# ---- uart_packet_rx_flat ----
===== config.mk =====
export PLATFORM = sky130hd
export DESIGN_NAME = uart_packet_rx_flat
export DESIGN_NICKNAME = d
export VERILOG_FILES = /design/src/rtl/uart_pkg.sv /design/src/rtl/uart_packet_rx_if.sv /design/src/rtl/uart_bit_rx.sv /design/src/rtl/uart_packet_rx.sv /design/src/flat_wrapper.sv
export SDC_FILE = /design/constraint.sdc
export NUM_CORES = 1
export LEC_CHECK = 0
export CAP_MARGIN = 20
export CORE_MARGIN = 2
export CORE_UTILIZATION = 30
export CTS_BUF_LIST = sky130_fd_sc_hd__clkbuf_4
export CTS_CLUSTER_DIAMETER = 40
export DETAILED_ROUTE_END_ITERATION = 10
export SLEW_MARGIN = 15
export SYNTH_ARGS = -nofsm -noshare
export SYNTH_HDL_FRONTEND = slang
export SYNTH_SLANG_ARGS = --single-unit

===== constraint.sdc =====
create_clock -name clock -period 3.2 [get_ports clock]
set_input_delay 0.96 -clock clock [delete_from_list [all_inputs] [get_ports clock]]
set_output_delay 0.96 -clock clock [all_outputs]
set_load 0.02 [all_outputs]

===== src/rtl/uart_pkg.sv =====
// ============================================================================
// Module : uart_pkg
// Shared state encodings, default sync header and counter sizing helper.
// Rev    : 1.0  initial release
// ============================================================================
`default_nettype none

package uart_pkg;

    typedef enum logic [2:0] {
        BIT_IDLE      = 3'd0,
        BIT_START     = 3'd1,
        BIT_DATA      = 3'd2,
        BIT_STOP      = 3'd3,
        BIT_WAIT_HIGH = 3'd4
    } bit_state_e;

    typedef enum logic [2:0] {
        BYTE_HUNT0   = 3'd0,
        BYTE_HUNT1   = 3'd1,
        BYTE_LEN     = 3'd2,
        BYTE_PAYLOAD = 3'd3,
        BYTE_CHK     = 3'd4
    } byte_state_e;

    localparam logic [7:0] c_sync0_default = 8'hAA;
    localparam logic [7:0] c_sync1_default = 8'h55;

    // Bits needed to hold the largest payload count a length byte can request.
    function automatic int rem_width(input int data_bits, input int len_mul, input int len_add);
        longint max_v;
        int     w;
        max_v = ((longint'(1) << data_bits) - 1) * longint'(len_mul) + longint'(len_add);
        w     = 1;
        for (int i = 1; i < 48; i++) begin
            if ((longint'(1) << i) <= max_v) begin
                w = i + 1;
            end
        end
        return w;
    endfunction

endpackage

`default_nettype wire


===== src/rtl/uart_packet_rx_if.sv =====
// ============================================================================
// Module : uart_packet_rx_if
// Serial input and packet/strobe outputs of the packet receiver.
// Rev    : 1.0  initial release
// ============================================================================
`default_nettype none

interface uart_packet_rx_if #(
    parameter int DATA_BITS = 8
);
    logic                 stream;
    logic [DATA_BITS-1:0] outstream;
    logic                 infodump;
    logic                 sof;
    logic                 eop;
    logic                 frame_err;
    logic                 sync_err;
    logic                 chk_err;
    logic                 busy;

    modport master (
        input  stream,
        output outstream, infodump, sof, eop, frame_err, sync_err, chk_err, busy
    );

    modport slave (
        output stream,
        input  outstream, infodump, sof, eop, frame_err, sync_err, chk_err, busy
    );
endinterface

`default_nettype wire


===== src/rtl/uart_bit_rx.sv =====
// ============================================================================
// Module : uart_bit_rx
// Two-flop synchroniser and mid-bit sampling character receiver.
// Rev    : 1.0  initial release
// ============================================================================
`default_nettype none

module uart_bit_rx
    import uart_pkg::*;
#(
    parameter int CLKS_PER_BIT = 868,
    parameter int DATA_BITS    = 8
) (
    input  wire logic                 clock,
    input  wire logic                 reset,
    input  wire logic                 stream_i,
    output logic      [DATA_BITS-1:0] char_o,
    output logic                      char_stb_o,
    output logic                      frame_err_o
);

    localparam int CNT_W  = (CLKS_PER_BIT > 2) ? $clog2(CLKS_PER_BIT) : 1;
    localparam int BIDX_W = (DATA_BITS > 2) ? $clog2(DATA_BITS) : 1;

    localparam logic [CNT_W-1:0]  c_half_load = CNT_W'(CLKS_PER_BIT / 2 - 1);
    localparam logic [CNT_W-1:0]  c_bit_load  = CNT_W'(CLKS_PER_BIT - 1);
    localparam logic [BIDX_W-1:0] c_last_bit  = BIDX_W'(DATA_BITS - 1);

    logic                 sync1_q;
    logic                 sync2_q;
    bit_state_e           state_q, state_d;
    logic [CNT_W-1:0]     cnt_q, cnt_d;
    logic [BIDX_W-1:0]    bidx_q, bidx_d;
    logic [DATA_BITS-1:0] shreg_q, shreg_d;
    logic                 stb_q, stb_d;
    logic                 ferr_q, ferr_d;

    logic w_rx;
    logic w_expire;

    assign w_rx     = sync2_q;
    assign w_expire = (cnt_q == '0);

    always_ff @(posedge clock or posedge reset) begin
        if (reset) begin
            sync1_q <= 1'b1;
            sync2_q <= 1'b1;
            state_q <= BIT_IDLE;
            cnt_q   <= '0;
            bidx_q  <= '0;
            shreg_q <= '0;
            stb_q   <= 1'b0;
            ferr_q  <= 1'b0;
        end else begin
            sync1_q <= stream_i;
            sync2_q <= sync1_q;
            state_q <= state_d;
            cnt_q   <= cnt_d;
            bidx_q  <= bidx_d;
            shreg_q <= shreg_d;
            stb_q   <= stb_d;
            ferr_q  <= ferr_d;
        end
    end

    always_comb begin
        state_d = state_q;
        cnt_d   = cnt_q;
        bidx_d  = bidx_q;
        shreg_d = shreg_q;
        case (state_q)
            BIT_IDLE: begin
                if (!w_rx) begin
                    state_d = BIT_START;
                    cnt_d   = c_half_load;
                end
            end
            BIT_START: begin
                if (!w_expire) begin
                    cnt_d = cnt_q - 1'b1;
                end else if (!w_rx) begin
                    state_d = BIT_DATA;
                    cnt_d   = c_bit_load;
                    bidx_d  = '0;
                end else begin
                    state_d = BIT_IDLE;
                end
            end
            BIT_DATA: begin
                if (!w_expire) begin
                    cnt_d = cnt_q - 1'b1;
                end else begin
                    // LSB arrives first, so shifting in at the top leaves it at bit 0.
                    shreg_d = {w_rx, shreg_q[DATA_BITS-1:1]};
                    cnt_d   = c_bit_load;
                    if (bidx_q == c_last_bit) begin
                        state_d = BIT_STOP;
                    end else begin
                        bidx_d = bidx_q + 1'b1;
                    end
                end
            end
            BIT_STOP: begin
                if (!w_expire) begin
                    cnt_d = cnt_q - 1'b1;
                end else begin
                    state_d = w_rx ? BIT_IDLE : BIT_WAIT_HIGH;
                end
            end
            BIT_WAIT_HIGH: begin
                if (w_rx) begin
                    state_d = BIT_IDLE;
                end
            end
            default: begin
                state_d = BIT_IDLE;
            end
        endcase
    end

    always_comb begin
        stb_d  = (state_q == BIT_STOP) && w_expire && w_rx;
        ferr_d = (state_q == BIT_STOP) && w_expire && !w_rx;
    end

    assign char_o      = shreg_q;
    assign char_stb_o  = stb_q;
    assign frame_err_o = ferr_q;

endmodule

`default_nettype wire


===== src/rtl/uart_packet_rx.sv =====
// ============================================================================
// Module : uart_packet_rx
// Sync-hunting packet receiver: length, scaled payload count, XOR checksum.
// Rev    : 1.0  initial release
// ============================================================================
`default_nettype none

module uart_packet_rx
    import uart_pkg::*;
#(
    parameter int                   CLKS_PER_BIT = 868,
    parameter int                   DATA_BITS    = 8,
    parameter logic [DATA_BITS-1:0] SYNC0        = DATA_BITS'(c_sync0_default),
    parameter logic [DATA_BITS-1:0] SYNC1        = DATA_BITS'(c_sync1_default),
    parameter int                   LEN_MUL      = 2,
    parameter int                   LEN_ADD      = 4,
    parameter bit                   CHK_EN       = 1'b1
) (
    input  wire logic         clock,
    input  wire logic         reset,
    uart_packet_rx_if.master  bus
);

    localparam int REM_W = rem_width(DATA_BITS, LEN_MUL, LEN_ADD);

    logic [DATA_BITS-1:0] w_char;
    logic                 w_char_stb;
    logic                 w_frame_err;

    uart_bit_rx #(
        .CLKS_PER_BIT (CLKS_PER_BIT),
        .DATA_BITS    (DATA_BITS)
    ) u_bit_rx (
        .clock       (clock),
        .reset       (reset),
        .stream_i    (bus.stream),
        .char_o      (w_char),
        .char_stb_o  (w_char_stb),
        .frame_err_o (w_frame_err)
    );

    byte_state_e          state_q, state_d;
    logic [REM_W-1:0]     rem_q, rem_d;
    logic [DATA_BITS-1:0] xsum_q, xsum_d;

    logic [DATA_BITS-1:0] outstream_q;
    logic                 infodump_q, sof_q, eop_q, frame_err_q, sync_err_q, chk_err_q, busy_q;

    logic w_info, w_sof, w_eop, w_sync_err, w_chk_err, w_busy;
    logic [REM_W-1:0] w_len_count;
    logic w_abort;

    assign w_len_count = REM_W'(w_char) * REM_W'(LEN_MUL) + REM_W'(LEN_ADD);
    assign w_abort     = w_frame_err && (state_q != BYTE_HUNT0);

    always_ff @(posedge clock or posedge reset) begin
        if (reset) begin
            state_q <= BYTE_HUNT0;
            rem_q   <= '0;
            xsum_q  <= '0;
        end else begin
            state_q <= state_d;
            rem_q   <= rem_d;
            xsum_q  <= xsum_d;
        end
    end

    always_comb begin
        state_d = state_q;
        rem_d   = rem_q;
        xsum_d  = xsum_q;
        if (w_abort) begin
            state_d = BYTE_HUNT0;
        end else if (w_char_stb) begin
            case (state_q)
                BYTE_HUNT0: begin
                    if (w_char == SYNC0) state_d = BYTE_HUNT1;
                end
                BYTE_HUNT1: begin
                    if (w_char == SYNC1)      state_d = BYTE_LEN;
                    else if (w_char != SYNC0) state_d = BYTE_HUNT0;
                end
                BYTE_LEN: begin
                    rem_d  = w_len_count;
                    xsum_d = w_char;
                    if (w_len_count != '0) state_d = BYTE_PAYLOAD;
                    else                   state_d = CHK_EN ? BYTE_CHK : BYTE_HUNT0;
                end
                BYTE_PAYLOAD: begin
                    rem_d  = rem_q - 1'b1;
                    xsum_d = xsum_q ^ w_char;
                    if (rem_q == REM_W'(1)) state_d = CHK_EN ? BYTE_CHK : BYTE_HUNT0;
                end
                BYTE_CHK: begin
                    state_d = BYTE_HUNT0;
                end
                default: begin
                    state_d = BYTE_HUNT0;
                end
            endcase
        end
    end

    always_comb begin
        w_info     = 1'b0;
        w_sof      = 1'b0;
        w_eop      = 1'b0;
        w_sync_err = 1'b0;
        w_chk_err  = 1'b0;
        if (w_char_stb && !w_abort) begin
            case (state_q)
                BYTE_HUNT1: begin
                    w_sync_err = (w_char != SYNC1) && (w_char != SYNC0);
                end
                BYTE_LEN: begin
                    w_info = 1'b1;
                    w_sof  = 1'b1;
                    w_eop  = (w_len_count == '0) && !CHK_EN;
                end
                BYTE_PAYLOAD: begin
                    w_info = 1'b1;
                    w_eop  = (rem_q == REM_W'(1)) && !CHK_EN;
                end
                BYTE_CHK: begin
                    w_info    = 1'b1;
                    w_eop     = 1'b1;
                    w_chk_err = (w_char != xsum_q);
                end
                default: begin
                end
            endcase
        end
        w_busy = (state_d != BYTE_HUNT0);
    end

    // Strobes land one clock after the character strobe, busy on the same edge.
    always_ff @(posedge clock or posedge reset) begin
        if (reset) begin
            outstream_q <= '0;
            infodump_q  <= 1'b0;
            sof_q       <= 1'b0;
            eop_q       <= 1'b0;
            frame_err_q <= 1'b0;
            sync_err_q  <= 1'b0;
            chk_err_q   <= 1'b0;
            busy_q      <= 1'b0;
        end else begin
            if (w_info) outstream_q <= w_char;
            infodump_q  <= w_info;
            sof_q       <= w_sof;
            eop_q       <= w_eop;
            frame_err_q <= w_frame_err;
            sync_err_q  <= w_sync_err;
            chk_err_q   <= w_chk_err;
            busy_q      <= w_busy;
        end
    end

    assign bus.outstream = outstream_q;
    assign bus.infodump  = infodump_q;
    assign bus.sof       = sof_q;
    assign bus.eop       = eop_q;
    assign bus.frame_err = frame_err_q;
    assign bus.sync_err  = sync_err_q;
    assign bus.chk_err   = chk_err_q;
    assign bus.busy      = busy_q;

endmodule

`default_nettype wire

===== src/flat_wrapper.sv =====
// flat-port wrapper written by rule: the top's interface ports become plain ports
module uart_packet_rx_flat import uart_pkg::*;
#(
    parameter int                   CLKS_PER_BIT = 868,
    parameter int                   DATA_BITS    = 8,
    parameter logic [DATA_BITS-1:0] SYNC0        = DATA_BITS'(c_sync0_default),
    parameter logic [DATA_BITS-1:0] SYNC1        = DATA_BITS'(c_sync1_default),
    parameter int                   LEN_MUL      = 2,
    parameter int                   LEN_ADD      = 4,
    parameter bit                   CHK_EN       = 1'b1
)
  (clock, reset, bus_stream, bus_outstream, bus_infodump, bus_sof, bus_eop, bus_frame_err, bus_sync_err, bus_chk_err, bus_busy);
  uart_packet_rx_if #(.DATA_BITS(DATA_BITS)) bus_i ();
  input  wire logic clock;
  input  wire logic reset;
  input wire logic [$bits(bus_i.stream)-1:0] bus_stream;
  output wire logic [$bits(bus_i.outstream)-1:0] bus_outstream;
  output wire logic [$bits(bus_i.infodump)-1:0] bus_infodump;
  output wire logic [$bits(bus_i.sof)-1:0] bus_sof;
  output wire logic [$bits(bus_i.eop)-1:0] bus_eop;
  output wire logic [$bits(bus_i.frame_err)-1:0] bus_frame_err;
  output wire logic [$bits(bus_i.sync_err)-1:0] bus_sync_err;
  output wire logic [$bits(bus_i.chk_err)-1:0] bus_chk_err;
  output wire logic [$bits(bus_i.busy)-1:0] bus_busy;
  assign bus_i.stream = bus_stream;
  assign bus_outstream = bus_i.outstream;
  assign bus_infodump = bus_i.infodump;
  assign bus_sof = bus_i.sof;
  assign bus_eop = bus_i.eop;
  assign bus_frame_err = bus_i.frame_err;
  assign bus_sync_err = bus_i.sync_err;
  assign bus_chk_err = bus_i.chk_err;
  assign bus_busy = bus_i.busy;
  uart_packet_rx #(.CLKS_PER_BIT(CLKS_PER_BIT), .DATA_BITS(DATA_BITS), .SYNC0(SYNC0), .SYNC1(SYNC1), .LEN_MUL(LEN_MUL), .LEN_ADD(LEN_ADD), .CHK_EN(CHK_EN)) u_core (.clock(clock), .reset(reset), .bus(bus_i));
endmodule

Figure 1. Gate families picked out (uart_packet_rx_flat).
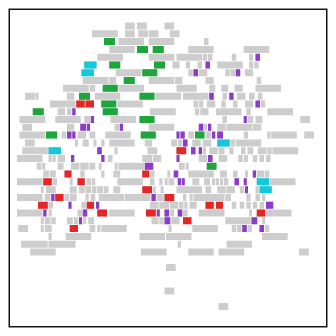
legend:
  red:
    family: AND-OR and OR-AND gates
    cells: 19
    most_used: a22o_1
  cyan:
    family: adder and majority cells
    cells: 6
    most_used: ha_1
  green:
    family: multiplexers
    cells: 18
    most_used: mux2_2
  purple:
    family: NAND gates
    cells: 52
    most_used: nand2_1

Figure 2. The metal 2 layer (uart_packet_rx_flat).
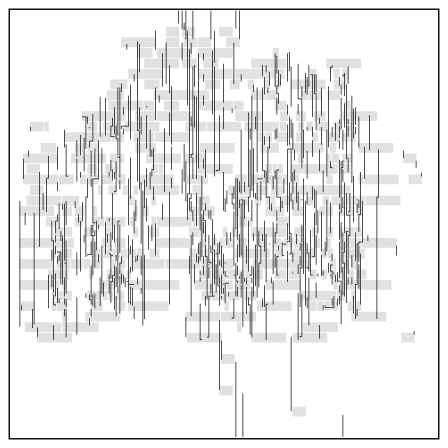
longest straight run: 37.2 um
nets with wire on the layer: 300
vias after detailed routing: 2596
GRT met2 Usage: 20.4%
Post-Route WL: 7190 um

Figure 3. Congestion heat map (uart_packet_rx_flat).
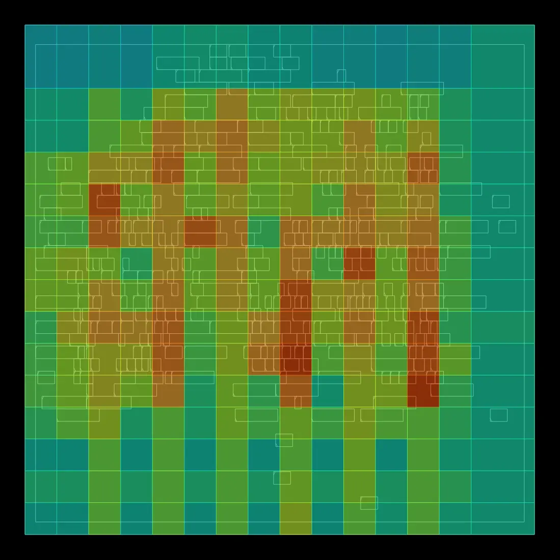
DR WL/cell: 14.0 um
Total Routing Usage GR: 12.8%
routing usage on met1: 17.2%

==> deck_impl_summary.md <==
Flow Results at a Glance

Finish
  • Logic area: 0.00166 mm^2
  • Regs by FF count: u_core.rem_q (10), u_core.u_bit_rx.cnt_q (10)
  • Post-route design area: 0.00383 mm^2
  • Sequential cell area: 0.00160 mm^2
  • Comb_multi_in: 259
  • Nets@finish: 376
  • Share of layout cells above drive strength 1: 11.6%
  • Non-clock buffer count in the final layout: 21
  • Comb/total area: 43.4%
  • Flip-flop and latch count: 64
  • Layout clock buffers: 11

Timing
  • Fin worst setup slack: 0.455 ns
  • Slew Limit Fails: 0
  • Endpoints failing setup: 0
  • Setup TNS Final: 0 ns
  • Worst Skew: 0.0159 ns

Yosys
  • Summed standard-cell area reported by yosys: 0.00339 mm^2
  • Post-synth top cells: 62 x dfrtp_1, 35 x a21oi_1, 29 x nor2_1
  • Dominant kind of combinational cell: AND-OR/OR-AND gates
  • Mux cell area share after synthesis: 6.68%
  • Main flop type: dfrtp_1
  • Area contributors post-synth: dfrtp_1 46%, a21oi_1 5.2%, o21ai_0 3.4%
  • Post-synth regs: 64
  • Syn Nets: 364
  • Top cell area share: 45.8%
  • XORs/XNORs by Area: 3.87%
  • Simple share: 17.5%
  • Yosys cell count: 355
  • Adder Share, Synth: 2.21%
  • Yosys cell types: 55

Detailed routing
  • DR WL met2: 3500 um
  • Metal-1 WL: 3380 um
  • Max layer used: met4

Clock network
  • CTS Buf Count: 9
  • Worst skew pair latency: 0.41 ns
  • # H-tree levels: 3
  • CTS resizes: 0

Power
  • Peak VDD IR: 0.165 mV
  • P_seq: 812 uW
  • Logic pwr share: 1.7%

Hold path
  • Worst hold endpoint: u_core.u_bit_rx.sync2_q
  • Min-Delay Path Class: reg2reg

Worst setup path
  • Critical R2R Capture: u_core.u_bit_rx.char_o[0]
  • FF-to-FF setup slack: 0.45 ns
  • CP cell instances: inv_1, ha_1, or4b_1, or3_1, or3_1, mux2_4
  • CP endpoint: u_core.u_bit_rx.char_o[0]
  • Worst r2r path cells: 6
  • Worst Path Arrival: 3.04 ns
  • Crit-path leading delay family: simple AND/OR/NAND/NOR gates
  • Crit end category: flip-flop

Outcome
  • Outcome: finished clean

Global route
  • Number of global-route vias before repair: 2502
  • Largest net degree at the start of global routing: 28

Placement
  • Placed Instances: 496

Floorplan
  • Number of placed I/O pins: 18
  • Die height: 110 um
  • Core Region: 0.0109 mm^2

Flow run
  • Max Cap Viol: 0

# ---- fetch_pc_unit ----
Figure 4. Gate families picked out (fetch_pc_unit).
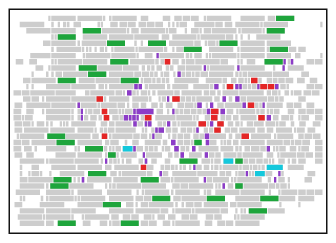
Figure 5. Congestion heat map (fetch_pc_unit).
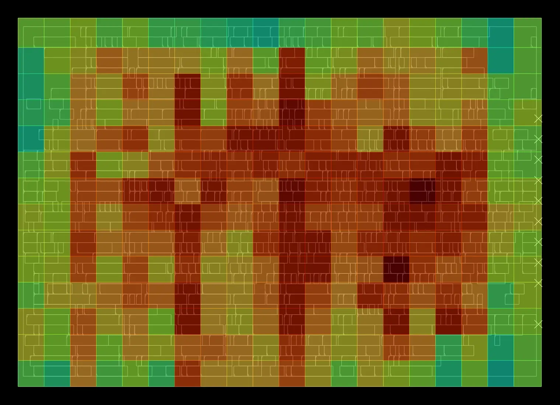
Figure 6. Sequential cells grouped by signal name (fetch_pc_unit).
Other sequential cells in the stronger grey, the rest of the logic in the fainter grey.
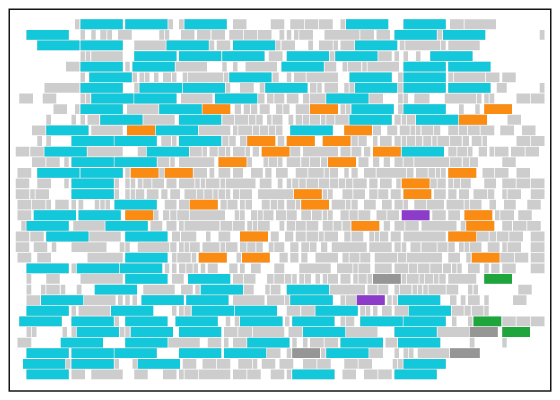
<file path="config.mk">
export PLATFORM = sky130hd
export DESIGN_NAME = fetch_pc_unit
export DESIGN_NICKNAME = d
export VERILOG_FILES = /design/src/rtl/fetch_pc_unit.sv
export SDC_FILE = /design/constraint.sdc
export NUM_CORES = 1
export LEC_CHECK = 0
export CAP_MARGIN = 20
export CORE_ASPECT_RATIO = 0.7
export CORE_MARGIN = 1
export CORE_UTILIZATION = 56
export CTS_BUF_LIST = sky130_fd_sc_hd__clkbuf_16
export DETAILED_ROUTE_END_ITERATION = 7
export PLACE_DENSITY_LB_ADDON = 0.3
export SYNTH_ARGS = -nofsm -noshare
export SYNTH_HDL_FRONTEND = slang
export SYNTH_SLANG_ARGS = --single-unit
export TNS_END_PERCENT = 5
</file>
<file path="constraint.sdc">
create_clock -name clk -period 8.3 [get_ports clk]
set_clock_uncertainty 0.15 [all_clocks]
set_input_delay 1.245 -clock clk [delete_from_list [all_inputs] [get_ports clk]]
set_output_delay 1.245 -clock clk [all_outputs]
set_load 0.05 [all_outputs]
</file>
<file path="src/rtl/fetch_pc_unit.sv">
// Fetch program counter with a return-address stack.
// Picks the next fetch address from reset, an execute redirect, a RAS pop,
// a decode jump, a stall hold or the sequential increment. All state
// changes on the falling clock edge.
module fetch_pc_unit #(
  parameter int                XLEN         = 32,
  parameter logic [XLEN-1:0]   RESET_VECTOR = '0,
  parameter int                INSTR_BYTES  = 4,
  parameter int                RAS_DEPTH    = 4
) (
  input  logic                         clk,
  input  logic                         rst,
  input  logic                         stall,
  input  logic                         redirect_valid,
  input  logic [XLEN-1:0]              redirect_addr,
  input  logic                         jump_valid,
  input  logic [XLEN-1:0]              jump_addr,
  input  logic                         call,
  input  logic [XLEN-1:0]              call_ret_addr,
  input  logic                         ret,
  output logic [XLEN-1:0]              pc,
  output logic [$clog2(RAS_DEPTH):0]   ras_count,
  output logic                         ras_overflow,
  output logic                         ret_miss
);

  localparam int CW = $clog2(RAS_DEPTH) + 1;
  localparam int PW = $clog2(RAS_DEPTH);
  // Clears the low address bits below instruction alignment.
  localparam logic [XLEN-1:0] ALIGN_MASK = ~(XLEN'(INSTR_BYTES - 1));

  logic [XLEN-1:0] r_pc;
  logic [CW-1:0]   r_count;
  logic [PW-1:0]   r_top;
  logic            r_ovf;
  logic            r_miss;
  logic [XLEN-1:0] r_ras [RAS_DEPTH];

  logic            w_call;
  logic            w_ret;
  logic            w_empty;
  logic            w_full;
  logic            w_pop;
  logic [XLEN-1:0] w_top_addr;
  logic [PW-1:0]   w_wr_idx;
  logic [PW-1:0]   w_top_nxt;
  logic [CW-1:0]   w_count_nxt;
  logic            w_ovf_set;
  logic [XLEN-1:0] w_pc_nxt;

  // A redirect means decode was on the wrong path: drop its call/ret.
  assign w_call     = call & ~redirect_valid;
  assign w_ret      = ret  & ~redirect_valid;
  assign w_empty    = (r_count == '0);
  assign w_full     = (r_count == CW'(RAS_DEPTH));
  assign w_pop      = w_ret & ~w_empty;
  assign w_top_addr = r_ras[r_top];

  // RAS pointer/count bookkeeping and next-PC priority selection.
  always_comb begin
    w_wr_idx    = r_top + PW'(1);
    w_top_nxt   = r_top;
    w_count_nxt = r_count;
    w_ovf_set   = 1'b0;
    if (w_call && w_pop) begin
      // Swap: return through the old top, the call replaces it in place.
      w_wr_idx = r_top;
    end else if (w_call) begin
      // Circular push; when full the pointer lands on the oldest entry.
      w_top_nxt = r_top + PW'(1);
      if (w_full) w_ovf_set = 1'b1;
      else        w_count_nxt = r_count + CW'(1);
    end else if (w_pop) begin
      w_top_nxt   = r_top - PW'(1);
      w_count_nxt = r_count - CW'(1);
    end

    if (redirect_valid)  w_pc_nxt = redirect_addr & ALIGN_MASK;
    else if (w_pop)      w_pc_nxt = w_top_addr & ALIGN_MASK;
    else if (jump_valid) w_pc_nxt = jump_addr & ALIGN_MASK;
    else if (stall)      w_pc_nxt = r_pc;
    else                 w_pc_nxt = r_pc + XLEN'(INSTR_BYTES);
  end

  // Control state: PC, RAS pointer/count and status flags.
  always_ff @(negedge clk) begin
    if (rst) begin
      r_pc    <= RESET_VECTOR;
      r_count <= '0;
      r_top   <= '0;
      r_ovf   <= 1'b0;
      r_miss  <= 1'b0;
    end else begin
      r_pc    <= w_pc_nxt;
      r_count <= w_count_nxt;
      r_top   <= w_top_nxt;
      r_ovf   <= r_ovf | w_ovf_set;
      r_miss  <= w_ret & w_empty;
    end
  end

  // RAS storage; contents are don't-care after reset so no reset here.
  always_ff @(negedge clk) begin
    if (!rst && w_call) r_ras[w_wr_idx] <= call_ret_addr;
  end

  assign pc           = r_pc;
  assign ras_count    = r_count;
  assign ras_overflow = r_ovf;
  assign ret_miss     = r_miss;

endmodule

</file>
==> deck_impl_summary.md <==
Flow Results at a Glance

Detailed routing
  • Met3 wire length: 2940 um
  • DR WL met2: 10400 um
  • Metal-1 WL: 8410 um
  • Via density: 6.51
  • # DRC: 20
  • DRT antenna net count: 0
  • Post-Route WL: 22800 um

Worst setup path
  • Critical R2R Capture: pc[19]
  • Worst Setup Path Type: in2reg
  • Crit end category: flip-flop
  • Crit-path leading delay family: buffers and inverters
  • FF-to-FF setup slack: 5.50 ns
  • Crit path buf inv count: 4
  • CP endpoint: r_ras[2][17]

Yosys
  • Simple share: 10.7%
  • Summed standard-cell area reported by yosys: 0.00729 mm^2
  • Post-synth ARST share: 0%
  • Post-synth regs: 159
  • Syn avg cell area: 13.2 um^2
  • Mux cell area share after synthesis: 9.81%
  • Synth Seq Share: 60.1%
  • Dominant kind of combinational cell: AND-OR/OR-AND gates

Hold path
  • Worst hold endpoint: ras_overflow

Floorplan
  • Die W: 138 um
  • Row count: 34
  • Tap cell count: 162
  • Die height: 97.5 um

Finish
  • Non-clock buffer count in the final layout: 160
  • Post-route design area: 0.0101 mm^2
  • Reg with most FFs: r_ras
  • Sequential cell area: 0.00439 mm^2
  • Logic area: 0.00272 mm^2
  • Clock network area share: 11.9%
  • Share of layout cells above drive strength 1: 12.4%
  • Non-Clock Buffer Area Fraction: 15.1%
  • Layout clock buffers: 17

Placement
  • Gpl congestion: 0.910
  • Placed inst area: 0.00890 mm^2

Power
  • Top pwr grp: clock
  • Clk. pwr: 1.14 mW
  • P per Cell Area: 253 mW/mm^2
  • Overall power: 2.56 mW
  • Seq pwr share: 37.9%
  • Peak VDD IR: 0.170 mV
  • Clock share of power: 44.7%
  • Lkg Pwr: 4.00 nW
  • Psw: 897 uW

Clock network
  • Post-CTS setup buffers: 0
  • Clock Pin Slew Worst Setup and Hold Paths: 0.03 ns
  • TritonCTS clock tree: done
  • Clk sink count: 159
  • Post-CTS Hold Fix Bufs: 0
  • CTS Buf Count: 17

Global route
  • Number of global-route vias before repair: 6909
  • First-pass GRT wire length: 35000 um
  • Routing usage on met1: 42.7%

Outcome
  • Outcome: complete, but fails checks
  • Failing checks: DRC

Timing
  • Worst-margin pin slew: 1.01 ns
  • Setup TNS Final: 0 ns
## Picture notes: Figure 4
legend:
  green:
    family: multiplexers
    cells: 34
    most_used: mux4_2
    where: spread over the die
  purple:
    family: NAND gates
    cells: 64
    most_used: nand2_1
  red:
    family: AND-OR and OR-AND gates
    cells: 20
    most_used: o31a_1
  cyan:
    family: adder and majority cells
    cells: 4
    most_used: ha_1
most frequent logic cell in the layout: inv_1
post-route insts no fill: 1030
Comb/total area: 26.9%

## Picture notes: Figure 5
final core utilization: 80.5%
M3 GR Usage: 12.8%
DR WL/cell: 22.1 um
Total Routing Usage GR: 35.1%
global-route layer with the greatest usage: met2

## Picture notes: Figure 6
legend:
  green:
    netlist_name: `ras_count`
    flops: 3
  purple:
    netlist_name: `r_top`
    flops: 2
  orange:
    netlist_name: `pc`
    flops: 30
  cyan:
    netlist_name: `r_ras`
    flops: 120
    where: spread over the die
not coloured: 4


# ---- instruction_fetch_queue ----
$ cat config.mk
export PLATFORM = sky130hd
export DESIGN_NAME = instruction_fetch_queue
export DESIGN_NICKNAME = d
export VERILOG_FILES = /design/src/rtl/riscv_definitions_pkg.sv /design/src/rtl/fetch_fifo.sv /design/src/rtl/instruction_fetch_queue.sv
export SDC_FILE = /design/constraint.sdc
export NUM_CORES = 1
export LEC_CHECK = 0
export CAP_MARGIN = 20
export CORE_AREA = 5 5 374 192
export CTS_BUF_LIST = sky130_fd_sc_hd__clkbuf_4 sky130_fd_sc_hd__clkbuf_8 sky130_fd_sc_hd__clkbuf_16
export DETAILED_ROUTE_END_ITERATION = 7
export DIE_AREA = 0 0 379 197
export GPL_TIMING_DRIVEN = 0
export PLACE_DENSITY = 0.43
export SYNTH_ARGS = -nofsm -noshare
export SYNTH_HDL_FRONTEND = slang
export SYNTH_SLANG_ARGS = --single-unit
$ cat constraint.sdc
create_clock -name clk -period 6.3 [get_ports clk]
set_clock_uncertainty 0.05 [all_clocks]
set_input_delay 0.63 -clock clk [delete_from_list [all_inputs] [get_ports clk]]
set_output_delay 0.63 -clock clk [all_outputs]
set_load 0.05 [all_outputs]
$ cat src/rtl/riscv_definitions_pkg.sv
// Shared types for the instruction fetch queue: FIFO entry layout, NOP encoding, IF state.
package riscv_definitions;

    localparam logic [31:0] NOP_INST = 32'h0000_0013;

    typedef struct packed {
        logic [31:0] pc;
        logic [31:0] inst;
    } if_entry_t;

    typedef enum logic [1:0] {
        IF_RUN   = 2'd0,
        IF_FAULT = 2'd1,
        IF_HALT  = 2'd2
    } if_state_e;

endpackage

$ cat src/rtl/fetch_fifo.sv
// Generic power-of-two circular FIFO with synchronous clear; a pop and a push
// in the same cycle are both accepted even when the FIFO is full.
module fetch_fifo #(
    parameter int  DEPTH = 4,
    parameter type T     = logic [31:0]
) (
    input  logic                   clk,
    input  logic                   rst_n,
    input  logic                   clear,
    input  logic                   push,
    input  T                       push_data,
    input  logic                   pop,
    output T                       head,
    output logic                   full,
    output logic                   empty,
    output logic [$clog2(DEPTH):0] count
);

    localparam int AW = $clog2(DEPTH);

    T               mem [DEPTH];
    logic [AW-1:0]  rd_ptr_q, rd_ptr_d;
    logic [AW-1:0]  wr_ptr_q, wr_ptr_d;
    logic [AW:0]    count_q, count_d;
    logic           do_push, do_pop;

    always_comb begin
        empty    = (count_q == '0);
        full     = (count_q == (AW+1)'(DEPTH));
        do_pop   = pop && !empty;
        do_push  = push && (!full || do_pop);
        rd_ptr_d = rd_ptr_q;
        wr_ptr_d = wr_ptr_q;
        count_d  = count_q;
        if (clear) begin
            rd_ptr_d = '0;
            wr_ptr_d = '0;
            count_d  = '0;
        end else begin
            if (do_pop)  rd_ptr_d = rd_ptr_q + AW'(1);
            if (do_push) wr_ptr_d = wr_ptr_q + AW'(1);
            count_d = count_q + (AW+1)'(do_push) - (AW+1)'(do_pop);
        end
    end

    always_ff @(posedge clk or negedge rst_n) begin
        if (!rst_n) begin
            rd_ptr_q <= '0;
            wr_ptr_q <= '0;
            count_q  <= '0;
        end else begin
            rd_ptr_q <= rd_ptr_d;
            wr_ptr_q <= wr_ptr_d;
            count_q  <= count_d;
        end
    end

    // Storage is not reset; entries are only observable through a valid count.
    always_ff @(posedge clk) begin
        if (do_push && !clear) mem[wr_ptr_q] <= push_data;
    end

    assign head  = mem[rd_ptr_q];
    assign count = count_q;

endmodule

$ cat src/rtl/instruction_fetch_queue.sv
// Decoupled IF stage: req/gnt/rvalid memory port, credit-limited prefetch FIFO, flush redirect.
// Optional macro IF_MISALIGN_CHECK_EN adds misaligned-redirect fault reporting (o_if_fault).
module instruction_fetch_queue
    import riscv_definitions::*;
#(
    parameter int              XLEN       = 32,
    parameter logic [XLEN-1:0] RESET_PC   = 32'h0000_0000,
    parameter int              FIFO_DEPTH = 4
) (
    input  logic            clk,
    input  logic            rst_n,
    input  logic            i_flush,
    input  logic [XLEN-1:0] i_jump_addr,
    output logic            o_inst_req,
    output logic [XLEN-1:0] o_inst_addr,
    input  logic            i_inst_gnt,
    input  logic            i_inst_rvalid,
    input  logic [XLEN-1:0] i_inst_rdata,
    output logic            o_if_valid,
    output logic [XLEN-1:0] o_if_inst,
    output logic [XLEN-1:0] o_if_pc,
    input  logic            i_id_ready
`ifdef IF_MISALIGN_CHECK_EN
    ,
    output logic            o_if_fault
`endif
);

    localparam int CW = $clog2(FIFO_DEPTH) + 1;
    localparam int DW = CW + 1;

    typedef struct packed {
        logic [XLEN-1:0] pc;
        logic [XLEN-1:0] inst;
    } entry_t;

    logic [XLEN-1:0] fetch_pc_q, fetch_pc_d;
    logic [DW-1:0]   discard_q, discard_d;
    logic            req_en_q;
    if_state_e       state_q;

    logic [XLEN-1:0] jump_addr;
    logic            run, fault_view, credit_ok, grant;
    logic            rsp_take, rsp_drop;
    logic [DW-1:0]   in_flight;

    entry_t          fifo_head, fifo_wdata;
    logic            fifo_full, fifo_empty, fifo_pop;
    logic [CW-1:0]   fifo_count;
    logic [XLEN-1:0] pcq_head;
    logic            pcq_full, pcq_empty;
    logic [CW-1:0]   pcq_count;

`ifdef IF_MISALIGN_CHECK_EN
    assign jump_addr  = i_jump_addr;
    assign fault_view = (state_q == IF_FAULT);
    assign o_if_fault = fault_view;

    always_ff @(posedge clk or negedge rst_n) begin
        if (!rst_n) begin
            state_q <= IF_RUN;
        end else if (i_flush) begin
            state_q <= (i_jump_addr[1:0] != 2'b00) ? IF_FAULT : IF_RUN;
        end else if (state_q == IF_FAULT && i_id_ready) begin
            state_q <= IF_HALT;
        end
    end
`else
    // Without the check, redirect targets are forced word-aligned.
    assign jump_addr  = i_jump_addr & ~XLEN'(3);
    assign fault_view = 1'b0;
    assign state_q    = IF_RUN;
`endif

    // The PC queue depth equals the number of live outstanding fetches, since it
    // is cleared on flush and only popped by responses that are kept.
    always_comb begin
        run        = (state_q == IF_RUN);
        credit_ok  = ({1'b0, fifo_count} + {1'b0, pcq_count}) < (CW+1)'(FIFO_DEPTH);
        o_inst_req = req_en_q && run && !i_flush && credit_ok && !fifo_full && !pcq_full;
        grant      = o_inst_req && i_inst_gnt;
        rsp_drop   = i_inst_rvalid && (discard_q != '0);
        rsp_take   = i_inst_rvalid && (discard_q == '0) && !pcq_empty && !i_flush;
        in_flight  = discard_q + DW'(pcq_count);
        fifo_pop   = i_id_ready && !fifo_empty;
        fifo_wdata = '{pc: pcq_head, inst: i_inst_rdata};

        fetch_pc_d = fetch_pc_q;
        discard_d  = discard_q;
        if (i_flush) begin
            fetch_pc_d = jump_addr;
            discard_d  = in_flight - DW'(i_inst_rvalid && (in_flight != '0));
        end else begin
            if (grant)    fetch_pc_d = fetch_pc_q + XLEN'(4);
            if (rsp_drop) discard_d  = discard_q - DW'(1);
        end
    end

    always_ff @(posedge clk or negedge rst_n) begin
        if (!rst_n) begin
            fetch_pc_q <= RESET_PC;
            discard_q  <= '0;
            req_en_q   <= 1'b0;
        end else begin
            fetch_pc_q <= fetch_pc_d;
            discard_q  <= discard_d;
            req_en_q   <= 1'b1;
        end
    end

    fetch_fifo #(.DEPTH(FIFO_DEPTH), .T(logic [XLEN-1:0])) u_pc_queue (
        .clk       (clk),
        .rst_n     (rst_n),
        .clear     (i_flush),
        .push      (grant),
        .push_data (fetch_pc_q),
        .pop       (rsp_take),
        .head      (pcq_head),
        .full      (pcq_full),
        .empty     (pcq_empty),
        .count     (pcq_count)
    );

    fetch_fifo #(.DEPTH(FIFO_DEPTH), .T(entry_t)) u_prefetch (
        .clk       (clk),
        .rst_n     (rst_n),
        .clear     (i_flush),
        .push      (rsp_take),
        .push_data (fifo_wdata),
        .pop       (fifo_pop),
        .head      (fifo_head),
        .full      (fifo_full),
        .empty     (fifo_empty),
        .count     (fifo_count)
    );

    // Fault entry is synthesised from the held redirect PC; FIFO is empty then.
    always_comb begin
        o_inst_addr = fetch_pc_q;
        o_if_valid  = fault_view || !fifo_empty;
        o_if_pc     = '0;
        o_if_inst   = XLEN'(NOP_INST);
        if (fault_view) begin
            o_if_pc = fetch_pc_q;
        end else if (!fifo_empty) begin
            o_if_pc   = fifo_head.pc;
            o_if_inst = fifo_head.inst;
        end
    end

endmodule

Figure 7. Congestion heat map (instruction_fetch_queue).
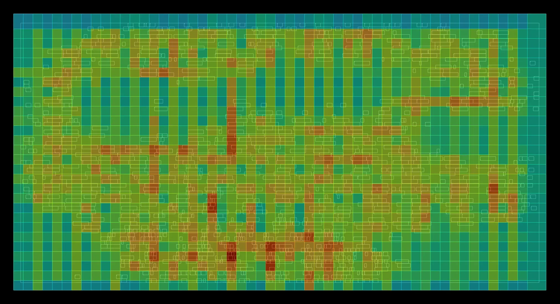
global-route layer with the greatest usage: met1
Total Routing Usage GR: 11.8%
DR WL/cell: 21.5 um

==> deck_impl_summary.md <==
Flow Results at a Glance

Power
  • Power Combinational: 2.53 mW
  • Peak VDD IR: 0.212 mV
  • Seq pwr share: 39.0%
  • P_seq: 3.21 mW
  • Top pwr grp: sequential cells
  • Logic pwr share: 30.8%
  • P per Cell Area: 389 mW/mm^2
  • Sw Share: 34.0%

Placement
  • Gpl congestion: 0.815
  • Hpwl dp: 29400 um
  • Placed inst area: 0.0198 mm^2

Yosys
  • Top cell area share: 65.5%
  • Simple share: 6.92%
  • Main flop type: edfxtp_1
  • Synth Area in Compound Gates: 2.22%

Finish
  • Comb_multi_in: 416
  • Flip-flop and latch count: 417
  • Reg with most FFs: u_prefetch.mem
  • Logic area: 0.00430 mm^2
  • Clock network area share: 6.34%
  • Most frequent logic cell in the layout: edfxtp_1
  • Layout clock buffers: 52
  • Comb/total area: 20.3%
  • Non-Clock Buffer Area Fraction: 9.49%
  • Nets@finish: 1207
  • Sequential cell area: 0.0123 mm^2

Clock network
  • # H-tree levels: 2
  • Worst skew pair latency: 0.56 ns
  • Clk sink count: 417
  • CTS Buf Count: 41
  • CTS resizes: 0
  • CTS Root Buffer Type: clkbuf_16

Detailed routing
  • Met3 wire length: 2230 um
  • DRT antenna net count: 0
  • Vias after detailed routing: 8884

Worst setup path
  • Critical path depth: 5
  • CP startpoint kind: flip-flop
  • CP startpoint: u_prefetch.count[1]
  • CP endpoint: o_if_pc[24]
  • Crit-path leading delay family: buffers and inverters
  • Worst r2r path cells: 10

Hold path
  • Min-Delay Path Class: in2async

Timing
  • Slew Limit Fails: 0
  • Max Fclk: 0.229 GHz
  • Worst hold margin: 0.0552 ns
  • Hold Fails Final Rpt: 0

Floorplan
  • Row count: 68
  • Core Region: 0.0682 mm^2
  • Die area: 0.0747 mm^2

Global route
  • Largest net degree at the start of global routing: 48
  • Number of global-route vias before repair: 9377
  • First-pass GRT wire length: 64900 um

Outcome
  • Outcome: finished clean

# ---- sum_bcd_display ----
Figure 8. Sequential cells grouped by signal name (sum_bcd_display).
Other sequential cells in the stronger grey, the rest of the logic in the fainter grey.
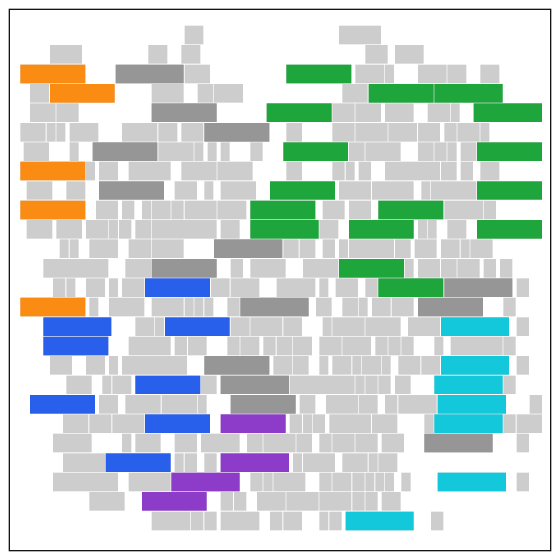
<file path="src/rtl/sum_bcd_display.sv">
// Two-digit BCD converter and 7-segment scan driver for the adder sum.
// Optional SUM_BCD_LEADING_ZERO_BLANK_EN blanks a zero tens digit on the display.
module sum_bcd_display #(
    parameter int WIDTH       = 4,
    parameter int REFRESH_DIV = 50000
) (
    input  logic             clk,
    input  logic             rst_n,
    input  logic [WIDTH:0]   sum_in,
    input  logic             in_valid,
    output logic             in_ready,
    output logic [3:0]       bcd_tens,
    output logic [3:0]       bcd_ones,
    output logic             out_valid,
    output logic [6:0]       seg,
    output logic [1:0]       an
);

    localparam int CNT_W = $clog2(WIDTH + 2);
    localparam int REF_W = $clog2(REFRESH_DIV);
    localparam logic [CNT_W-1:0] N_SHIFT = CNT_W'(WIDTH + 1);
    localparam logic [REF_W-1:0] REF_MAX = REF_W'(REFRESH_DIV - 1);

    typedef enum logic [1:0] {S_IDLE, S_SHIFT, S_DONE} state_t;

    state_t           r_state;
    logic [WIDTH:0]   r_shift;
    logic [7:0]       r_scratch;
    logic [CNT_W-1:0] r_cnt;
    logic             r_in_ready;
    logic [3:0]       r_tens;
    logic [3:0]       r_ones;
    logic             r_out_valid;
    logic [REF_W-1:0] r_ref_cnt;
    logic             r_digit_sel;
    logic [6:0]       r_seg;
    logic [1:0]       r_an;

    logic [7:0]       w_adj;
    logic [6:0]       w_ones_seg;
    logic [6:0]       w_tens_seg;

    function automatic logic [6:0] seg_code(input logic [3:0] d);
        case (d)
            4'd0:    seg_code = 7'b1000000;
            4'd1:    seg_code = 7'b1111001;
            4'd2:    seg_code = 7'b0100100;
            4'd3:    seg_code = 7'b0110000;
            4'd4:    seg_code = 7'b0011001;
            4'd5:    seg_code = 7'b0010010;
            4'd6:    seg_code = 7'b0000010;
            4'd7:    seg_code = 7'b1111000;
            4'd8:    seg_code = 7'b0000000;
            4'd9:    seg_code = 7'b0010000;
            default: seg_code = 7'b1111111;
        endcase
    endfunction

    // NOTE: every always_comb output is assigned on all paths, so no latch is inferred.
    always_comb begin
        w_adj[3:0] = (r_scratch[3:0] >= 4'd5) ? r_scratch[3:0] + 4'd3 : r_scratch[3:0];
        w_adj[7:4] = (r_scratch[7:4] >= 4'd5) ? r_scratch[7:4] + 4'd3 : r_scratch[7:4];
        w_ones_seg = seg_code(r_ones);
`ifdef SUM_BCD_LEADING_ZERO_BLANK_EN
        w_tens_seg = (r_tens == 4'd0) ? 7'b1111111 : seg_code(r_tens);
`else
        w_tens_seg = seg_code(r_tens);
`endif
    end

    // NOTE: sequential state uses non-blocking assignments so all registers update together.
    always_ff @(posedge clk or negedge rst_n) begin
        if (!rst_n) begin
            r_state     <= S_IDLE;
            r_shift     <= '0;
            r_scratch   <= '0;
            r_cnt       <= '0;
            r_in_ready  <= 1'b1;
            r_tens      <= '0;
            r_ones      <= '0;
            r_out_valid <= 1'b0;
        end else begin
            case (r_state)
                S_IDLE: begin
                    r_out_valid <= 1'b0;
                    if (in_valid && r_in_ready) begin
                        r_shift    <= sum_in;
                        r_scratch  <= '0;
                        r_cnt      <= N_SHIFT;
                        r_in_ready <= 1'b0;
                        r_state    <= S_SHIFT;
                    end
                end
                S_SHIFT: begin
                    // The last shift lands in r_scratch; the following edge publishes it.
                    if (r_cnt != '0) begin
                        {r_scratch, r_shift} <= {w_adj, r_shift} << 1;
                        r_cnt <= r_cnt - 1'b1;
                    end else begin
                        r_tens      <= r_scratch[7:4];
                        r_ones      <= r_scratch[3:0];
                        r_out_valid <= 1'b1;
                        r_state     <= S_DONE;
                    end
                end
                S_DONE: begin
                    r_out_valid <= 1'b0;
                    r_in_ready  <= 1'b1;
                    r_state     <= S_IDLE;
                end
                default: begin
                    r_out_valid <= 1'b0;
                    r_in_ready  <= 1'b1;
                    r_state     <= S_IDLE;
                end
            endcase
        end
    end

    // Display scan runs freely, independent of the converter.
    always_ff @(posedge clk or negedge rst_n) begin
        if (!rst_n) begin
            r_ref_cnt   <= '0;
            r_digit_sel <= 1'b0;
            r_seg       <= 7'b1111111;
            r_an        <= 2'b11;
        end else begin
            if (r_ref_cnt == REF_MAX) begin
                r_ref_cnt   <= '0;
                r_digit_sel <= ~r_digit_sel;
            end else begin
                r_ref_cnt <= r_ref_cnt + 1'b1;
            end
            r_an  <= r_digit_sel ? 2'b01 : 2'b10;
            r_seg <= r_digit_sel ? w_tens_seg : w_ones_seg;
        end
    end

    assign in_ready  = r_in_ready;
    assign bcd_tens  = r_tens;
    assign bcd_ones  = r_ones;
    assign out_valid = r_out_valid;
    assign seg       = r_seg;
    assign an        = r_an;

endmodule

</file>
<file path="config.mk">
export PLATFORM = sky130hd
export DESIGN_NAME = sum_bcd_display
export DESIGN_NICKNAME = d
export VERILOG_FILES = /design/src/rtl/sum_bcd_display.sv
export SDC_FILE = /design/constraint.sdc
export NUM_CORES = 1
export LEC_CHECK = 0
export ABC_AREA = 0
export CORE_UTILIZATION = 50
export CTS_CLUSTER_DIAMETER = 150
export DETAILED_ROUTE_END_ITERATION = 10
export GPL_TIMING_DRIVEN = 0
export PLACE_DENSITY = 0.8
export SYNTH_ARGS = -nofsm -noshare
export SYNTH_HDL_FRONTEND = slang
export SYNTH_SLANG_ARGS = --single-unit
</file>
<file path="constraint.sdc">
create_clock -name clk -period 1.4 [get_ports clk]
set_clock_uncertainty 0.05 [all_clocks]
set_input_delay 0.28 -clock clk [delete_from_list [all_inputs] [get_ports clk]]
set_output_delay 0.28 -clock clk [all_outputs]
set_load 0.03 [all_outputs]
</file>
==> deck_impl_summary.md <==
Flow Results at a Glance

Global route
  • GRT Residual Overflow: 0
  • Number of global-route vias before repair: 1976
  • Total Routing Usage GR: 21.6%

Yosys
  • Synth Area in Compound Gates: 12.5%
  • Synth Cell Area: 0.00271 mm^2
  • Area contributors post-synth: dfrtp_1 41%, dfstp_2 9.7%, ha_1 7.9%
  • Synth Seq Share: 50.4%
  • Dominant kind of combinational cell: simple AND/OR/NAND/NOR gates
  • Yosys cell count: 261
  • Post-synth top cells: 44 x dfrtp_1, 25 x nor2_1, 21 x nand2_1
  • Main flop type: dfrtp_1

Flow run
  • Max Cap Viol: 0

Clock network
  • Worst skew pair latency: 0.32 ns
  • Clock Pin Slew Worst Setup and Hold Paths: 0.10 ns

Worst setup path
  • FF-to-FF Start: r_ref_cnt[7]
  • Critical Path RT: 1.59 ns
  • CP cell instances: nor4b_2, nand4_1, nor3_4, buf_6, xnor2_1
  • Crit end category: flip-flop
  • Critical path depth: 5

Detailed routing
  • Via density: 5.31
  • Post-Route WL: 5920 um

Placement
  • Placed inst area: 0.00311 mm^2

Power
  • Lkg Pwr: 1.64 nW
  • Top pwr grp: sequential cells
  • Overall power: 2.53 mW
  • Power Combinational: 58.2 uW

Floorplan
  • Die W: 75.6 um
  • Die height: 75.6 um

Finish
  • Logic area: 0.00157 mm^2
  • Share of layout cells above drive strength 1: 45.0%

Timing
  • Fin worst setup slack: -0.124 ns
  • Period utilization: 109%
  • Endpoints failing setup: 14
  • RSZ-0062 raised after global routing: true

Hold path
  • Min-Delay Path Class: in2async

Outcome
  • Outcome: complete, but fails checks
  • Failing checks: setup timing
About Figure 8:
legend:
  cyan:
    netlist_name: `seg`
    flops: 7
  green:
    netlist_name: `r_ref_cnt`
    flops: 16
  blue:
    netlist_name: `r_scratch`
    flops: 8
  purple:
    netlist_name: `bcd_tens`
    flops: 4
    where: south
  orange:
    netlist_name: `r_shift`
    flops: 5
not coloured: 14
final core utilization: 71.3%
Seq/total area: 37.3%


# ---- itch_message_dispatcher_flat ----
==> config.mk <==
export PLATFORM = sky130hd
export DESIGN_NAME = itch_message_dispatcher_flat
export DESIGN_NICKNAME = d
export VERILOG_FILES = /design/src/rtl/itch_pkg.sv /design/src/rtl/itch_message_dispatcher_if.sv /design/src/rtl/itch_type_decoder.sv /design/src/rtl/itch_message_dispatcher.sv /design/src/flat_wrapper.sv
export SDC_FILE = /design/constraint.sdc
export NUM_CORES = 1
export LEC_CHECK = 0
export ABC_AREA = 0
export CORE_UTILIZATION = 40
export DETAILED_ROUTE_END_ITERATION = 8
export PLACE_DENSITY = 0.58
export SLEW_MARGIN = 30
export SYNTH_ARGS = -nofsm -noshare
export SYNTH_HDL_FRONTEND = slang
export SYNTH_SLANG_ARGS = --single-unit
==> constraint.sdc <==
create_clock -name clk -period 16.3 [get_ports clk]
set_input_delay 2.445 -clock clk [delete_from_list [all_inputs] [get_ports clk]]
set_output_delay 2.445 -clock clk [all_outputs]
set_load 0.01 [all_outputs]
==> src/rtl/itch_pkg.sv <==
// itch_pkg: ITCH type bytes, dispatcher phase encoding and start-vector lane indices.
package itch_pkg;

    localparam logic [7:0] MSG_ADD_ORDER      = 8'h41;
    localparam logic [7:0] MSG_EXECUTED       = 8'h45;
    localparam logic [7:0] MSG_EXECUTED_PRICE = 8'h43;
    localparam logic [7:0] MSG_ORDER_DELETE   = 8'h44;
    localparam logic [7:0] MSG_REPLACE        = 8'h55;
    localparam logic [7:0] MSG_SECONDS        = 8'h54;

    localparam logic [15:0] LEN_ORDER_DELETE = 16'd18;
    localparam logic [15:0] LEN_SECONDS      = 16'd5;

    typedef enum logic [1:0] {LEN_HI, LEN_LO, TYPE, BODY} phaseT;

    localparam int START_ADD          = 0;
    localparam int START_EXECUTED     = 1;
    localparam int START_EXEC_PRICE   = 2;
    localparam int START_DELETE       = 3;
    localparam int START_REPLACE      = 4;
    localparam int START_SECONDS      = 5;
    localparam int START_OTHER        = 6;
    localparam int NUM_STARTS         = 7;

    // Fixed wire length of the message types whose size the parsers rely on; 0 when variable/unknown.
    function automatic logic [15:0] expectedLength(input logic [7:0] msgType);
        return msgType == MSG_ORDER_DELETE ? LEN_ORDER_DELETE :
               msgType == MSG_SECONDS      ? LEN_SECONDS      : 16'd0;
    endfunction

endpackage

==> src/rtl/itch_message_dispatcher_if.sv <==
// itch_message_dispatcher_if: 64-bit word stream feeding the dispatcher.
interface itch_message_dispatcher_if;
    logic [63:0] dataIn;
    logic        inValid;
    logic        inReady;
    modport master (output dataIn, inValid, input inReady);
    modport slave  (input dataIn, inValid, output inReady);
endinterface

==> src/rtl/itch_type_decoder.sv <==
// itch_type_decoder: maps an ITCH type byte onto a one-hot parser start vector.
module itch_type_decoder
    import itch_pkg::*;
(
    input  logic [7:0]            typeByte,
    output logic [NUM_STARTS-1:0] startVec
);

    always_comb begin
        startVec                   = '0;
        startVec[START_ADD]        = typeByte == MSG_ADD_ORDER;
        startVec[START_EXECUTED]   = typeByte == MSG_EXECUTED;
        startVec[START_EXEC_PRICE] = typeByte == MSG_EXECUTED_PRICE;
        startVec[START_DELETE]     = typeByte == MSG_ORDER_DELETE;
        startVec[START_REPLACE]    = typeByte == MSG_REPLACE;
        startVec[START_SECONDS]    = typeByte == MSG_SECONDS;
        startVec[START_OTHER]      = ~|startVec[START_SECONDS:START_ADD];
    end

endmodule

==> src/rtl/itch_message_dispatcher.sv <==
// itch_message_dispatcher: walks length-prefixed ITCH messages in 64-bit words and pulses one parser start per type byte.
module itch_message_dispatcher
    import itch_pkg::*;
#(
    parameter int MAX_LEN = 64,
    parameter int CNT_W   = 32
) (
    input  logic                        clk,
    input  logic                        rst,
    itch_message_dispatcher_if.slave    inBus,
    output logic [63:0]                 dataOut,
    output logic [5:0]                  trackerOut,
    output logic [15:0]                 msgLength,
    output logic                        startAddOrder,
    output logic                        startOrderExecuted,
    output logic                        startOrderExecutedPrice,
    output logic                        startOrderDelete,
    output logic                        startOrderReplace,
    output logic                        startTimeSeconds,
    output logic                        startOther,
    output logic                        lenError,
    output logic [CNT_W-1:0]            msgCount
);

    phaseT                 phase, phaseN;
    logic [2:0]            cursor, cursorN, typeIdx;
    logic [7:0]            lenHi, lenHiN, typeByte, b;
    logic [15:0]           rem, remN, typeLen;
    logic                  typeSeen, stop, lenErr, lenErrNext;
    logic [NUM_STARTS-1:0] typeVec, startNext, startReg;

    itch_type_decoder dec (.typeByte(typeByte), .startVec(typeVec));

    always_ff @(posedge clk) begin
        if (!rst) begin
            phase      <= LEN_HI;
            cursor     <= '0;
            lenHi      <= '0;
            rem        <= '0;
            startReg   <= '0;
            lenError   <= 1'b0;
            dataOut    <= '0;
            trackerOut <= '0;
            msgLength  <= '0;
            msgCount   <= '0;
        end else begin
            startReg <= startNext;
            lenError <= lenErrNext;
            if (inBus.inValid) begin
                phase  <= phaseN;
                cursor <= cursorN;
                lenHi  <= lenHiN;
                rem    <= remN;
            end
            if (typeSeen) begin
                dataOut    <= inBus.dataIn;
                trackerOut <= {3'd0, typeIdx};
                msgLength  <= typeLen;
                msgCount   <= msgCount + CNT_W'(1);
            end
        end
    end

    // Rem holds L between the length and type bytes, then counts the body down.
    always_comb begin
        phaseN   = phase;
        cursorN  = 3'd0;
        lenHiN   = lenHi;
        remN     = rem;
        typeSeen = 1'b0;
        stop     = 1'b0;
        typeIdx  = 3'd0;
        typeByte = 8'd0;
        typeLen  = 16'd0;
        lenErr   = 1'b0;
        b        = 8'd0;
        for (int i = 0; i < 8; i++) begin
            b = inBus.dataIn[63 - 8*i -: 8];
            if (inBus.inValid && !stop && 3'(i) >= cursor) begin
                case (phaseN)
                    LEN_HI: begin
                        lenHiN = b;
                        phaseN = LEN_LO;
                    end
                    LEN_LO: begin
                        remN   = {lenHiN, b};
                        lenErr = lenErr | (remN == '0) | (remN > 16'(MAX_LEN));
                        phaseN = remN == '0 ? LEN_HI : TYPE;
                    end
                    TYPE: begin
                        if (typeSeen) begin
                            stop    = 1'b1;
                            cursorN = 3'(i);
                        end else begin
                            typeSeen = 1'b1;
                            typeIdx  = 3'(i);
                            typeByte = b;
                            typeLen  = remN;
                            remN     = remN - 16'd1;
                            phaseN   = remN == '0 ? LEN_HI : BODY;
                        end
                    end
                    default: begin
                        remN   = remN - 16'd1;
                        phaseN = remN == '0 ? LEN_HI : BODY;
                    end
                endcase
            end
        end
    end

    always_comb begin
        inBus.inReady = inBus.inValid && !stop;
        startNext     = typeSeen ? typeVec : '0;
        lenErrNext    = lenErr;
    end

    assign startAddOrder           = startReg[START_ADD];
    assign startOrderExecuted      = startReg[START_EXECUTED];
    assign startOrderExecutedPrice = startReg[START_EXEC_PRICE];
    assign startOrderDelete        = startReg[START_DELETE];
    assign startOrderReplace       = startReg[START_REPLACE];
    assign startTimeSeconds        = startReg[START_SECONDS];
    assign startOther              = startReg[START_OTHER];

endmodule

==> src/flat_wrapper.sv <==
// flat-port wrapper written by rule: the top's interface ports become plain ports
module itch_message_dispatcher_flat import itch_pkg::*;
#(
    parameter int MAX_LEN = 64,
    parameter int CNT_W   = 32
)
  (clk, rst, dataOut, trackerOut, msgLength, startAddOrder, startOrderExecuted, startOrderExecutedPrice, startOrderDelete, startOrderReplace, startTimeSeconds, startOther, lenError, msgCount, inBus_dataIn, inBus_inValid, inBus_inReady);
  itch_message_dispatcher_if inBus_i ();
  input  logic clk;
  input  logic rst;
  output logic [63:0] dataOut;
  output logic [5:0] trackerOut;
  output logic [15:0] msgLength;
  output logic startAddOrder;
  output logic startOrderExecuted;
  output logic startOrderExecutedPrice;
  output logic startOrderDelete;
  output logic startOrderReplace;
  output logic startTimeSeconds;
  output logic startOther;
  output logic lenError;
  output logic [CNT_W-1:0] msgCount;
  input wire logic [$bits(inBus_i.dataIn)-1:0] inBus_dataIn;
  input wire logic [$bits(inBus_i.inValid)-1:0] inBus_inValid;
  output wire logic [$bits(inBus_i.inReady)-1:0] inBus_inReady;
  assign inBus_i.dataIn = inBus_dataIn;
  assign inBus_i.inValid = inBus_inValid;
  assign inBus_inReady = inBus_i.inReady;
  itch_message_dispatcher #(.MAX_LEN(MAX_LEN), .CNT_W(CNT_W)) u_core (.clk(clk), .rst(rst), .inBus(inBus_i), .dataOut(dataOut), .trackerOut(trackerOut), .msgLength(msgLength), .startAddOrder(startAddOrder), .startOrderExecuted(startOrderExecuted), .startOrderExecutedPrice(startOrderExecutedPrice), .startOrderDelete(startOrderDelete), .startOrderReplace(startOrderReplace), .startTimeSeconds(startTimeSeconds), .startOther(startOther), .lenError(lenError), .msgCount(msgCount));
endmodule
Figure 9. The metal 2 layer (itch_message_dispatcher_flat).
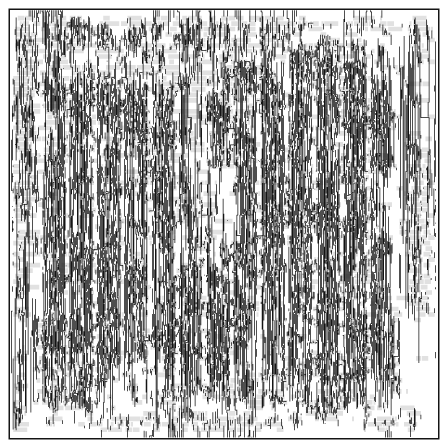
nets with wire on the layer: 2434
longest straight run: 87.9 um
main direction: vertical
wire length on this layer: 41.3 mm
share of all routed wire: 42%

==> deck_impl_summary.md <==
Flow Results at a Glance

Detailed routing
  • Drt pass-1 iters: 9
  • Metal-1 WL: 38700 um
  • Max layer used: met4
  • Via density: 7.02
  • DR WL/cell: 29.5 um
  • # DRC: 6

Hold path
  • Hold wc startpoint: u_core.dataOut[39]

Yosys
  • Yosys cell types: 131
  • Post-synth EDFFs: 0
  • Synth Seq Share: 17.2%
  • Yosys warns: 0
  • Simple share: 33.3%
  • XORs/XNORs by Area: 3.03%
  • Post-synth ARST share: 0%

Finish
  • Fillers: 4385
  • Comb_multi_in: 2175
  • Non-Clock Buffer Area Fraction: 14.6%

Clock network
  • CTS Buf Count: 17
  • CTS resizes: 0
  • CTS max path bufs: 2
  • # H-tree levels: 4

Timing
  • Endpoints failing setup: 0
  • Fin worst setup slack: 0.412 ns
  • RSZ-0062 raised after global routing: false
  • Slew headroom: 26.3%
  • Max Fclk: 0.0629 GHz
  • Slew Limit Fails: 0
  • Period utilization: 97.5%

Worst setup path
  • Worst r2r path cells: 42
  • Worst Path Arrival: 13.44 ns
  • Worst Setup Path Type: in2out
  • Critical Path RT: 13.86 ns
  • CP startpoint kind: primary input
  • FF-to-FF Start: u_core.rem[1]

Placement
  • Placed inst area: 0.0208 mm^2
  • Worst slack at placement: 0.621 ns

Outcome
  • Outcome: complete, but fails checks
  • Failing checks: DRC

Floorplan
  • Tap cell count: 585

Global route
  • Number of global-route vias before repair: 21.8k
  • First-pass GRT wire length: 143000 um

# ---- sdram_port_arbiter ----
Figure 10. Gate families picked out (sdram_port_arbiter).
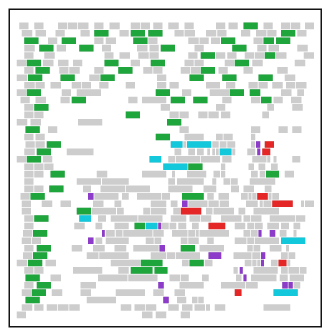
Figure 11. Signal wires on met3 (sdram_port_arbiter).
Bar = 20 um.
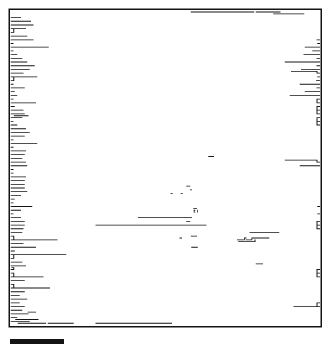
<file path="src/rtl/sdram_arb_pkg.sv">
`default_nettype none
// +--------------------------------------------------------------------+
// | sdram_arb_pkg : shared types for the two-master SDRAM port arbiter  |
// | Rev 1.0                                                            |
// +--------------------------------------------------------------------+
package sdram_arb_pkg;

   typedef logic master_id_t;

   localparam master_id_t ID_M0 = 1'b0;
   localparam master_id_t ID_M1 = 1'b1;

   typedef enum logic [1:0] {
      IDLE   = 2'd0,
      GRANT0 = 2'd1,
      GRANT1 = 2'd2
   } arb_state_t;

   function automatic master_id_t other_id(input master_id_t id);
      return ~id;
   endfunction

endpackage
`default_nettype wire

</file>
<file path="src/rtl/sdram_port_arbiter_fifo.sv">
`default_nettype none
// +--------------------------------------------------------------------+
// | arb_id_fifo : read-ID FIFO, push and pop allowed in the same cycle  |
// | Rev 1.0                                                            |
// +--------------------------------------------------------------------+
module arb_id_fifo #(
   parameter int DEPTH = 8,
   parameter int WIDTH = 1
) (
   input  logic             clk,
   input  logic             rst,
   input  logic             i_push,
   input  logic             i_pop,
   input  logic [WIDTH-1:0] i_data,
   output logic             o_full,
   output logic             o_empty,
   output logic [WIDTH-1:0] o_head
);

   localparam int c_idx_w = $clog2(DEPTH);
   localparam int c_ptr_w = c_idx_w + 1;

   logic [c_ptr_w-1:0] r_wr_ptr;
   logic [c_ptr_w-1:0] r_rd_ptr;
   logic [WIDTH-1:0]   r_mem [DEPTH];
   logic               w_do_push;
   logic               w_do_pop;

   assign o_empty   = (r_wr_ptr == r_rd_ptr);
   assign o_full    = (r_wr_ptr[c_ptr_w-1] != r_rd_ptr[c_ptr_w-1]) &&
                      (r_wr_ptr[c_idx_w-1:0] == r_rd_ptr[c_idx_w-1:0]);
   assign w_do_pop  = i_pop & ~o_empty;
   // A pop in the same cycle frees the slot, so a push at full is still legal.
   assign w_do_push = i_push & (~o_full | w_do_pop);
   assign o_head    = r_mem[r_rd_ptr[c_idx_w-1:0]];

   always_ff @(posedge clk or posedge rst) begin
      if (rst) begin
         r_wr_ptr <= '0;
         r_rd_ptr <= '0;
      end else begin
         if (w_do_push) r_wr_ptr <= r_wr_ptr + c_ptr_w'(1);
         if (w_do_pop)  r_rd_ptr <= r_rd_ptr + c_ptr_w'(1);
      end
   end

   always_ff @(posedge clk) begin
      if (w_do_push) r_mem[r_wr_ptr[c_idx_w-1:0]] <= i_data;
   end

endmodule
`default_nettype wire

</file>
<file path="src/rtl/sdram_port_arbiter.sv">
`default_nettype none
// +--------------------------------------------------------------------+
// | sdram_port_arbiter : round-robin two-master Avalon-MM SDRAM arbiter |
// | Optional statistics: define SDRAM_ARB_STATS_EN            Rev 1.0   |
// +--------------------------------------------------------------------+
module sdram_port_arbiter
   import sdram_arb_pkg::*;
#(
   parameter int ADDR_W      = 24,
   parameter int DATA_W      = 32,
   parameter int MAX_PEND    = 8,
   parameter int BURST_LIMIT = 16
) (
   input  logic                clk_clk,
   input  logic                reset_reset,
   input  logic [ADDR_W-1:0]   m0_address,
   input  logic                m0_read,
   input  logic                m0_write,
   input  logic [DATA_W-1:0]   m0_writedata,
   input  logic [DATA_W/8-1:0] m0_byteenable,
   output logic                m0_waitrequest,
   output logic [DATA_W-1:0]   m0_readdata,
   output logic                m0_readdatavalid,
   input  logic [ADDR_W-1:0]   m1_address,
   input  logic                m1_read,
   input  logic                m1_write,
   input  logic [DATA_W-1:0]   m1_writedata,
   input  logic [DATA_W/8-1:0] m1_byteenable,
   output logic                m1_waitrequest,
   output logic [DATA_W-1:0]   m1_readdata,
   output logic                m1_readdatavalid,
   output logic [ADDR_W-1:0]   s_address,
   output logic [DATA_W-1:0]   s_writedata,
   output logic [DATA_W/8-1:0] s_byteenable,
   output logic                s_read,
   output logic                s_write,
   input  logic                s_waitrequest,
   input  logic [DATA_W-1:0]   s_readdata,
   input  logic                s_readdatavalid
`ifdef SDRAM_ARB_STATS_EN
   ,
   input  logic                stat_clear,
   output logic [31:0]         stat_m0_grants,
   output logic [31:0]         stat_m1_grants,
   output logic [31:0]         stat_stall_cycles,
   output logic                stat_orphan_rdv
`endif
);

   localparam logic [1:0] c_st_idle   = IDLE;
   localparam logic [1:0] c_st_grant0 = GRANT0;
   localparam logic [1:0] c_st_grant1 = GRANT1;
   localparam int         c_hold_w    = $clog2(BURST_LIMIT + 1);
   localparam logic [c_hold_w-1:0] c_hold_max = c_hold_w'(BURST_LIMIT);

   logic                clk;
   logic                rst;
   logic [1:0]          r_state, w_nxt_state, w_oth_state;
   master_id_t          r_last_served, w_nxt_last;
   logic [c_hold_w-1:0] r_hold_cnt, w_nxt_hold, w_hold_inc;
   logic                w_req0, w_req1, w_own_req, w_oth_req;
   logic                w_gnt_valid, w_sel_read, w_read_block, w_wait_sel, w_accept;
   master_id_t          w_gnt_id, w_fifo_head;
   logic                w_fifo_push, w_fifo_pop, w_fifo_full, w_fifo_empty;

   assign clk = clk_clk;
   assign rst = reset_reset;

   assign w_req0      = m0_read | m0_write;
   assign w_req1      = m1_read | m1_write;
   assign w_gnt_valid = (r_state == c_st_grant0) || (r_state == c_st_grant1);
   assign w_gnt_id    = (r_state == c_st_grant1) ? ID_M1 : ID_M0;
   assign w_own_req   = (w_gnt_id == ID_M1) ? w_req1 : w_req0;
   assign w_oth_req   = (other_id(w_gnt_id) == ID_M1) ? w_req1 : w_req0;
   assign w_oth_state = (w_gnt_id == ID_M1) ? c_st_grant0 : c_st_grant1;
   assign w_sel_read  = (w_gnt_id == ID_M1) ? m1_read : m0_read;

   assign w_fifo_pop   = s_readdatavalid & ~w_fifo_empty;
   assign w_read_block = w_fifo_full & ~w_fifo_pop;

   assign s_address    = (w_gnt_id == ID_M1) ? m1_address    : m0_address;
   assign s_writedata  = (w_gnt_id == ID_M1) ? m1_writedata  : m0_writedata;
   assign s_byteenable = (w_gnt_id == ID_M1) ? m1_byteenable : m0_byteenable;
   assign s_read       = w_gnt_valid & w_sel_read & ~w_read_block;
   assign s_write      = w_gnt_valid & ((w_gnt_id == ID_M1) ? m1_write : m0_write);

   // The FIFO-full stall only applies to reads; a stalled write would otherwise be
   // accepted by the controller while the master still sees waitrequest.
   assign w_wait_sel     = s_waitrequest | (w_read_block & w_sel_read);
   assign m0_waitrequest = ~(w_gnt_valid & (w_gnt_id == ID_M0)) | w_wait_sel;
   assign m1_waitrequest = ~(w_gnt_valid & (w_gnt_id == ID_M1)) | w_wait_sel;

   assign w_accept    = (s_read | s_write) & ~s_waitrequest;
   assign w_fifo_push = w_accept & s_read;

   assign m0_readdata      = s_readdata;
   assign m1_readdata      = s_readdata;
   assign m0_readdatavalid = w_fifo_pop & (w_fifo_head == ID_M0);
   assign m1_readdatavalid = w_fifo_pop & (w_fifo_head == ID_M1);

   assign w_hold_inc = (r_hold_cnt == c_hold_max) ? c_hold_max : r_hold_cnt + c_hold_w'(1);

   always_comb begin
      w_nxt_state = r_state;
      w_nxt_last  = r_last_served;
      w_nxt_hold  = r_hold_cnt;
      case (r_state)
         c_st_idle: begin
            if (w_req0 && w_req1)
               w_nxt_state = (r_last_served == ID_M1) ? c_st_grant0 : c_st_grant1;
            else if (w_req0)
               w_nxt_state = c_st_grant0;
            else if (w_req1)
               w_nxt_state = c_st_grant1;
         end
         c_st_grant0, c_st_grant1: begin
            if (!w_own_req) begin
               w_nxt_state = w_oth_req ? w_oth_state : c_st_idle;
               w_nxt_last  = w_gnt_id;
               w_nxt_hold  = '0;
            end else if (w_accept) begin
               if ((w_hold_inc == c_hold_max) && w_oth_req) begin
                  w_nxt_state = w_oth_state;
                  w_nxt_last  = w_gnt_id;
                  w_nxt_hold  = '0;
               end else begin
                  w_nxt_hold  = w_hold_inc;
               end
            end
         end
         default: w_nxt_state = c_st_idle;
      endcase
   end

   always_ff @(posedge clk or posedge rst) begin
      if (rst) begin
         r_state       <= c_st_idle;
         r_last_served <= ID_M1;
         r_hold_cnt    <= '0;
      end else begin
         r_state       <= w_nxt_state;
         r_last_served <= w_nxt_last;
         r_hold_cnt    <= w_nxt_hold;
      end
   end

   arb_id_fifo #(
      .DEPTH (MAX_PEND),
      .WIDTH (1)
   ) u_id_fifo (
      .clk     (clk),
      .rst     (rst),
      .i_push  (w_fifo_push),
      .i_pop   (w_fifo_pop),
      .i_data  (w_gnt_id),
      .o_full  (w_fifo_full),
      .o_empty (w_fifo_empty),
      .o_head  (w_fifo_head)
   );

`ifdef SDRAM_ARB_STATS_EN
   logic [31:0] r_stat_m0, r_stat_m1, r_stat_stall;
   logic        r_stat_orphan;

   always_ff @(posedge clk or posedge rst) begin
      if (rst) begin
         r_stat_m0     <= '0;
         r_stat_m1     <= '0;
         r_stat_stall  <= '0;
         r_stat_orphan <= 1'b0;
      end else if (stat_clear) begin
         r_stat_m0     <= '0;
         r_stat_m1     <= '0;
         r_stat_stall  <= '0;
         r_stat_orphan <= 1'b0;
      end else begin
         if (w_accept && (w_gnt_id == ID_M0) && (r_stat_m0 != '1)) r_stat_m0 <= r_stat_m0 + 32'd1;
         if (w_accept && (w_gnt_id == ID_M1) && (r_stat_m1 != '1)) r_stat_m1 <= r_stat_m1 + 32'd1;
         if ((w_req0 || w_req1) && !w_accept && (r_stat_stall != '1))
            r_stat_stall <= r_stat_stall + 32'd1;
         if (s_readdatavalid && w_fifo_empty) r_stat_orphan <= 1'b1;
      end
   end

   assign stat_m0_grants    = r_stat_m0;
   assign stat_m1_grants    = r_stat_m1;
   assign stat_stall_cycles = r_stat_stall;
   assign stat_orphan_rdv   = r_stat_orphan;
`endif

endmodule
`default_nettype wire

</file>
<file path="config.mk">
export PLATFORM = sky130hd
export DESIGN_NAME = sdram_port_arbiter
export DESIGN_NICKNAME = d
export VERILOG_FILES = /design/src/rtl/sdram_arb_pkg.sv /design/src/rtl/sdram_port_arbiter_fifo.sv /design/src/rtl/sdram_port_arbiter.sv
export SDC_FILE = /design/constraint.sdc
export NUM_CORES = 1
export LEC_CHECK = 0
export CORE_AREA = 2 2 112 114
export CTS_CLUSTER_SIZE = 20
export DETAILED_ROUTE_END_ITERATION = 10
export DIE_AREA = 0 0 114 116
export GPL_ROUTABILITY_DRIVEN = 0
export PLACE_DENSITY_LB_ADDON = 0.15
export SLEW_MARGIN = 20
export SYNTH_ARGS = -nofsm -noshare
export SYNTH_HDL_FRONTEND = slang
export SYNTH_SLANG_ARGS = --single-unit
</file>
<file path="constraint.sdc">
create_clock -name clk_clk -period 1.9 [get_ports clk_clk]
set_input_delay 0.19 -clock clk_clk [delete_from_list [all_inputs] [get_ports clk_clk]]
set_output_delay 0.19 -clock clk_clk [all_outputs]
set_load 0.02 [all_outputs]
</file>
==> deck_impl_summary.md <==
Flow Results at a Glance

Outcome
  • Outcome: complete, but fails checks
  • Failing checks: setup timing

Timing
  • Endpoints failing setup: 43
  • Period utilization: 109%
  • RSZ-0062 raised after global routing: true
  • Hold Fails Final Rpt: 0
  • Fin worst setup slack: -0.168 ns

Yosys
  • Area contributors post-synth: mux2_2 25%, buf_4 17%, dfrtp_1 13%

Finish
  • Non-Clock Buffer Area Fraction: 47.3%
  • Non-clock buffer count in the final layout: 268

Placement
  • Worst slack at placement: -0.295 ns
  • Hpwl dp: 10300 um
  • Placed Instances: 602

Detailed routing
  • # DRC: 0
  • Max layer used: met4
  • Via density: 4.58
  • Initial drt markers: 122

Worst setup path
  • Critical R2R Capture: r_state[1]
  • Worst r2r path cells: 8

Power
  • Power Combinational: 7.80 mW
  • Peak VDD IR: 0.515 mV
  • P_seq: 965 uW

Clock network
  • CTS resizes: 331
  • CTS Buf Count: 3

Global route
  • GRT Residual Overflow: 0

Floorplan
  • Fp util: 23.5%
Notes on Figure 10 above:
legend:
  purple:
    family: NAND gates
    cells: 19
    most_used: nand2_1
  red:
    family: AND-OR and OR-AND gates
    cells: 8
  cyan:
    family: adder and majority cells
    cells: 9
    most_used: ha_1
  green:
    family: multiplexers
    cells: 68
    most_used: mux2_4
    where: spread over the die
most frequent logic cell in the layout: clkdlybuf4s50_1
post-route insts no fill: 631

Notes on Figure 11 above:
main direction: horizontal
share of all routed wire: 5.6%
wire length on this layer: 737 um
nets with wire on the layer: 109


# ---- uart_alu_intf ----
Figure 12. Gate families picked out (uart_alu_intf).
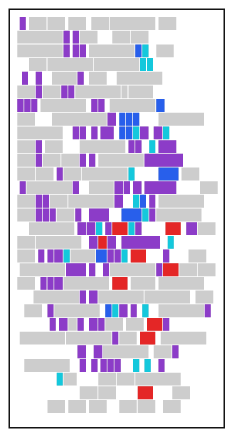
Figure 13. Congestion heat map (uart_alu_intf).
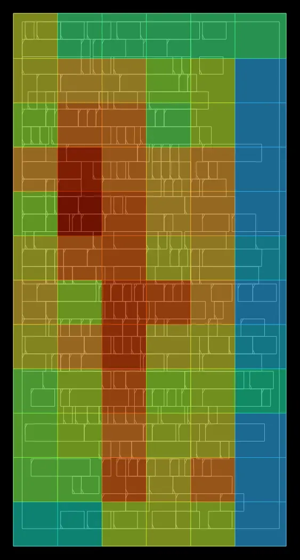
Figure 14. Signal wires on met3 (uart_alu_intf).
Bar = 10 um.
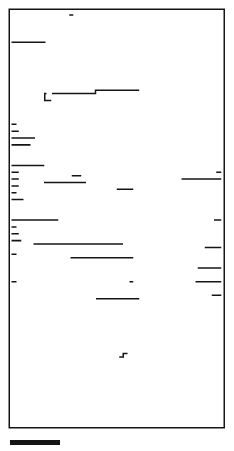
## config.mk

```make
export PLATFORM = sky130hd
export DESIGN_NAME = uart_alu_intf
export DESIGN_NICKNAME = d
export VERILOG_FILES = /design/src/rtl/uart_alu_intf.sv
export SDC_FILE = /design/constraint.sdc
export NUM_CORES = 1
export LEC_CHECK = 0
export ABC_AREA = 1
export CAP_MARGIN = 25
export CORE_ASPECT_RATIO = 2
export CORE_UTILIZATION = 48
export CTS_CLUSTER_SIZE = 14
export DETAILED_ROUTE_END_ITERATION = 6
export PLACE_DENSITY = 0.92
export SLEW_MARGIN = 20
export SYNTH_ARGS = -nofsm -noshare
export SYNTH_HDL_FRONTEND = slang
export SYNTH_SLANG_ARGS = --single-unit
```

## constraint.sdc

```tcl
create_clock -name clk -period 2.2 [get_ports clk]
set_input_delay 0.22 -clock clk [delete_from_list [all_inputs] [get_ports clk]]
set_output_delay 0.22 -clock clk [all_outputs]
set_load 0.01 [all_outputs]
```

## src/rtl/uart_alu_intf.sv

```systemverilog
// Command interface between the UART receiver, the ALU and the UART transmitter.
// It collects {A, B, opcode} frames and sends each ALU result back.
// Optional inter-byte timeout: define INTF_TIMEOUT_EN.
module uart_alu_intf #(
  parameter int NB_DATA        = 8,
  parameter int NB_OP          = 6,
  parameter int TIMEOUT_CYCLES = 50000
) (
  input  logic               clk,
  input  logic               reset,
  input  logic               rx_done_tick,
  input  logic [NB_DATA-1:0] rx_data,
  input  logic [NB_DATA-1:0] alu_result,
  input  logic               tx_done_tick,
  output logic [NB_DATA-1:0] op_a,
  output logic [NB_DATA-1:0] op_b,
  output logic [NB_OP-1:0]   op_code,
  output logic               tx_start,
  output logic [NB_DATA-1:0] tx_data,
  output logic               busy,
  output logic               err
);

  typedef enum logic [2:0] {
    WAIT_A  = 3'd0,
    WAIT_B  = 3'd1,
    WAIT_OP = 3'd2,
    EXEC    = 3'd3,
    SEND    = 3'd4,
    WAIT_TX = 3'd5
  } state_t;

  state_t           state, state_next;
  logic             load_a, load_b, load_op, load_res, err_next, timeout;
  logic [NB_OP-1:0] opcode_rx;

  assign opcode_rx = rx_data[NB_OP-1:0];

  function automatic logic op_valid(input logic [NB_OP-1:0] op);
    case (op)
      NB_OP'(6'b100000), NB_OP'(6'b100010), NB_OP'(6'b100100), NB_OP'(6'b100101),
      NB_OP'(6'b100110), NB_OP'(6'b100111), NB_OP'(6'b000011), NB_OP'(6'b000010):
        op_valid = 1'b1;
      default: op_valid = 1'b0;
    endcase
  endfunction

`ifdef INTF_TIMEOUT_EN
  localparam int TW = $clog2(TIMEOUT_CYCLES + 1);
  logic [TW-1:0] timer;

  // Timer counts idle cycles while a frame is partially received.
  always_ff @(posedge clk or posedge reset) begin
    if (reset)
      timer <= '0;
    else if (rx_done_tick || state_next == WAIT_A)
      timer <= '0;
    else if (state == WAIT_B || state == WAIT_OP)
      timer <= timer + 1'b1;
  end

  assign timeout = (timer == TW'(TIMEOUT_CYCLES - 1));
`else
  logic unused_timeout_cfg;
  assign unused_timeout_cfg = (TIMEOUT_CYCLES > 0);
  assign timeout = 1'b0;
`endif

  always_comb begin
    state_next = state;
    load_a     = 1'b0;
    load_b     = 1'b0;
    load_op    = 1'b0;
    load_res   = 1'b0;
    err_next   = 1'b0;
    case (state)
      WAIT_A: begin
        if (rx_done_tick) begin
          load_a     = 1'b1;
          state_next = WAIT_B;
        end
      end
      WAIT_B: begin
        if (rx_done_tick) begin
          load_b     = 1'b1;
          state_next = WAIT_OP;
        end else if (timeout) begin
          err_next   = 1'b1;
          state_next = WAIT_A;
        end
      end
      WAIT_OP: begin
        if (rx_done_tick) begin
          if (op_valid(opcode_rx)) begin
            load_op    = 1'b1;
            state_next = EXEC;
          end else begin
            err_next   = 1'b1;
            state_next = WAIT_A;
          end
        end else if (timeout) begin
          err_next   = 1'b1;
          state_next = WAIT_A;
        end
      end
      EXEC: begin
        load_res   = 1'b1;
        state_next = SEND;
      end
      SEND: state_next = WAIT_TX;
      WAIT_TX: begin
        // A byte arriving with tx_done starts the next frame immediately.
        if (tx_done_tick) begin
          if (rx_done_tick) begin
            load_a     = 1'b1;
            state_next = WAIT_B;
          end else begin
            state_next = WAIT_A;
          end
        end
      end
      default: state_next = WAIT_A;
    endcase
  end

  always_ff @(posedge clk or posedge reset) begin
    if (reset) begin
      state    <= WAIT_A;
      op_a     <= '0;
      op_b     <= '0;
      op_code  <= '0;
      tx_data  <= '0;
      tx_start <= 1'b0;
      busy     <= 1'b0;
      err      <= 1'b0;
    end else begin
      state    <= state_next;
      tx_start <= (state_next == SEND);
      busy     <= (state_next == EXEC) || (state_next == SEND) || (state_next == WAIT_TX);
      err      <= err_next;
      if (load_a)   op_a    <= rx_data;
      if (load_b)   op_b    <= rx_data;
      if (load_op)  op_code <= opcode_rx;
      if (load_res) tx_data <= alu_result;
    end
  end

endmodule
```

==> deck_impl_summary.md <==
Flow Results at a Glance

Floorplan
  • Die area: 0.00352 mm^2
  • Row count: 29
  • Number of placed I/O pins: 53

Detailed routing
  • Met3 wire length: 139 um
  • Max layer used: met4
  • Drt pass-1 iters: 4

Worst setup path
  • Crit path buf inv count: 2
  • Worst r2r path cells: 5

Yosys
  • Post-Synthesis Cells: 170
  • Post-synth ARST share: 100%
  • Mux cell area share after synthesis: 0%

Timing
  • RSZ-0062 raised after global routing: false
  • Slew Limit Fails: 0

Finish
  • N_diodes: 0
  • Most frequent logic cell in the layout: nand2_1
  • Regs by FF count: op_a (8), op_b (8), tx_data (8)

Power
  • Lkg Pwr: 1.13 nW

Placement
  • Gpl congestion: 0.797
  • Hpwl dp: 2690 um

Clock network
  • # H-tree levels: 2
  • CTS max path bufs: 2

Outcome
  • Outcome: finished clean
About Figure 12:
legend:
  purple:
    family: NAND gates
    cells: 92
    most_used: nand2_1
  red:
    family: inverting AOI/OAI gates
    cells: 9
    most_used: o21ai_2
  blue:
    family: NOR gates
    cells: 12
    most_used: nor2_1
  cyan:
    family: inverters
    cells: 19
    most_used: inv_1

About Figure 13:
global-route layer with the greatest usage: met2
Total Routing Usage GR: 24.9%
GRT met2 Usage: 43.9%
final core utilization: 70.6%

About Figure 14:
share of all routed wire: 3.7%
nets with wire on the layer: 30
longest straight run: 17.5 um
main direction: horizontal
wire length on this layer: 139 um
vias after detailed routing: 1331
M3 GR Usage: 5.22%
Post-Route WL: 3730 um


# ---- pipelined_prefix_adder ----
Figure 15. Signal wires on met3 (pipelined_prefix_adder).
Bar = 20 um.
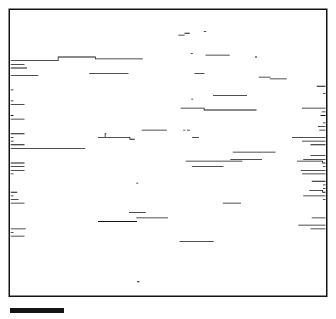
Figure 16. The metal 2 layer (pipelined_prefix_adder).
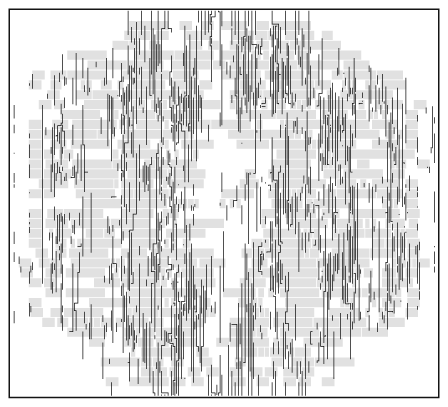
Figure 17. Sequential cells grouped by signal name (pipelined_prefix_adder).
Other sequential cells in the stronger grey, the rest of the logic in the fainter grey.
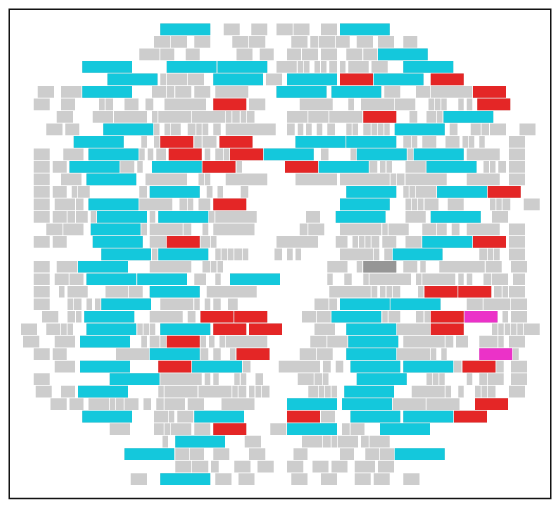
## src/rtl/pipelined_prefix_adder.sv

```systemverilog
// pipelined_prefix_adder: lane-partitioned Brent-Kung prefix adder/subtractor
// with a valid/ready pipeline of PIPE_STAGES registers (1..3).
//   stage boundaries: group P/G | up-sweep | down-sweep + sum -> output regs
//   PIPE_STAGES=1: output register only
//   PIPE_STAGES=2: + register after group P/G
//   PIPE_STAGES=3: + register after the up-sweep
// Optional feature macro: PREFIX_ADDER_OVF_EN adds the per-lane signed
// overflow output out_ovf; without it the port and its logic do not exist.
module pipelined_prefix_adder #(
  parameter int DATA_WIDTH  = 32,
  parameter int LANES       = 1,
  parameter int GROUP_SIZE  = 4,
  parameter int PIPE_STAGES = 2
) (
  input  logic                  clk,
  input  logic                  rst_n,
  input  logic                  in_valid,
  output logic                  in_ready,
  input  logic [DATA_WIDTH-1:0] in_a,
  input  logic [DATA_WIDTH-1:0] in_b,
  input  logic [LANES-1:0]      in_cin,
  input  logic                  in_sub,
  output logic                  out_valid,
  input  logic                  out_ready,
  output logic [DATA_WIDTH-1:0] out_sum,
  output logic [LANES-1:0]      out_cout
`ifdef PREFIX_ADDER_OVF_EN
  ,
  output logic [LANES-1:0]      out_ovf
`endif
);

  localparam int LW     = DATA_WIDTH / LANES;  // lane width
  localparam int NG     = LW / GROUP_SIZE;     // prefix leaves per lane
  localparam int TG     = DATA_WIDTH / GROUP_SIZE;
  localparam int LOG_NG = $clog2(NG);
  localparam int LAST   = PIPE_STAGES - 1;

  if (PIPE_STAGES < 1 || PIPE_STAGES > 3) begin : g_bad_pipe
    $fatal(1, "pipelined_prefix_adder: PIPE_STAGES must be 1..3");
  end
  if ((DATA_WIDTH % LANES) != 0 || (LW % GROUP_SIZE) != 0 || NG < 2 ||
      (1 << LOG_NG) != NG) begin : g_bad_geom
    $fatal(1, "pipelined_prefix_adder: lane groups must be a power of two >= 2");
  end

  // Operands (B already conditioned for subtract) plus per-group generate /
  // propagate. After the up-sweep, g/p hold the partial Brent-Kung spans.
  typedef struct packed {
    logic [DATA_WIDTH-1:0] a;
    logic [DATA_WIDTH-1:0] b;
    logic [LANES-1:0]      cin;
    logic [TG-1:0]         g;
    logic [TG-1:0]         p;
  } pg_t;

  typedef struct packed {
    logic [DATA_WIDTH-1:0] sum;
    logic [LANES-1:0]      cout;
`ifdef PREFIX_ADDER_OVF_EN
    logic [LANES-1:0]      ovf;
`endif
  } res_t;

  // Condition operands and reduce each GROUP_SIZE slice to one (G, P) pair.
  function automatic pg_t group_pg(input logic [DATA_WIDTH-1:0] a,
                                   input logic [DATA_WIDTH-1:0] b,
                                   input logic [LANES-1:0] cin,
                                   input logic sub);
    pg_t  r;
    logic gg, pp;
    int   n;
    r     = '0;
    r.a   = a;
    r.b   = sub ? ~b : b;
    r.cin = sub ? '1 : cin;
    for (int j = 0; j < TG; j++) begin
      gg = 1'b0;
      pp = 1'b1;
      for (int i = 0; i < GROUP_SIZE; i++) begin
        n  = j * GROUP_SIZE + i;
        gg = (r.a[n] & r.b[n]) | ((r.a[n] ^ r.b[n]) & gg);
        pp = pp & (r.a[n] ^ r.b[n]);
      end
      r.g[j] = gg;
      r.p[j] = pp;
    end
    return r;
  endfunction

  // Brent-Kung up-sweep inside each lane; the top node ends up spanning the
  // whole lane, so lane carries never see a neighbouring lane.
  function automatic pg_t up_sweep(input pg_t x);
    pg_t r;
    int  j, m;
    r = x;
    for (int k = 0; k < LANES; k++) begin
      for (int l = 0; l < LOG_NG; l++) begin
        for (int i = 0; i < NG; i++) begin
          if (((i + 1) % (2 << l)) == 0) begin
            j      = k * NG + i;
            m      = j - (1 << l);
            r.g[j] = r.g[j] | (r.p[j] & r.g[m]);
            r.p[j] = r.p[j] & r.p[m];
          end
        end
      end
    end
    return r;
  endfunction

  // Down-sweep fills in the remaining prefixes, then each group ripples its
  // sum from a carry-in derived from the prefix and the lane carry-in.
  function automatic res_t finish(input pg_t x);
    res_t          r;
    logic [NG-1:0] gl, pl;
    logic          c;
    int            n, m;
    r = '0;
    for (int k = 0; k < LANES; k++) begin
      gl = x.g[k*NG +: NG];
      pl = x.p[k*NG +: NG];
      for (int l = LOG_NG - 2; l >= 0; l--) begin
        for (int i = 0; i < NG; i++) begin
          if (((i + 1) % (2 << l)) == (1 << l) && i >= (2 << l)) begin
            m     = i - (1 << l);
            gl[i] = gl[i] | (pl[i] & gl[m]);
            pl[i] = pl[i] & pl[m];
          end
        end
      end
      for (int i = 0; i < NG; i++) begin
        c = (i == 0) ? x.cin[k] : (gl[i-1] | (pl[i-1] & x.cin[k]));
        for (int t = 0; t < GROUP_SIZE; t++) begin
          n        = (k * NG + i) * GROUP_SIZE + t;
          r.sum[n] = x.a[n] ^ x.b[n] ^ c;
          c        = (x.a[n] & x.b[n]) | ((x.a[n] ^ x.b[n]) & c);
        end
      end
      r.cout[k] = gl[NG-1] | (pl[NG-1] & x.cin[k]);
`ifdef PREFIX_ADDER_OVF_EN
      n        = k * LW + LW - 1;
      r.ovf[k] = (x.a[n] == x.b[n]) & (r.sum[n] != x.a[n]);
`endif
    end
    return r;
  endfunction

  // ---------------- handshake ----------------
  logic [PIPE_STAGES-1:0] v;    // stage holds a beat
  logic [PIPE_STAGES-1:0] ld;   // stage may load this cycle
  logic [PIPE_STAGES-1:0] vin;  // valid presented to each stage
  logic [PIPE_STAGES-1:0] en;   // stage captures a real beat

  // Load chain from the output back: a stage loads if empty or its successor loads.
  always_comb begin : ld_chain
    logic nxt;
    // NOTE: every always_comb output gets a default before any branch or loop
    // so that no path can leave it unassigned and infer a latch.
    ld  = '0;
    nxt = out_ready;
    for (int s = LAST; s >= 0; s--) begin
      ld[s] = ~v[s] | nxt;
      nxt   = ld[s];
    end
  end

  assign in_ready  = rst_n & ld[0];
  assign out_valid = v[LAST];

  // Valid presented to each stage: the accepted input beat, then the predecessor.
  always_comb begin
    vin    = '0;
    vin[0] = in_valid & in_ready;
    for (int s = 1; s < PIPE_STAGES; s++) vin[s] = v[s-1];
  end

  assign en = ld & vin;

  // Valid bits advance whenever their stage loads; reset empties the pipe.
  always_ff @(posedge clk) begin
    if (!rst_n) begin
      // NOTE: sequential state uses non-blocking assignments so every flop
      // samples pre-edge values regardless of statement order.
      v <= '0;
    end else begin
      for (int s = 0; s < PIPE_STAGES; s++) begin
        if (ld[s]) v[s] <= vin[s];
      end
    end
  end

  // ---------------- datapath ----------------
  pg_t  pg_in, pg_s1, pg_up, pg_s2;
  res_t res;

  // Group generate/propagate straight from the input operands.
  always_comb pg_in = group_pg(in_a, in_b, in_cin, in_sub);

  if (PIPE_STAGES >= 2) begin : g_reg_pg
    // Capture group P/G when stage 0 takes a beat.
    always_ff @(posedge clk) begin
      // NOTE: payload registers carry no reset; the valid bits alone say
      // whether their contents mean anything.
      if (en[0]) pg_s1 <= pg_in;
    end
  end else begin : g_thru_pg
    assign pg_s1 = pg_in;
  end

  // Up-sweep on the group P/G.
  always_comb pg_up = up_sweep(pg_s1);

  if (PIPE_STAGES == 3) begin : g_reg_up
    // Capture the up-sweep result when stage 1 takes a beat.
    always_ff @(posedge clk) begin
      if (en[1]) pg_s2 <= pg_up;
    end
  end else begin : g_thru_up
    assign pg_s2 = pg_up;
  end

  // Down-sweep, group carries and ripple sums.
  always_comb res = finish(pg_s2);

  // Output registers: reset to zero and held while the consumer stalls.
  always_ff @(posedge clk) begin
    if (!rst_n) begin
      out_sum  <= '0;
      out_cout <= '0;
`ifdef PREFIX_ADDER_OVF_EN
      out_ovf  <= '0;
`endif
    end else if (en[LAST]) begin
      out_sum  <= res.sum;
      out_cout <= res.cout;
`ifdef PREFIX_ADDER_OVF_EN
      out_ovf  <= res.ovf;
`endif
    end
  end

endmodule

```

## config.mk

```make
export PLATFORM = sky130hd
export DESIGN_NAME = pipelined_prefix_adder
export DESIGN_NICKNAME = d
export VERILOG_FILES = /design/src/rtl/pipelined_prefix_adder.sv
export SDC_FILE = /design/constraint.sdc
export NUM_CORES = 1
export LEC_CHECK = 0
export ABC_AREA = 1
export CORE_ASPECT_RATIO = 0.9
export CORE_MARGIN = 2
export CORE_UTILIZATION = 47
export DETAILED_ROUTE_END_ITERATION = 8
export GPL_ROUTABILITY_DRIVEN = 0
export PLACE_DENSITY = 0.83
export SLEW_MARGIN = 25
export SYNTH_ARGS = -nofsm -noshare
export SYNTH_HDL_FRONTEND = slang
export SYNTH_SLANG_ARGS = --single-unit
```

## constraint.sdc

```tcl
create_clock -name clk -period 5.5 [get_ports clk]
set_input_delay 1.1 -clock clk [delete_from_list [all_inputs] [get_ports clk]]
set_output_delay 1.1 -clock clk [all_outputs]
set_load 0.005 [all_outputs]
```

==> deck_impl_summary.md <==
Flow Results at a Glance

Outcome
  • Outcome: finished clean

Timing
  • Max Fclk: 0.272 GHz
  • Period utilization: 66.9%
  • Slew headroom: 35.0%
  • Fin crit period: 3.68 ns
  • Hold Fails Final Rpt: 0

Floorplan
  • Die area: 0.0125 mm^2
  • Core Region: 0.0114 mm^2
  • Die height: 106 um

Worst setup path
  • CP cell instances: clkdlybuf4s50_1, buf_4, nand2_1, inv_1, clkdlybuf4s50_1
  • CP startpoint kind: primary input

Hold path
  • Worst hold endpoint: v[1]

Finish
  • Inverters: 42
  • Share of layout cells above drive strength 1: 6.53%

Clock network
  • Clk sink count: 116

Yosys
  • Simple share: 8.41%

Global route
  • First-pass GRT wire length: 16900 um

Detailed routing
  • # DRC: 0
  • Initial drt markers: 195

Power
  • Overall power: 2.42 mW
About Figure 15:
longest straight run: 27.4 um
wire length on this layer: 509 um
main direction: horizontal

About Figure 16:
longest straight run: 49.0 um
main direction: vertical
nets with wire on the layer: 581
wire length on this layer: 5520 um
share of all routed wire: 52%

About Figure 17:
legend:
  red:
    netlist_name: `out_sum`
    flops: 32
  magenta:
    netlist_name: `v`
    flops: 2
  cyan:
    netlist_name: `pg_s1`
    flops: 81
Seq/total area: 43.1%
final core utilization: 63.8%
sequential cell area: 0.00313 mm^2
P_seq: 1.03 mW


# ---- wd_service_gen ----
Figure 18. Signal wires on met3 (wd_service_gen).
Bar = 10 um.
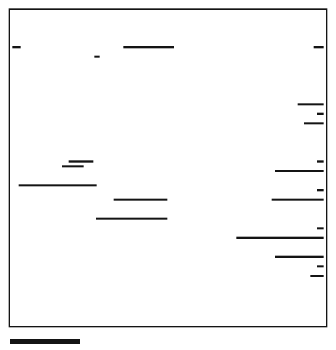
Figure 19. The metal 2 layer (wd_service_gen).
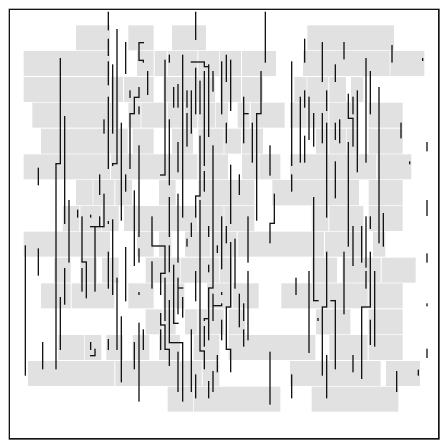
## config.mk

```make
export PLATFORM = sky130hd
export DESIGN_NAME = wd_service_gen
export DESIGN_NICKNAME = d
export VERILOG_FILES = /design/src/rtl/wd_service_gen.sv
export SDC_FILE = /design/constraint.sdc
export NUM_CORES = 1
export LEC_CHECK = 0
export CORE_UTILIZATION = 54
export CTS_BUF_LIST = sky130_fd_sc_hd__clkbuf_4
export CTS_CLUSTER_SIZE = 40
export DETAILED_ROUTE_END_ITERATION = 12
export PLACE_DENSITY_LB_ADDON = 0.15
export SYNTH_ARGS = -nofsm -noshare
export SYNTH_HDL_FRONTEND = slang
export SYNTH_SLANG_ARGS = --single-unit
```

## constraint.sdc

```tcl
create_clock -name i_clk -period 2.4 [get_ports i_clk]
set_input_delay 0.72 -clock i_clk [delete_from_list [all_inputs] [get_ports i_clk]]
set_output_delay 0.72 -clock i_clk [all_outputs]
set_load 0.02 [all_outputs]
```

## src/rtl/wd_service_gen.sv

```systemverilog
// Watchdog service-window generator: opens a servicing window, issues one
// service pulse when the software task completes, and escalates repeated failed checks.
module wd_service_gen #(
  parameter int TMO      = 16,
  parameter int GAP      = 8,
  parameter int MAX_FAIL = 3
) (
  input  logic       i_clk,
  input  logic       i_rst_n,
  input  logic       i_en,
  input  logic       i_task_done,
  input  logic       i_clr,
  input  logic       i_wdfail,
  input  logic [2:0] i_flstat,
  output logic       o_swstat,
  output logic       o_wdsrvc,
  output logic       o_fwovr,
  output logic [1:0] o_failcnt,
  output logic [2:0] o_lastfl
);

  // state    | meaning
  // IDLE     | waiting for EN
  // OPEN     | window open, waiting for TASK_DONE or timeout
  // SERVE    | one-cycle service pulse
  // HOLD     | window held one more cycle after the pulse
  // GAP      | window closed, settling before the fail check
  // CHECK    | sample the fail detector
  // OVERRIDE | firmware override requested until CLR
  localparam logic [2:0] S_IDLE  = 3'd0;
  localparam logic [2:0] S_OPEN  = 3'd1;
  localparam logic [2:0] S_SERVE = 3'd2;
  localparam logic [2:0] S_HOLD  = 3'd3;
  localparam logic [2:0] S_GAP   = 3'd4;
  localparam logic [2:0] S_CHECK = 3'd5;
  localparam logic [2:0] S_OVR   = 3'd6;

  localparam logic [7:0] TMO_M1     = 8'(TMO - 1);
  localparam logic [7:0] GAP_M1     = 8'(GAP - 1);
  localparam logic [1:0] MAX_FAIL_L = 2'(MAX_FAIL);

  logic [2:0] r_state;
  logic [7:0] r_cnt;
  logic       r_swstat;
  logic       r_wdsrvc;
  logic       r_fwovr;
  logic [1:0] r_failcnt;
  logic [2:0] r_lastfl;

  logic [2:0] w_state_nxt;
  logic [7:0] w_cnt_nxt;
  logic [1:0] w_failcnt_inc;

  assign w_failcnt_inc = (r_failcnt == 2'd3) ? 2'd3 : r_failcnt + 2'd1;

  always_comb begin
    w_state_nxt = r_state;
    w_cnt_nxt   = r_cnt;
    case (r_state)
      S_IDLE: begin
        w_cnt_nxt = 8'd0;
        if (i_en) w_state_nxt = S_OPEN;
      end
      S_OPEN: begin
        // TASK_DONE takes priority over the timeout on the same cycle
        if (i_task_done) begin
          w_state_nxt = S_SERVE;
        end else if (r_cnt == TMO_M1) begin
          w_state_nxt = S_GAP;
          w_cnt_nxt   = 8'd0;
        end else begin
          w_cnt_nxt = r_cnt + 8'd1;
        end
      end
      S_SERVE: w_state_nxt = S_HOLD;
      S_HOLD: begin
        w_state_nxt = S_GAP;
        w_cnt_nxt   = 8'd0;
      end
      S_GAP: begin
        if (r_cnt == GAP_M1) w_state_nxt = S_CHECK;
        else                 w_cnt_nxt   = r_cnt + 8'd1;
      end
      S_CHECK: begin
        if (i_wdfail && !i_clr && (w_failcnt_inc >= MAX_FAIL_L)) w_state_nxt = S_OVR;
        else                                                     w_state_nxt = S_IDLE;
      end
      S_OVR: begin
        if (i_clr) w_state_nxt = S_IDLE;
      end
      default: w_state_nxt = S_IDLE;
    endcase
  end

  always_ff @(posedge i_clk or negedge i_rst_n) begin
    if (!i_rst_n) begin
      r_state   <= S_IDLE;
      r_cnt     <= 8'd0;
      r_swstat  <= 1'b0;
      r_wdsrvc  <= 1'b0;
      r_fwovr   <= 1'b0;
      r_failcnt <= 2'd0;
      r_lastfl  <= 3'b100;
    end else begin
      r_state  <= w_state_nxt;
      r_cnt    <= w_cnt_nxt;
      // outputs decode the next state so they line up with the state register
      r_swstat <= (w_state_nxt == S_OPEN) || (w_state_nxt == S_SERVE) || (w_state_nxt == S_HOLD);
      r_wdsrvc <= (w_state_nxt == S_SERVE);
      r_fwovr  <= (w_state_nxt == S_OVR);
      if (i_clr)                   r_failcnt <= 2'd0;
      else if (r_state == S_CHECK) r_failcnt <= i_wdfail ? w_failcnt_inc : 2'd0;
      if ((r_state == S_CHECK) && i_wdfail) r_lastfl <= i_flstat;
    end
  end

  assign o_swstat  = r_swstat;
  assign o_wdsrvc  = r_wdsrvc;
  assign o_fwovr   = r_fwovr;
  assign o_failcnt = r_failcnt;
  assign o_lastfl  = r_lastfl;

endmodule

```

==> deck_impl_summary.md <==
Flow Results at a Glance

Yosys
  • Synth Seq Share: 47.6%
  • Dominant kind of combinational cell: simple AND/OR/NAND/NOR gates
  • Summed standard-cell area reported by yosys: 0.00100 mm^2
  • Adder Share, Synth: 1.25%
  • XORs/XNORs by Area: 0%
  • Syn Nets: 109
  • Post-Synthesis Cells: 99
  • Yosys cell types: 33
  • Synth Area in Compound Gates: 18.4%

Placement
  • Worst slack at placement: 0.111 ns
  • Hpwl dp: 1360 um
  • PortBufs: 16

Finish
  • Share of layout cells above drive strength 1: 11.9%
  • Largest class: logic gates
  • Non-Clock Buffer Area Fraction: 14.4%
  • Flip-flop and latch count: 19
  • Max reg flops: 8
  • Clock network area share: 2.46%
  • Comb/total area: 40.3%
  • Most frequent logic cell in the layout: dfrtp_1

Detailed routing
  • DRT antenna net count: 0
  • Max layer used: met4
  • Post-Route WL: 1840 um
  • DR WL met2: 825 um

Clock network
  • Clk sink count: 19
  • CTS max path bufs: 2
  • Post-CTS setup buffers: 0
  • Post-CTS Hold Fix Bufs: 0

Floorplan
  • Die height: 45.1 um
  • Fp util: 58.0%
  • Row count: 15
  • Die area: 0.00203 mm^2

Worst setup path
  • CP startpoint kind: flip-flop
  • Crit end category: output port
  • Critical path depth: 1
  • Critical R2R Capture: r_cnt[0]
  • CP Max Fanout: 2

Global route
  • Number of global-route vias before repair: 669
  • First-pass GRT wire length: 3020 um
  • M3 GR Usage: 4.00%
  • GRT Residual Overflow: 0
  • Antenna violations before repair: 0

Power
  • Seq pwr share: 41.4%
  • Sw Share: 38.5%
  • Clk. pwr: 170 uW
  • Internal Power: 709 uW
  • Peak VDD IR: 0.584 mV

Hold path
  • Min-Delay Path Class: reg2reg
  • WHS Path Cells: 1
  • Worst hold endpoint: o_lastfl[0]

Timing
  • Slew headroom: 66.9%
  • RSZ-0062 raised after global routing: false

Outcome
  • Outcome: finished clean
Notes on Figure 18 above:
main direction: horizontal
longest straight run: 12.2 um
nets with wire on the layer: 19
share of all routed wire: 4.7%
wire length on this layer: 86.9 um

Notes on Figure 19 above:
nets with wire on the layer: 106
wire length on this layer: 826 um
share of all routed wire: 45%


# ---- fp_addsub_ctrl ----
Figure 20. Signal wires on met3 (fp_addsub_ctrl).
Bar = 50 um.
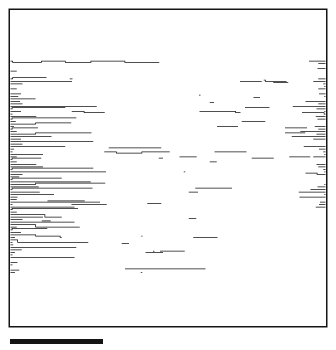
$ cat config.mk
export PLATFORM = sky130hd
export DESIGN_NAME = fp_addsub_ctrl
export DESIGN_NICKNAME = d
export VERILOG_FILES = /design/src/rtl/fp_addsub_ctrl.sv
export SDC_FILE = /design/constraint.sdc
export NUM_CORES = 1
export LEC_CHECK = 0
export CAP_MARGIN = 10
export CORE_UTILIZATION = 35
export DETAILED_ROUTE_END_ITERATION = 10
export SLEW_MARGIN = 20
export SYNTH_ARGS = -nofsm -noshare
export SYNTH_HDL_FRONTEND = slang
export SYNTH_SLANG_ARGS = --single-unit
$ cat constraint.sdc
create_clock -name clk -period 12.9 [get_ports clk]
set_input_delay 1.29 -clock clk [delete_from_list [all_inputs] [get_ports clk]]
set_output_delay 1.29 -clock clk [all_outputs]
set_load 0.05 [all_outputs]
$ cat src/rtl/fp_addsub_ctrl.sv
// Sequencer for one single-precision add/subtract through the shared 24-bit
// sign-magnitude mantissa ALU: unpack, serial align, execute, serial normalise, pack.
module fp_addsub_ctrl #(
    parameter int EXP_WIDTH = 8,
    parameter int MAN_WIDTH = 24
) (
    input  logic                      clk,
    input  logic                      rst,
    input  logic                      start,
    input  logic [EXP_WIDTH+MAN_WIDTH-1:0] op_a,
    input  logic [EXP_WIDTH+MAN_WIDTH-1:0] op_b,
    input  logic                      symbol,
    output logic                      busy,
    output logic                      done,
    output logic [EXP_WIDTH+MAN_WIDTH-1:0] result,
    output logic [MAN_WIDTH-1:0]      alu_a,
    output logic [MAN_WIDTH-1:0]      alu_b,
    output logic                      alu_sign_a,
    output logic                      alu_sign_b,
    output logic                      alu_symbol,
    input  logic [MAN_WIDTH:0]        alu_out,
    input  logic                      alu_sign_out
);
    localparam int FW    = MAN_WIDTH - 1;
    localparam int SHCAP = MAN_WIDTH + 1;
    localparam logic [EXP_WIDTH-1:0] EMAX = '1;

    typedef struct packed {
        logic                 s;
        logic [EXP_WIDTH-1:0] e;
        logic [FW-1:0]        f;
    } fp_t;

    typedef enum logic [2:0] {IDLE, UNPACK, ALIGN, EXEC, NORM, PACK} state_t;

    state_t               state;
    fp_t                  a_q, b_q;
    logic                 sym_q;
    logic [EXP_WIDTH-1:0] exp_r, d;
    logic                 shift_a, sign_r;
    logic [MAN_WIDTH:0]   m;
    logic                 nan_f, zero_f, ovf_f, udf_f;

    logic [EXP_WIDTH-1:0] d_full, d_cap;
    logic [MAN_WIDTH-1:0] ma, mb;

    // Denormals flush to a zero mantissa; the shift distance is capped since
    // a 24-bit mantissa is all zeros after 25 right shifts anyway.
    always_comb begin
        ma     = (a_q.e != '0) ? {1'b1, a_q.f} : '0;
        mb     = (b_q.e != '0) ? {1'b1, b_q.f} : '0;
        d_full = (a_q.e >= b_q.e) ? (a_q.e - b_q.e) : (b_q.e - a_q.e);
        d_cap  = (d_full > EXP_WIDTH'(SHCAP)) ? EXP_WIDTH'(SHCAP) : d_full;
    end

    always_ff @(posedge clk or posedge rst) begin
        if (rst) begin
            state      <= IDLE;
            a_q        <= '0;
            b_q        <= '0;
            sym_q      <= 1'b0;
            exp_r      <= '0;
            d          <= '0;
            shift_a    <= 1'b0;
            sign_r     <= 1'b0;
            m          <= '0;
            {nan_f, zero_f, ovf_f, udf_f} <= '0;
            busy       <= 1'b0;
            done       <= 1'b0;
            result     <= '0;
            alu_a      <= '0;
            alu_b      <= '0;
            alu_sign_a <= 1'b0;
            alu_sign_b <= 1'b0;
            alu_symbol <= 1'b0;
        end else begin
            done <= 1'b0;
            case (state)
                IDLE: if (start) begin
                    a_q   <= op_a;
                    b_q   <= op_b;
                    sym_q <= symbol;
                    busy  <= 1'b1;
                    {nan_f, zero_f, ovf_f, udf_f} <= '0;
                    state <= UNPACK;
                end
                UNPACK: begin
                    exp_r      <= (a_q.e >= b_q.e) ? a_q.e : b_q.e;
                    shift_a    <= (a_q.e < b_q.e);
                    d          <= d_cap;
                    alu_a      <= ma;
                    alu_b      <= mb;
                    alu_sign_a <= a_q.s;
                    alu_sign_b <= b_q.s;
                    alu_symbol <= sym_q;
                    if (a_q.e == EMAX || b_q.e == EMAX) begin
                        nan_f <= 1'b1;
                        state <= PACK;
                    end else if (d_cap == '0) begin
                        state <= EXEC;
                    end else begin
                        state <= ALIGN;
                    end
                end
                ALIGN: begin
                    if (shift_a) alu_a <= alu_a >> 1;
                    else         alu_b <= alu_b >> 1;
                    d <= d - 1'b1;
                    if (d == EXP_WIDTH'(1)) state <= EXEC;
                end
                EXEC: begin
                    m      <= alu_out;
                    sign_r <= alu_sign_out;
                    state  <= NORM;
                end
                NORM: begin
                    if (m == '0) begin
                        zero_f <= 1'b1;
                        state  <= PACK;
                    end else if (m[MAN_WIDTH]) begin
                        m     <= m >> 1;
                        exp_r <= exp_r + 1'b1;
                        if (exp_r == EMAX - 1'b1) begin
                            ovf_f <= 1'b1;
                            state <= PACK;
                        end
                    end else if (!m[MAN_WIDTH-1]) begin
                        m     <= m << 1;
                        exp_r <= exp_r - 1'b1;
                        if (exp_r == EXP_WIDTH'(1)) begin
                            udf_f <= 1'b1;
                            state <= PACK;
                        end
                    end else begin
                        state <= PACK;
                    end
                end
                PACK: begin
                    if (nan_f)       result <= {1'b0, EMAX, 1'b1, {(FW-1){1'b0}}};
                    else if (zero_f) result <= '0;
                    else if (ovf_f)  result <= {sign_r, EMAX, {FW{1'b0}}};
                    else if (udf_f)  result <= {sign_r, {(EXP_WIDTH+FW){1'b0}}};
                    else             result <= {sign_r, exp_r, m[FW-1:0]};
                    done  <= 1'b1;
                    busy  <= 1'b0;
                    state <= IDLE;
                end
                default: state <= IDLE;
            endcase
        end
    end
endmodule
==> deck_impl_summary.md <==
Flow Results at a Glance

Yosys
  • Area contributors post-synth: dfrtp_1 50%, mux2_2 6.1%, o21ai_0 5.5%
  • Summed standard-cell area reported by yosys: 0.00997 mm^2
  • Yosys cell count: 987
  • Post-synth top cells: 200 x dfrtp_1, 110 x nand2_1, 109 x o21ai_0
  • Main flop type: dfrtp_1
  • Adder Share, Synth: 3.04%
  • Top cell area share: 50.2%
  • XORs/XNORs by Area: 0.527%

Worst setup path
  • CP startpoint kind: flip-flop
  • Crit path buf inv count: 0
  • Worst r2r path cells: 7
  • Critical Path RT: 13.22 ns

Hold path
  • Worst hold endpoint: alu_sign_b
  • WHS Path Cells: 2
  • Hold wc startpoint: b_q[31]

Global route
  • Total Routing Usage GR: 18.3%
  • GRT met2 Usage: 28.9%
  • First-pass GRT wire length: 42100 um
  • GRT Residual Overflow: 0
  • Antenna violations before repair: 0
  • Global-route layer with the greatest usage: met2

Finish
  • Clock network area share: 4.87%
  • Non-clock buffer count in the final layout: 188
  • Area Growth Syn to Fin: 26.6%
  • Sequential cell area: 0.00501 mm^2
  • N_diodes: 0
  • Flip-flop and latch count: 200

Detailed routing
  • DR WL met2: 11700 um
  • Post-Route WL: 25800 um

Floorplan
  • Row count: 61
  • Core Region: 0.0279 mm^2
  • Die area: 0.0292 mm^2
  • Die W: 171 um

Clock network
  • CTS max path bufs: 2
  • # H-tree levels: 4
  • CTS Root Buffer Type: clkbuf_16

Timing
  • Endpoints failing setup: 0
  • Period utilization: 25.9%
  • Hold Fails Final Rpt: 0
  • Worst-margin pin slew: 1.06 ns
  • Worst hold margin: 0.475 ns

Power
  • Sw Share: 47.9%
  • P per Cell Area: 310 mW/mm^2
  • Clk. pwr: 557 uW

Flow run
  • Tool warnings: 39

Outcome
  • Outcome: finished clean
## Picture notes: Figure 20
longest straight run: 51.3 um
nets with wire on the layer: 143
share of all routed wire: 7.9%


# ---- pcs_tx_ordered_set_flat ----
`src/rtl/pcs_tx_ordered_set_if.sv`:
```
// GMII-side transmit inputs and encoder-side outputs of the 1000BASE-X PCS
// transmit ordered-set controller.
interface pcs_tx_ordered_set_if;
   logic       XMIT_DATA;
   logic       TX_EN;
   logic       TX_ER;
   logic [7:0] TXD;
   logic       TX_DISP;
   logic [7:0] TX_OCTET;
   logic       TX_IS_K;
   logic       TX_EVEN;
   logic       TRANSMITTING;

   modport master (
      output XMIT_DATA, TX_EN, TX_ER, TXD, TX_DISP,
      input  TX_OCTET, TX_IS_K, TX_EVEN, TRANSMITTING
   );

   modport slave (
      input  XMIT_DATA, TX_EN, TX_ER, TXD, TX_DISP,
      output TX_OCTET, TX_IS_K, TX_EVEN, TRANSMITTING
   );
endinterface

```
`src/rtl/pcs_tx_ordered_set.sv`:
```
// 1000BASE-X PCS transmit ordered-set controller: picks idle/SOP/data/EOP code-groups
// for the 8b/10b encoder, keeping commas on even slots. Define CARRIER_EXT_EN for carrier extension.
module pcs_tx_ordered_set #(
   parameter int unsigned MIN_IDLE_PAIRS = 1,
   parameter int unsigned CNT_W          = 4
) (
   input logic                 CLK,
   input logic                 RESET,
   pcs_tx_ordered_set_if.slave bus
);

   localparam logic [CNT_W-1:0] MIN_CNT = CNT_W'(MIN_IDLE_PAIRS);
   localparam logic [7:0] OCT_K28_5 = 8'hBC;
   localparam logic [7:0] OCT_S     = 8'hFB;
   localparam logic [7:0] OCT_T     = 8'hFD;
   localparam logic [7:0] OCT_R     = 8'hF7;
   localparam logic [7:0] OCT_V     = 8'hFE;
   localparam logic [7:0] OCT_D5_6  = 8'hC5;
   localparam logic [7:0] OCT_D16_2 = 8'h50;

   typedef enum logic [2:0] {
      ST_IDLE_K = 3'd0,
      ST_IDLE_D = 3'd1,
      ST_SOP    = 3'd2,
      ST_DATA   = 3'd3,
      ST_EPD2   = 3'd4,
      ST_EPD3   = 3'd5,
      ST_EXTEND = 3'd6
   } state_t;

   state_t           r_state;
   state_t           w_state_nxt;
   logic [CNT_W-1:0] r_cnt;
   logic [CNT_W-1:0] w_cnt_nxt;
   logic [CNT_W-1:0] w_cnt_inc;
   logic [7:0]       r_octet;
   logic [7:0]       w_octet;
   logic             r_is_k;
   logic             w_is_k;
   logic             r_even;
   logic             r_trans;
   logic             w_trans;
   logic             w_slot_even;
   logic             w_data_ok;
`ifdef CARRIER_EXT_EN
   logic             w_ext_start;
   logic             w_ext_hold;
`endif

   // r_even holds the parity of the slot on the outputs; the slot being decided is the opposite one
   assign w_slot_even = ~r_even;
   assign w_data_ok   = bus.TX_EN & bus.XMIT_DATA;
   assign w_cnt_inc   = (r_cnt >= MIN_CNT) ? MIN_CNT : r_cnt + CNT_W'(1);
`ifdef CARRIER_EXT_EN
   assign w_ext_hold  = ~bus.TX_EN & bus.TX_ER;
   assign w_ext_start = w_ext_hold & (bus.TXD == 8'h0F);
`endif

   always_ff @(posedge CLK or posedge RESET) begin
      if (RESET) begin
         r_state <= ST_IDLE_K;
         r_cnt   <= MIN_CNT;
      end else begin
         r_state <= w_state_nxt;
         r_cnt   <= w_cnt_nxt;
      end
   end

   always_comb begin
      w_state_nxt = r_state;
      w_cnt_nxt   = r_cnt;
      case (r_state)
         ST_IDLE_K: w_state_nxt = ST_IDLE_D;
         ST_IDLE_D: begin
            w_cnt_nxt   = w_cnt_inc;
            w_state_nxt = (w_data_ok && (w_cnt_inc == MIN_CNT)) ? ST_SOP : ST_IDLE_K;
         end
         ST_SOP: begin
            w_cnt_nxt   = '0;
            w_state_nxt = ST_DATA;
         end
         ST_DATA: begin
            if (w_data_ok) begin
               w_state_nxt = ST_DATA;
`ifdef CARRIER_EXT_EN
            end else if (w_ext_start) begin
               w_state_nxt = ST_EXTEND;
`endif
            end else begin
               w_state_nxt = ST_EPD2;
            end
         end
         ST_EPD2:   w_state_nxt = w_slot_even ? ST_EPD3 : ST_IDLE_K;
         ST_EPD3:   w_state_nxt = ST_IDLE_K;
`ifdef CARRIER_EXT_EN
         // leaving extension behaves as EPD2 in the same slot
         ST_EXTEND: begin
            if (w_ext_hold) w_state_nxt = ST_EXTEND;
            else            w_state_nxt = w_slot_even ? ST_EPD3 : ST_IDLE_K;
         end
`endif
         default:   w_state_nxt = ST_IDLE_K;
      endcase
   end

   always_comb begin
      w_octet = 8'h00;
      w_is_k  = 1'b0;
      w_trans = 1'b0;
      case (r_state)
         ST_IDLE_K: begin
            w_octet = OCT_K28_5;
            w_is_k  = 1'b1;
         end
         ST_IDLE_D: w_octet = bus.TX_DISP ? OCT_D5_6 : OCT_D16_2;
         ST_SOP: begin
            w_octet = OCT_S;
            w_is_k  = 1'b1;
            w_trans = 1'b1;
         end
         ST_DATA: begin
            w_trans = 1'b1;
            w_is_k  = 1'b1;
            if (w_data_ok) begin
               if (bus.TX_ER) begin
                  w_octet = OCT_V;
               end else begin
                  w_octet = bus.TXD;
                  w_is_k  = 1'b0;
               end
            end else if (!bus.TX_EN) begin
`ifdef CARRIER_EXT_EN
               w_octet = w_ext_start ? OCT_R : OCT_T;
`else
               w_octet = OCT_T;
`endif
            end else begin
               w_octet = OCT_V;
            end
         end
         ST_EPD2, ST_EPD3: begin
            w_octet = OCT_R;
            w_is_k  = 1'b1;
            w_trans = 1'b1;
         end
`ifdef CARRIER_EXT_EN
         ST_EXTEND: begin
            w_octet = (w_ext_hold && (bus.TXD != 8'h0F)) ? OCT_V : OCT_R;
            w_is_k  = 1'b1;
            w_trans = 1'b1;
         end
`endif
         default: ;
      endcase
   end

   // registered encoder-side outputs; parity simply toggles every cycle out of reset
   always_ff @(posedge CLK or posedge RESET) begin
      if (RESET) begin
         r_octet <= 8'h00;
         r_is_k  <= 1'b0;
         r_even  <= 1'b0;
         r_trans <= 1'b0;
      end else begin
         r_octet <= w_octet;
         r_is_k  <= w_is_k;
         r_even  <= ~r_even;
         r_trans <= w_trans;
      end
   end

   assign bus.TX_OCTET     = r_octet;
   assign bus.TX_IS_K      = r_is_k;
   assign bus.TX_EVEN      = r_even;
   assign bus.TRANSMITTING = r_trans;

endmodule

```
`src/flat_wrapper.sv`:
```
// flat-port wrapper written by rule: the top's interface ports become plain ports
module pcs_tx_ordered_set_flat 
#(
   parameter int unsigned MIN_IDLE_PAIRS = 1,
   parameter int unsigned CNT_W          = 4
)
  (CLK, RESET, bus_XMIT_DATA, bus_TX_EN, bus_TX_ER, bus_TXD, bus_TX_DISP, bus_TX_OCTET, bus_TX_IS_K, bus_TX_EVEN, bus_TRANSMITTING);
  pcs_tx_ordered_set_if bus_i ();
  input logic CLK;
  input logic RESET;
  input wire logic [$bits(bus_i.XMIT_DATA)-1:0] bus_XMIT_DATA;
  input wire logic [$bits(bus_i.TX_EN)-1:0] bus_TX_EN;
  input wire logic [$bits(bus_i.TX_ER)-1:0] bus_TX_ER;
  input wire logic [$bits(bus_i.TXD)-1:0] bus_TXD;
  input wire logic [$bits(bus_i.TX_DISP)-1:0] bus_TX_DISP;
  output wire logic [$bits(bus_i.TX_OCTET)-1:0] bus_TX_OCTET;
  output wire logic [$bits(bus_i.TX_IS_K)-1:0] bus_TX_IS_K;
  output wire logic [$bits(bus_i.TX_EVEN)-1:0] bus_TX_EVEN;
  output wire logic [$bits(bus_i.TRANSMITTING)-1:0] bus_TRANSMITTING;
  assign bus_i.XMIT_DATA = bus_XMIT_DATA;
  assign bus_i.TX_EN = bus_TX_EN;
  assign bus_i.TX_ER = bus_TX_ER;
  assign bus_i.TXD = bus_TXD;
  assign bus_i.TX_DISP = bus_TX_DISP;
  assign bus_TX_OCTET = bus_i.TX_OCTET;
  assign bus_TX_IS_K = bus_i.TX_IS_K;
  assign bus_TX_EVEN = bus_i.TX_EVEN;
  assign bus_TRANSMITTING = bus_i.TRANSMITTING;
  pcs_tx_ordered_set #(.MIN_IDLE_PAIRS(MIN_IDLE_PAIRS), .CNT_W(CNT_W)) u_core (.CLK(CLK), .RESET(RESET), .bus(bus_i));
endmodule
```
`config.mk`:
```
export PLATFORM = sky130hd
export DESIGN_NAME = pcs_tx_ordered_set_flat
export DESIGN_NICKNAME = d
export VERILOG_FILES = /design/src/rtl/pcs_tx_ordered_set_if.sv /design/src/rtl/pcs_tx_ordered_set.sv /design/src/flat_wrapper.sv
export SDC_FILE = /design/constraint.sdc
export NUM_CORES = 1
export LEC_CHECK = 0
export CAP_MARGIN = 0
export CORE_MARGIN = 4
export CORE_UTILIZATION = 40
export DETAILED_ROUTE_END_ITERATION = 6
export GPL_ROUTABILITY_DRIVEN = 0
export PLACE_DENSITY = 0.7
export SLEW_MARGIN = 40
export SYNTH_ARGS = -nofsm -noshare
export SYNTH_HDL_FRONTEND = slang
export SYNTH_SLANG_ARGS = --single-unit
```
`constraint.sdc`:
```
create_clock -name CLK -period 1.65 [get_ports CLK]
set_input_delay 0.33 -clock CLK [delete_from_list [all_inputs] [get_ports CLK]]
set_output_delay 0.33 -clock CLK [all_outputs]
set_load 0.03 [all_outputs]
```
==> deck_impl_summary.md <==
Flow Results at a Glance

Power
  • Clk. pwr: 237 uW
  • Peak VDD IR: 1.17 mV
  • Internal Power: 1.25 mW

Global route
  • Routing usage on met1: 19.5%
  • GRT met2 Usage: 25.2%
  • Global-route layer with the greatest usage: met2

Finish
  • Nets@finish: 150
  • Max reg flops: 8
  • Inverters: 10
  • N_diodes: 0
  • Logic area: 443 um^2
  • Post-route design area: 0.00129 mm^2

Yosys
  • Post-Synthesis Cells: 102
  • Top cell area share: 45.6%
  • Post-synth regs: 18

Timing
  • Period utilization: 101%
  • Endpoints failing setup: 2
  • Fin crit period: 1.67 ns
  • Fin worst setup slack: -0.0196 ns

Clock network
  • Worst skew pair latency: 0.30 ns
  • Post-CTS setup buffers: 2
  • # H-tree levels: 1
  • Clock Pin Slew Worst Setup and Hold Paths: 0.11 ns
  • Post-CTS Hold Fix Bufs: 0
  • Clk sink count: 18

Outcome
  • Failing checks: setup timing
  • Outcome: complete, but fails checks

Worst setup path
  • FF-to-FF Start: u_core.r_cnt[1]
  • Critical path depth: 5
  • CP startpoint kind: flip-flop
  • Delay of the slowest cell on the worst path: 0.50 ns

Detailed routing
  • DRT antenna net count: 0

Floorplan
  • Core Region: 0.00221 mm^2
  • Number of placed I/O pins: 25

Placement
  • Placed inst area: 0.00122 mm^2
Figure 21. Sequential cells grouped by signal name (pcs_tx_ordered_set_flat).
Other sequential cells in the stronger grey, the rest of the logic in the fainter grey.
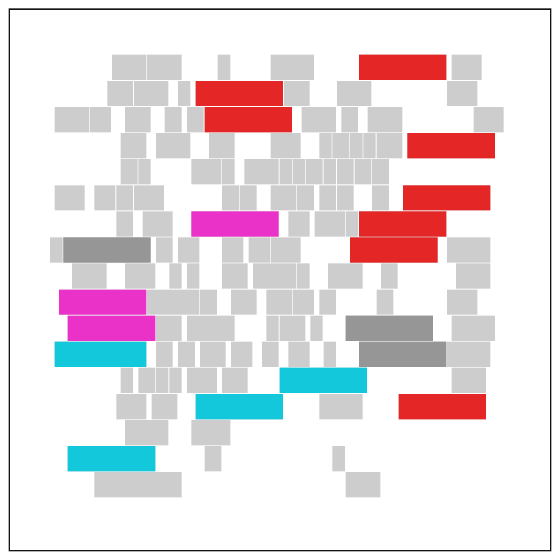
legend:
  red:
    netlist_name: `u_core.bus.TX_OCTET`
    flops: 8
  cyan:
    netlist_name: `u_core.r_cnt`
    flops: 4
  magenta:
    netlist_name: `u_core.r_state`
    flops: 3
sequential cell area: 452 um^2
final core utilization: 58.3%
Seq/total area: 35.0%
P_seq: 750 uW


# ---- i2c_line_rx_flat ----
## config.mk

```make
export PLATFORM = sky130hd
export DESIGN_NAME = i2c_line_rx_flat
export DESIGN_NICKNAME = d
export VERILOG_FILES = /design/src/rtl/i2c_line_rx_pkg.sv /design/src/rtl/i2c_line_rx_if.sv /design/src/rtl/i2c_line_rx_filter.sv /design/src/rtl/i2c_line_rx.sv /design/src/flat_wrapper.sv
export SDC_FILE = /design/constraint.sdc
export NUM_CORES = 1
export LEC_CHECK = 0
export CORE_AREA = 5 5 64 66
export CTS_CLUSTER_SIZE = 28
export DETAILED_ROUTE_END_ITERATION = 10
export DIE_AREA = 0 0 69 71
export GPL_ROUTABILITY_DRIVEN = 0
export HOLD_SLACK_MARGIN = 0.03
export PLACE_DENSITY = 0.7
export REMOVE_ABC_BUFFERS = 1
export SLEW_MARGIN = 20
export SYNTH_ARGS = -nofsm -noshare
export SYNTH_HDL_FRONTEND = slang
export SYNTH_SLANG_ARGS = --single-unit
```

## constraint.sdc

```tcl
create_clock -name clk_i -period 2.7 [get_ports clk_i]
set_input_delay 0.405 -clock clk_i [delete_from_list [all_inputs] [get_ports clk_i]]
set_output_delay 0.405 -clock clk_i [all_outputs]
set_load 0.02 [all_outputs]
```

## src/rtl/i2c_line_rx_pkg.sv

```systemverilog
// Shared types and constants for the I2C line receiver.
package i2c_pkg;

  localparam int unsigned I2C_BYTE_W          = 8;
  localparam int unsigned I2C_BIT_CNT_W       = $clog2(I2C_BYTE_W);
  localparam int unsigned I2C_SYNC_STAGES_DEF = 2;
  localparam int unsigned I2C_FILTER_LEN_DEF  = 3;

  typedef logic [I2C_BYTE_W-1:0]    i2c_byte_t;
  typedef logic [I2C_BIT_CNT_W-1:0] i2c_bit_cnt_t;

  // Receiver protocol states.
  typedef enum logic [1:0] {
    ST_IDLE = 2'd0,
    ST_RECV = 2'd1,
    ST_ACK  = 2'd2,
    ST_WAIT = 2'd3
  } i2c_state_e;

endpackage

```

## src/rtl/i2c_line_rx_if.sv

```systemverilog
// Bus-side and consumer-side signals of the I2C line receiver.
interface i2c_line_rx_if;
  import i2c_pkg::*;

  logic      scl_i;
  logic      sda_i;
  logic      ack_i;
  logic      sda_oe_o;
  logic      start_o;
  logic      stop_o;
  i2c_byte_t byte_o;
  logic      byte_valid_o;
  logic      first_byte_o;
  logic      busy_o;

  // Receiver side.
  modport slave (
    input  scl_i, sda_i, ack_i,
    output sda_oe_o, start_o, stop_o, byte_o, byte_valid_o, first_byte_o, busy_o
  );

  // Pad / consumer side.
  modport master (
    output scl_i, sda_i, ack_i,
    input  sda_oe_o, start_o, stop_o, byte_o, byte_valid_o, first_byte_o, busy_o
  );

endinterface

```

## src/rtl/i2c_line_rx_filter.sv

```systemverilog
// Synchronizer plus consecutive-sample glitch filter for one I2C line.
// Both stages reset to 1 (bus idle).
module i2c_line_filter #(
  parameter int unsigned SYNC_STAGES = 2,
  parameter int unsigned FILTER_LEN  = 3
) (
  input  logic clk_i,
  input  logic rst_i,
  input  logic line_i,
  output logic line_o
);

  localparam int unsigned CNT_W = (FILTER_LEN > 1) ? $clog2(FILTER_LEN) : 1;

  logic [SYNC_STAGES-1:0] sync_q, sync_d;
  logic [CNT_W-1:0]       cnt_q, cnt_d;
  logic                   filt_q, filt_d;
  logic                   sync_out;

  assign sync_out = sync_q[SYNC_STAGES-1];

  // Shift the raw line through the synchronizer chain.
  always_comb begin
    sync_d = {sync_q[SYNC_STAGES-2:0], line_i};
  end

  // Change the filtered level only after FILTER_LEN consecutive differing samples.
  always_comb begin
    filt_d = filt_q;
    cnt_d  = '0;
    if (sync_out != filt_q) begin
      if (cnt_q == CNT_W'(FILTER_LEN - 1)) begin
        filt_d = sync_out;
      end else begin
        cnt_d = cnt_q + CNT_W'(1);
      end
    end
  end

  // Synchronizer and filter registers.
  always_ff @(posedge clk_i) begin
    if (rst_i) begin
      sync_q <= '1;
      cnt_q  <= '0;
      filt_q <= 1'b1;
    end else begin
      sync_q <= sync_d;
      cnt_q  <= cnt_d;
      filt_q <= filt_d;
    end
  end

  assign line_o = filt_q;

endmodule

```

## src/rtl/i2c_line_rx.sv

```systemverilog
// I2C line receiver: filters SCL/SDA, detects START/STOP, assembles
// MSB-first bytes with a one-cycle strobe and drives the ACK bit.
module i2c_line_rx
  import i2c_pkg::*;
#(
  parameter int unsigned SYNC_STAGES = I2C_SYNC_STAGES_DEF,
  parameter int unsigned FILTER_LEN  = I2C_FILTER_LEN_DEF
) (
  input  logic          clk_i,
  input  logic          rst_i,
  i2c_line_rx_if.slave  bus
);

  localparam i2c_bit_cnt_t LAST_BIT = i2c_bit_cnt_t'(I2C_BYTE_W - 1);

  logic scl_f, sda_f;
  logic scl_prev_q, sda_prev_q;
  logic scl_rise, scl_fall, scl_hold_hi;
  logic start_det, stop_det;

  i2c_state_e   state_q, state_d;
  i2c_byte_t    shift_q, shift_d, shift_next;
  i2c_bit_cnt_t cnt_q, cnt_d;
  logic         first_q, first_d;
  logic         ack_pend_q, ack_pend_d;

  logic         sda_oe_q, sda_oe_d;
  logic         start_q, start_d;
  logic         stop_q, stop_d;
  i2c_byte_t    byte_q, byte_d;
  logic         byte_valid_q, byte_valid_d;
  logic         first_byte_q, first_byte_d;
  logic         busy_q, busy_d;

  i2c_line_filter #(
    .SYNC_STAGES (SYNC_STAGES),
    .FILTER_LEN  (FILTER_LEN)
  ) u_scl_filter (
    .clk_i  (clk_i),
    .rst_i  (rst_i),
    .line_i (bus.scl_i),
    .line_o (scl_f)
  );

  i2c_line_filter #(
    .SYNC_STAGES (SYNC_STAGES),
    .FILTER_LEN  (FILTER_LEN)
  ) u_sda_filter (
    .clk_i  (clk_i),
    .rst_i  (rst_i),
    .line_i (bus.sda_i),
    .line_o (sda_f)
  );

  // SDA edges only count as START/STOP when SCL was high in both cycles,
  // so a simultaneous SCL+SDA change is seen as an SCL edge only.
  assign scl_rise    =  scl_f & ~scl_prev_q;
  assign scl_fall    = ~scl_f &  scl_prev_q;
  assign scl_hold_hi =  scl_f &  scl_prev_q;
  assign start_det   = scl_hold_hi &  sda_prev_q & ~sda_f;
  assign stop_det    = scl_hold_hi & ~sda_prev_q &  sda_f;
  assign shift_next  = {shift_q[I2C_BYTE_W-2:0], sda_f};

  // Next-state logic; bus conditions take priority over every state.
  always_comb begin
    state_d = state_q;
    if (start_det) begin
      state_d = ST_RECV;
    end else if (stop_det) begin
      state_d = ST_IDLE;
    end else begin
      unique case (state_q)
        ST_RECV: if (ack_pend_q && scl_fall) state_d = bus.ack_i ? ST_ACK : ST_WAIT;
        ST_ACK:  if (scl_fall)               state_d = ST_RECV;
        default: ;
      endcase
    end
  end

  // Datapath and registered-output next values.
  always_comb begin
    shift_d      = shift_q;
    cnt_d        = cnt_q;
    first_d      = first_q;
    ack_pend_d   = ack_pend_q;
    byte_d       = byte_q;
    busy_d       = busy_q;
    sda_oe_d     = sda_oe_q;
    start_d      = 1'b0;
    stop_d       = 1'b0;
    byte_valid_d = 1'b0;
    first_byte_d = 1'b0;

    if (start_det) begin
      start_d    = 1'b1;
      busy_d     = 1'b1;
      cnt_d      = '0;
      first_d    = 1'b1;
      ack_pend_d = 1'b0;
      sda_oe_d   = 1'b0;
    end else if (stop_det) begin
      stop_d     = 1'b1;
      busy_d     = 1'b0;
      cnt_d      = '0;
      first_d    = 1'b0;
      ack_pend_d = 1'b0;
      sda_oe_d   = 1'b0;
    end else begin
      unique case (state_q)
        ST_RECV: begin
          // After a full byte, the next SCL fall is the ACK decision point.
          if (ack_pend_q) begin
            if (scl_fall) begin
              ack_pend_d = 1'b0;
              sda_oe_d   = bus.ack_i;
            end
          end else if (scl_rise) begin
            shift_d = shift_next;
            cnt_d   = cnt_q + i2c_bit_cnt_t'(1);
            if (cnt_q == LAST_BIT) begin
              byte_valid_d = 1'b1;
              byte_d       = shift_next;
              first_byte_d = first_q;
              ack_pend_d   = 1'b1;
            end
          end
        end
        ST_ACK: begin
          if (scl_fall) begin
            sda_oe_d = 1'b0;
            first_d  = 1'b0;
            cnt_d    = '0;
          end
        end
        default: ;
      endcase
    end
  end

  // State, datapath and output registers.
  always_ff @(posedge clk_i) begin
    if (rst_i) begin
      state_q      <= ST_IDLE;
      scl_prev_q   <= 1'b1;
      sda_prev_q   <= 1'b1;
      shift_q      <= '0;
      cnt_q        <= '0;
      first_q      <= 1'b0;
      ack_pend_q   <= 1'b0;
      sda_oe_q     <= 1'b0;
      start_q      <= 1'b0;
      stop_q       <= 1'b0;
      byte_q       <= '0;
      byte_valid_q <= 1'b0;
      first_byte_q <= 1'b0;
      busy_q       <= 1'b0;
    end else begin
      state_q      <= state_d;
      scl_prev_q   <= scl_f;
      sda_prev_q   <= sda_f;
      shift_q      <= shift_d;
      cnt_q        <= cnt_d;
      first_q      <= first_d;
      ack_pend_q   <= ack_pend_d;
      sda_oe_q     <= sda_oe_d;
      start_q      <= start_d;
      stop_q       <= stop_d;
      byte_q       <= byte_d;
      byte_valid_q <= byte_valid_d;
      first_byte_q <= first_byte_d;
      busy_q       <= busy_d;
    end
  end

  assign bus.sda_oe_o     = sda_oe_q;
  assign bus.start_o      = start_q;
  assign bus.stop_o       = stop_q;
  assign bus.byte_o       = byte_q;
  assign bus.byte_valid_o = byte_valid_q;
  assign bus.first_byte_o = first_byte_q;
  assign bus.busy_o       = busy_q;

endmodule

```

## src/flat_wrapper.sv

```systemverilog
// flat-port wrapper written by rule: the top's interface ports become plain ports
module i2c_line_rx_flat import i2c_pkg::*;
#(
  parameter int unsigned SYNC_STAGES = I2C_SYNC_STAGES_DEF,
  parameter int unsigned FILTER_LEN  = I2C_FILTER_LEN_DEF
)
  (clk_i, rst_i, bus_scl_i, bus_sda_i, bus_ack_i, bus_sda_oe_o, bus_start_o, bus_stop_o, bus_byte_o, bus_byte_valid_o, bus_first_byte_o, bus_busy_o);
  i2c_line_rx_if bus_i ();
  input  logic clk_i;
  input  logic rst_i;
  input wire logic [$bits(bus_i.scl_i)-1:0] bus_scl_i;
  input wire logic [$bits(bus_i.sda_i)-1:0] bus_sda_i;
  input wire logic [$bits(bus_i.ack_i)-1:0] bus_ack_i;
  output wire logic [$bits(bus_i.sda_oe_o)-1:0] bus_sda_oe_o;
  output wire logic [$bits(bus_i.start_o)-1:0] bus_start_o;
  output wire logic [$bits(bus_i.stop_o)-1:0] bus_stop_o;
  output wire logic [$bits(bus_i.byte_o)-1:0] bus_byte_o;
  output wire logic [$bits(bus_i.byte_valid_o)-1:0] bus_byte_valid_o;
  output wire logic [$bits(bus_i.first_byte_o)-1:0] bus_first_byte_o;
  output wire logic [$bits(bus_i.busy_o)-1:0] bus_busy_o;
  assign bus_i.scl_i = bus_scl_i;
  assign bus_i.sda_i = bus_sda_i;
  assign bus_i.ack_i = bus_ack_i;
  assign bus_sda_oe_o = bus_i.sda_oe_o;
  assign bus_start_o = bus_i.start_o;
  assign bus_stop_o = bus_i.stop_o;
  assign bus_byte_o = bus_i.byte_o;
  assign bus_byte_valid_o = bus_i.byte_valid_o;
  assign bus_first_byte_o = bus_i.first_byte_o;
  assign bus_busy_o = bus_i.busy_o;
  i2c_line_rx #(.SYNC_STAGES(SYNC_STAGES), .FILTER_LEN(FILTER_LEN)) u_core (.clk_i(clk_i), .rst_i(rst_i), .bus(bus_i));
endmodule
```

Figure 22. Sequential cells grouped by signal name (i2c_line_rx_flat).
Other sequential cells in the stronger grey, the rest of the logic in the fainter grey.
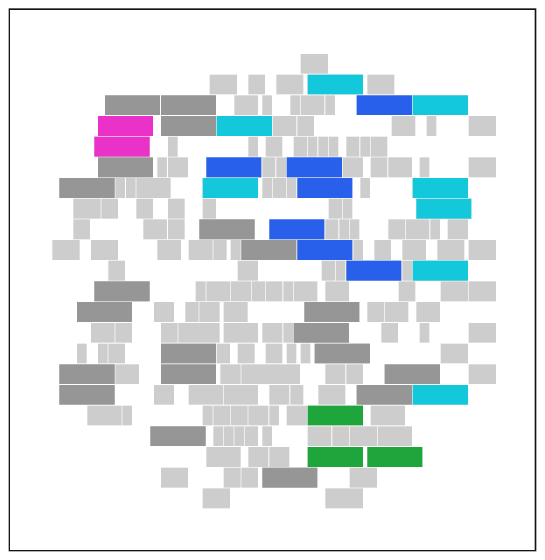
legend:
  blue:
    netlist_name: `u_core.shift_q`
    flops: 7
  green:
    netlist_name: `u_core.cnt_q`
    flops: 3
  cyan:
    netlist_name: `u_core.bus.byte_o`
    flops: 8
  magenta:
    netlist_name: `u_core.u_sda_filter.sync_q`
    flops: 2
not coloured: 20

Figure 23. The metal 2 layer (i2c_line_rx_flat).
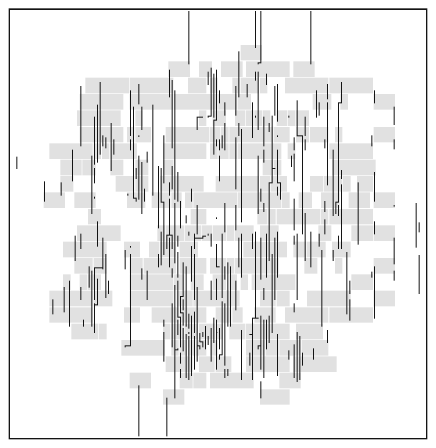
main direction: vertical
share of all routed wire: 45%
nets with wire on the layer: 163
vias after detailed routing: 1181
GRT met2 Usage: 19.7%

==> deck_impl_summary.md <==
Flow Results at a Glance

Global route
  • First-pass GRT wire length: 5090 um
  • Largest net degree at the start of global routing: 17
  • Total Routing Usage GR: 12.5%
  • Global-route layer with the greatest usage: met2
  • Number of global-route vias before repair: 1135

Power
  • Internal Power: 871 uW
  • Sw Share: 29.0%
  • Logic pwr share: 22.4%

Worst setup path
  • Crit-path leading delay family: AND-OR/OR-AND gates
  • Critical R2R Capture: u_core.state_q[0]
  • Worst Path Arrival: 1.99 ns
  • CP startpoint kind: flip-flop
  • Delay of the slowest cell on the worst path: 0.36 ns
  • CP endpoint: u_core.state_q[0]

Yosys
  • Synth Area in Compound Gates: 17.3%
  • Main flop type: dfxtp_1
  • Mux cell area share after synthesis: 0%
  • Yosys cell count: 171

Finish
  • Comb_multi_in: 117
  • Seq/total area: 42.0%
  • N_diodes: 0
  • Flip-flop and latch count: 40
  • Comb/total area: 40.6%
  • Logic area: 773 um^2

Detailed routing
  • # DRC: 0
  • DRT antenna net count: 0

Timing
  • Slew headroom: 59.8%

Flow run
  • Tool warnings: 26

Outcome
  • Outcome: finished clean

# ---- led_scanner ----
Figure 24. Signal wires on met3 (led_scanner).
Bar = 20 um.
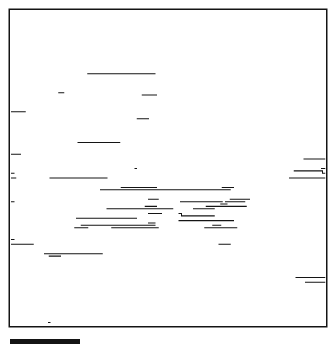
**src/rtl/led_pkg.sv**
```systemverilog
`default_nettype none
// ============================================================================
//  Module : led_pkg
//  Brief  : Shared mode encodings and width helper for the LED display blocks.
//  Rev    : 1.0  initial release
// ============================================================================
package led_pkg;

    localparam logic [1:0] MODE_BOUNCE  = 2'd0;
    localparam logic [1:0] MODE_WRAP_UP = 2'd1;
    localparam logic [1:0] MODE_WRAP_DN = 2'd2;
    localparam logic [1:0] MODE_HOLD    = 2'd3;

    // Index width for n items, never narrower than one bit.
    function automatic int pos_width(input int n);
        return (n < 2) ? 1 : $clog2(n);
    endfunction

endpackage : led_pkg
`default_nettype wire

```
**src/rtl/tick_gen.sv**
```systemverilog
`default_nettype none
// ============================================================================
//  Module : tick_gen
//  Brief  : Single-clock tick-enable generator; one-cycle tick every TICK_DIV
//           enabled cycles.
//  Rev    : 1.0  initial release
// ============================================================================
module tick_gen
    import led_pkg::*;
#(
    parameter int TICK_DIV = 2500000
) (
    input  logic CLOCK_50,
    input  logic RESET,
    input  logic enable,
    output logic tick
);

    localparam int            CW     = pos_width(TICK_DIV);
    localparam logic [CW-1:0] c_LAST = CW'(TICK_DIV - 1);

    logic [CW-1:0] r_cnt;
    logic          w_at_last;

    assign w_at_last = (r_cnt == c_LAST);
    // Combinational so the consumer's registered step lines up with its state.
    assign tick      = enable && w_at_last;

    always_ff @(posedge CLOCK_50) begin
        if (RESET) begin
            r_cnt <= '0;
        end else if (enable) begin
            r_cnt <= w_at_last ? '0 : r_cnt + CW'(1);
        end
    end

endmodule : tick_gen
`default_nettype wire

```
**src/rtl/led_scanner.sv**
```systemverilog
`default_nettype none
// ============================================================================
//  Module : led_scanner
//  Brief  : Parametrised LED scanner with bounce/wrap/hold modes and a fading
//           trail display, driven from a single-clock tick enable.
//  Rev    : 1.0  initial release
// ============================================================================
module led_scanner
    import led_pkg::*;
#(
    parameter int NUM_LEDS  = 10,
    parameter int TICK_DIV  = 2500000,
    parameter int TRAIL_LEN = 3
) (
    input  logic                            CLOCK_50,
    input  logic                            RESET,
    input  logic                            enable,
    input  logic [1:0]                      mode,
    output logic [NUM_LEDS-1:0]             LEDR,
    output logic [pos_width(NUM_LEDS)-1:0]  pos,
    output logic                            dir_up,
    output logic                            step
);

    localparam int                W        = pos_width(NUM_LEDS);
    localparam logic [W-1:0]      c_LAST   = W'(NUM_LEDS - 1);
    localparam logic [W-1:0]      c_PENULT = W'(NUM_LEDS - 2);
    localparam logic [W-1:0]      c_ONE    = W'(1);
    localparam logic [NUM_LEDS-1:0] c_LED0 = NUM_LEDS'(1);

    logic                w_tick;
    logic [W-1:0]        r_hist [TRAIL_LEN];
    logic                r_dir_up;
    logic                r_step;
    logic [NUM_LEDS-1:0] r_ledr;

    logic [W-1:0]        w_pos;
    logic [W-1:0]        w_pos_nxt;
    logic                w_dir_nxt;
    logic [NUM_LEDS-1:0] w_ledr_nxt;

    tick_gen #(
        .TICK_DIV (TICK_DIV)
    ) u_tick_gen (
        .CLOCK_50 (CLOCK_50),
        .RESET    (RESET),
        .enable   (enable),
        .tick     (w_tick)
    );

    // The head of the history is the current position.
    assign w_pos = r_hist[0];

    always_comb begin
        w_pos_nxt = w_pos;
        w_dir_nxt = r_dir_up;
        case (mode)
            MODE_BOUNCE: begin
                if (r_dir_up && (w_pos == c_LAST)) begin
                    w_dir_nxt = 1'b0;
                    w_pos_nxt = c_PENULT;
                end else if (!r_dir_up && (w_pos == '0)) begin
                    w_dir_nxt = 1'b1;
                    w_pos_nxt = c_ONE;
                end else if (r_dir_up) begin
                    w_pos_nxt = w_pos + c_ONE;
                end else begin
                    w_pos_nxt = w_pos - c_ONE;
                end
            end
            MODE_WRAP_UP: begin
                w_dir_nxt = 1'b1;
                w_pos_nxt = (w_pos == c_LAST) ? '0 : w_pos + c_ONE;
            end
            MODE_WRAP_DN: begin
                w_dir_nxt = 1'b0;
                w_pos_nxt = (w_pos == '0) ? c_LAST : w_pos - c_ONE;
            end
            default: begin
                w_pos_nxt = w_pos;
                w_dir_nxt = r_dir_up;
            end
        endcase
    end

    // Decode the post-shift history: new head plus all but the oldest entry.
    always_comb begin
        w_ledr_nxt = c_LED0 << w_pos_nxt;
        for (int i = 0; i < TRAIL_LEN - 1; i++) begin
            w_ledr_nxt = w_ledr_nxt | (c_LED0 << r_hist[i]);
        end
    end

    always_ff @(posedge CLOCK_50) begin
        if (RESET) begin
            for (int i = 0; i < TRAIL_LEN; i++) begin
                r_hist[i] <= '0;
            end
            r_dir_up <= 1'b1;
            r_step   <= 1'b0;
            r_ledr   <= c_LED0;
        end else begin
            r_step <= w_tick;
            if (w_tick) begin
                r_hist[0] <= w_pos_nxt;
                for (int i = 1; i < TRAIL_LEN; i++) begin
                    r_hist[i] <= r_hist[i-1];
                end
                r_dir_up <= w_dir_nxt;
                r_ledr   <= w_ledr_nxt;
            end
        end
    end

    assign pos    = w_pos;
    assign dir_up = r_dir_up;
    assign step   = r_step;
    assign LEDR   = r_ledr;

endmodule : led_scanner
`default_nettype wire

```
**config.mk**
```make
export PLATFORM = sky130hd
export DESIGN_NAME = led_scanner
export DESIGN_NICKNAME = d
export VERILOG_FILES = /design/src/rtl/led_pkg.sv /design/src/rtl/tick_gen.sv /design/src/rtl/led_scanner.sv
export SDC_FILE = /design/constraint.sdc
export NUM_CORES = 1
export LEC_CHECK = 0
export CORE_MARGIN = 2
export CORE_UTILIZATION = 35
export DETAILED_ROUTE_END_ITERATION = 10
export HOLD_SLACK_MARGIN = 0.03
export PLACE_DENSITY = 0.62
export SYNTH_ARGS = -nofsm -noshare
export SYNTH_HDL_FRONTEND = slang
export SYNTH_HIERARCHICAL = 1
export SYNTH_SLANG_ARGS = --single-unit
```
**constraint.sdc**
```tcl
create_clock -name CLOCK_50 -period 5.05 [get_ports CLOCK_50]
set_input_delay 0.505 -clock CLOCK_50 [delete_from_list [all_inputs] [get_ports CLOCK_50]]
set_output_delay 0.505 -clock CLOCK_50 [all_outputs]
set_load 0.01 [all_outputs]
```
==> deck_impl_summary.md <==
Flow Results at a Glance

Finish
  • Non-clock buffer count in the final layout: 22
  • Most frequent cells in the layout: 34 x dfxtp_1, 31 x nor2_1, 22 x nand2_1
  • Non-Clock Buffer Area Fraction: 7.29%
  • Logic area: 0.00155 mm^2
  • Post-route insts no fill: 413

Clock network
  • # H-tree levels: 2

Power
  • Top pwr grp: sequential cells
  • Overall power: 658 uW

Global route
  • Largest net degree at the start of global routing: 23
  • Routing usage on met1: 24.1%

Yosys
  • Main flop type: dfxtp_1
  • Post-synth top cells: 34 x dfxtp_1, 31 x nor2_1, 22 x nand2_1
  • Synth Seq Share: 35.0%
  • Synth Area in Compound Gates: 20.0%
  • Post-synth EDFFs: 8

Worst setup path
  • Crit end category: flip-flop
  • Crit path buf inv count: 1
  • CP startpoint: r_hist[0][0]

Outcome
  • Outcome: finished clean

Timing
  • Period utilization: 59.4%

Hold path
  • WHS Path Cells: 2
Notes on Figure 24 above:
wire length on this layer: 352 um
nets with wire on the layer: 42


# ---- spi_resp_packer ----
[config.mk]
export PLATFORM = sky130hd
export DESIGN_NAME = spi_resp_packer
export DESIGN_NICKNAME = d
export VERILOG_FILES = /design/src/rtl/spi_resp_packer.sv
export SDC_FILE = /design/constraint.sdc
export NUM_CORES = 1
export LEC_CHECK = 0
export CORE_MARGIN = 2
export CORE_UTILIZATION = 60
export DETAILED_ROUTE_END_ITERATION = 12
export HOLD_SLACK_MARGIN = 0.1
export PLACE_DENSITY = 0.94
export SETUP_SLACK_MARGIN = 0.3
export SLEW_MARGIN = 20
export SYNTH_ARGS = -nofsm -noshare
export SYNTH_HDL_FRONTEND = slang
export SYNTH_SLANG_ARGS = --single-unit
export TNS_END_PERCENT = 50
[constraint.sdc]
create_clock -name axi_aclk -period 6.4 [get_ports axi_aclk]
set_input_delay 1.28 -clock axi_aclk [delete_from_list [all_inputs] [get_ports axi_aclk]]
set_output_delay 1.28 -clock axi_aclk [all_outputs]
set_load 0.01 [all_outputs]
[src/rtl/spi_resp_packer.sv]
// Purpose: frames one CCU response as SOF, opcode, N, N payload bytes, XOR checksum onto an AXI4-Stream byte link.
// Latency: the SOF byte is valid one clock after request acceptance; one byte per cycle afterwards when unstalled.
// Backpressure: single registered output stage holds data while axis_rready is low; payload is pulled only into a free slot.
//
// Ports:
//   axi_aclk, axi_aresetn         clock, asynchronous active-low reset
//   req_valid/req_ready           response request handshake; req_opcode/req_len captured on acceptance
//   pld_data/pld_valid/pld_ready  payload byte stream, consumed only while emitting payload
//   axis_rdata/rvalid/rready/rlast  framed byte stream; rlast marks the checksum byte
//   busy                          high from acceptance until the checksum handshake
//   len_err                       one-cycle pulse when a request is rejected for req_len > MAX_LEN
module spi_resp_packer #(
  parameter logic [7:0]  SOF_BYTE = 8'hA5,
  parameter int unsigned MAX_LEN  = 64
) (
  input  logic       axi_aclk,
  input  logic       axi_aresetn,
  input  logic       req_valid,
  output logic       req_ready,
  input  logic [7:0] req_opcode,
  input  logic [7:0] req_len,
  input  logic [7:0] pld_data,
  input  logic       pld_valid,
  output logic       pld_ready,
  output logic [7:0] axis_rdata,
  output logic       axis_rvalid,
  input  logic       axis_rready,
  output logic       axis_rlast,
  output logic       busy,
  output logic       len_err
);

  typedef enum logic [2:0] {IDLE, SOF, OPC, LEN, PLD, CSUM} state_t;

  localparam logic [8:0] MAX_LEN_W = 9'(MAX_LEN);

  state_t     state, state_nxt;
  logic [7:0] opc_q, opc_nxt;
  logic [7:0] len_q, len_nxt;
  logic [7:0] cnt_q, cnt_nxt;
  logic [7:0] csum_q, csum_nxt;

  logic       slot_free;
  logic       len_ok;
  logic       ld;
  logic [7:0] ld_dat;
  logic       ld_last;

  // The output register can take a new byte when empty or when its byte is leaving this cycle.
  assign slot_free = !axis_rvalid || axis_rready;
  assign len_ok    = ({1'b0, req_len} <= MAX_LEN_W);

  always_comb begin
    state_nxt = state;
    opc_nxt   = opc_q;
    len_nxt   = len_q;
    cnt_nxt   = cnt_q;
    csum_nxt  = csum_q;
    ld        = 1'b0;
    ld_dat    = 8'h00;
    ld_last   = 1'b0;
    pld_ready = 1'b0;

    case (state)
      IDLE: begin
        if (req_valid && req_ready && len_ok) begin
          state_nxt = SOF;
          opc_nxt   = req_opcode;
          len_nxt   = req_len;
          cnt_nxt   = 8'h00;
          csum_nxt  = 8'h00;
        end
      end
      SOF: begin
        if (slot_free) begin
          ld        = 1'b1;
          ld_dat    = SOF_BYTE;
          state_nxt = OPC;
        end
      end
      OPC: begin
        if (slot_free) begin
          ld        = 1'b1;
          ld_dat    = opc_q;
          csum_nxt  = csum_q ^ opc_q;
          state_nxt = LEN;
        end
      end
      LEN: begin
        if (slot_free) begin
          ld        = 1'b1;
          ld_dat    = len_q;
          csum_nxt  = csum_q ^ len_q;
          state_nxt = (len_q != 8'h00) ? PLD : CSUM;
        end
      end
      PLD: begin
        // cnt never passes len_q, so N=255 cannot wrap the 8-bit counter.
        pld_ready = slot_free && (cnt_q < len_q);
        if (pld_valid && pld_ready) begin
          ld       = 1'b1;
          ld_dat   = pld_data;
          csum_nxt = csum_q ^ pld_data;
          cnt_nxt  = cnt_q + 8'd1;
          if (cnt_q + 8'd1 == len_q) begin
            state_nxt = CSUM;
          end
        end
      end
      CSUM: begin
        // The last payload byte may still be waiting in the output register;
        // the checksum goes in behind it, then we wait for its own handshake.
        if (axis_rvalid && axis_rlast) begin
          if (axis_rready) begin
            state_nxt = IDLE;
          end
        end else if (slot_free) begin
          ld      = 1'b1;
          ld_dat  = csum_q;
          ld_last = 1'b1;
        end
      end
      default: state_nxt = IDLE;
    endcase
  end

  always_ff @(posedge axi_aclk or negedge axi_aresetn) begin
    if (!axi_aresetn) begin
      state     <= IDLE;
      opc_q     <= 8'h00;
      len_q     <= 8'h00;
      cnt_q     <= 8'h00;
      csum_q    <= 8'h00;
      req_ready <= 1'b0;
      busy      <= 1'b0;
      len_err   <= 1'b0;
    end else begin
      state     <= state_nxt;
      opc_q     <= opc_nxt;
      len_q     <= len_nxt;
      cnt_q     <= cnt_nxt;
      csum_q    <= csum_nxt;
      req_ready <= (state_nxt == IDLE);
      busy      <= (state_nxt != IDLE);
      len_err   <= (state == IDLE) && req_valid && req_ready && !len_ok;
    end
  end

  always_ff @(posedge axi_aclk or negedge axi_aresetn) begin
    if (!axi_aresetn) begin
      axis_rvalid <= 1'b0;
      axis_rdata  <= 8'h00;
      axis_rlast  <= 1'b0;
    end else if (ld) begin
      axis_rvalid <= 1'b1;
      axis_rdata  <= ld_dat;
      axis_rlast  <= ld_last;
    end else if (axis_rready) begin
      axis_rvalid <= 1'b0;
      axis_rlast  <= 1'b0;
    end
  end

endmodule

Figure 25. Clock network drawn from the DEF (spi_resp_packer).
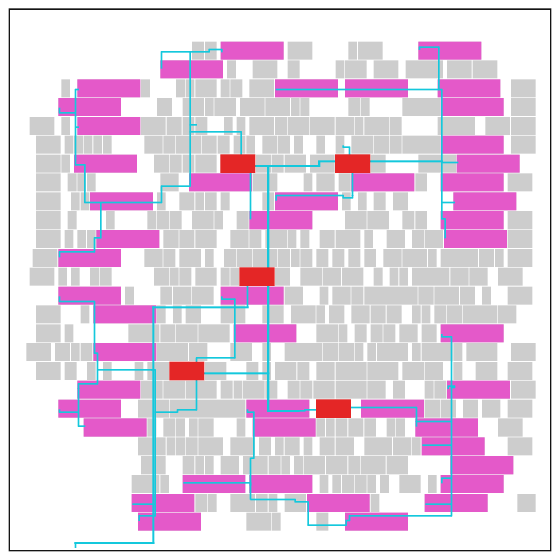
legend:
  red:
    item: cells driving clock nets
    count: 5
  magenta:
    item: flip-flops
    count: 48
  cyan:
    item: clock wires
    length: 552 um
flops lie: spread over the die
Worst Skew: 0.00673 ns
Clk. pwr: 217 uW
worst skew pair latency: 0.30 ns
clock share of power: 26.1%

==> deck_impl_summary.md <==
Flow Results at a Glance

Finish
  • Post-route design area: 0.00380 mm^2
  • Non-Clock Buffer Area Fraction: 11.8%
  • Largest class: logic gates
  • Layout clock buffers: 6
  • Fillers: 390
  • Inverters: 16
  • Share of layout cells above drive strength 1: 7.43%
  • Most frequent logic cell in the layout: nand2_1
  • Flip-flop and latch count: 48
  • Clock network area share: 2.83%
  • Comb/total area: 50.0%
  • Nets@finish: 454

Worst setup path
  • FF-to-FF Start: state[2]
  • Worst Path Arrival: 2.98 ns
  • Worst r2r path cells: 4
  • Worst Setup Path Type: in2out
  • Crit-path leading delay family: buffers and inverters
  • CP startpoint kind: primary input
  • Worst path slowest cell: clkdlybuf4s50_1
  • CP startpoint: axis_rready
  • FF-to-FF setup slack: 3.42 ns
  • CP Max Fanout: 6
  • CP endpoint: pld_ready

Yosys
  • Synth Area in Compound Gates: 18.9%
  • Post-synth top cells: 57 x nand2_1, 48 x dfrtp_1, 38 x nor2_1
  • Yosys cell types: 54
  • Yosys warns: 0
  • XORs/XNORs by Area: 2.67%
  • Synth Seq Share: 36.6%
  • Simple share: 25.6%
  • Biggest area consumer among synthesized cells: dfrtp_1
  • Adder Share, Synth: 3.74%
  • Syn avg cell area: 8.45 um^2
  • Mux cell area share after synthesis: 6.83%
  • Dominant kind of combinational cell: simple AND/OR/NAND/NOR gates
  • Syn Nets: 426
  • Post-synth regs: 48

Timing
  • Slew headroom: 25.9%
  • RSZ-0062 raised after global routing: false
  • Max Fclk: 0.235 GHz
  • Setup TNS Final: 0 ns
  • Fin worst setup slack: 2.14 ns

Power
  • P per Cell Area: 218 mW/mm^2
  • Sw Share: 31.4%
  • Psw: 260 uW
  • Seq pwr share: 47.9%

Hold path
  • Min-Delay Path Class: reg2reg
  • WHS Path Cells: 1
  • Hold wc startpoint: axis_rdata[3]
  • Worst hold endpoint: axis_rdata[3]

Placement
  • Placed Instances: 479
  • Gpl congestion: 0.948
  • Worst slack at placement: 2.17 ns
  • PortBufs: 42

Global route
  • Antenna violations before repair: 0
  • Number of global-route vias before repair: 2876
  • Total Routing Usage GR: 27.8%
  • M3 GR Usage: 3.95%
  • Largest net degree at the start of global routing: 49
  • Routing usage on met1: 37.8%
  • First-pass GRT wire length: 13600 um

Clock network
  • CTS max path bufs: 2
  • CTS Root Buffer Type: clkbuf_8
  • Post-CTS Hold Fix Bufs: 0

Floorplan
  • Number of placed I/O pins: 43
  • Tap cell count: 70

Detailed routing
  • DR WL met2: 3820 um
  • Max layer used: met4
  • # DRC: 0

Outcome
  • Outcome: finished clean

# ---- mem_wb_stage ----
## src/rtl/mem_wb_stage.sv

```systemverilog
// mem_wb_stage: memory-access / writeback pipeline stage (IDLE -> MEM -> WB handshake FSM)
// Ports:
//   clk, rst                    clock, synchronous active-high reset
//   valid_i / ready_o           upstream handshake, op accepted when both are high
//   alu_result_i, store_data_i  ALU result or effective address, store data
//   is_load_i, is_store_i       memory op flags (both set executes as a load)
//   regwrite_i, rd_i            register write enable and destination
//   size_i, unsigned_i          access size (00 byte, 01 half, 1x word), zero-extend loads
//   mem_*                       single outstanding request held until mem_ack_i
//   regwrite_o, wa_o, wd_o      register-file write port
//   misalign_o                  one-cycle pulse after accepting a misaligned access
// Optional feature: define SUBWORD_LOAD_EN for byte/half accesses; otherwise every
// access is word-sized and size_i/unsigned_i are ignored.
module mem_wb_stage #(
    parameter int WIDTH   = 32,
    parameter int REGBITS = 3
) (
    input  logic               clk,
    input  logic               rst,
    input  logic               valid_i,
    output logic               ready_o,
    input  logic [WIDTH-1:0]   alu_result_i,
    input  logic [WIDTH-1:0]   store_data_i,
    input  logic               is_load_i,
    input  logic               is_store_i,
    input  logic               regwrite_i,
    input  logic [REGBITS-1:0] rd_i,
    input  logic [1:0]         size_i,
    input  logic               unsigned_i,
    output logic               mem_req_o,
    output logic               mem_we_o,
    output logic [WIDTH-1:0]   mem_addr_o,
    output logic [WIDTH-1:0]   mem_wdata_o,
    output logic [3:0]         mem_be_o,
    input  logic               mem_ack_i,
    input  logic [WIDTH-1:0]   mem_rdata_i,
    output logic               regwrite_o,
    output logic [REGBITS-1:0] wa_o,
    output logic [WIDTH-1:0]   wd_o,
    output logic               misalign_o
);
    typedef enum logic [1:0] {IDLE, MEM, WB} state_t;
    state_t             state_q, state_d;
    logic [WIDTH-1:0]   addr_q, addr_d, sdata_q, sdata_d, wd_q, wd_d, ld_data;
    logic [REGBITS-1:0] rd_q, rd_d;
    logic [1:0]         size_q, size_d, size_in;
    logic               load_q, load_d, uns_q, uns_d, rw_q, rw_d, mis_q, mis_d;
    logic               uns_in, accept, is_mem_in, mis_in;
    logic [7:0]         lane_b;
    logic [15:0]        lane_h;

`ifdef SUBWORD_LOAD_EN
    assign size_in = size_i;
    assign uns_in  = unsigned_i;
`else
    logic unused_cfg;
    assign unused_cfg = ^{size_i, unsigned_i};
    assign size_in    = 2'b10;
    assign uns_in     = 1'b0;
`endif

    assign accept    = valid_i && ready_o;
    assign is_mem_in = is_load_i || is_store_i;
    // size 11 is treated as word, so size[1] alone selects word alignment rules
    assign mis_in    = is_mem_in && (size_in[1] ? |alu_result_i[1:0] : size_in[0] & alu_result_i[0]);

    assign lane_b  = 8'(mem_rdata_i >> {addr_q[1:0], 3'b000});
    assign lane_h  = 16'(mem_rdata_i >> {addr_q[1], 4'b0000});
    assign ld_data = size_q[1] ? mem_rdata_i :
                     size_q[0] ? {{(WIDTH-16){~uns_q & lane_h[15]}}, lane_h} :
                                 {{(WIDTH-8){~uns_q & lane_b[7]}}, lane_b};

    always_ff @(posedge clk) begin
        if (rst) state_q <= IDLE;
        else     state_q <= state_d;
    end

    // accept is only possible in IDLE/WB; acks outside MEM fall through to IDLE
    always_comb begin
        state_d = accept ? (!is_mem_in ? WB : mis_in ? IDLE : MEM) :
                  state_q == MEM ? (mem_ack_i ? (load_q ? WB : IDLE) : MEM) : IDLE;
    end

    always_comb begin
        ready_o     = state_q != MEM;
        mem_req_o   = state_q == MEM;
        mem_we_o    = mem_req_o && !load_q;
        mem_addr_o  = mem_req_o ? {addr_q[WIDTH-1:2], 2'b00} : '0;
        mem_be_o    = !mem_req_o ? 4'b0000 : size_q[1] ? 4'b1111 :
                      size_q[0] ? 4'b0011 << {addr_q[1], 1'b0} : 4'b0001 << addr_q[1:0];
        mem_wdata_o = !mem_we_o ? '0 : size_q[1] ? sdata_q :
                      size_q[0] ? {(WIDTH/16){sdata_q[15:0]}} : {(WIDTH/8){sdata_q[7:0]}};
        regwrite_o  = state_q == WB && rw_q && rd_q != '0;
        wa_o        = rd_q;
        wd_o        = wd_q;
        misalign_o  = mis_q;
    end

    always_comb begin
        addr_d  = addr_q;
        sdata_d = sdata_q;
        wd_d    = wd_q;
        rd_d    = rd_q;
        size_d  = size_q;
        load_d  = load_q;
        uns_d   = uns_q;
        rw_d    = rw_q;
        mis_d   = accept && mis_in;
        if (accept) begin
            addr_d  = alu_result_i;
            sdata_d = store_data_i;
            wd_d    = alu_result_i;
            rd_d    = rd_i;
            size_d  = size_in;
            load_d  = is_load_i;
            uns_d   = uns_in;
            rw_d    = regwrite_i;
        end else if (state_q == MEM && mem_ack_i && load_q) begin
            wd_d = ld_data;
        end
    end

    always_ff @(posedge clk) begin
        if (rst) begin
            addr_q  <= '0;
            sdata_q <= '0;
            wd_q    <= '0;
            rd_q    <= '0;
            size_q  <= '0;
            load_q  <= 1'b0;
            uns_q   <= 1'b0;
            rw_q    <= 1'b0;
            mis_q   <= 1'b0;
        end else begin
            addr_q  <= addr_d;
            sdata_q <= sdata_d;
            wd_q    <= wd_d;
            rd_q    <= rd_d;
            size_q  <= size_d;
            load_q  <= load_d;
            uns_q   <= uns_d;
            rw_q    <= rw_d;
            mis_q   <= mis_d;
        end
    end
endmodule

```

## config.mk

```make
export PLATFORM = sky130hd
export DESIGN_NAME = mem_wb_stage
export DESIGN_NICKNAME = d
export VERILOG_FILES = /design/src/rtl/mem_wb_stage.sv
export SDC_FILE = /design/constraint.sdc
export NUM_CORES = 1
export LEC_CHECK = 0
export CAP_MARGIN = 20
export CELL_PAD_IN_SITES_DETAIL_PLACEMENT = 0
export CELL_PAD_IN_SITES_GLOBAL_PLACEMENT = 1
export CORE_MARGIN = 3
export CORE_UTILIZATION = 29
export CTS_CLUSTER_DIAMETER = 80
export CTS_CLUSTER_SIZE = 12
export DETAILED_ROUTE_END_ITERATION = 12
export PLACE_DENSITY_LB_ADDON = 0.1
export SKIP_CTS_REPAIR_TIMING = 1
export SLEW_MARGIN = 0
export SYNTH_ARGS = -nofsm -noshare
export SYNTH_HDL_FRONTEND = slang
export SYNTH_SLANG_ARGS = --single-unit
```

## constraint.sdc

```tcl
create_clock -name clk -period 2.41 [get_ports clk]
set_input_delay 0.723 -clock clk [delete_from_list [all_inputs] [get_ports clk]]
set_output_delay 0.723 -clock clk [all_outputs]
set_load 0.01 [all_outputs]
```

Figure 26. Congestion heat map (mem_wb_stage).
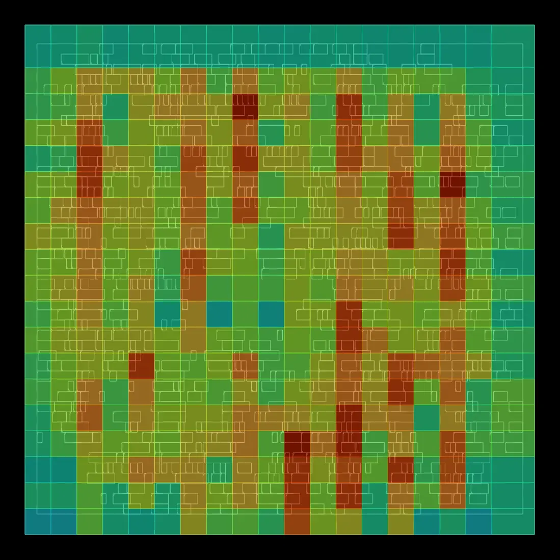
Total Routing Usage GR: 19.6%
GRT met2 Usage: 31.5%

==> deck_impl_summary.md <==
Flow Results at a Glance

Timing
  • Slew Limit Fails: 0
  • Slew headroom: 56.8%
  • Fin crit period: 2.35 ns
  • Worst-margin pin slew: 0.649 ns
  • Fin worst setup slack: 0.0606 ns
  • Worst Skew: 0.00972 ns
  • Worst hold margin: 0.451 ns

Clock network
  • Clock Pin Slew Worst Setup and Hold Paths: 0.07 ns
  • CTS max path bufs: 2
  • CTS Buf Count: 9
  • # H-tree levels: 3

Finish
  • Most frequent cells in the layout: 208 x nand2_1, 142 x clkdlybuf4s50_1, 101 x dfxtp_1
  • Largest class: non-clock buffers
  • Final core utilization: 49.2%
  • Fillers: 1593
  • Flip-flop and latch count: 105
  • Inverters: 5
  • Area Growth Syn to Fin: 63.4%
  • Logic area: 0.00255 mm^2
  • Nets@finish: 955
  • Layout clock buffers: 9

Worst setup path
  • Crit-path leading delay family: buffers and inverters
  • Worst Path Arrival: 1.63 ns
  • Crit path buf inv count: 2
  • Worst r2r path cells: 5
  • Worst path slowest cell: clkdlybuf4s50_1
  • CP cell instances: buf_4, nor3_1, clkdlybuf4s50_1
  • Critical Path RT: 1.69 ns
  • FF-to-FF setup slack: 0.52 ns
  • CP startpoint kind: flip-flop

Detailed routing
  • Initial drt markers: 270
  • Post-Route WL: 18300 um
  • Metal-1 WL: 8000 um
  • # DRC: 0
  • Met3 wire length: 1360 um

Global route
  • Antenna violations before repair: 0
  • First-pass GRT wire length: 28200 um
  • Routing usage on met1: 25.7%
  • Global-route layer with the greatest usage: met2

Floorplan
  • Core Region: 0.0162 mm^2
  • Fp util: 30.1%
  • Die area: 0.0184 mm^2

Yosys
  • Biggest area consumer among synthesized cells: dfxtp_1
  • Dominant kind of combinational cell: simple AND/OR/NAND/NOR gates
  • Post-Synthesis Cells: 643
  • Yosys warns: 0
  • Post-synth ARST share: 0%
  • Synth Seq Share: 43.2%
  • Adder Share, Synth: 0%
  • Top cell area share: 43.2%
  • Top-count cell post-synth: nand2_1
  • Yosys cell count: 643

Hold path
  • Hold wc startpoint: addr_q[12]
  • WHS Path Cells: 2
  • Worst hold endpoint: addr_q[12]
  • Min-Delay Path Class: reg2reg

Placement
  • Gpl congestion: 0.799
  • PortBufs: 211
  • Placed inst area: 0.00736 mm^2
  • Hpwl dp: 13400 um

Power
  • Psw: 1.16 mW
  • Sw Share: 27.1%
  • Seq pwr share: 45.0%

Outcome
  • Outcome: finished clean
Figure 27. Signal wires on met3 (mem_wb_stage).
Bar = 50 um.
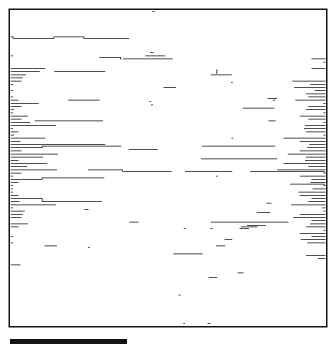
share of all routed wire: 7.4%
nets with wire on the layer: 138


# ---- lif_neuron ----
[config.mk]
export PLATFORM = sky130hd
export DESIGN_NAME = lif_neuron
export DESIGN_NICKNAME = d
export VERILOG_FILES = /design/src/rtl/lif_pkg.sv /design/src/rtl/lif_update.sv /design/src/rtl/lif_neuron.sv
export SDC_FILE = /design/constraint.sdc
export NUM_CORES = 1
export LEC_CHECK = 0
export ABC_CLOCK_PERIOD_IN_PS = 16110
export CAP_MARGIN = 0
export CORE_ASPECT_RATIO = 0.75
export CORE_MARGIN = 3
export CORE_UTILIZATION = 60
export CTS_BUF_LIST = sky130_fd_sc_hd__clkbuf_8
export CTS_CLUSTER_DIAMETER = 50
export CTS_CLUSTER_SIZE = 25
export DETAILED_ROUTE_END_ITERATION = 10
export HOLD_SLACK_MARGIN = 0.06
export PLACE_DENSITY = 0.85
export SYNTH_ARGS = -nofsm -noshare
export SYNTH_HDL_FRONTEND = slang
export SYNTH_SLANG_ARGS = --single-unit
[constraint.sdc]
create_clock -name clk -period 16.11 [get_ports clk]
set_clock_uncertainty 0.2 [all_clocks]
set_input_delay 1.611 -clock clk [delete_from_list [all_inputs] [get_ports clk]]
set_output_delay 1.611 -clock clk [all_outputs]
set_load 0.05 [all_outputs]
[src/rtl/lif_pkg.sv]
// Shared types, widths and the saturating narrow helper for the LIF neuron.
package lif_pkg;

    localparam int unsigned V_WIDTH = 32;

    typedef enum logic [0:0] {
        INTEGRATE,
        REFRACT
    } lif_state_e;

    // Clamp a 34-bit signed sum into the signed 32-bit range.
    function automatic logic signed [V_WIDTH-1:0] sat32(input logic signed [V_WIDTH+1:0] x);
        logic signed [V_WIDTH-1:0] r;
        if (x[V_WIDTH+1:V_WIDTH-1] == 3'b000 || x[V_WIDTH+1:V_WIDTH-1] == 3'b111) begin
            r = x[V_WIDTH-1:0];
        end else if (x[V_WIDTH+1]) begin
            r = {1'b1, {(V_WIDTH-1){1'b0}}};
        end else begin
            r = {1'b0, {(V_WIDTH-1){1'b1}}};
        end
        return r;
    endfunction

endpackage

[src/rtl/lif_update.sv]
// Combinational membrane update: leak by arithmetic shift, add input, saturate.
module lif_update
    import lif_pkg::*;
#(
    parameter int unsigned LEAK_SHIFT = 3
) (
    input  logic signed [V_WIDTH-1:0] v,
    input  logic                      in_valid,
    input  logic signed [V_WIDTH-1:0] in_current,
    output logic signed [V_WIDTH-1:0] v_next
);

    logic signed [V_WIDTH+1:0] v_ext;
    logic signed [V_WIDTH+1:0] leak;
    logic signed [V_WIDTH+1:0] cur_ext;
    logic signed [V_WIDTH+1:0] sum;

    always_comb begin
        v_ext   = {{2{v[V_WIDTH-1]}}, v};
        // >>> on a signed operand floors toward minus infinity
        leak    = v_ext >>> LEAK_SHIFT;
        cur_ext = in_valid ? {{2{in_current[V_WIDTH-1]}}, in_current} : '0;
        sum     = v_ext - leak + cur_ext;
        v_next  = sat32(sum);
    end

endmodule

[src/rtl/lif_neuron.sv]
// Leaky integrate-and-fire neuron: integrate/refractory FSM around lif_update.
module lif_neuron
    import lif_pkg::*;
#(
    parameter logic signed [31:0] THRESHOLD      = 32'sd100,
    parameter int unsigned        LEAK_SHIFT     = 3,
    parameter int unsigned        REFRACT_CYCLES = 4,
    parameter logic signed [31:0] V_RESET        = 32'sd0
) (
    input  logic                      clk,
    input  logic                      rst,
    input  logic                      in_valid,
    input  logic signed [V_WIDTH-1:0] in_current,
    output logic signed [V_WIDTH-1:0] v_mem,
    output logic                      spike,
    output logic                      refractory
);

    localparam logic [7:0] RefractLoad =
        (REFRACT_CYCLES == 0) ? 8'd0 : 8'(REFRACT_CYCLES - 1);

    lif_state_e                state_q, state_d;
    logic [7:0]                cnt_q, cnt_d;
    logic signed [V_WIDTH-1:0] v_q, v_d;
    logic                      spike_q, spike_d;
    logic signed [V_WIDTH-1:0] v_next;
    logic                      fire;

    lif_update #(
        .LEAK_SHIFT (LEAK_SHIFT)
    ) u_update (
        .v          (v_q),
        .in_valid   (in_valid),
        .in_current (in_current),
        .v_next     (v_next)
    );

    assign fire = (v_next >= THRESHOLD);

    always_comb begin
        state_d = state_q;
        cnt_d   = cnt_q;
        v_d     = v_q;
        spike_d = 1'b0;
        unique case (state_q)
            INTEGRATE: begin
                if (fire) begin
                    v_d     = V_RESET;
                    spike_d = 1'b1;
                    if (REFRACT_CYCLES > 0) begin
                        state_d = REFRACT;
                        cnt_d   = RefractLoad;
                    end
                end else begin
                    v_d = v_next;
                end
            end
            REFRACT: begin
                // Inputs are dropped; membrane is parked at the reset value
                v_d = V_RESET;
                if (cnt_q == 8'd0) begin
                    state_d = INTEGRATE;
                end else begin
                    cnt_d = cnt_q - 8'd1;
                end
            end
            default: begin
                state_d = INTEGRATE;
                cnt_d   = 8'd0;
            end
        endcase
    end

    always_ff @(posedge clk or negedge rst) begin
        if (!rst) begin
            state_q <= INTEGRATE;
            cnt_q   <= 8'd0;
            v_q     <= '0;
            spike_q <= 1'b0;
        end else begin
            state_q <= state_d;
            cnt_q   <= cnt_d;
            v_q     <= v_d;
            spike_q <= spike_d;
        end
    end

    assign v_mem      = v_q;
    assign spike      = spike_q;
    assign refractory = (state_q == REFRACT);

endmodule
Figure 28. Congestion heat map (lif_neuron).
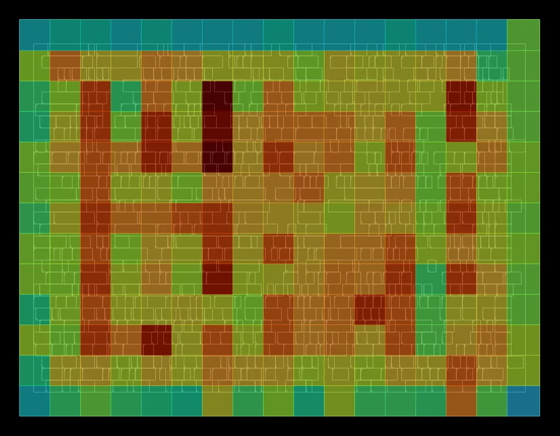
Total Routing Usage GR: 29.0%
global-route layer with the greatest usage: met2
final core utilization: 73.3%

==> deck_impl_summary.md <==
Flow Results at a Glance

Outcome
  • Outcome: finished clean

Yosys
  • Summed standard-cell area reported by yosys: 0.00562 mm^2
  • Post-synth top cells: 67 x nand2_1, 65 x ha_1, 61 x a21oi_1
  • Post-synth ARST share: 100%
  • Synth Seq Share: 18.7%
  • Post-Synthesis Cells: 696
  • Area contributors post-synth: dfrtp_1 19%, ha_1 14%, xnor2_1 5.9%
  • Simple share: 22.3%
  • Biggest area consumer among synthesized cells: dfrtp_1
  • Top-count cell post-synth: nand2_1
  • Syn Nets: 798

Placement
  • Hpwl dp: 12900 um
  • Placed inst area: 0.00634 mm^2
  • Gpl congestion: 0.969
  • Worst slack at placement: 9.02 ns

Flow run
  • Max Cap Viol: 0
  • Tool warnings: 26

Global route
  • GRT Residual Overflow: 0
  • Largest net degree at the start of global routing: 43
  • GRT met2 Usage: 44.4%

Finish
  • N_diodes: 0
  • Fillers: 735
  • Comb_multi_in: 589
  • Comb/total area: 66.7%

Worst setup path
  • CP cell instances: ha_1, fa_1, nor2b_1, o2111ai_1, a211o_1, a21bo_2, a21oi_1, a31oi_1, a211oi_1, nor3_1, xnor2_1, ha_1, and4_1, nand3_1, or3_1, o21ai_0, a21oi_1, a21oi_1, xor2_1, a21o_1, nand2_1, a22oi_1
  • Delay of the slowest cell on the worst path: 0.54 ns
  • Crit path buf inv count: 0
  • Critical R2R Capture: v_mem[19]

Hold path
  • Hold wc startpoint: cnt_q[1]

Detailed routing
  • DRT antenna net count: 0
  • Post-Route WL: 16000 um

Clock network
  • Post-CTS Hold Fix Bufs: 0

Floorplan
  • Fp util: 64.0%

Timing
  • Max Fclk: 0.145 GHz
  • Slew headroom: 35.8%
Figure 29. Sequential cells grouped by signal name (lif_neuron).
Other sequential cells in the stronger grey, the rest of the logic in the fainter grey.
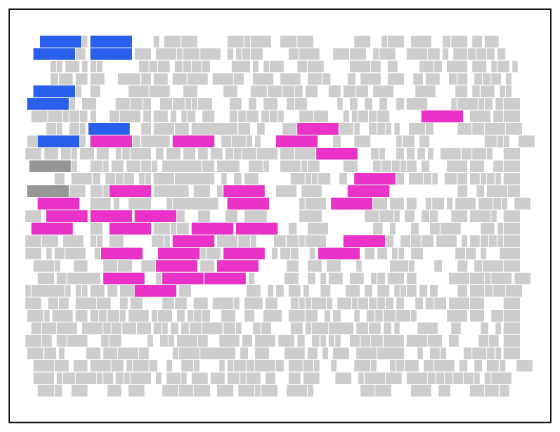
legend:
  blue:
    netlist_name: `cnt_q`
    flops: 8
    where: north-west
  magenta:
    netlist_name: `v_mem`
    flops: 32
sequential cell area: 0.00105 mm^2
Seq/total area: 16.3%


# ---- vga_timing ----
File: config.mk
export PLATFORM = sky130hd
export DESIGN_NAME = vga_timing
export DESIGN_NICKNAME = d
export VERILOG_FILES = /design/src/rtl/vga_timing.sv
export SDC_FILE = /design/constraint.sdc
export NUM_CORES = 1
export LEC_CHECK = 0
export ABC_AREA = 1
export CAP_MARGIN = 20
export CORE_MARGIN = 1.5
export CORE_UTILIZATION = 25
export CTS_CLUSTER_SIZE = 10
export DETAILED_ROUTE_END_ITERATION = 8
export PLACE_DENSITY = 0.41
export SLEW_MARGIN = 40
export SYNTH_ARGS = -nofsm -noshare
export SYNTH_HDL_FRONTEND = slang
export SYNTH_SLANG_ARGS = --single-unit
File: constraint.sdc
create_clock -name clk -period 2.3 [get_ports clk]
set_input_delay 0.46 -clock clk [delete_from_list [all_inputs] [get_ports clk]]
set_output_delay 0.46 -clock clk [all_outputs]
set_load 0.02 [all_outputs]
File: src/rtl/vga_timing.sv
// rtl/vga_timing.sv - raster timing generator (x/y coordinates, hsync/vsync/blank); optional VGA_TIMING_PIXDIV2_EN
module vga_timing #(
    parameter int H_VISIBLE       = 640,
    parameter int H_FRONT         = 16,
    parameter int H_SYNC          = 96,
    parameter int H_BACK          = 48,
    parameter int V_VISIBLE       = 480,
    parameter int V_FRONT         = 10,
    parameter int V_SYNC          = 2,
    parameter int V_BACK          = 33,
    parameter int SYNC_ACTIVE_LOW = 1
) (
    input  logic       clk,
    input  logic       reset,
    output logic [9:0] x_px,
    output logic [9:0] y_px,
    output logic       hsync,
    output logic       vsync,
    output logic       blank,
    output logic       line_start,
    output logic       frame_start,
    output logic       pix_ce
);

    localparam int H_TOTAL = H_VISIBLE + H_FRONT + H_SYNC + H_BACK;
    localparam int V_TOTAL = V_VISIBLE + V_FRONT + V_SYNC + V_BACK;

    if (H_TOTAL > 1024 || V_TOTAL > 1024) begin : g_bad_total
        $error("vga_timing: H_TOTAL and V_TOTAL must not exceed 1024");
    end

    localparam logic [9:0]  H_LAST     = 10'(H_TOTAL - 1);
    localparam logic [9:0]  V_LAST     = 10'(V_TOTAL - 1);
    localparam logic [10:0] H_VIS_END  = 11'(H_VISIBLE);
    localparam logic [10:0] V_VIS_END  = 11'(V_VISIBLE);
    localparam logic [10:0] HS_START   = 11'(H_VISIBLE + H_FRONT);
    localparam logic [10:0] HS_STOP    = 11'(H_VISIBLE + H_FRONT + H_SYNC);
    localparam logic [10:0] VS_START   = 11'(V_VISIBLE + V_FRONT);
    localparam logic [10:0] VS_STOP    = 11'(V_VISIBLE + V_FRONT + V_SYNC);
    localparam logic        SYNC_ON    = (SYNC_ACTIVE_LOW != 0) ? 1'b0 : 1'b1;

`ifdef VGA_TIMING_PIXDIV2_EN
    // Reset to 1 so the first cycle after release is a stepping cycle.
    logic ce_q;

    always_ff @(posedge clk) begin
        if (reset) begin
            ce_q <= 1'b1;
        end else begin
            ce_q <= ~ce_q;
        end
    end

    assign pix_ce = ce_q;
`else
    assign pix_ce = 1'b1;
`endif

    logic       x_wrap;
    logic       y_wrap;
    logic [9:0] x_nxt;
    logic [9:0] y_nxt;
    logic       h_act_nxt;
    logic       v_act_nxt;
    logic       blank_nxt;

    // Sync/blank are decoded from the next coordinate so registered outputs
    // line up with the coordinate they describe.
    always_comb begin
        x_wrap    = (x_px == H_LAST);
        y_wrap    = (y_px == V_LAST);
        x_nxt     = x_wrap ? 10'd0 : x_px + 10'd1;
        y_nxt     = y_px;
        if (x_wrap) begin
            y_nxt = y_wrap ? 10'd0 : y_px + 10'd1;
        end
        h_act_nxt = ({1'b0, x_nxt} >= HS_START) && ({1'b0, x_nxt} < HS_STOP);
        v_act_nxt = ({1'b0, y_nxt} >= VS_START) && ({1'b0, y_nxt} < VS_STOP);
        blank_nxt = ({1'b0, x_nxt} >= H_VIS_END) || ({1'b0, y_nxt} >= V_VIS_END);
    end

    always_ff @(posedge clk) begin
        if (reset) begin
            x_px        <= H_LAST;
            y_px        <= V_LAST;
            blank       <= 1'b1;
            hsync       <= ~SYNC_ON;
            vsync       <= ~SYNC_ON;
            line_start  <= 1'b0;
            frame_start <= 1'b0;
        end else if (pix_ce) begin
            x_px        <= x_nxt;
            y_px        <= y_nxt;
            blank       <= blank_nxt;
            hsync       <= h_act_nxt ? SYNC_ON : ~SYNC_ON;
            vsync       <= v_act_nxt ? SYNC_ON : ~SYNC_ON;
            line_start  <= (x_nxt == 10'd0);
            frame_start <= (x_nxt == 10'd0) && (y_nxt == 10'd0);
        end else begin
            line_start  <= 1'b0;
            frame_start <= 1'b0;
        end
    end

endmodule

==> deck_impl_summary.md <==
Flow Results at a Glance

Outcome
  • Outcome: finished clean

Power
  • P_seq: 688 uW
  • Lkg Pwr: 0.780 nW
  • Power Combinational: 1.43 mW
  • Top pwr grp: combinational logic
  • Clock share of power: 11.3%
  • Peak VDD IR: 0.374 mV

Yosys
  • Post-synth top cells: 58 x nand2_1, 30 x nor2_1, 25 x dfxtp_1
  • Mux cell area share after synthesis: 0%
  • Simple share: 47.0%
  • Synth Area in Compound Gates: 5.99%
  • Biggest area consumer among synthesized cells: dfxtp_1
  • Main flop type: dfxtp_1
  • Syn avg cell area: 6.77 um^2

Finish
  • Most frequent cells in the layout: 58 x nand2_1, 30 x nor2_1, 26 x clkdlybuf4s50_1
  • N_diodes: 0
  • Share of layout cells above drive strength 1: 12.9%
  • Logic area: 857 um^2
  • Regs by FF count: x_px (10), y_px (10)

Clock network
  • TritonCTS clock tree: done
  • Post-CTS setup buffers: 0
  • # H-tree levels: 1
  • CTS max path bufs: 2
  • Worst skew pair latency: 0.27 ns

Worst setup path
  • CP startpoint: x_px[1]
  • CP startpoint kind: flip-flop
  • CP cell instances: ha_1, nand2_2, nor2_4, nand3_4, inv_2, nand3_1, xor2_1, nand3_1, nor2_2
  • Most used cell, CP: nand3_1

Detailed routing
  • Post-Route WL: 3800 um
  • Initial drt markers: 76
  • Drt pass-1 iters: 4

Floorplan
  • Tap cell count: 72
  • Fp util: 26.4%
  • Core Region: 0.00561 mm^2
  • Die area: 0.00640 mm^2
  • Number of placed I/O pins: 28

Timing
  • RSZ-0062 raised after global routing: false
  • Slew Limit Fails: 0
  • Period utilization: 89.9%
  • Fin crit period: 2.07 ns
  • Setup TNS Final: 0 ns

Global route
  • Number of global-route vias before repair: 1251
  • Global-route layer with the greatest usage: met2
  • GRT Residual Overflow: 0

Flow run
  • Max Cap Viol: 0

Hold path
  • WHS Path Cells: 2
Figure 30. The metal 2 layer (vga_timing).
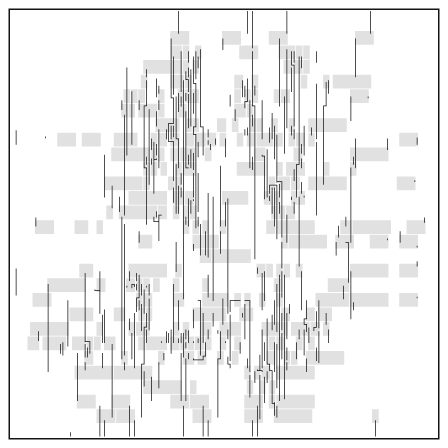
main direction: vertical
nets with wire on the layer: 196

Figure 31. Congestion heat map (vga_timing).
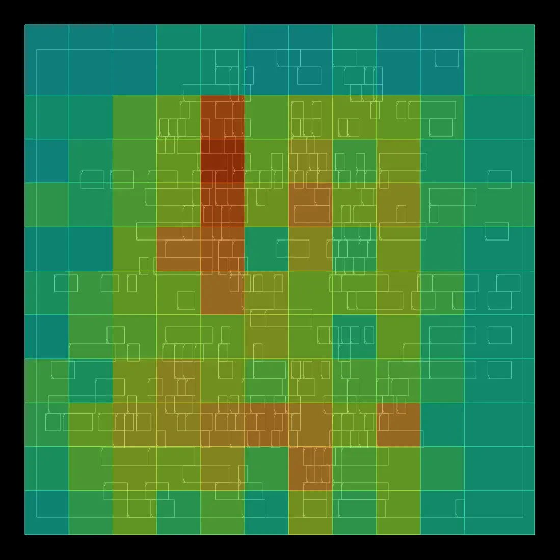
Total Routing Usage GR: 12.5%
M3 GR Usage: 1.14%


# ---- fpu_op_dispatcher ----
[src/rtl/fpu_op_dispatcher.sv]
// -----------------------------------------------------------------------------
// fpu_op_dispatcher
//
// Purpose:
//   Sends one floating-point operation at a time to an FPU core and returns
//   its result. A request is accepted on a valid/ready port. Its operands go
//   out to the FPU, and a one-cycle start pulse launches it. The block then
//   waits for done, with a timeout. The result and the request tag leave on a
//   valid/ready response port. No operand bits are interpreted: results pass
//   through bit-exact.
//
// Parameters:
//   TIMEOUT_CYCLES  WAIT cycles without fpu_done before the op is aborted
//                   (min 2)
//   TAG_W           width of the request/response tag
//
// Ports:
//   clock, reset        rising-edge clock, synchronous active-high reset
//   in_valid/in_ready   request handshake; in_ready is high only in IDLE
//   in_a, in_b, in_op   operands and op select (00 add, 01 sub, 10 mul, 11 div)
//   in_tag              request tag, echoed on the response
//   fpu_a, fpu_b        operands to the FPU; held from one acceptance to the
//                       next
//   fpu_sel             operation select to the FPU
//   fpu_start           one-cycle launch pulse
//   fpu_result          FPU result
//   fpu_done            FPU completion level; may still be high from the
//                       previous op
//   out_valid/out_ready response handshake
//   out_result, out_tag result and tag of the completed op
//   out_timeout         1 = op aborted by timeout; out_result is the quiet NaN
//                       7FC00000
//   busy                high in any state other than IDLE
//
// Optional feature (macro FPU_DISP_PERF_EN):
//   Adds three saturating counters, all cleared by reset:
//   perf_ops       (32)  response handshakes
//   perf_timeouts  (16)  timeout responses produced
//   perf_last_lat  (16)  cycles from fpu_start to done/timeout, most recent op
// -----------------------------------------------------------------------------
module fpu_op_dispatcher #(
  parameter int TIMEOUT_CYCLES = 1023,
  parameter int TAG_W          = 4
) (
  input  logic             clock,
  input  logic             reset,
  // request port
  input  logic             in_valid,
  output logic             in_ready,
  input  logic [31:0]      in_a,
  input  logic [31:0]      in_b,
  input  logic [1:0]       in_op,
  input  logic [TAG_W-1:0] in_tag,
  // FPU start/done interface
  output logic [31:0]      fpu_a,
  output logic [31:0]      fpu_b,
  output logic [1:0]       fpu_sel,
  output logic             fpu_start,
  input  logic [31:0]      fpu_result,
  input  logic             fpu_done,
  // response port
  output logic             out_valid,
  input  logic             out_ready,
  output logic [31:0]      out_result,
  output logic [TAG_W-1:0] out_tag,
  output logic             out_timeout,
  output logic             busy
`ifdef FPU_DISP_PERF_EN
  ,
  output logic [31:0]      perf_ops,
  output logic [15:0]      perf_timeouts,
  output logic [15:0]      perf_last_lat
`endif
);

  // The counter only has to reach TIMEOUT_CYCLES-1. That is the value it
  // holds in the last allowed WAIT cycle.
  localparam int              CNT_W     = $clog2(TIMEOUT_CYCLES + 1);
  localparam logic [CNT_W-1:0] LAST_WAIT = CNT_W'(TIMEOUT_CYCLES - 1);
  localparam logic [31:0]     QNAN      = 32'h7FC0_0000;

  typedef enum logic [1:0] {
    S_IDLE   = 2'd0,
    S_LAUNCH = 2'd1,
    S_WAIT   = 2'd2,
    S_HOLD   = 2'd3
  } state_t;

  state_t             r_state;
  state_t             w_state_nxt;

  logic [31:0]        r_fpu_a;
  logic [31:0]        r_fpu_b;
  logic [1:0]         r_fpu_sel;
  logic [TAG_W-1:0]   r_tag;
  logic [CNT_W-1:0]   r_cnt;
  logic [31:0]        r_out_result;
  logic [TAG_W-1:0]   r_out_tag;
  logic               r_out_timeout;

  logic               w_accept;
  logic               w_done_ok;
  logic               w_timeout;
  logic               w_handshake;

  // ---------------------------------------------------------------------------
  // State register
  // ---------------------------------------------------------------------------
  // NOTE: sequential state is written with non-blocking assignments only, so
  // every always_ff samples the values from before the edge.
  always_ff @(posedge clock) begin
    if (reset) r_state <= S_IDLE;
    else       r_state <= w_state_nxt;
  end

  // ---------------------------------------------------------------------------
  // Next state and handshake/control outputs
  // ---------------------------------------------------------------------------
  always_comb begin
    // NOTE: every signal gets a default before the case, so no path can leave
    // one unassigned and infer a latch.
    w_state_nxt = r_state;
    in_ready    = 1'b0;
    fpu_start   = 1'b0;
    out_valid   = 1'b0;
    busy        = 1'b1;
    w_accept    = 1'b0;
    w_done_ok   = 1'b0;
    w_timeout   = 1'b0;
    w_handshake = 1'b0;

    case (r_state)
      S_IDLE: begin
        in_ready = 1'b1;
        busy     = 1'b0;
        if (in_valid) begin
          w_accept    = 1'b1;
          w_state_nxt = S_LAUNCH;
        end
      end

      S_LAUNCH: begin
        fpu_start   = 1'b1;
        w_state_nxt = S_WAIT;
      end

      S_WAIT: begin
        // In the first WAIT cycle (counter still 0), done can only be the
        // level left over from the previous op, so it is ignored. If done
        // and the timeout fall in the same cycle, done wins.
        w_done_ok = fpu_done && (r_cnt != '0);
        w_timeout = !w_done_ok && (r_cnt == LAST_WAIT);
        if (w_done_ok || w_timeout) w_state_nxt = S_HOLD;
      end

      S_HOLD: begin
        out_valid = 1'b1;
        if (out_ready) begin
          w_handshake = 1'b1;
          w_state_nxt = S_IDLE;
        end
      end

      default: w_state_nxt = S_IDLE;
    endcase
  end

  // ---------------------------------------------------------------------------
  // Operand/tag capture, wait counter, response registers
  // ---------------------------------------------------------------------------
  always_ff @(posedge clock) begin
    if (reset) begin
      r_fpu_a       <= '0;
      r_fpu_b       <= '0;
      r_fpu_sel     <= '0;
      r_tag         <= '0;
      r_cnt         <= '0;
      r_out_result  <= '0;
      r_out_tag     <= '0;
      r_out_timeout <= 1'b0;
    end else begin
      // The operand registers keep their values in IDLE. They change only
      // when a new request is accepted.
      if (w_accept) begin
        r_fpu_a   <= in_a;
        r_fpu_b   <= in_b;
        r_fpu_sel <= in_op;
        r_tag     <= in_tag;
      end

      if (r_state == S_LAUNCH)    r_cnt <= '0;
      else if (r_state == S_WAIT) r_cnt <= r_cnt + CNT_W'(1);

      if (w_done_ok) begin
        r_out_result  <= fpu_result;
        r_out_tag     <= r_tag;
        r_out_timeout <= 1'b0;
      end else if (w_timeout) begin
        r_out_result  <= QNAN;
        r_out_tag     <= r_tag;
        r_out_timeout <= 1'b1;
      end
    end
  end

  assign fpu_a       = r_fpu_a;
  assign fpu_b       = r_fpu_b;
  assign fpu_sel     = r_fpu_sel;
  assign out_result  = r_out_result;
  assign out_tag     = r_out_tag;
  assign out_timeout = r_out_timeout;

`ifdef FPU_DISP_PERF_EN
  // ---------------------------------------------------------------------------
  // Performance counters (saturating)
  // ---------------------------------------------------------------------------
  logic [31:0] r_perf_ops;
  logic [15:0] r_perf_timeouts;
  logic [15:0] r_perf_last_lat;
  logic [31:0] w_lat;

  // In WAIT cycle k the counter holds k-1, and WAIT cycle k is k cycles after
  // the start pulse.
  assign w_lat = 32'(r_cnt) + 32'd1;

  always_ff @(posedge clock) begin
    if (reset) begin
      r_perf_ops      <= '0;
      r_perf_timeouts <= '0;
      r_perf_last_lat <= '0;
    end else begin
      if (w_handshake && (r_perf_ops != '1))
        r_perf_ops <= r_perf_ops + 32'd1;
      if (w_timeout && (r_perf_timeouts != '1))
        r_perf_timeouts <= r_perf_timeouts + 16'd1;
      if (w_done_ok || w_timeout)
        r_perf_last_lat <= (w_lat > 32'd65535) ? 16'hFFFF : w_lat[15:0];
    end
  end

  assign perf_ops      = r_perf_ops;
  assign perf_timeouts = r_perf_timeouts;
  assign perf_last_lat = r_perf_last_lat;
`endif

endmodule
[config.mk]
export PLATFORM = sky130hd
export DESIGN_NAME = fpu_op_dispatcher
export DESIGN_NICKNAME = d
export VERILOG_FILES = /design/src/rtl/fpu_op_dispatcher.sv
export SDC_FILE = /design/constraint.sdc
export NUM_CORES = 1
export LEC_CHECK = 0
export ABC_AREA = 1
export CORE_MARGIN = 2
export CORE_UTILIZATION = 44
export DETAILED_ROUTE_END_ITERATION = 12
export HOLD_SLACK_MARGIN = 0.15
export PLACE_DENSITY = 0.94
export SKIP_LAST_GASP = 1
export SYNTH_ARGS = -nofsm -noshare
export SYNTH_HDL_FRONTEND = slang
export SYNTH_SLANG_ARGS = --single-unit
[constraint.sdc]
create_clock -name clock -period 4.5 [get_ports clock]
set_input_delay 0.9 -clock clock [delete_from_list [all_inputs] [get_ports clock]]
set_output_delay 0.9 -clock clock [all_outputs]
set_load 0.1 [all_outputs]
Figure 32. Sequential cells grouped by signal name (fpu_op_dispatcher).
Other sequential cells in the stronger grey, the rest of the logic in the fainter grey.
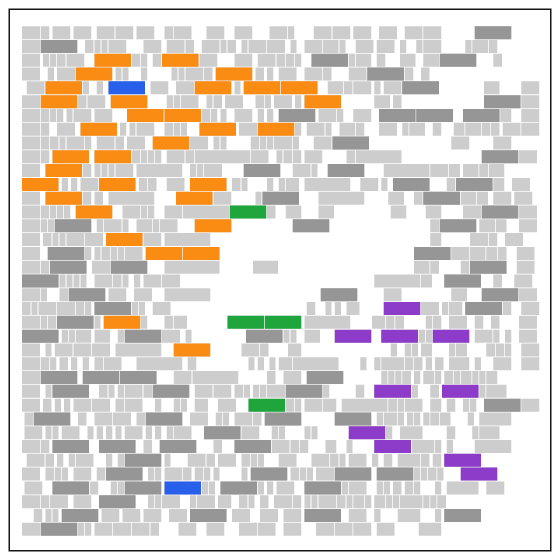
legend:
  orange:
    netlist_name: `fpu_b`
    flops: 32
  purple:
    netlist_name: `r_cnt`
    flops: 10
  blue:
    netlist_name: `fpu_sel`
    flops: 2
  green:
    netlist_name: `r_tag`
    flops: 4
    where: centre
not coloured: 71

==> deck_impl_summary.md <==
Flow Results at a Glance

Clock network
  • TritonCTS clock tree: done
  • Clock Pin Slew Worst Setup and Hold Paths: 0.06 ns

Power
  • P_seq: 1.36 mW
  • Internal Power: 2.62 mW
  • Logic pwr share: 48.4%
  • Peak VDD IR: 0.524 mV
  • Top pwr grp: combinational logic
  • Psw: 2.52 mW

Yosys
  • Mux cell area share after synthesis: 0%
  • Post-synth ARST share: 0%
  • Dominant kind of combinational cell: simple AND/OR/NAND/NOR gates
  • Biggest area consumer among synthesized cells: dfxtp_1
  • Main flop type: dfxtp_1
  • Post-synth top cells: 174 x nor2_1, 119 x dfxtp_1, 80 x o21ai_0
  • Area contributors post-synth: dfxtp_1 52%, nor2_1 14%, o21ai_0 8.7%

Timing
  • Fin worst setup slack: 1.16 ns
  • Endpoints failing setup: 0
  • Max Fclk: 0.300 GHz
  • Setup TNS Final: 0 ns

Placement
  • Gpl congestion: 0.799
  • Worst slack at placement: 1.67 ns
  • Placed inst area: 0.00675 mm^2

Detailed routing
  • Max layer used: met4
  • Via density: 4.85
  • DRT antenna net count: 0

Floorplan
  • Die W: 106 um

Finish
  • Most frequent logic cell in the layout: clkdlybuf4s50_1
  • Sequential cell area: 0.00238 mm^2
  • Final core utilization: 71.2%

Worst setup path
  • Critical Path RT: 3.60 ns
  • Worst path slowest cell: clkdlybuf4s50_1
  • CP endpoint: busy

Global route
  • Total Routing Usage GR: 22.9%
  • GRT met2 Usage: 37.5%
  • M3 GR Usage: 10.2%

Outcome
  • Outcome: finished clean

Flow run
  • Tool warnings: 31
Figure 33. Gate families picked out (fpu_op_dispatcher).
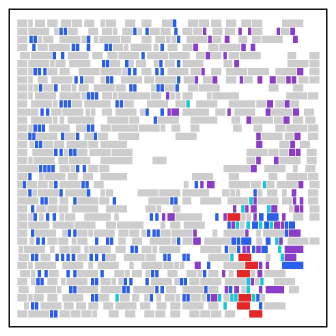
legend:
  cyan:
    family: inverters
    cells: 22
    most_used: inv_1
    where: south-east
  blue:
    family: NOR gates
    cells: 184
    most_used: nor2_1
    where: spread over the die
  purple:
    family: NAND gates
    cells: 84
    most_used: nand2_1
  red:
    family: adder and majority cells
    cells: 7
    most_used: ha_1
    where: south-east
post-route insts no fill: 923
Comb/total area: 26.7%


# ---- updown_counter_ctrl_flat ----
Figure 34. Signal wires on met3 (updown_counter_ctrl_flat).
Bar = 20 um.
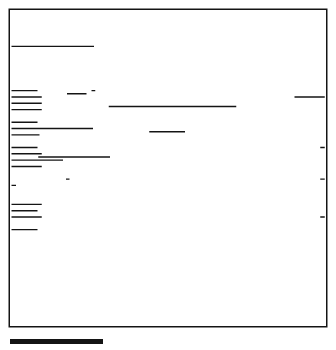
File: src/rtl/updown_counter_ctrl_pkg.sv
// updown_counter_ctrl_pkg: command opcodes, FSM states and seek direction helper
package updown_ctrl_pkg;
  typedef enum logic [1:0] {OP_LOAD, OP_UP, OP_DOWN, OP_SEEK} op_e;
  typedef enum logic [2:0] {S_IDLE, S_LOAD, S_STEP, S_SEEK, S_FIN} state_e;
  // Shortest path on a modulo 2^w ring; an exact half-turn goes up.
  function automatic logic seek_dir(input logic [31:0] count, input logic [31:0] target, input int w);
    logic [31:0] diff;
    diff = (target - count) & ((w >= 32) ? 32'hFFFF_FFFF : ((32'd1 << w) - 32'd1));
    return diff <= (32'd1 << (w - 1));
  endfunction
endpackage

File: src/rtl/updown_counter_ctrl_if.sv
// updown_counter_ctrl_if: valid/ready command channel into the counter controller
interface updown_counter_ctrl_if #(parameter int WIDTH = 8) ();
  logic cmd_valid;
  logic cmd_ready;
  logic [1:0] cmd_op;
  logic [WIDTH-1:0] cmd_data;
  modport master(output cmd_valid, cmd_op, cmd_data, input cmd_ready);
  modport slave(input cmd_valid, cmd_op, cmd_data, output cmd_ready);
endinterface

File: src/rtl/updown_counter_ctrl.sv
// updown_counter_ctrl: drives updown_counter load/step/seek sequences from commands
// UPDOWN_CTRL_TIMEOUT_EN adds a SEEK watchdog that aborts with err after SEEK_TIMEOUT cycles.
module updown_counter_ctrl
  import updown_ctrl_pkg::*;
#(
  parameter int WIDTH = 8,
  parameter int SEEK_TIMEOUT = 512
) (
  input  logic             clk,
  input  logic             rst_n,
  updown_counter_ctrl_if.slave cmd,
  input  logic [WIDTH-1:0] count,
  output logic             en,
  output logic             m,
  output logic             load,
  output logic [WIDTH-1:0] data_in,
  output logic             busy,
  output logic             done,
  output logic             err
);
  state_e r_state, w_next;
  logic [WIDTH-1:0] r_data, r_data_in;
  logic r_m;
  op_e w_op;
  logic w_acc, w_hit, w_to;
  assign w_op = op_e'(cmd.cmd_op);
  assign cmd.cmd_ready = r_state == S_IDLE;
  assign w_acc = cmd.cmd_valid && cmd.cmd_ready;
  assign w_hit = count == r_data;
  assign busy = r_state != S_IDLE;
  assign done = r_state == S_FIN;
  assign data_in = r_data_in;
  assign m = (r_state == S_SEEK) ? seek_dir(32'(count), 32'(r_data), WIDTH) : r_m;
  always_comb begin
    w_next = r_state;
    en = 1'b0;
    load = 1'b0;
    unique case (r_state)
      S_IDLE: if (w_acc) w_next = (w_op == OP_LOAD) ? S_LOAD :
                                  (w_op == OP_SEEK) ? S_SEEK :
                                  (cmd.cmd_data == '0) ? S_FIN : S_STEP;
      S_LOAD: begin
        load = 1'b1;
        w_next = S_FIN;
      end
      S_STEP: begin
        en = 1'b1;
        w_next = (r_data == WIDTH'(1)) ? S_FIN : S_STEP;
      end
      S_SEEK: begin
        en = !w_hit && !w_to;
        w_next = (w_hit || w_to) ? S_FIN : S_SEEK;
      end
      S_FIN: w_next = S_IDLE;
      default: w_next = S_IDLE;
    endcase
  end
  // r_data doubles as remaining step count (STEP) and target (SEEK).
  always_ff @(posedge clk or negedge rst_n) begin
    if (!rst_n) begin
      r_state <= S_IDLE;
      r_data <= '0;
      r_data_in <= '0;
      r_m <= 1'b0;
    end else begin
      r_state <= w_next;
      if (w_acc) r_data <= cmd.cmd_data;
      else if (r_state == S_STEP) r_data <= r_data - 1'b1;
      if (w_acc && (w_op == OP_UP || w_op == OP_DOWN)) r_m <= w_op == OP_UP;
      if (w_acc && w_op == OP_LOAD) r_data_in <= cmd.cmd_data;
    end
  end
`ifdef UPDOWN_CTRL_TIMEOUT_EN
  localparam int TW = $clog2(SEEK_TIMEOUT + 1);
  logic [TW-1:0] r_tmr;
  logic r_err;
  assign w_to = r_tmr == TW'(SEEK_TIMEOUT - 1);
  assign err = done && r_err;
  always_ff @(posedge clk or negedge rst_n) begin
    if (!rst_n) begin
      r_tmr <= '0;
      r_err <= 1'b0;
    end else begin
      r_tmr <= (r_state == S_SEEK) ? r_tmr + 1'b1 : '0;
      if (w_acc) r_err <= 1'b0;
      else if (r_state == S_SEEK && w_to && !w_hit) r_err <= 1'b1;
    end
  end
`else
  assign w_to = 1'b0;
  assign err = 1'b0;
`endif
endmodule

File: src/flat_wrapper.sv
// flat-port wrapper written by rule: the top's interface ports become plain ports
module updown_counter_ctrl_flat import updown_ctrl_pkg::*;
#(
  parameter int WIDTH = 8,
  parameter int SEEK_TIMEOUT = 512
)
  (clk, rst_n, count, en, m, load, data_in, busy, done, err, cmd_cmd_valid, cmd_cmd_op, cmd_cmd_data, cmd_cmd_ready);
  updown_counter_ctrl_if #(.WIDTH(WIDTH)) cmd_i ();
  input  logic clk;
  input  logic rst_n;
  input  logic [WIDTH-1:0] count;
  output logic en;
  output logic m;
  output logic load;
  output logic [WIDTH-1:0] data_in;
  output logic busy;
  output logic done;
  output logic err;
  input wire logic [$bits(cmd_i.cmd_valid)-1:0] cmd_cmd_valid;
  input wire logic [$bits(cmd_i.cmd_op)-1:0] cmd_cmd_op;
  input wire logic [$bits(cmd_i.cmd_data)-1:0] cmd_cmd_data;
  output wire logic [$bits(cmd_i.cmd_ready)-1:0] cmd_cmd_ready;
  assign cmd_i.cmd_valid = cmd_cmd_valid;
  assign cmd_i.cmd_op = cmd_cmd_op;
  assign cmd_i.cmd_data = cmd_cmd_data;
  assign cmd_cmd_ready = cmd_i.cmd_ready;
  updown_counter_ctrl #(.WIDTH(WIDTH), .SEEK_TIMEOUT(SEEK_TIMEOUT)) u_core (.clk(clk), .rst_n(rst_n), .cmd(cmd_i), .count(count), .en(en), .m(m), .load(load), .data_in(data_in), .busy(busy), .done(done), .err(err));
endmodule
File: config.mk
export PLATFORM = sky130hd
export DESIGN_NAME = updown_counter_ctrl_flat
export DESIGN_NICKNAME = d
export VERILOG_FILES = /design/src/rtl/updown_counter_ctrl_pkg.sv /design/src/rtl/updown_counter_ctrl_if.sv /design/src/rtl/updown_counter_ctrl.sv /design/src/flat_wrapper.sv
export SDC_FILE = /design/constraint.sdc
export NUM_CORES = 1
export LEC_CHECK = 0
export ABC_AREA = 1
export CELL_PAD_IN_SITES_DETAIL_PLACEMENT = 1
export CELL_PAD_IN_SITES_GLOBAL_PLACEMENT = 2
export CORE_MARGIN = 1.5
export CORE_UTILIZATION = 37
export CTS_BUF_LIST = sky130_fd_sc_hd__clkbuf_8 sky130_fd_sc_hd__clkbuf_16
export DETAILED_ROUTE_END_ITERATION = 12
export DONT_BUFFER_PORTS = 1
export PLACE_DENSITY = 0.9
export SYNTH_ARGS = -nofsm -noshare
export SYNTH_HDL_FRONTEND = slang
export SYNTH_SLANG_ARGS = --single-unit
File: constraint.sdc
create_clock -name clk -period 2.5 [get_ports clk]
set_input_delay 0.5 -clock clk [delete_from_list [all_inputs] [get_ports clk]]
set_output_delay 0.5 -clock clk [all_outputs]
set_load 0.01 [all_outputs]
==> deck_impl_summary.md <==
Flow Results at a Glance

Outcome
  • Outcome: finished clean

Global route
  • Number of global-route vias before repair: 1405
  • First-pass GRT wire length: 6090 um
  • GRT met2 Usage: 30.7%

Worst setup path
  • Delay of the slowest cell on the worst path: 0.39 ns
  • Critical Path RT: 2.00 ns
  • CP startpoint kind: flip-flop
  • Most used cell, CP: nand2_1
  • Worst Setup Path Type: reg2out
  • Crit-path leading delay family: simple AND/OR/NAND/NOR gates
  • Critical R2R Capture: u_core.r_state[1]
  • CP cell instances: ha_1, nand2_1, nor2_1, nand2_1, nand3_1, nand2_1, nand2_1, nand3_1, a21oi_2

Finish
  • Most frequent cells in the layout: 48 x nand2_1, 41 x inv_1, 21 x nor2_1
  • Largest class: logic gates
  • Post-route design area: 0.00175 mm^2
  • Non-clock buffer count in the final layout: 2
  • Nets@finish: 251
  • Non-Clock Buffer Area Fraction: 1.00%
  • Most frequent logic cell in the layout: nand2_1
  • Final core utilization: 43.5%
  • Clock network area share: 4.07%
  • Comb/total area: 53.6%

Yosys
  • Synth Area in Compound Gates: 8.56%
  • Simple share: 29.7%
  • Main flop type: dfrtp_1
  • Yosys cell types: 27
  • Post-synth EDFFs: 0
  • Synth Cell Area: 0.00156 mm^2
  • Mux cell area share after synthesis: 5.76%

Timing
  • Worst hold margin: 0.384 ns
  • Worst-margin pin slew: 0.920 ns
  • Slew Limit Fails: 0
  • Worst Skew: 0.00706 ns
  • Max Fclk: 0.426 GHz

Clock network
  • Clock Pin Slew Worst Setup and Hold Paths: 0.08 ns
  • CTS max path bufs: 2
  • CTS resizes: 0
  • CTS Buf Count: 3
  • Worst skew pair latency: 0.26 ns

Power
  • Clock share of power: 14.3%
  • P per Cell Area: 1290 mW/mm^2

Floorplan
  • Die area: 0.00463 mm^2
  • Core Region: 0.00403 mm^2
  • Die W: 68.0 um

Hold path
  • WHS Path Cells: 1
  • Worst hold endpoint: u_core.data_in[6]

Placement
  • Placed inst area: 0.00163 mm^2

Flow run
  • Tool warnings: 29
Notes on Figure 34 above:
wire length on this layer: 184 um
share of all routed wire: 4.9%
longest straight run: 27.1 um
main direction: horizontal
nets with wire on the layer: 24
M3 GR Usage: 3.45%
Post-Route WL: 3730 um
vias after detailed routing: 1360


# ---- demux_rr_scheduler_flat ----
$ cat src/rtl/demux_rr_if.sv
// Producer / scheduler / consumer signal bundle for the 1-to-4 demux scheduler.
interface demux_rr_if #(
  parameter int W     = 8,
  parameter int CNT_W = 16
);
  logic             in_valid;
  logic [W-1:0]     in_data;
  logic [1:0]       in_dest;
  logic             in_ready;
  logic             dir_mode;
  logic [3:0]       chan_mask;
  logic [1:0]       sel;
  logic             en;
  logic [W-1:0]     out_data;
  logic [3:0]       out_valid;
  logic [3:0]       out_ready;
  logic [CNT_W-1:0] xfer_cnt;
  logic             drop_pulse;
  logic             timeout_err;

  modport master (
    output in_valid, in_data, in_dest, dir_mode, chan_mask, out_ready,
    input  in_ready, sel, en, out_data, out_valid, xfer_cnt, drop_pulse, timeout_err
  );

  modport slave (
    input  in_valid, in_data, in_dest, dir_mode, chan_mask, out_ready,
    output in_ready, sel, en, out_data, out_valid, xfer_cnt, drop_pulse, timeout_err
  );
endinterface

$ cat src/rtl/demux_rr_scheduler.sv
// Holds one producer word at a time and steers it through a 1-to-4 demux,
// choosing the channel round-robin or from in_dest, with a stall timeout.
module demux_rr_scheduler #(
  parameter int W       = 8,
  parameter int TIMEOUT = 16,
  parameter int CNT_W   = 16
) (
  input  logic      clk,
  input  logic      rst,
  demux_rr_if.slave bus
);
  localparam int WAIT_W = (TIMEOUT > 1) ? $clog2(TIMEOUT) : 1;

  // state | meaning
  // IDLE  | no word held, demux disabled
  // HOLD  | word held on out_data, demux enabled toward sel
  typedef enum logic {IDLE, HOLD} state_t;

  state_t              state, state_nxt;
  logic [1:0]          sel_q, sel_nxt, rr_ptr, ptr_nxt, base, rr_ch, idx, pick_ch;
  logic [W-1:0]        data_q, data_nxt;
  logic [CNT_W-1:0]    cnt_q, cnt_nxt;
  logic [WAIT_W-1:0]   wait_cnt, wait_nxt;
  logic                drop_q, drop_nxt, err_q, err_nxt;
  logic                can_accept, xfer, found, pick_ok, ready_c, en_c;
  logic [3:0]          valid_c;

  always_ff @(posedge clk) begin
    if (rst) begin
      state    <= IDLE;
      sel_q    <= '0;
      data_q   <= '0;
      rr_ptr   <= '0;
      cnt_q    <= '0;
      wait_cnt <= '0;
      drop_q   <= 1'b0;
      err_q    <= 1'b0;
    end else begin
      state    <= state_nxt;
      sel_q    <= sel_nxt;
      data_q   <= data_nxt;
      rr_ptr   <= ptr_nxt;
      cnt_q    <= cnt_nxt;
      wait_cnt <= wait_nxt;
      drop_q   <= drop_nxt;
      err_q    <= err_nxt;
    end
  end

  // A back-to-back accept must scan from the channel just served, not the stale pointer.
  always_comb begin
    can_accept = bus.dir_mode | (|bus.chan_mask);
    xfer       = (state == HOLD) & bus.out_ready[sel_q];
    base       = (xfer & ~bus.dir_mode) ? sel_q : rr_ptr;
    rr_ch      = base;
    found      = 1'b0;
    idx        = '0;
    for (int i = 1; i <= 4; i++) begin
      idx = base + 2'(i);
      if (!found && bus.chan_mask[idx]) begin
        rr_ch = idx;
        found = 1'b1;
      end
    end
    pick_ch = bus.dir_mode ? bus.in_dest : rr_ch;
    pick_ok = bus.dir_mode ? bus.chan_mask[bus.in_dest] : 1'b1;
  end

  always_comb begin
    state_nxt = state;
    sel_nxt   = sel_q;
    data_nxt  = data_q;
    ptr_nxt   = rr_ptr;
    cnt_nxt   = cnt_q;
    wait_nxt  = wait_cnt;
    drop_nxt  = 1'b0;
    err_nxt   = err_q;
    ready_c   = 1'b0;
    en_c      = 1'b0;
    valid_c   = 4'b0000;
    case (state)
      IDLE: ready_c = can_accept & ~rst;
      HOLD: begin
        en_c    = 1'b1;
        valid_c = 4'b0001 << sel_q;
        ready_c = xfer & can_accept & ~rst;
        if (xfer) begin
          cnt_nxt   = cnt_q + CNT_W'(1);
          state_nxt = IDLE;
          if (!bus.dir_mode) ptr_nxt = sel_q;
        end else if (wait_cnt == WAIT_W'(TIMEOUT - 1)) begin
          drop_nxt  = 1'b1;
          err_nxt   = 1'b1;
          state_nxt = IDLE;
        end else begin
          wait_nxt = wait_cnt + WAIT_W'(1);
        end
      end
      default: state_nxt = IDLE;
    endcase
    if (bus.in_valid && ready_c) begin
      if (pick_ok) begin
        state_nxt = HOLD;
        sel_nxt   = pick_ch;
        data_nxt  = bus.in_data;
        wait_nxt  = '0;
      end else begin
        drop_nxt = 1'b1;
      end
    end
  end

  assign bus.in_ready    = ready_c;
  assign bus.en          = en_c;
  assign bus.out_valid   = valid_c;
  assign bus.sel         = sel_q;
  assign bus.out_data    = data_q;
  assign bus.xfer_cnt    = cnt_q;
  assign bus.drop_pulse  = drop_q;
  assign bus.timeout_err = err_q;
endmodule

$ cat src/flat_wrapper.sv
// flat-port wrapper written by rule: the top's interface ports become plain ports
module demux_rr_scheduler_flat 
#(
  parameter int W       = 8,
  parameter int TIMEOUT = 16,
  parameter int CNT_W   = 16
)
  (clk, rst, bus_in_valid, bus_in_data, bus_in_dest, bus_dir_mode, bus_chan_mask, bus_out_ready, bus_in_ready, bus_sel, bus_en, bus_out_data, bus_out_valid, bus_xfer_cnt, bus_drop_pulse, bus_timeout_err);
  demux_rr_if #(.W(W), .CNT_W(CNT_W)) bus_i ();
  input  logic clk;
  input  logic rst;
  input wire logic [$bits(bus_i.in_valid)-1:0] bus_in_valid;
  input wire logic [$bits(bus_i.in_data)-1:0] bus_in_data;
  input wire logic [$bits(bus_i.in_dest)-1:0] bus_in_dest;
  input wire logic [$bits(bus_i.dir_mode)-1:0] bus_dir_mode;
  input wire logic [$bits(bus_i.chan_mask)-1:0] bus_chan_mask;
  input wire logic [$bits(bus_i.out_ready)-1:0] bus_out_ready;
  output wire logic [$bits(bus_i.in_ready)-1:0] bus_in_ready;
  output wire logic [$bits(bus_i.sel)-1:0] bus_sel;
  output wire logic [$bits(bus_i.en)-1:0] bus_en;
  output wire logic [$bits(bus_i.out_data)-1:0] bus_out_data;
  output wire logic [$bits(bus_i.out_valid)-1:0] bus_out_valid;
  output wire logic [$bits(bus_i.xfer_cnt)-1:0] bus_xfer_cnt;
  output wire logic [$bits(bus_i.drop_pulse)-1:0] bus_drop_pulse;
  output wire logic [$bits(bus_i.timeout_err)-1:0] bus_timeout_err;
  assign bus_i.in_valid = bus_in_valid;
  assign bus_i.in_data = bus_in_data;
  assign bus_i.in_dest = bus_in_dest;
  assign bus_i.dir_mode = bus_dir_mode;
  assign bus_i.chan_mask = bus_chan_mask;
  assign bus_i.out_ready = bus_out_ready;
  assign bus_in_ready = bus_i.in_ready;
  assign bus_sel = bus_i.sel;
  assign bus_en = bus_i.en;
  assign bus_out_data = bus_i.out_data;
  assign bus_out_valid = bus_i.out_valid;
  assign bus_xfer_cnt = bus_i.xfer_cnt;
  assign bus_drop_pulse = bus_i.drop_pulse;
  assign bus_timeout_err = bus_i.timeout_err;
  demux_rr_scheduler #(.W(W), .TIMEOUT(TIMEOUT), .CNT_W(CNT_W)) u_core (.clk(clk), .rst(rst), .bus(bus_i));
endmodule
$ cat config.mk
export PLATFORM = sky130hd
export DESIGN_NAME = demux_rr_scheduler_flat
export DESIGN_NICKNAME = d
export VERILOG_FILES = /design/src/rtl/demux_rr_if.sv /design/src/rtl/demux_rr_scheduler.sv /design/src/flat_wrapper.sv
export SDC_FILE = /design/constraint.sdc
export NUM_CORES = 1
export LEC_CHECK = 0
export CAP_MARGIN = 25
export CORE_MARGIN = 2
export CORE_UTILIZATION = 46
export DETAILED_ROUTE_END_ITERATION = 10
export GPL_ROUTABILITY_DRIVEN = 1
export PLACE_DENSITY = 0.86
export SLEW_MARGIN = 20
export SYNTH_ARGS = -nofsm -noshare
export SYNTH_HDL_FRONTEND = slang
export SYNTH_SLANG_ARGS = --single-unit
export TNS_END_PERCENT = 1
$ cat constraint.sdc
create_clock -name clk -period 2.5 [get_ports clk]
set_input_delay 0.375 -clock clk [delete_from_list [all_inputs] [get_ports clk]]
set_output_delay 0.375 -clock clk [all_outputs]
set_load 0.05 [all_outputs]
Figure 35. Sequential cells grouped by signal name (demux_rr_scheduler_flat).
Other sequential cells in the stronger grey, the rest of the logic in the fainter grey.
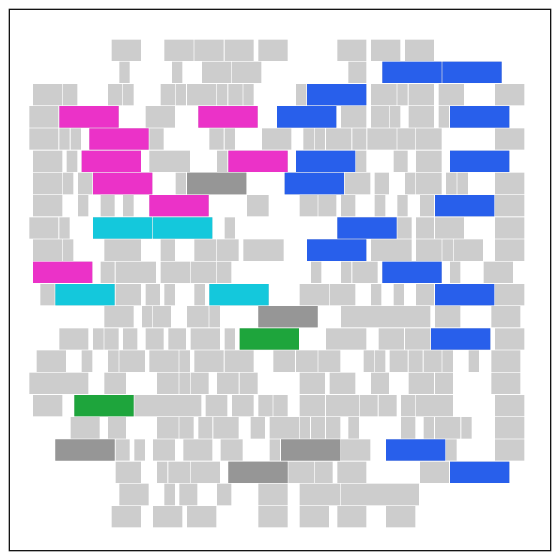
legend:
  magenta:
    netlist_name: `u_core.bus.out_data`
    flops: 8
    where: north-west
  blue:
    netlist_name: `u_core.bus.xfer_cnt`
    flops: 16
  green:
    netlist_name: `u_core.bus.sel`
    flops: 2
  cyan:
    netlist_name: `u_core.wait_cnt`
    flops: 4
    where: west

Figure 36. Gate families picked out (demux_rr_scheduler_flat).
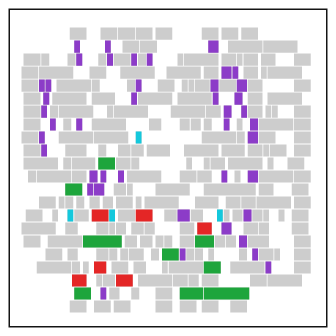
legend:
  purple:
    family: NAND gates
    cells: 43
    most_used: nand2_1
  green:
    family: multiplexers
    cells: 9
    most_used: mux2i_1
    where: south
  cyan:
    family: inverters
    cells: 4
    most_used: inv_1
  red:
    family: AND-OR and OR-AND gates
    cells: 6
post-route insts no fill: 317
most frequent logic cell in the layout: clkdlybuf4s50_1

Figure 37. Signal wires on met3 (demux_rr_scheduler_flat).
Bar = 20 um.
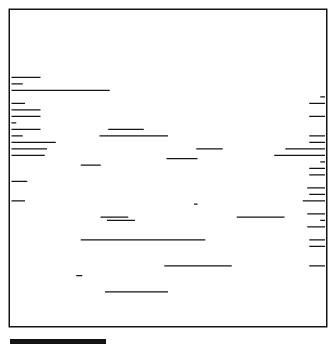
wire length on this layer: 255 um
nets with wire on the layer: 39
main direction: horizontal
share of all routed wire: 5.9%
Post-Route WL: 4280 um
M3 GR Usage: 5.11%

==> deck_impl_summary.md <==
Flow Results at a Glance

Outcome
  • Outcome: finished clean

Floorplan
  • Number of placed I/O pins: 56
  • Row count: 22
  • Tap cell count: 48
  • Core Region: 0.00369 mm^2
  • Die height: 66.1 um

Finish
  • Fillers: 332
  • Sequential cell area: 701 um^2
  • Logic area: 0.00100 mm^2
  • Comb/total area: 40.0%
  • Share of layout cells above drive strength 1: 9.29%
  • Non-Clock Buffer Area Fraction: 24.5%
  • N_diodes: 0

Power
  • Internal Power: 979 uW
  • P_seq: 596 uW
  • Overall power: 1.35 mW
  • Power Combinational: 250 uW
  • Logic pwr share: 18.6%
  • Lkg Pwr: 0.930 nW
  • Sw Share: 27.4%
  • Peak VDD IR: 0.416 mV

Worst setup path
  • CP startpoint: u_core.bus.sel[1]
  • CP startpoint kind: flip-flop
  • Worst Setup Path Type: reg2out
  • Critical Path RT: 2.12 ns
  • Critical path depth: 3
  • Delay of the slowest cell on the worst path: 0.82 ns
  • Crit end category: output port
  • Worst r2r path cells: 5
  • Critical R2R Capture: u_core.wait_cnt[2]
  • Worst path slowest cell: clkdlybuf4s50_1
  • FF-to-FF Start: u_core.bus.sel[1]
  • CP cell instances: inv_1, nor2_1, clkdlybuf4s50_1
  • Worst Path Arrival: 1.99 ns

Timing
  • Period utilization: 94.5%
  • Slew headroom: 65.7%
  • Hold Fails Final Rpt: 0
  • Max Fclk: 0.423 GHz
  • Worst hold margin: 0.464 ns
  • RSZ-0062 raised after global routing: false
  • Fin crit period: 2.36 ns

Global route
  • GRT met2 Usage: 35.4%
  • GRT Residual Overflow: 0
  • Routing usage on met1: 25.9%

Yosys
  • Yosys warns: 0
  • Syn Nets: 234
  • Synth Seq Share: 39.5%
  • Main flop type: dfxtp_1
  • Area contributors post-synth: dfxtp_1 39%, xor2_1 6.4%, nand2_1 5.9%
  • Yosys cell types: 47
  • Mux cell area share after synthesis: 6.98%
  • Summed standard-cell area reported by yosys: 0.00178 mm^2
  • Post-synth top cells: 35 x dfxtp_1, 28 x nand2_1, 27 x nor2_1
  • Top-count cell post-synth: dfxtp_1
  • Biggest area consumer among synthesized cells: dfxtp_1

Flow run
  • Max Cap Viol: 0
  • Tool warnings: 26

Clock network
  • CTS Root Buffer Type: clkbuf_8
  • Post-CTS setup buffers: 0
  • Post-CTS Hold Fix Bufs: 0

Hold path
  • Min-Delay Path Class: reg2reg

Placement
  • Placed Instances: 309
  • Hpwl dp: 3140 um

Detailed routing
  • Drt pass-1 iters: 5
  • Via density: 5.51
  • Max layer used: met4
  • Initial drt markers: 92
  • DR WL met2: 2060 um
  • Vias after detailed routing: 1748
  • Metal-1 WL: 1950 um

# ---- wb_arbiter_flat ----
Figure 38. The metal 2 layer (wb_arbiter_flat).
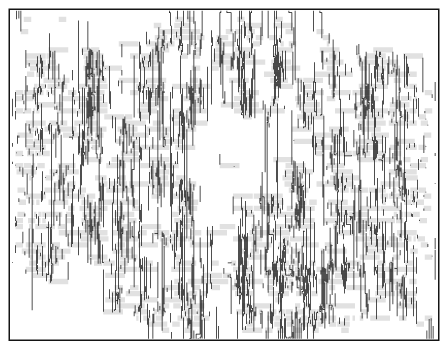
Figure 39. Signal wires on met3 (wb_arbiter_flat).
Bar = 50 um.
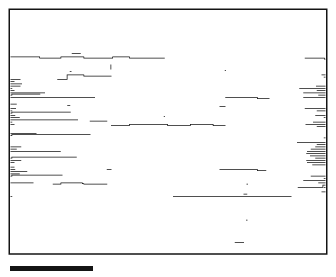
[src/rtl/wb_arbiter_if.sv]
// Writeback arbiter bus: ALU/memory result inputs, register-file write port, hazard query.
// Optional WB_FWD_EN adds the forwarding query/response signals.
interface wb_arbiter_if #(
    parameter int DATA_W   = 32,
    parameter int ADDR_W   = 5,
    parameter int LQ_DEPTH = 4,
    parameter int CNT_W    = $clog2(LQ_DEPTH) + 1
);
    logic              alu_valid;
    logic [ADDR_W-1:0] alu_addr;
    logic [DATA_W-1:0] alu_data;
    logic              mem_valid;
    logic              mem_ready;
    logic [ADDR_W-1:0] mem_addr;
    logic [DATA_W-1:0] mem_data;
    logic              wrEn;
    logic [ADDR_W-1:0] wrAddr;
    logic [DATA_W-1:0] wrData;
    logic              busy;
    logic [CNT_W-1:0]  lq_count;
    logic [ADDR_W-1:0] pend_addr;
    logic              pend_hit;
`ifdef WB_FWD_EN
    logic [ADDR_W-1:0] fwd_addr1;
    logic [ADDR_W-1:0] fwd_addr2;
    logic              fwd_hit1;
    logic              fwd_hit2;
    logic [DATA_W-1:0] fwd_data1;
    logic [DATA_W-1:0] fwd_data2;
`endif

    modport slave (
        input  alu_valid, alu_addr, alu_data,
        input  mem_valid, mem_addr, mem_data,
        output mem_ready,
        output wrEn, wrAddr, wrData,
        output busy, lq_count,
        input  pend_addr,
        output pend_hit
`ifdef WB_FWD_EN
        , input  fwd_addr1, fwd_addr2
        , output fwd_hit1, fwd_hit2, fwd_data1, fwd_data2
`endif
    );

    modport master (
        output alu_valid, alu_addr, alu_data,
        output mem_valid, mem_addr, mem_data,
        input  mem_ready,
        input  wrEn, wrAddr, wrData,
        input  busy, lq_count,
        output pend_addr,
        input  pend_hit
`ifdef WB_FWD_EN
        , output fwd_addr1, fwd_addr2
        , input  fwd_hit1, fwd_hit2, fwd_data1, fwd_data2
`endif
    );
endinterface

[src/rtl/wb_arbiter.sv]
// Writeback arbiter: ALU results win the register-file port, long-latency results wait in a FIFO.
// Optional macro WB_FWD_EN adds combinational forwarding of the in-flight output write.
module wb_arbiter #(
    parameter int DATA_W   = 32,
    parameter int ADDR_W   = 5,
    parameter int LQ_DEPTH = 4,
    parameter int CNT_W    = $clog2(LQ_DEPTH) + 1
) (
    input  logic        clk,
    input  logic        rst,
    wb_arbiter_if.slave bus
);
    localparam int                PTR_W     = $clog2(LQ_DEPTH);
    localparam logic [CNT_W-1:0]  DEPTH_C   = CNT_W'(LQ_DEPTH);
    localparam logic [CNT_W-1:0]  CNT_ZERO  = {CNT_W{1'b0}};
    localparam logic [CNT_W-1:0]  CNT_ONE   = {{(CNT_W-1){1'b0}}, 1'b1};
    localparam logic [PTR_W-1:0]  PTR_ONE   = {{(PTR_W-1){1'b0}}, 1'b1};
    localparam logic [ADDR_W-1:0] ADDR_ZERO = {ADDR_W{1'b0}};
    localparam logic [DATA_W-1:0] DATA_ZERO = {DATA_W{1'b0}};

    logic [ADDR_W-1:0] lq_addr_r [LQ_DEPTH];
    logic [DATA_W-1:0] lq_data_r [LQ_DEPTH];
    logic [PTR_W-1:0]  rd_ptr_r;
    logic [PTR_W-1:0]  wr_ptr_r;
    logic [CNT_W-1:0]  count_r;
    logic              wr_en_r;
    logic [ADDR_W-1:0] wr_addr_r;
    logic [DATA_W-1:0] wr_data_r;

    logic mem_ready_s;
    logic alu_sel_s;
    logic enq_s;
    logic deq_s;
    logic lq_hit_s;
    logic pend_hit_s;

    // An entry is live when its distance from the read pointer is below the occupancy.
    function automatic logic entry_live(input logic [PTR_W-1:0] idx,
                                        input logic [PTR_W-1:0] rd,
                                        input logic [CNT_W-1:0] cnt);
        logic [PTR_W-1:0] offset;
        offset = idx - rd;
        return ({1'b0, offset} < cnt);
    endfunction

    assign mem_ready_s = (count_r < DEPTH_C) && !rst;
    assign alu_sel_s   = bus.alu_valid && (bus.alu_addr != ADDR_ZERO);
    // Writes to r0 complete the handshake but are never stored.
    assign enq_s       = bus.mem_valid && mem_ready_s && (bus.mem_addr != ADDR_ZERO);
    assign deq_s       = !alu_sel_s && (count_r != CNT_ZERO);

    // Load-queue storage
    always_ff @(posedge clk or posedge rst) begin
        if (rst) begin
            for (int i = 0; i < LQ_DEPTH; i++) begin
                lq_addr_r[i] <= ADDR_ZERO;
                lq_data_r[i] <= DATA_ZERO;
            end
        end else if (enq_s) begin
            lq_addr_r[wr_ptr_r] <= bus.mem_addr;
            lq_data_r[wr_ptr_r] <= bus.mem_data;
        end
    end

    // Queue pointers and occupancy counter
    always_ff @(posedge clk or posedge rst) begin
        if (rst) begin
            rd_ptr_r <= {PTR_W{1'b0}};
            wr_ptr_r <= {PTR_W{1'b0}};
            count_r  <= CNT_ZERO;
        end else begin
            if (enq_s) begin
                wr_ptr_r <= wr_ptr_r + PTR_ONE;
            end
            if (deq_s) begin
                rd_ptr_r <= rd_ptr_r + PTR_ONE;
            end
            case ({enq_s, deq_s})
                2'b10:   count_r <= count_r + CNT_ONE;
                2'b01:   count_r <= count_r - CNT_ONE;
                default: count_r <= count_r;
            endcase
        end
    end

    // Register-file write port: ALU first, then queue head
    always_ff @(posedge clk or posedge rst) begin
        if (rst) begin
            wr_en_r   <= 1'b0;
            wr_addr_r <= ADDR_ZERO;
            wr_data_r <= DATA_ZERO;
        end else if (alu_sel_s) begin
            wr_en_r   <= 1'b1;
            wr_addr_r <= bus.alu_addr;
            wr_data_r <= bus.alu_data;
        end else if (deq_s) begin
            wr_en_r   <= 1'b1;
            wr_addr_r <= lq_addr_r[rd_ptr_r];
            wr_data_r <= lq_data_r[rd_ptr_r];
        end else begin
            wr_en_r   <= 1'b0;
        end
    end

    // Hazard lookup across all live queue entries
    always_comb begin
        lq_hit_s = 1'b0;
        for (int i = 0; i < LQ_DEPTH; i++) begin
            lq_hit_s = lq_hit_s |
                       (entry_live(PTR_W'(i), rd_ptr_r, count_r) && (lq_addr_r[i] == bus.pend_addr));
        end
    end

    assign pend_hit_s = (bus.pend_addr != ADDR_ZERO) &&
                        (lq_hit_s || (wr_en_r && (wr_addr_r == bus.pend_addr)));

    assign bus.mem_ready = mem_ready_s;
    assign bus.wrEn      = wr_en_r;
    assign bus.wrAddr    = wr_addr_r;
    assign bus.wrData    = wr_data_r;
    assign bus.busy      = (count_r != CNT_ZERO) || wr_en_r;
    assign bus.lq_count  = count_r;
    assign bus.pend_hit  = pend_hit_s;

`ifdef WB_FWD_EN
    // Covers the cycle where the register file has not yet absorbed the write.
    assign bus.fwd_hit1  = wr_en_r && (wr_addr_r == bus.fwd_addr1) && (bus.fwd_addr1 != ADDR_ZERO);
    assign bus.fwd_hit2  = wr_en_r && (wr_addr_r == bus.fwd_addr2) && (bus.fwd_addr2 != ADDR_ZERO);
    assign bus.fwd_data1 = bus.fwd_hit1 ? wr_data_r : DATA_ZERO;
    assign bus.fwd_data2 = bus.fwd_hit2 ? wr_data_r : DATA_ZERO;
`endif
endmodule

[src/flat_wrapper.sv]
// flat-port wrapper written by rule: the top's interface ports become plain ports
module wb_arbiter_flat 
#(
    parameter int DATA_W   = 32,
    parameter int ADDR_W   = 5,
    parameter int LQ_DEPTH = 4,
    parameter int CNT_W    = $clog2(LQ_DEPTH) + 1
)
  (clk, rst, bus_alu_valid, bus_alu_addr, bus_alu_data, bus_mem_valid, bus_mem_addr, bus_mem_data, bus_mem_ready, bus_wrEn, bus_wrAddr, bus_wrData, bus_busy, bus_lq_count, bus_pend_addr, bus_pend_hit);
  wb_arbiter_if #(.DATA_W(DATA_W), .ADDR_W(ADDR_W), .LQ_DEPTH(LQ_DEPTH), .CNT_W(CNT_W)) bus_i ();
  input  logic clk;
  input  logic rst;
  input wire logic [$bits(bus_i.alu_valid)-1:0] bus_alu_valid;
  input wire logic [$bits(bus_i.alu_addr)-1:0] bus_alu_addr;
  input wire logic [$bits(bus_i.alu_data)-1:0] bus_alu_data;
  input wire logic [$bits(bus_i.mem_valid)-1:0] bus_mem_valid;
  input wire logic [$bits(bus_i.mem_addr)-1:0] bus_mem_addr;
  input wire logic [$bits(bus_i.mem_data)-1:0] bus_mem_data;
  output wire logic [$bits(bus_i.mem_ready)-1:0] bus_mem_ready;
  output wire logic [$bits(bus_i.wrEn)-1:0] bus_wrEn;
  output wire logic [$bits(bus_i.wrAddr)-1:0] bus_wrAddr;
  output wire logic [$bits(bus_i.wrData)-1:0] bus_wrData;
  output wire logic [$bits(bus_i.busy)-1:0] bus_busy;
  output wire logic [$bits(bus_i.lq_count)-1:0] bus_lq_count;
  input wire logic [$bits(bus_i.pend_addr)-1:0] bus_pend_addr;
  output wire logic [$bits(bus_i.pend_hit)-1:0] bus_pend_hit;
  assign bus_i.alu_valid = bus_alu_valid;
  assign bus_i.alu_addr = bus_alu_addr;
  assign bus_i.alu_data = bus_alu_data;
  assign bus_i.mem_valid = bus_mem_valid;
  assign bus_i.mem_addr = bus_mem_addr;
  assign bus_i.mem_data = bus_mem_data;
  assign bus_mem_ready = bus_i.mem_ready;
  assign bus_wrEn = bus_i.wrEn;
  assign bus_wrAddr = bus_i.wrAddr;
  assign bus_wrData = bus_i.wrData;
  assign bus_busy = bus_i.busy;
  assign bus_lq_count = bus_i.lq_count;
  assign bus_i.pend_addr = bus_pend_addr;
  assign bus_pend_hit = bus_i.pend_hit;
  wb_arbiter #(.DATA_W(DATA_W), .ADDR_W(ADDR_W), .LQ_DEPTH(LQ_DEPTH), .CNT_W(CNT_W)) u_core (.clk(clk), .rst(rst), .bus(bus_i));
endmodule
[config.mk]
export PLATFORM = sky130hd
export DESIGN_NAME = wb_arbiter_flat
export DESIGN_NICKNAME = d
export VERILOG_FILES = /design/src/rtl/wb_arbiter_if.sv /design/src/rtl/wb_arbiter.sv /design/src/flat_wrapper.sv
export SDC_FILE = /design/constraint.sdc
export NUM_CORES = 1
export LEC_CHECK = 0
export CORE_AREA = 2 2 189 145
export CTS_CLUSTER_SIZE = 14
export DETAILED_ROUTE_END_ITERATION = 7
export DIE_AREA = 0 0 191 147
export PLACE_DENSITY = 0.52
export SLEW_MARGIN = 30
export SYNTH_ARGS = -nofsm -noshare
export SYNTH_HDL_FRONTEND = slang
export SYNTH_SLANG_ARGS = --single-unit
[constraint.sdc]
create_clock -name clk -period 9.1 [get_ports clk]
set_input_delay 1.82 -clock clk [delete_from_list [all_inputs] [get_ports clk]]
set_output_delay 1.82 -clock clk [all_outputs]
set_load 0.05 [all_outputs]
==> deck_impl_summary.md <==
Flow Results at a Glance

Outcome
  • Outcome: finished clean

Flow run
  • Max Cap Viol: 0

Timing
  • Fin worst setup slack: 3.14 ns
  • Slew Limit Fails: 0
  • Max Fclk: 0.168 GHz
  • Period utilization: 65.5%

Worst setup path
  • Crit-path leading delay family: buffers and inverters
  • Critical R2R Capture: u_core.bus.lq_count[1]
  • Worst Setup Path Type: in2out
  • Crit path buf inv count: 2
  • CP Max Fanout: 6

Detailed routing
  • Via density: 4.93
  • Met3 wire length: 1100 um
  • Metal-1 WL: 10500 um
  • # DRC: 0

Yosys
  • Syn avg cell area: 14.7 um^2
  • Post-synth top cells: 193 x dfrtp_1, 142 x mux2_2, 38 x a21oi_1
  • Syn Nets: 709
  • Biggest area consumer among synthesized cells: dfrtp_1
  • Yosys cell count: 616
  • Synth Cell Area: 0.00903 mm^2

Floorplan
  • Tap cell count: 351
  • Die height: 147 um
  • Core Region: 0.0264 mm^2
  • Number of placed I/O pins: 127
  • Die area: 0.0281 mm^2

Finish
  • Most frequent cells in the layout: 191 x dfrtp_1, 142 x mux2_2, 126 x clkdlybuf4s50_1
  • Comb_multi_in: 375
  • Inverters: 10
  • Layout clock buffers: 19
  • Comb/total area: 35.1%
  • Share of layout cells above drive strength 1: 31.2%
  • Logic area: 0.00391 mm^2
  • Flip-flop and latch count: 193
  • Clock network area share: 5.32%
  • Final core utilization: 42.3%
  • Area Growth Syn to Fin: 23.4%

Global route
  • GRT Residual Overflow: 0
  • Largest net degree at the start of global routing: 134
  • Number of global-route vias before repair: 6128
  • Routing usage on met1: 22.7%

Hold path
  • WHS Path Cells: 1

Clock network
  • Post-CTS setup buffers: 0
  • TritonCTS clock tree: done
  • # H-tree levels: 4
  • Clk sink count: 193
  • Worst skew pair latency: 0.43 ns

Placement
  • Hpwl dp: 13600 um

Power
  • Clock share of power: 18.6%
About Figure 38:
longest straight run: 59.3 um
share of all routed wire: 46%
wire length on this layer: 10100 um
vias after detailed routing: 5389
GRT met2 Usage: 26.1%
Post-Route WL: 21900 um

About Figure 39:
share of all routed wire: 5.0%
main direction: horizontal
wire length on this layer: 1100 um
nets with wire on the layer: 75
longest straight run: 71.3 um


# ---- core_block_launcher ----
Figure 40. The metal 2 layer (core_block_launcher).
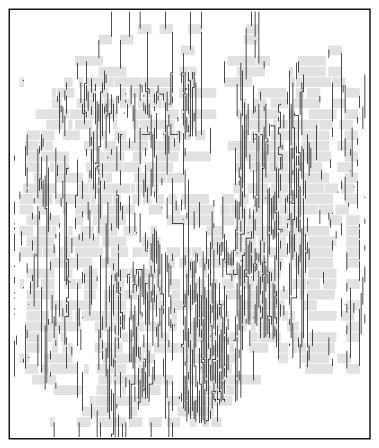
Figure 41. Signal wires on met3 (core_block_launcher).
Bar = 20 um.
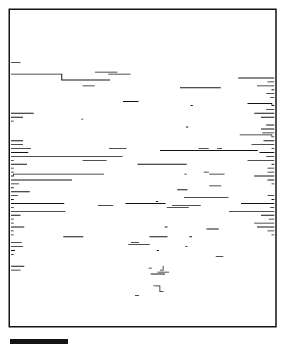
## src/rtl/core_block_launcher.sv

```systemverilog
// -----------------------------------------------------------------------------
// core_block_launcher
//
// Core-side responder to the GPU block dispatcher, one instance per core.
// It accepts a block assignment, launches the block's thread groups onto the
// core's warps (one warp per cycle), collects per-warp completions and returns
// a level core_done that stays high until reset or core_reset.
//
// Every output is registered and follows the FSM state by one cycle. A warp
// launched while the FSM handles warp index i shows its warp_start pulse in the
// cycle after that, and core_done rises the cycle after the FSM enters DONE.
//
// Ports
//   clk               in   rising-edge clock
//   reset             in   synchronous active-high global reset
//   core_reset        in   synchronous active-high per-core reset (same effect)
//   core_start        in   dispatch request, sampled only in IDLE
//   core_block_id     in   block index, valid with core_start
//   kernel_threads    in   total threads in the kernel, stable while busy
//   warp_start        out  one-hot, one-cycle launch pulse per warp
//   warp_thread_mask  out  active-lane mask of the launching warp, else 0
//   warp_base_thread  out  global thread index of lane 0, else 0
//   warp_done         in   per-warp completion (pulse or level)
//   busy              out  high while launching or waiting for completions
//   core_done         out  block complete, held until reset/core_reset
//   active_block_id   out  latched block id, 0 after reset
// -----------------------------------------------------------------------------
module core_block_launcher #(
   parameter int WARPS_PER_CORE   = 4,
   parameter int THREADS_PER_WARP = 32,
   parameter int THREAD_W         = 16
) (
   input  logic                        clk,
   input  logic                        reset,
   input  logic                        core_reset,
   input  logic                        core_start,
   input  logic [7:0]                  core_block_id,
   input  logic [THREAD_W-1:0]         kernel_threads,
   output logic [WARPS_PER_CORE-1:0]   warp_start,
   output logic [THREADS_PER_WARP-1:0] warp_thread_mask,
   output logic [THREAD_W-1:0]         warp_base_thread,
   input  logic [WARPS_PER_CORE-1:0]   warp_done,
   output logic                        busy,
   output logic                        core_done,
   output logic [7:0]                  active_block_id
);

   localparam int          IDX_W = (WARPS_PER_CORE > 1) ? $clog2(WARPS_PER_CORE) : 1;
   localparam logic [31:0] BT    = 32'(WARPS_PER_CORE * THREADS_PER_WARP);
   localparam logic [31:0] TPW   = 32'(THREADS_PER_WARP);

   typedef enum logic [1:0] {IDLE, LAUNCH, WAIT, DONE} state_t;

   state_t                    state, state_nxt;
   logic [IDX_W-1:0]          idx;
   logic [31:0]               base;
   logic [WARPS_PER_CORE-1:0] launched, launched_nxt;
   logic [WARPS_PER_CORE-1:0] done_mask, done_nxt;

   // Per-warp launch arithmetic for the warp currently indexed by idx.
   logic [31:0]                 rem, warp_off, left, n_cur;
   logic [THREADS_PER_WARP-1:0] mask_cur;
   logic                        last_idx, launch_now;

   always_comb begin
      rem      = (32'(kernel_threads) > base) ? 32'(kernel_threads) - base : 32'd0;
      warp_off = 32'(idx) * TPW;
      // Saturate at 0 below the tail and clamp to a full warp above it.
      left     = (rem > warp_off) ? rem - warp_off : 32'd0;
      n_cur    = (left > TPW) ? TPW : left;
      // Shifting all-ones right keeps n_cur = THREADS_PER_WARP as all-ones
      // and n_cur = 0 as an empty mask without a wider intermediate.
      mask_cur = {THREADS_PER_WARP{1'b1}} >> (TPW - n_cur);
      last_idx = (idx == IDX_W'(WARPS_PER_CORE - 1));
   end

   // NOTE: every signal driven here gets a default first, so no path leaves a
   // value unassigned and no latch is inferred.
   always_comb begin
      state_nxt    = state;
      launched_nxt = launched;
      done_nxt     = done_mask;
      launch_now   = 1'b0;
      case (state)
         IDLE: begin
            if (core_start) begin
               state_nxt    = LAUNCH;
               launched_nxt = '0;
               done_nxt     = '0;
            end
         end
         LAUNCH: begin
            if (n_cur != 32'd0) begin
               launch_now        = 1'b1;
               launched_nxt[idx] = 1'b1;
            end
            // A completion counts if its warp launched earlier or launches now.
            done_nxt = done_mask | (warp_done & launched_nxt);
            if (last_idx) state_nxt = WAIT;
         end
         WAIT: begin
            done_nxt = done_mask | (warp_done & launched);
            if ((done_nxt & launched) == launched) state_nxt = DONE;
         end
         DONE:    state_nxt = DONE;
         default: state_nxt = IDLE;
      endcase
   end

   // NOTE: state is updated with non-blocking assignments so every register
   // samples the pre-edge values, independent of statement order.
   always_ff @(posedge clk) begin
      if (reset || core_reset) begin
         state            <= IDLE;
         idx              <= '0;
         base             <= '0;
         launched         <= '0;
         done_mask        <= '0;
         warp_start       <= '0;
         warp_thread_mask <= '0;
         warp_base_thread <= '0;
         busy             <= 1'b0;
         core_done        <= 1'b0;
         active_block_id  <= '0;
      end else begin
         state            <= state_nxt;
         launched         <= launched_nxt;
         done_mask        <= done_nxt;
         busy             <= (state == LAUNCH) || (state == WAIT);
         core_done        <= (state == DONE);
         warp_start       <= launch_now ? (WARPS_PER_CORE'(1) << idx) : '0;
         warp_thread_mask <= launch_now ? mask_cur : '0;
         warp_base_thread <= launch_now ? THREAD_W'(base + warp_off) : '0;
         if (state == IDLE && core_start) begin
            active_block_id <= core_block_id;
            base            <= 32'(core_block_id) * BT;
            idx             <= '0;
         end else if (state == LAUNCH) begin
            idx <= idx + 1'b1;
         end
      end
   end

endmodule
```

## config.mk

```make
export PLATFORM = sky130hd
export DESIGN_NAME = core_block_launcher
export DESIGN_NICKNAME = d
export VERILOG_FILES = /design/src/rtl/core_block_launcher.sv
export SDC_FILE = /design/constraint.sdc
export NUM_CORES = 1
export LEC_CHECK = 0
export ABC_CLOCK_PERIOD_IN_PS = 5700
export CAP_MARGIN = 20
export CORE_ASPECT_RATIO = 1.2
export CORE_MARGIN = 2
export CORE_UTILIZATION = 39
export CTS_CLUSTER_SIZE = 8
export DETAILED_ROUTE_END_ITERATION = 10
export HOLD_SLACK_MARGIN = 0.08
export PLACE_DENSITY = 0.66
export SLEW_MARGIN = 15
export SYNTH_ARGS = -nofsm -noshare
export SYNTH_HDL_FRONTEND = slang
export SYNTH_SLANG_ARGS = --single-unit
export TNS_END_PERCENT = 30
```

## constraint.sdc

```tcl
create_clock -name clk -period 5.7 [get_ports clk]
set_input_delay 0.855 -clock clk [delete_from_list [all_inputs] [get_ports clk]]
set_output_delay 0.855 -clock clk [all_outputs]
set_load 0.05 [all_outputs]
```

==> deck_impl_summary.md <==
Flow Results at a Glance

Yosys
  • Post-synth EDFFs: 0
  • Yosys cell types: 66
  • Post-Synthesis Cells: 420
  • Post-synth regs: 68
  • Mux cell area share after synthesis: 0.276%
  • Syn avg cell area: 8.63 um^2
  • Post-synth ARST share: 0%
  • Synth Area in Compound Gates: 22.4%
  • Synth Cell Area: 0.00362 mm^2
  • Simple share: 21.9%
  • Yosys warns: 0

Global route
  • Routing usage on met1: 21.4%
  • GRT Residual Overflow: 0
  • Number of global-route vias before repair: 3426
  • Largest net degree at the start of global routing: 15

Finish
  • Reg with most FFs: warp_thread_mask
  • Area Growth Syn to Fin: 40.6%
  • Logic area: 0.00211 mm^2
  • Inverters: 24
  • Clock network area share: 4.03%
  • Sequential cell area: 0.00136 mm^2
  • Most frequent cells in the layout: 87 x clkdlybuf4s50_1, 68 x dfxtp_1, 42 x a21oi_1
  • Seq/total area: 26.7%

Power
  • Logic pwr share: 21.6%
  • Lkg Pwr: 2.03 nW
  • P per Cell Area: 226 mW/mm^2
  • Peak VDD IR: 0.130 mV

Hold path
  • Hold wc startpoint: done_mask[2]
  • Worst hold endpoint: done_mask[2]
  • WHS Path Cells: 2

Floorplan
  • Core Region: 0.00903 mm^2
  • Tap cell count: 120
  • Die area: 0.0101 mm^2
  • Die W: 92.0 um

Worst setup path
  • CP startpoint: kernel_threads[7]
  • Crit-path leading delay family: AND-OR/OR-AND gates
  • CP endpoint: warp_thread_mask[5]
  • CP startpoint kind: primary input
  • Worst path slowest cell: clkdlybuf4s50_1
  • FF-to-FF setup slack: 0.85 ns
  • Crit end category: flip-flop
  • Critical Path RT: 5.94 ns
  • Crit path buf inv count: 5

Timing
  • Endpoints failing setup: 0
  • Slew headroom: 58.6%
  • Worst Skew: 0.0109 ns
  • Worst-margin pin slew: 0.617 ns

Clock network
  • TritonCTS clock tree: done
  • Worst skew pair latency: 0.35 ns
  • CTS max path bufs: 2
  • CTS Buf Count: 9
  • CTS Root Buffer Type: clkbuf_8
  • # H-tree levels: 3

Flow run
  • Max Cap Viol: 0

Detailed routing
  • DR WL met2: 4680 um
  • Met3 wire length: 631 um
  • Via density: 5.19

Outcome
  • Outcome: finished clean

Placement
  • PortBufs: 87
Notes on Figure 40 above:
wire length on this layer: 4680 um
share of all routed wire: 50%
longest straight run: 44.7 um
GRT met2 Usage: 34.6%
vias after detailed routing: 3464

Notes on Figure 41 above:
share of all routed wire: 6.7%
nets with wire on the layer: 98
wire length on this layer: 632 um
M3 GR Usage: 4.52%
Post-Route WL: 9420 um


# ---- dmem_arbiter ----
Figure 42. Congestion heat map (dmem_arbiter).
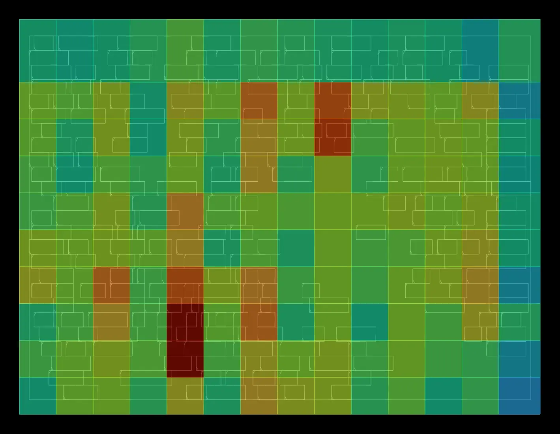
Figure 43. The metal 2 layer (dmem_arbiter).
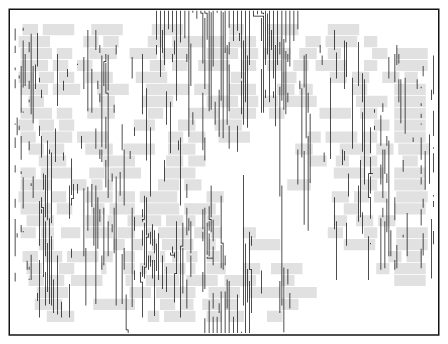
File: src/rtl/dmem_arbiter.sv
// Two-port data-memory arbiter: CPU has priority, debug port gets a bounded wait.
// Read data returns one cycle after the grant and is steered to the issuing port.
module dmem_arbiter #(
  parameter int ADDR_W   = 5,
  parameter int DATA_W   = 16,
  parameter int MAX_WAIT = 4
) (
  input  logic              clk,
  input  logic              rst,
  input  logic              cpu_req,
  input  logic              cpu_we,
  input  logic [ADDR_W-1:0] cpu_addr,
  input  logic [DATA_W-1:0] cpu_wdata,
  output logic              cpu_gnt,
  output logic              cpu_rvalid,
  output logic [DATA_W-1:0] cpu_rdata,
  input  logic              dbg_req,
  input  logic              dbg_we,
  input  logic [ADDR_W-1:0] dbg_addr,
  input  logic [DATA_W-1:0] dbg_wdata,
  output logic              dbg_gnt,
  output logic              dbg_rvalid,
  output logic [DATA_W-1:0] dbg_rdata,
  output logic              mem_en,
  output logic              mem_we,
  output logic [ADDR_W-1:0] mem_addr,
  output logic [DATA_W-1:0] mem_wdata,
  input  logic [DATA_W-1:0] mem_rdata
);

  localparam logic [3:0] MaxWait = 4'(MAX_WAIT);

  logic [3:0] wait_cnt_q, wait_cnt_d;
  logic       rd_pending_q, rd_pending_d;
  logic       rd_owner_q, rd_owner_d;
  logic       cpu_win, dbg_win;

  // Debug only overrides the CPU once it has lost MAX_WAIT contested cycles in a row.
  always_comb begin
    cpu_win = 1'b0;
    dbg_win = 1'b0;
    if (!rst) begin
      if (cpu_req && dbg_req) begin
        if (wait_cnt_q == MaxWait) dbg_win = 1'b1;
        else                       cpu_win = 1'b1;
      end else if (cpu_req) begin
        cpu_win = 1'b1;
      end else if (dbg_req) begin
        dbg_win = 1'b1;
      end
    end
  end

  always_comb begin
    mem_en    = cpu_win | dbg_win;
    mem_we    = 1'b0;
    mem_addr  = '0;
    mem_wdata = '0;
    if (cpu_win) begin
      mem_we    = cpu_we;
      mem_addr  = cpu_addr;
      mem_wdata = cpu_wdata;
    end else if (dbg_win) begin
      mem_we    = dbg_we;
      mem_addr  = dbg_addr;
      mem_wdata = dbg_wdata;
    end
  end

  assign cpu_gnt = cpu_win;
  assign dbg_gnt = dbg_win;

  always_comb begin
    wait_cnt_d = '0;
    if (!rst && dbg_req && !dbg_win) begin
      wait_cnt_d = (wait_cnt_q == MaxWait) ? wait_cnt_q : wait_cnt_q + 4'd1;
    end
  end

  assign rd_pending_d = mem_en & ~mem_we;
  assign rd_owner_d   = dbg_win;

  // A read granted just before reset still answers in the first reset cycle.
  always_ff @(posedge clk) begin
    if (rst) begin
      wait_cnt_q   <= '0;
      rd_pending_q <= 1'b0;
      rd_owner_q   <= 1'b0;
    end else begin
      wait_cnt_q   <= wait_cnt_d;
      rd_pending_q <= rd_pending_d;
      rd_owner_q   <= rd_owner_d;
    end
  end

  assign cpu_rvalid = rd_pending_q & ~rd_owner_q;
  assign dbg_rvalid = rd_pending_q &  rd_owner_q;
  assign cpu_rdata  = cpu_rvalid ? mem_rdata : '0;
  assign dbg_rdata  = dbg_rvalid ? mem_rdata : '0;

endmodule

File: config.mk
export PLATFORM = sky130hd
export DESIGN_NAME = dmem_arbiter
export DESIGN_NICKNAME = d
export VERILOG_FILES = /design/src/rtl/dmem_arbiter.sv
export SDC_FILE = /design/constraint.sdc
export NUM_CORES = 1
export LEC_CHECK = 0
export CAP_MARGIN = 10
export CELL_PAD_IN_SITES_DETAIL_PLACEMENT = 1
export CELL_PAD_IN_SITES_GLOBAL_PLACEMENT = 1
export CORE_ASPECT_RATIO = 0.75
export CORE_MARGIN = 1.5
export CORE_UTILIZATION = 11
export CTS_CLUSTER_DIAMETER = 200
export CTS_CLUSTER_SIZE = 8
export DETAILED_ROUTE_END_ITERATION = 10
export PLACE_DENSITY = 0.78
export SLEW_MARGIN = 30
export SYNTH_ARGS = -nofsm -noshare
export SYNTH_HDL_FRONTEND = slang
export SYNTH_SLANG_ARGS = --single-unit
File: constraint.sdc
create_clock -name clk -period 1.34 [get_ports clk]
set_input_delay 0.201 -clock clk [delete_from_list [all_inputs] [get_ports clk]]
set_output_delay 0.201 -clock clk [all_outputs]
set_load 0.1 [all_outputs]
==> deck_impl_summary.md <==
Flow Results at a Glance

Detailed routing
  • DR WL met2: 2670 um
  • Post-Route WL: 5170 um
  • Metal-1 WL: 2110 um
  • DRT antenna net count: 0

Flow run
  • Max Cap Viol: 0

Timing
  • Slew Limit Fails: 0
  • Period utilization: 142%
  • Endpoints failing setup: 55
  • Fin worst setup slack: -0.566 ns
  • Setup TNS Final: -14.48 ns
  • RSZ-0062 raised after global routing: true
  • Max Fclk: 0.525 GHz

Worst setup path
  • Crit-path leading delay family: AND-OR/OR-AND gates
  • Worst r2r path cells: 7

Outcome
  • Outcome: complete, but fails checks
  • Failing checks: setup timing

Power
  • P_seq: 189 uW
  • Sw Share: 47.1%
  • Logic pwr share: 76.5%
  • Seq pwr share: 9.6%
  • Power Combinational: 1.51 mW

Floorplan
  • Die height: 73.8 um
  • Row count: 25

Yosys
  • Simple share: 36.4%
  • Area contributors post-synth: a22o_1 26%, dfxtp_1 16%, and2_1 14%
  • Syn avg cell area: 8.00 um^2
  • Main flop type: dfxtp_1
  • Top cell area share: 26.2%

Placement
  • Worst slack at placement: -0.474 ns

Global route
  • Largest net degree at the start of global routing: 19
  • Antenna violations before repair: 0
  • GRT met2 Usage: 25.8%
## Picture notes: Figure 42
M3 GR Usage: 2.57%
final core utilization: 52.0%
DR WL/cell: 16.3 um

## Picture notes: Figure 43
longest straight run: 29.6 um
share of all routed wire: 52%


# ---- piece_cell_sequencer ----
## src/rtl/piece_cell_sequencer.sv

```systemverilog
// piece_cell_sequencer: walks the 4x4 tetromino window through the shape ROM.
// Each filled cell produces one playfield access: a read in CHECK mode and a
// write of the cell template in LOCK mode.
// Optional build macro COLLISION_EARLY_EXIT_EN: in CHECK mode the first
// collision ends the scan immediately.
module piece_cell_sequencer #(
  parameter int         BOARD_W    = 10,
  parameter int         BOARD_H    = 20,
  parameter logic [1:0] EMPTY_CODE = 2'b11
) (
  input  logic       Clk,
  input  logic       Reset_n,
  input  logic       start,
  input  logic       mode,
  input  logic [4:0] piece_id,
  input  logic [5:0] piece_x,
  input  logic [5:0] piece_y,
  output logic [4:0] rom_identifier,
  output logic [2:0] rom_col,
  output logic [2:0] rom_row,
  input  logic [1:0] rom_template,
  output logic       pf_req,
  output logic       pf_we,
  output logic [3:0] pf_x,
  output logic [4:0] pf_y,
  output logic [1:0] pf_wdata,
  input  logic [1:0] pf_rdata,
  input  logic       pf_ack,
  output logic       busy,
  output logic       done,
  output logic       collision
);

`ifdef COLLISION_EARLY_EXIT_EN
  localparam bit EARLY_EXIT = 1'b1;
`else
  localparam bit EARLY_EXIT = 1'b0;
`endif

  typedef enum logic [1:0] {
    S_IDLE  = 2'd0,
    S_FETCH = 2'd1,
    S_REQ   = 2'd2,
    S_DONE  = 2'd3
  } state_t;

  state_t      state_q, state_d;
  logic [3:0]  idx_q, idx_d;
  logic        mode_q, mode_d;
  logic [4:0]  pid_q, pid_d;
  logic [5:0]  px_q, px_d;
  logic [5:0]  py_q, py_d;
  logic        coll_q, coll_d;
  logic [3:0]  pfx_q, pfx_d;
  logic [4:0]  pfy_q, pfy_d;
  logic        pfwe_q, pfwe_d;
  logic [1:0]  pfwd_q, pfwd_d;

  logic [6:0]  tx, ty;
  logic        oob, filled, last;
  state_t      adv_state;
  logic [3:0]  adv_idx;

  // Absolute target cell as 7-bit two's complement plus bounds/fill decode.
  always_comb begin
    tx        = {px_q[5], px_q} + {5'b0, idx_q[1:0]};
    ty        = {py_q[5], py_q} + {5'b0, idx_q[3:2]};
    oob       = tx[6] | (tx[5:0] >= 6'(BOARD_W)) | ty[6] | (ty[5:0] >= 6'(BOARD_H));
    filled    = (rom_template != EMPTY_CODE);
    last      = (idx_q == 4'd15);
    adv_state = last ? S_DONE : S_FETCH;
    adv_idx   = last ? idx_q : idx_q + 4'd1;
  end

  // Next-state and datapath update; "advance" folds the next-cell step into
  // the current cycle so no separate NEXT state is needed.
  always_comb begin
    state_d = state_q;
    idx_d   = idx_q;
    mode_d  = mode_q;
    pid_d   = pid_q;
    px_d    = px_q;
    py_d    = py_q;
    coll_d  = coll_q;
    pfx_d   = pfx_q;
    pfy_d   = pfy_q;
    pfwe_d  = pfwe_q;
    pfwd_d  = pfwd_q;
    case (state_q)
      S_IDLE: begin
        if (start) begin
          mode_d  = mode;
          pid_d   = piece_id;
          px_d    = piece_x;
          py_d    = piece_y;
          coll_d  = 1'b0;
          idx_d   = '0;
          state_d = S_FETCH;
        end
      end
      S_FETCH: begin
        if (!filled) begin
          state_d = adv_state;
          idx_d   = adv_idx;
        end else if (oob) begin
          coll_d = 1'b1;
          if (EARLY_EXIT && !mode_q) begin
            state_d = S_DONE;
          end else begin
            state_d = adv_state;
            idx_d   = adv_idx;
          end
        end else begin
          pfx_d   = tx[3:0];
          pfy_d   = ty[4:0];
          pfwe_d  = mode_q;
          pfwd_d  = rom_template;
          state_d = S_REQ;
        end
      end
      S_REQ: begin
        if (pf_ack) begin
          if (!mode_q && (pf_rdata != EMPTY_CODE)) begin
            coll_d = 1'b1;
            if (EARLY_EXIT) begin
              state_d = S_DONE;
            end else begin
              state_d = adv_state;
              idx_d   = adv_idx;
            end
          end else begin
            state_d = adv_state;
            idx_d   = adv_idx;
          end
        end
      end
      S_DONE: state_d = S_IDLE;
      default: state_d = S_IDLE;
    endcase
  end

  // State and datapath registers; asynchronous reset aborts any scan.
  always_ff @(posedge Clk or negedge Reset_n) begin
    if (!Reset_n) begin
      state_q <= S_IDLE;
      idx_q   <= '0;
      mode_q  <= 1'b0;
      pid_q   <= '0;
      px_q    <= '0;
      py_q    <= '0;
      coll_q  <= 1'b0;
      pfx_q   <= '0;
      pfy_q   <= '0;
      pfwe_q  <= 1'b0;
      pfwd_q  <= '0;
    end else begin
      state_q <= state_d;
      idx_q   <= idx_d;
      mode_q  <= mode_d;
      pid_q   <= pid_d;
      px_q    <= px_d;
      py_q    <= py_d;
      coll_q  <= coll_d;
      pfx_q   <= pfx_d;
      pfy_q   <= pfy_d;
      pfwe_q  <= pfwe_d;
      pfwd_q  <= pfwd_d;
    end
  end

  assign busy           = (state_q != S_IDLE);
  assign done           = (state_q == S_DONE);
  assign pf_req         = (state_q == S_REQ);
  assign collision      = coll_q;
  assign pf_x           = pfx_q;
  assign pf_y           = pfy_q;
  assign pf_we          = pfwe_q;
  assign pf_wdata       = pfwd_q;
  assign rom_identifier = busy ? pid_q : '0;
  assign rom_col        = busy ? {1'b0, idx_q[1:0]} : '0;
  assign rom_row        = busy ? {1'b0, idx_q[3:2]} : '0;

endmodule

```

## config.mk

```make
export PLATFORM = sky130hd
export DESIGN_NAME = piece_cell_sequencer
export DESIGN_NICKNAME = d
export VERILOG_FILES = /design/src/rtl/piece_cell_sequencer.sv
export SDC_FILE = /design/constraint.sdc
export NUM_CORES = 1
export LEC_CHECK = 0
export CORE_AREA = 8 8 67 92
export DETAILED_ROUTE_END_ITERATION = 16
export DIE_AREA = 0 0 75 100
export PLACE_DENSITY = 0.74
export SKIP_CTS_REPAIR_TIMING = 1
export SLEW_MARGIN = 20
export SYNTH_ARGS = -nofsm -noshare
export SYNTH_HDL_FRONTEND = slang
export SYNTH_SLANG_ARGS = --single-unit
export TNS_END_PERCENT = 10
```

## constraint.sdc

```tcl
create_clock -name Clk -period 2.7 [get_ports Clk]
set_input_delay 0.54 -clock Clk [delete_from_list [all_inputs] [get_ports Clk]]
set_output_delay 0.54 -clock Clk [all_outputs]
set_load 0.01 [all_outputs]
```

Figure 44. Signal wires on met3 (piece_cell_sequencer).
Bar = 20 um.
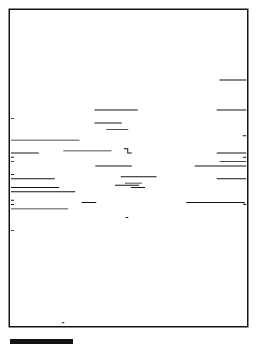
longest straight run: 21.4 um
share of all routed wire: 5.9%
main direction: horizontal
wire length on this layer: 272 um
vias after detailed routing: 1569
Post-Route WL: 4600 um

==> deck_impl_summary.md <==
Flow Results at a Glance

Worst setup path
  • Critical Path RT: 2.87 ns
  • Worst r2r path cells: 9
  • Crit-path leading delay family: adder cells
  • Delay of the slowest cell on the worst path: 0.48 ns
  • CP startpoint kind: flip-flop

Detailed routing
  • # DRC: 0

Floorplan
  • Row count: 30

Finish
  • Area Growth Syn to Fin: 36.2%
  • Regs by FF count: px_q (6), py_q (6)
  • Flip-flop and latch count: 37

Yosys
  • Synth Cell Area: 0.00203 mm^2
  • Summed standard-cell area reported by yosys: 0.00203 mm^2
  • Post-synth EDFFs: 0
  • Main flop type: dfrtp_1

Timing
  • Fin crit period: 2.62 ns

Global route
  • Largest net degree at the start of global routing: 38
  • Antenna violations before repair: 0
  • Number of global-route vias before repair: 1673

Outcome
  • Outcome: finished clean


==> gallery <==
Signal wires on met3.
picture 1
Bar = 50 um.
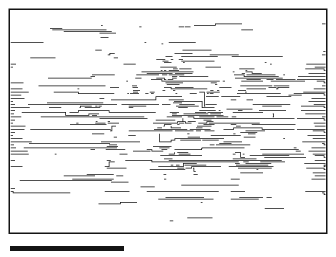
picture 2
Bar = 20 um.
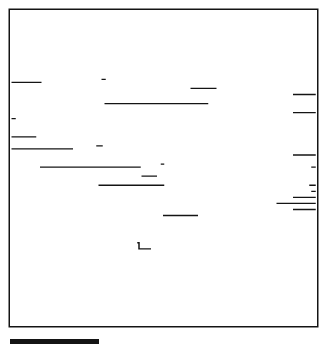
picture 3
Bar = 20 um.
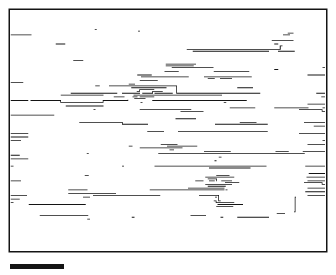
picture 4
Bar = 20 um.
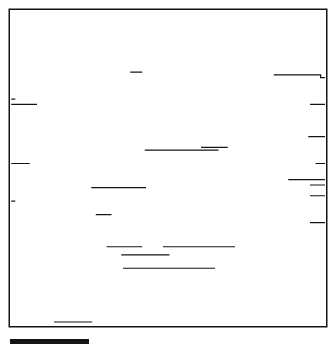
picture 5
Bar = 20 um.
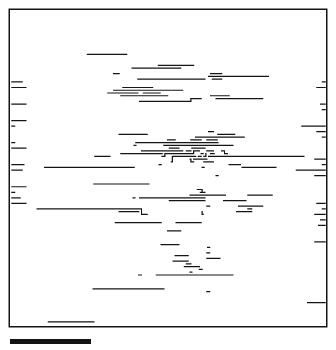
picture 6
Bar = 20 um.
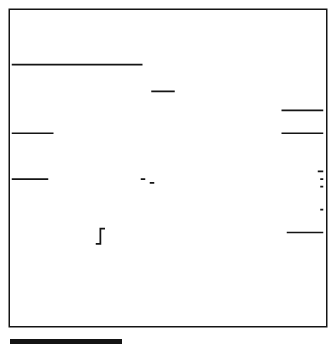
Picture 1 is fetch_pc_unit.
Picture 2 is i2c_line_rx_flat.
Picture 5 is spi_resp_packer.
Picture 6 is pcs_tx_ordered_set_flat.
Picture 4 is vga_timing.
Picture 3 is lif_neuron.


## Gallery

Gate families picked out.
Plate I
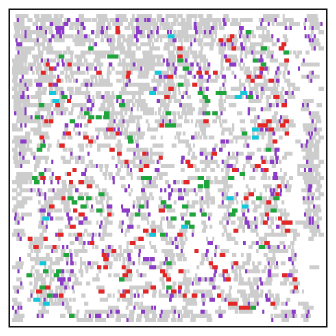
Plate II
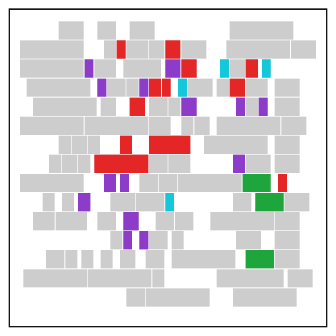
Plate III
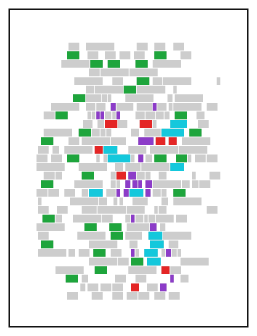
Plate IV
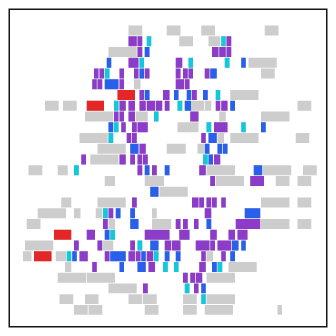
Plate V
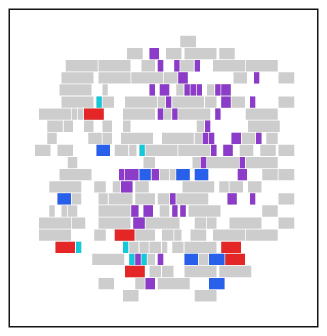
Plate VI
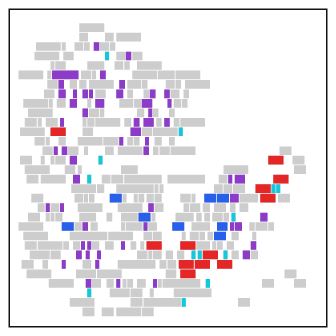
| from | picture |
|---|---|
| wd_service_gen | Plate II |
| led_scanner | Plate VI |
| piece_cell_sequencer | Plate III |
| i2c_line_rx_flat | Plate V |
| itch_message_dispatcher_flat | Plate I |
| vga_timing | Plate IV |
The one with the fewest cells is Plate II.
The one with the most cells is Plate I.

No activity file was given, so power comes from the tool's default toggle rates.
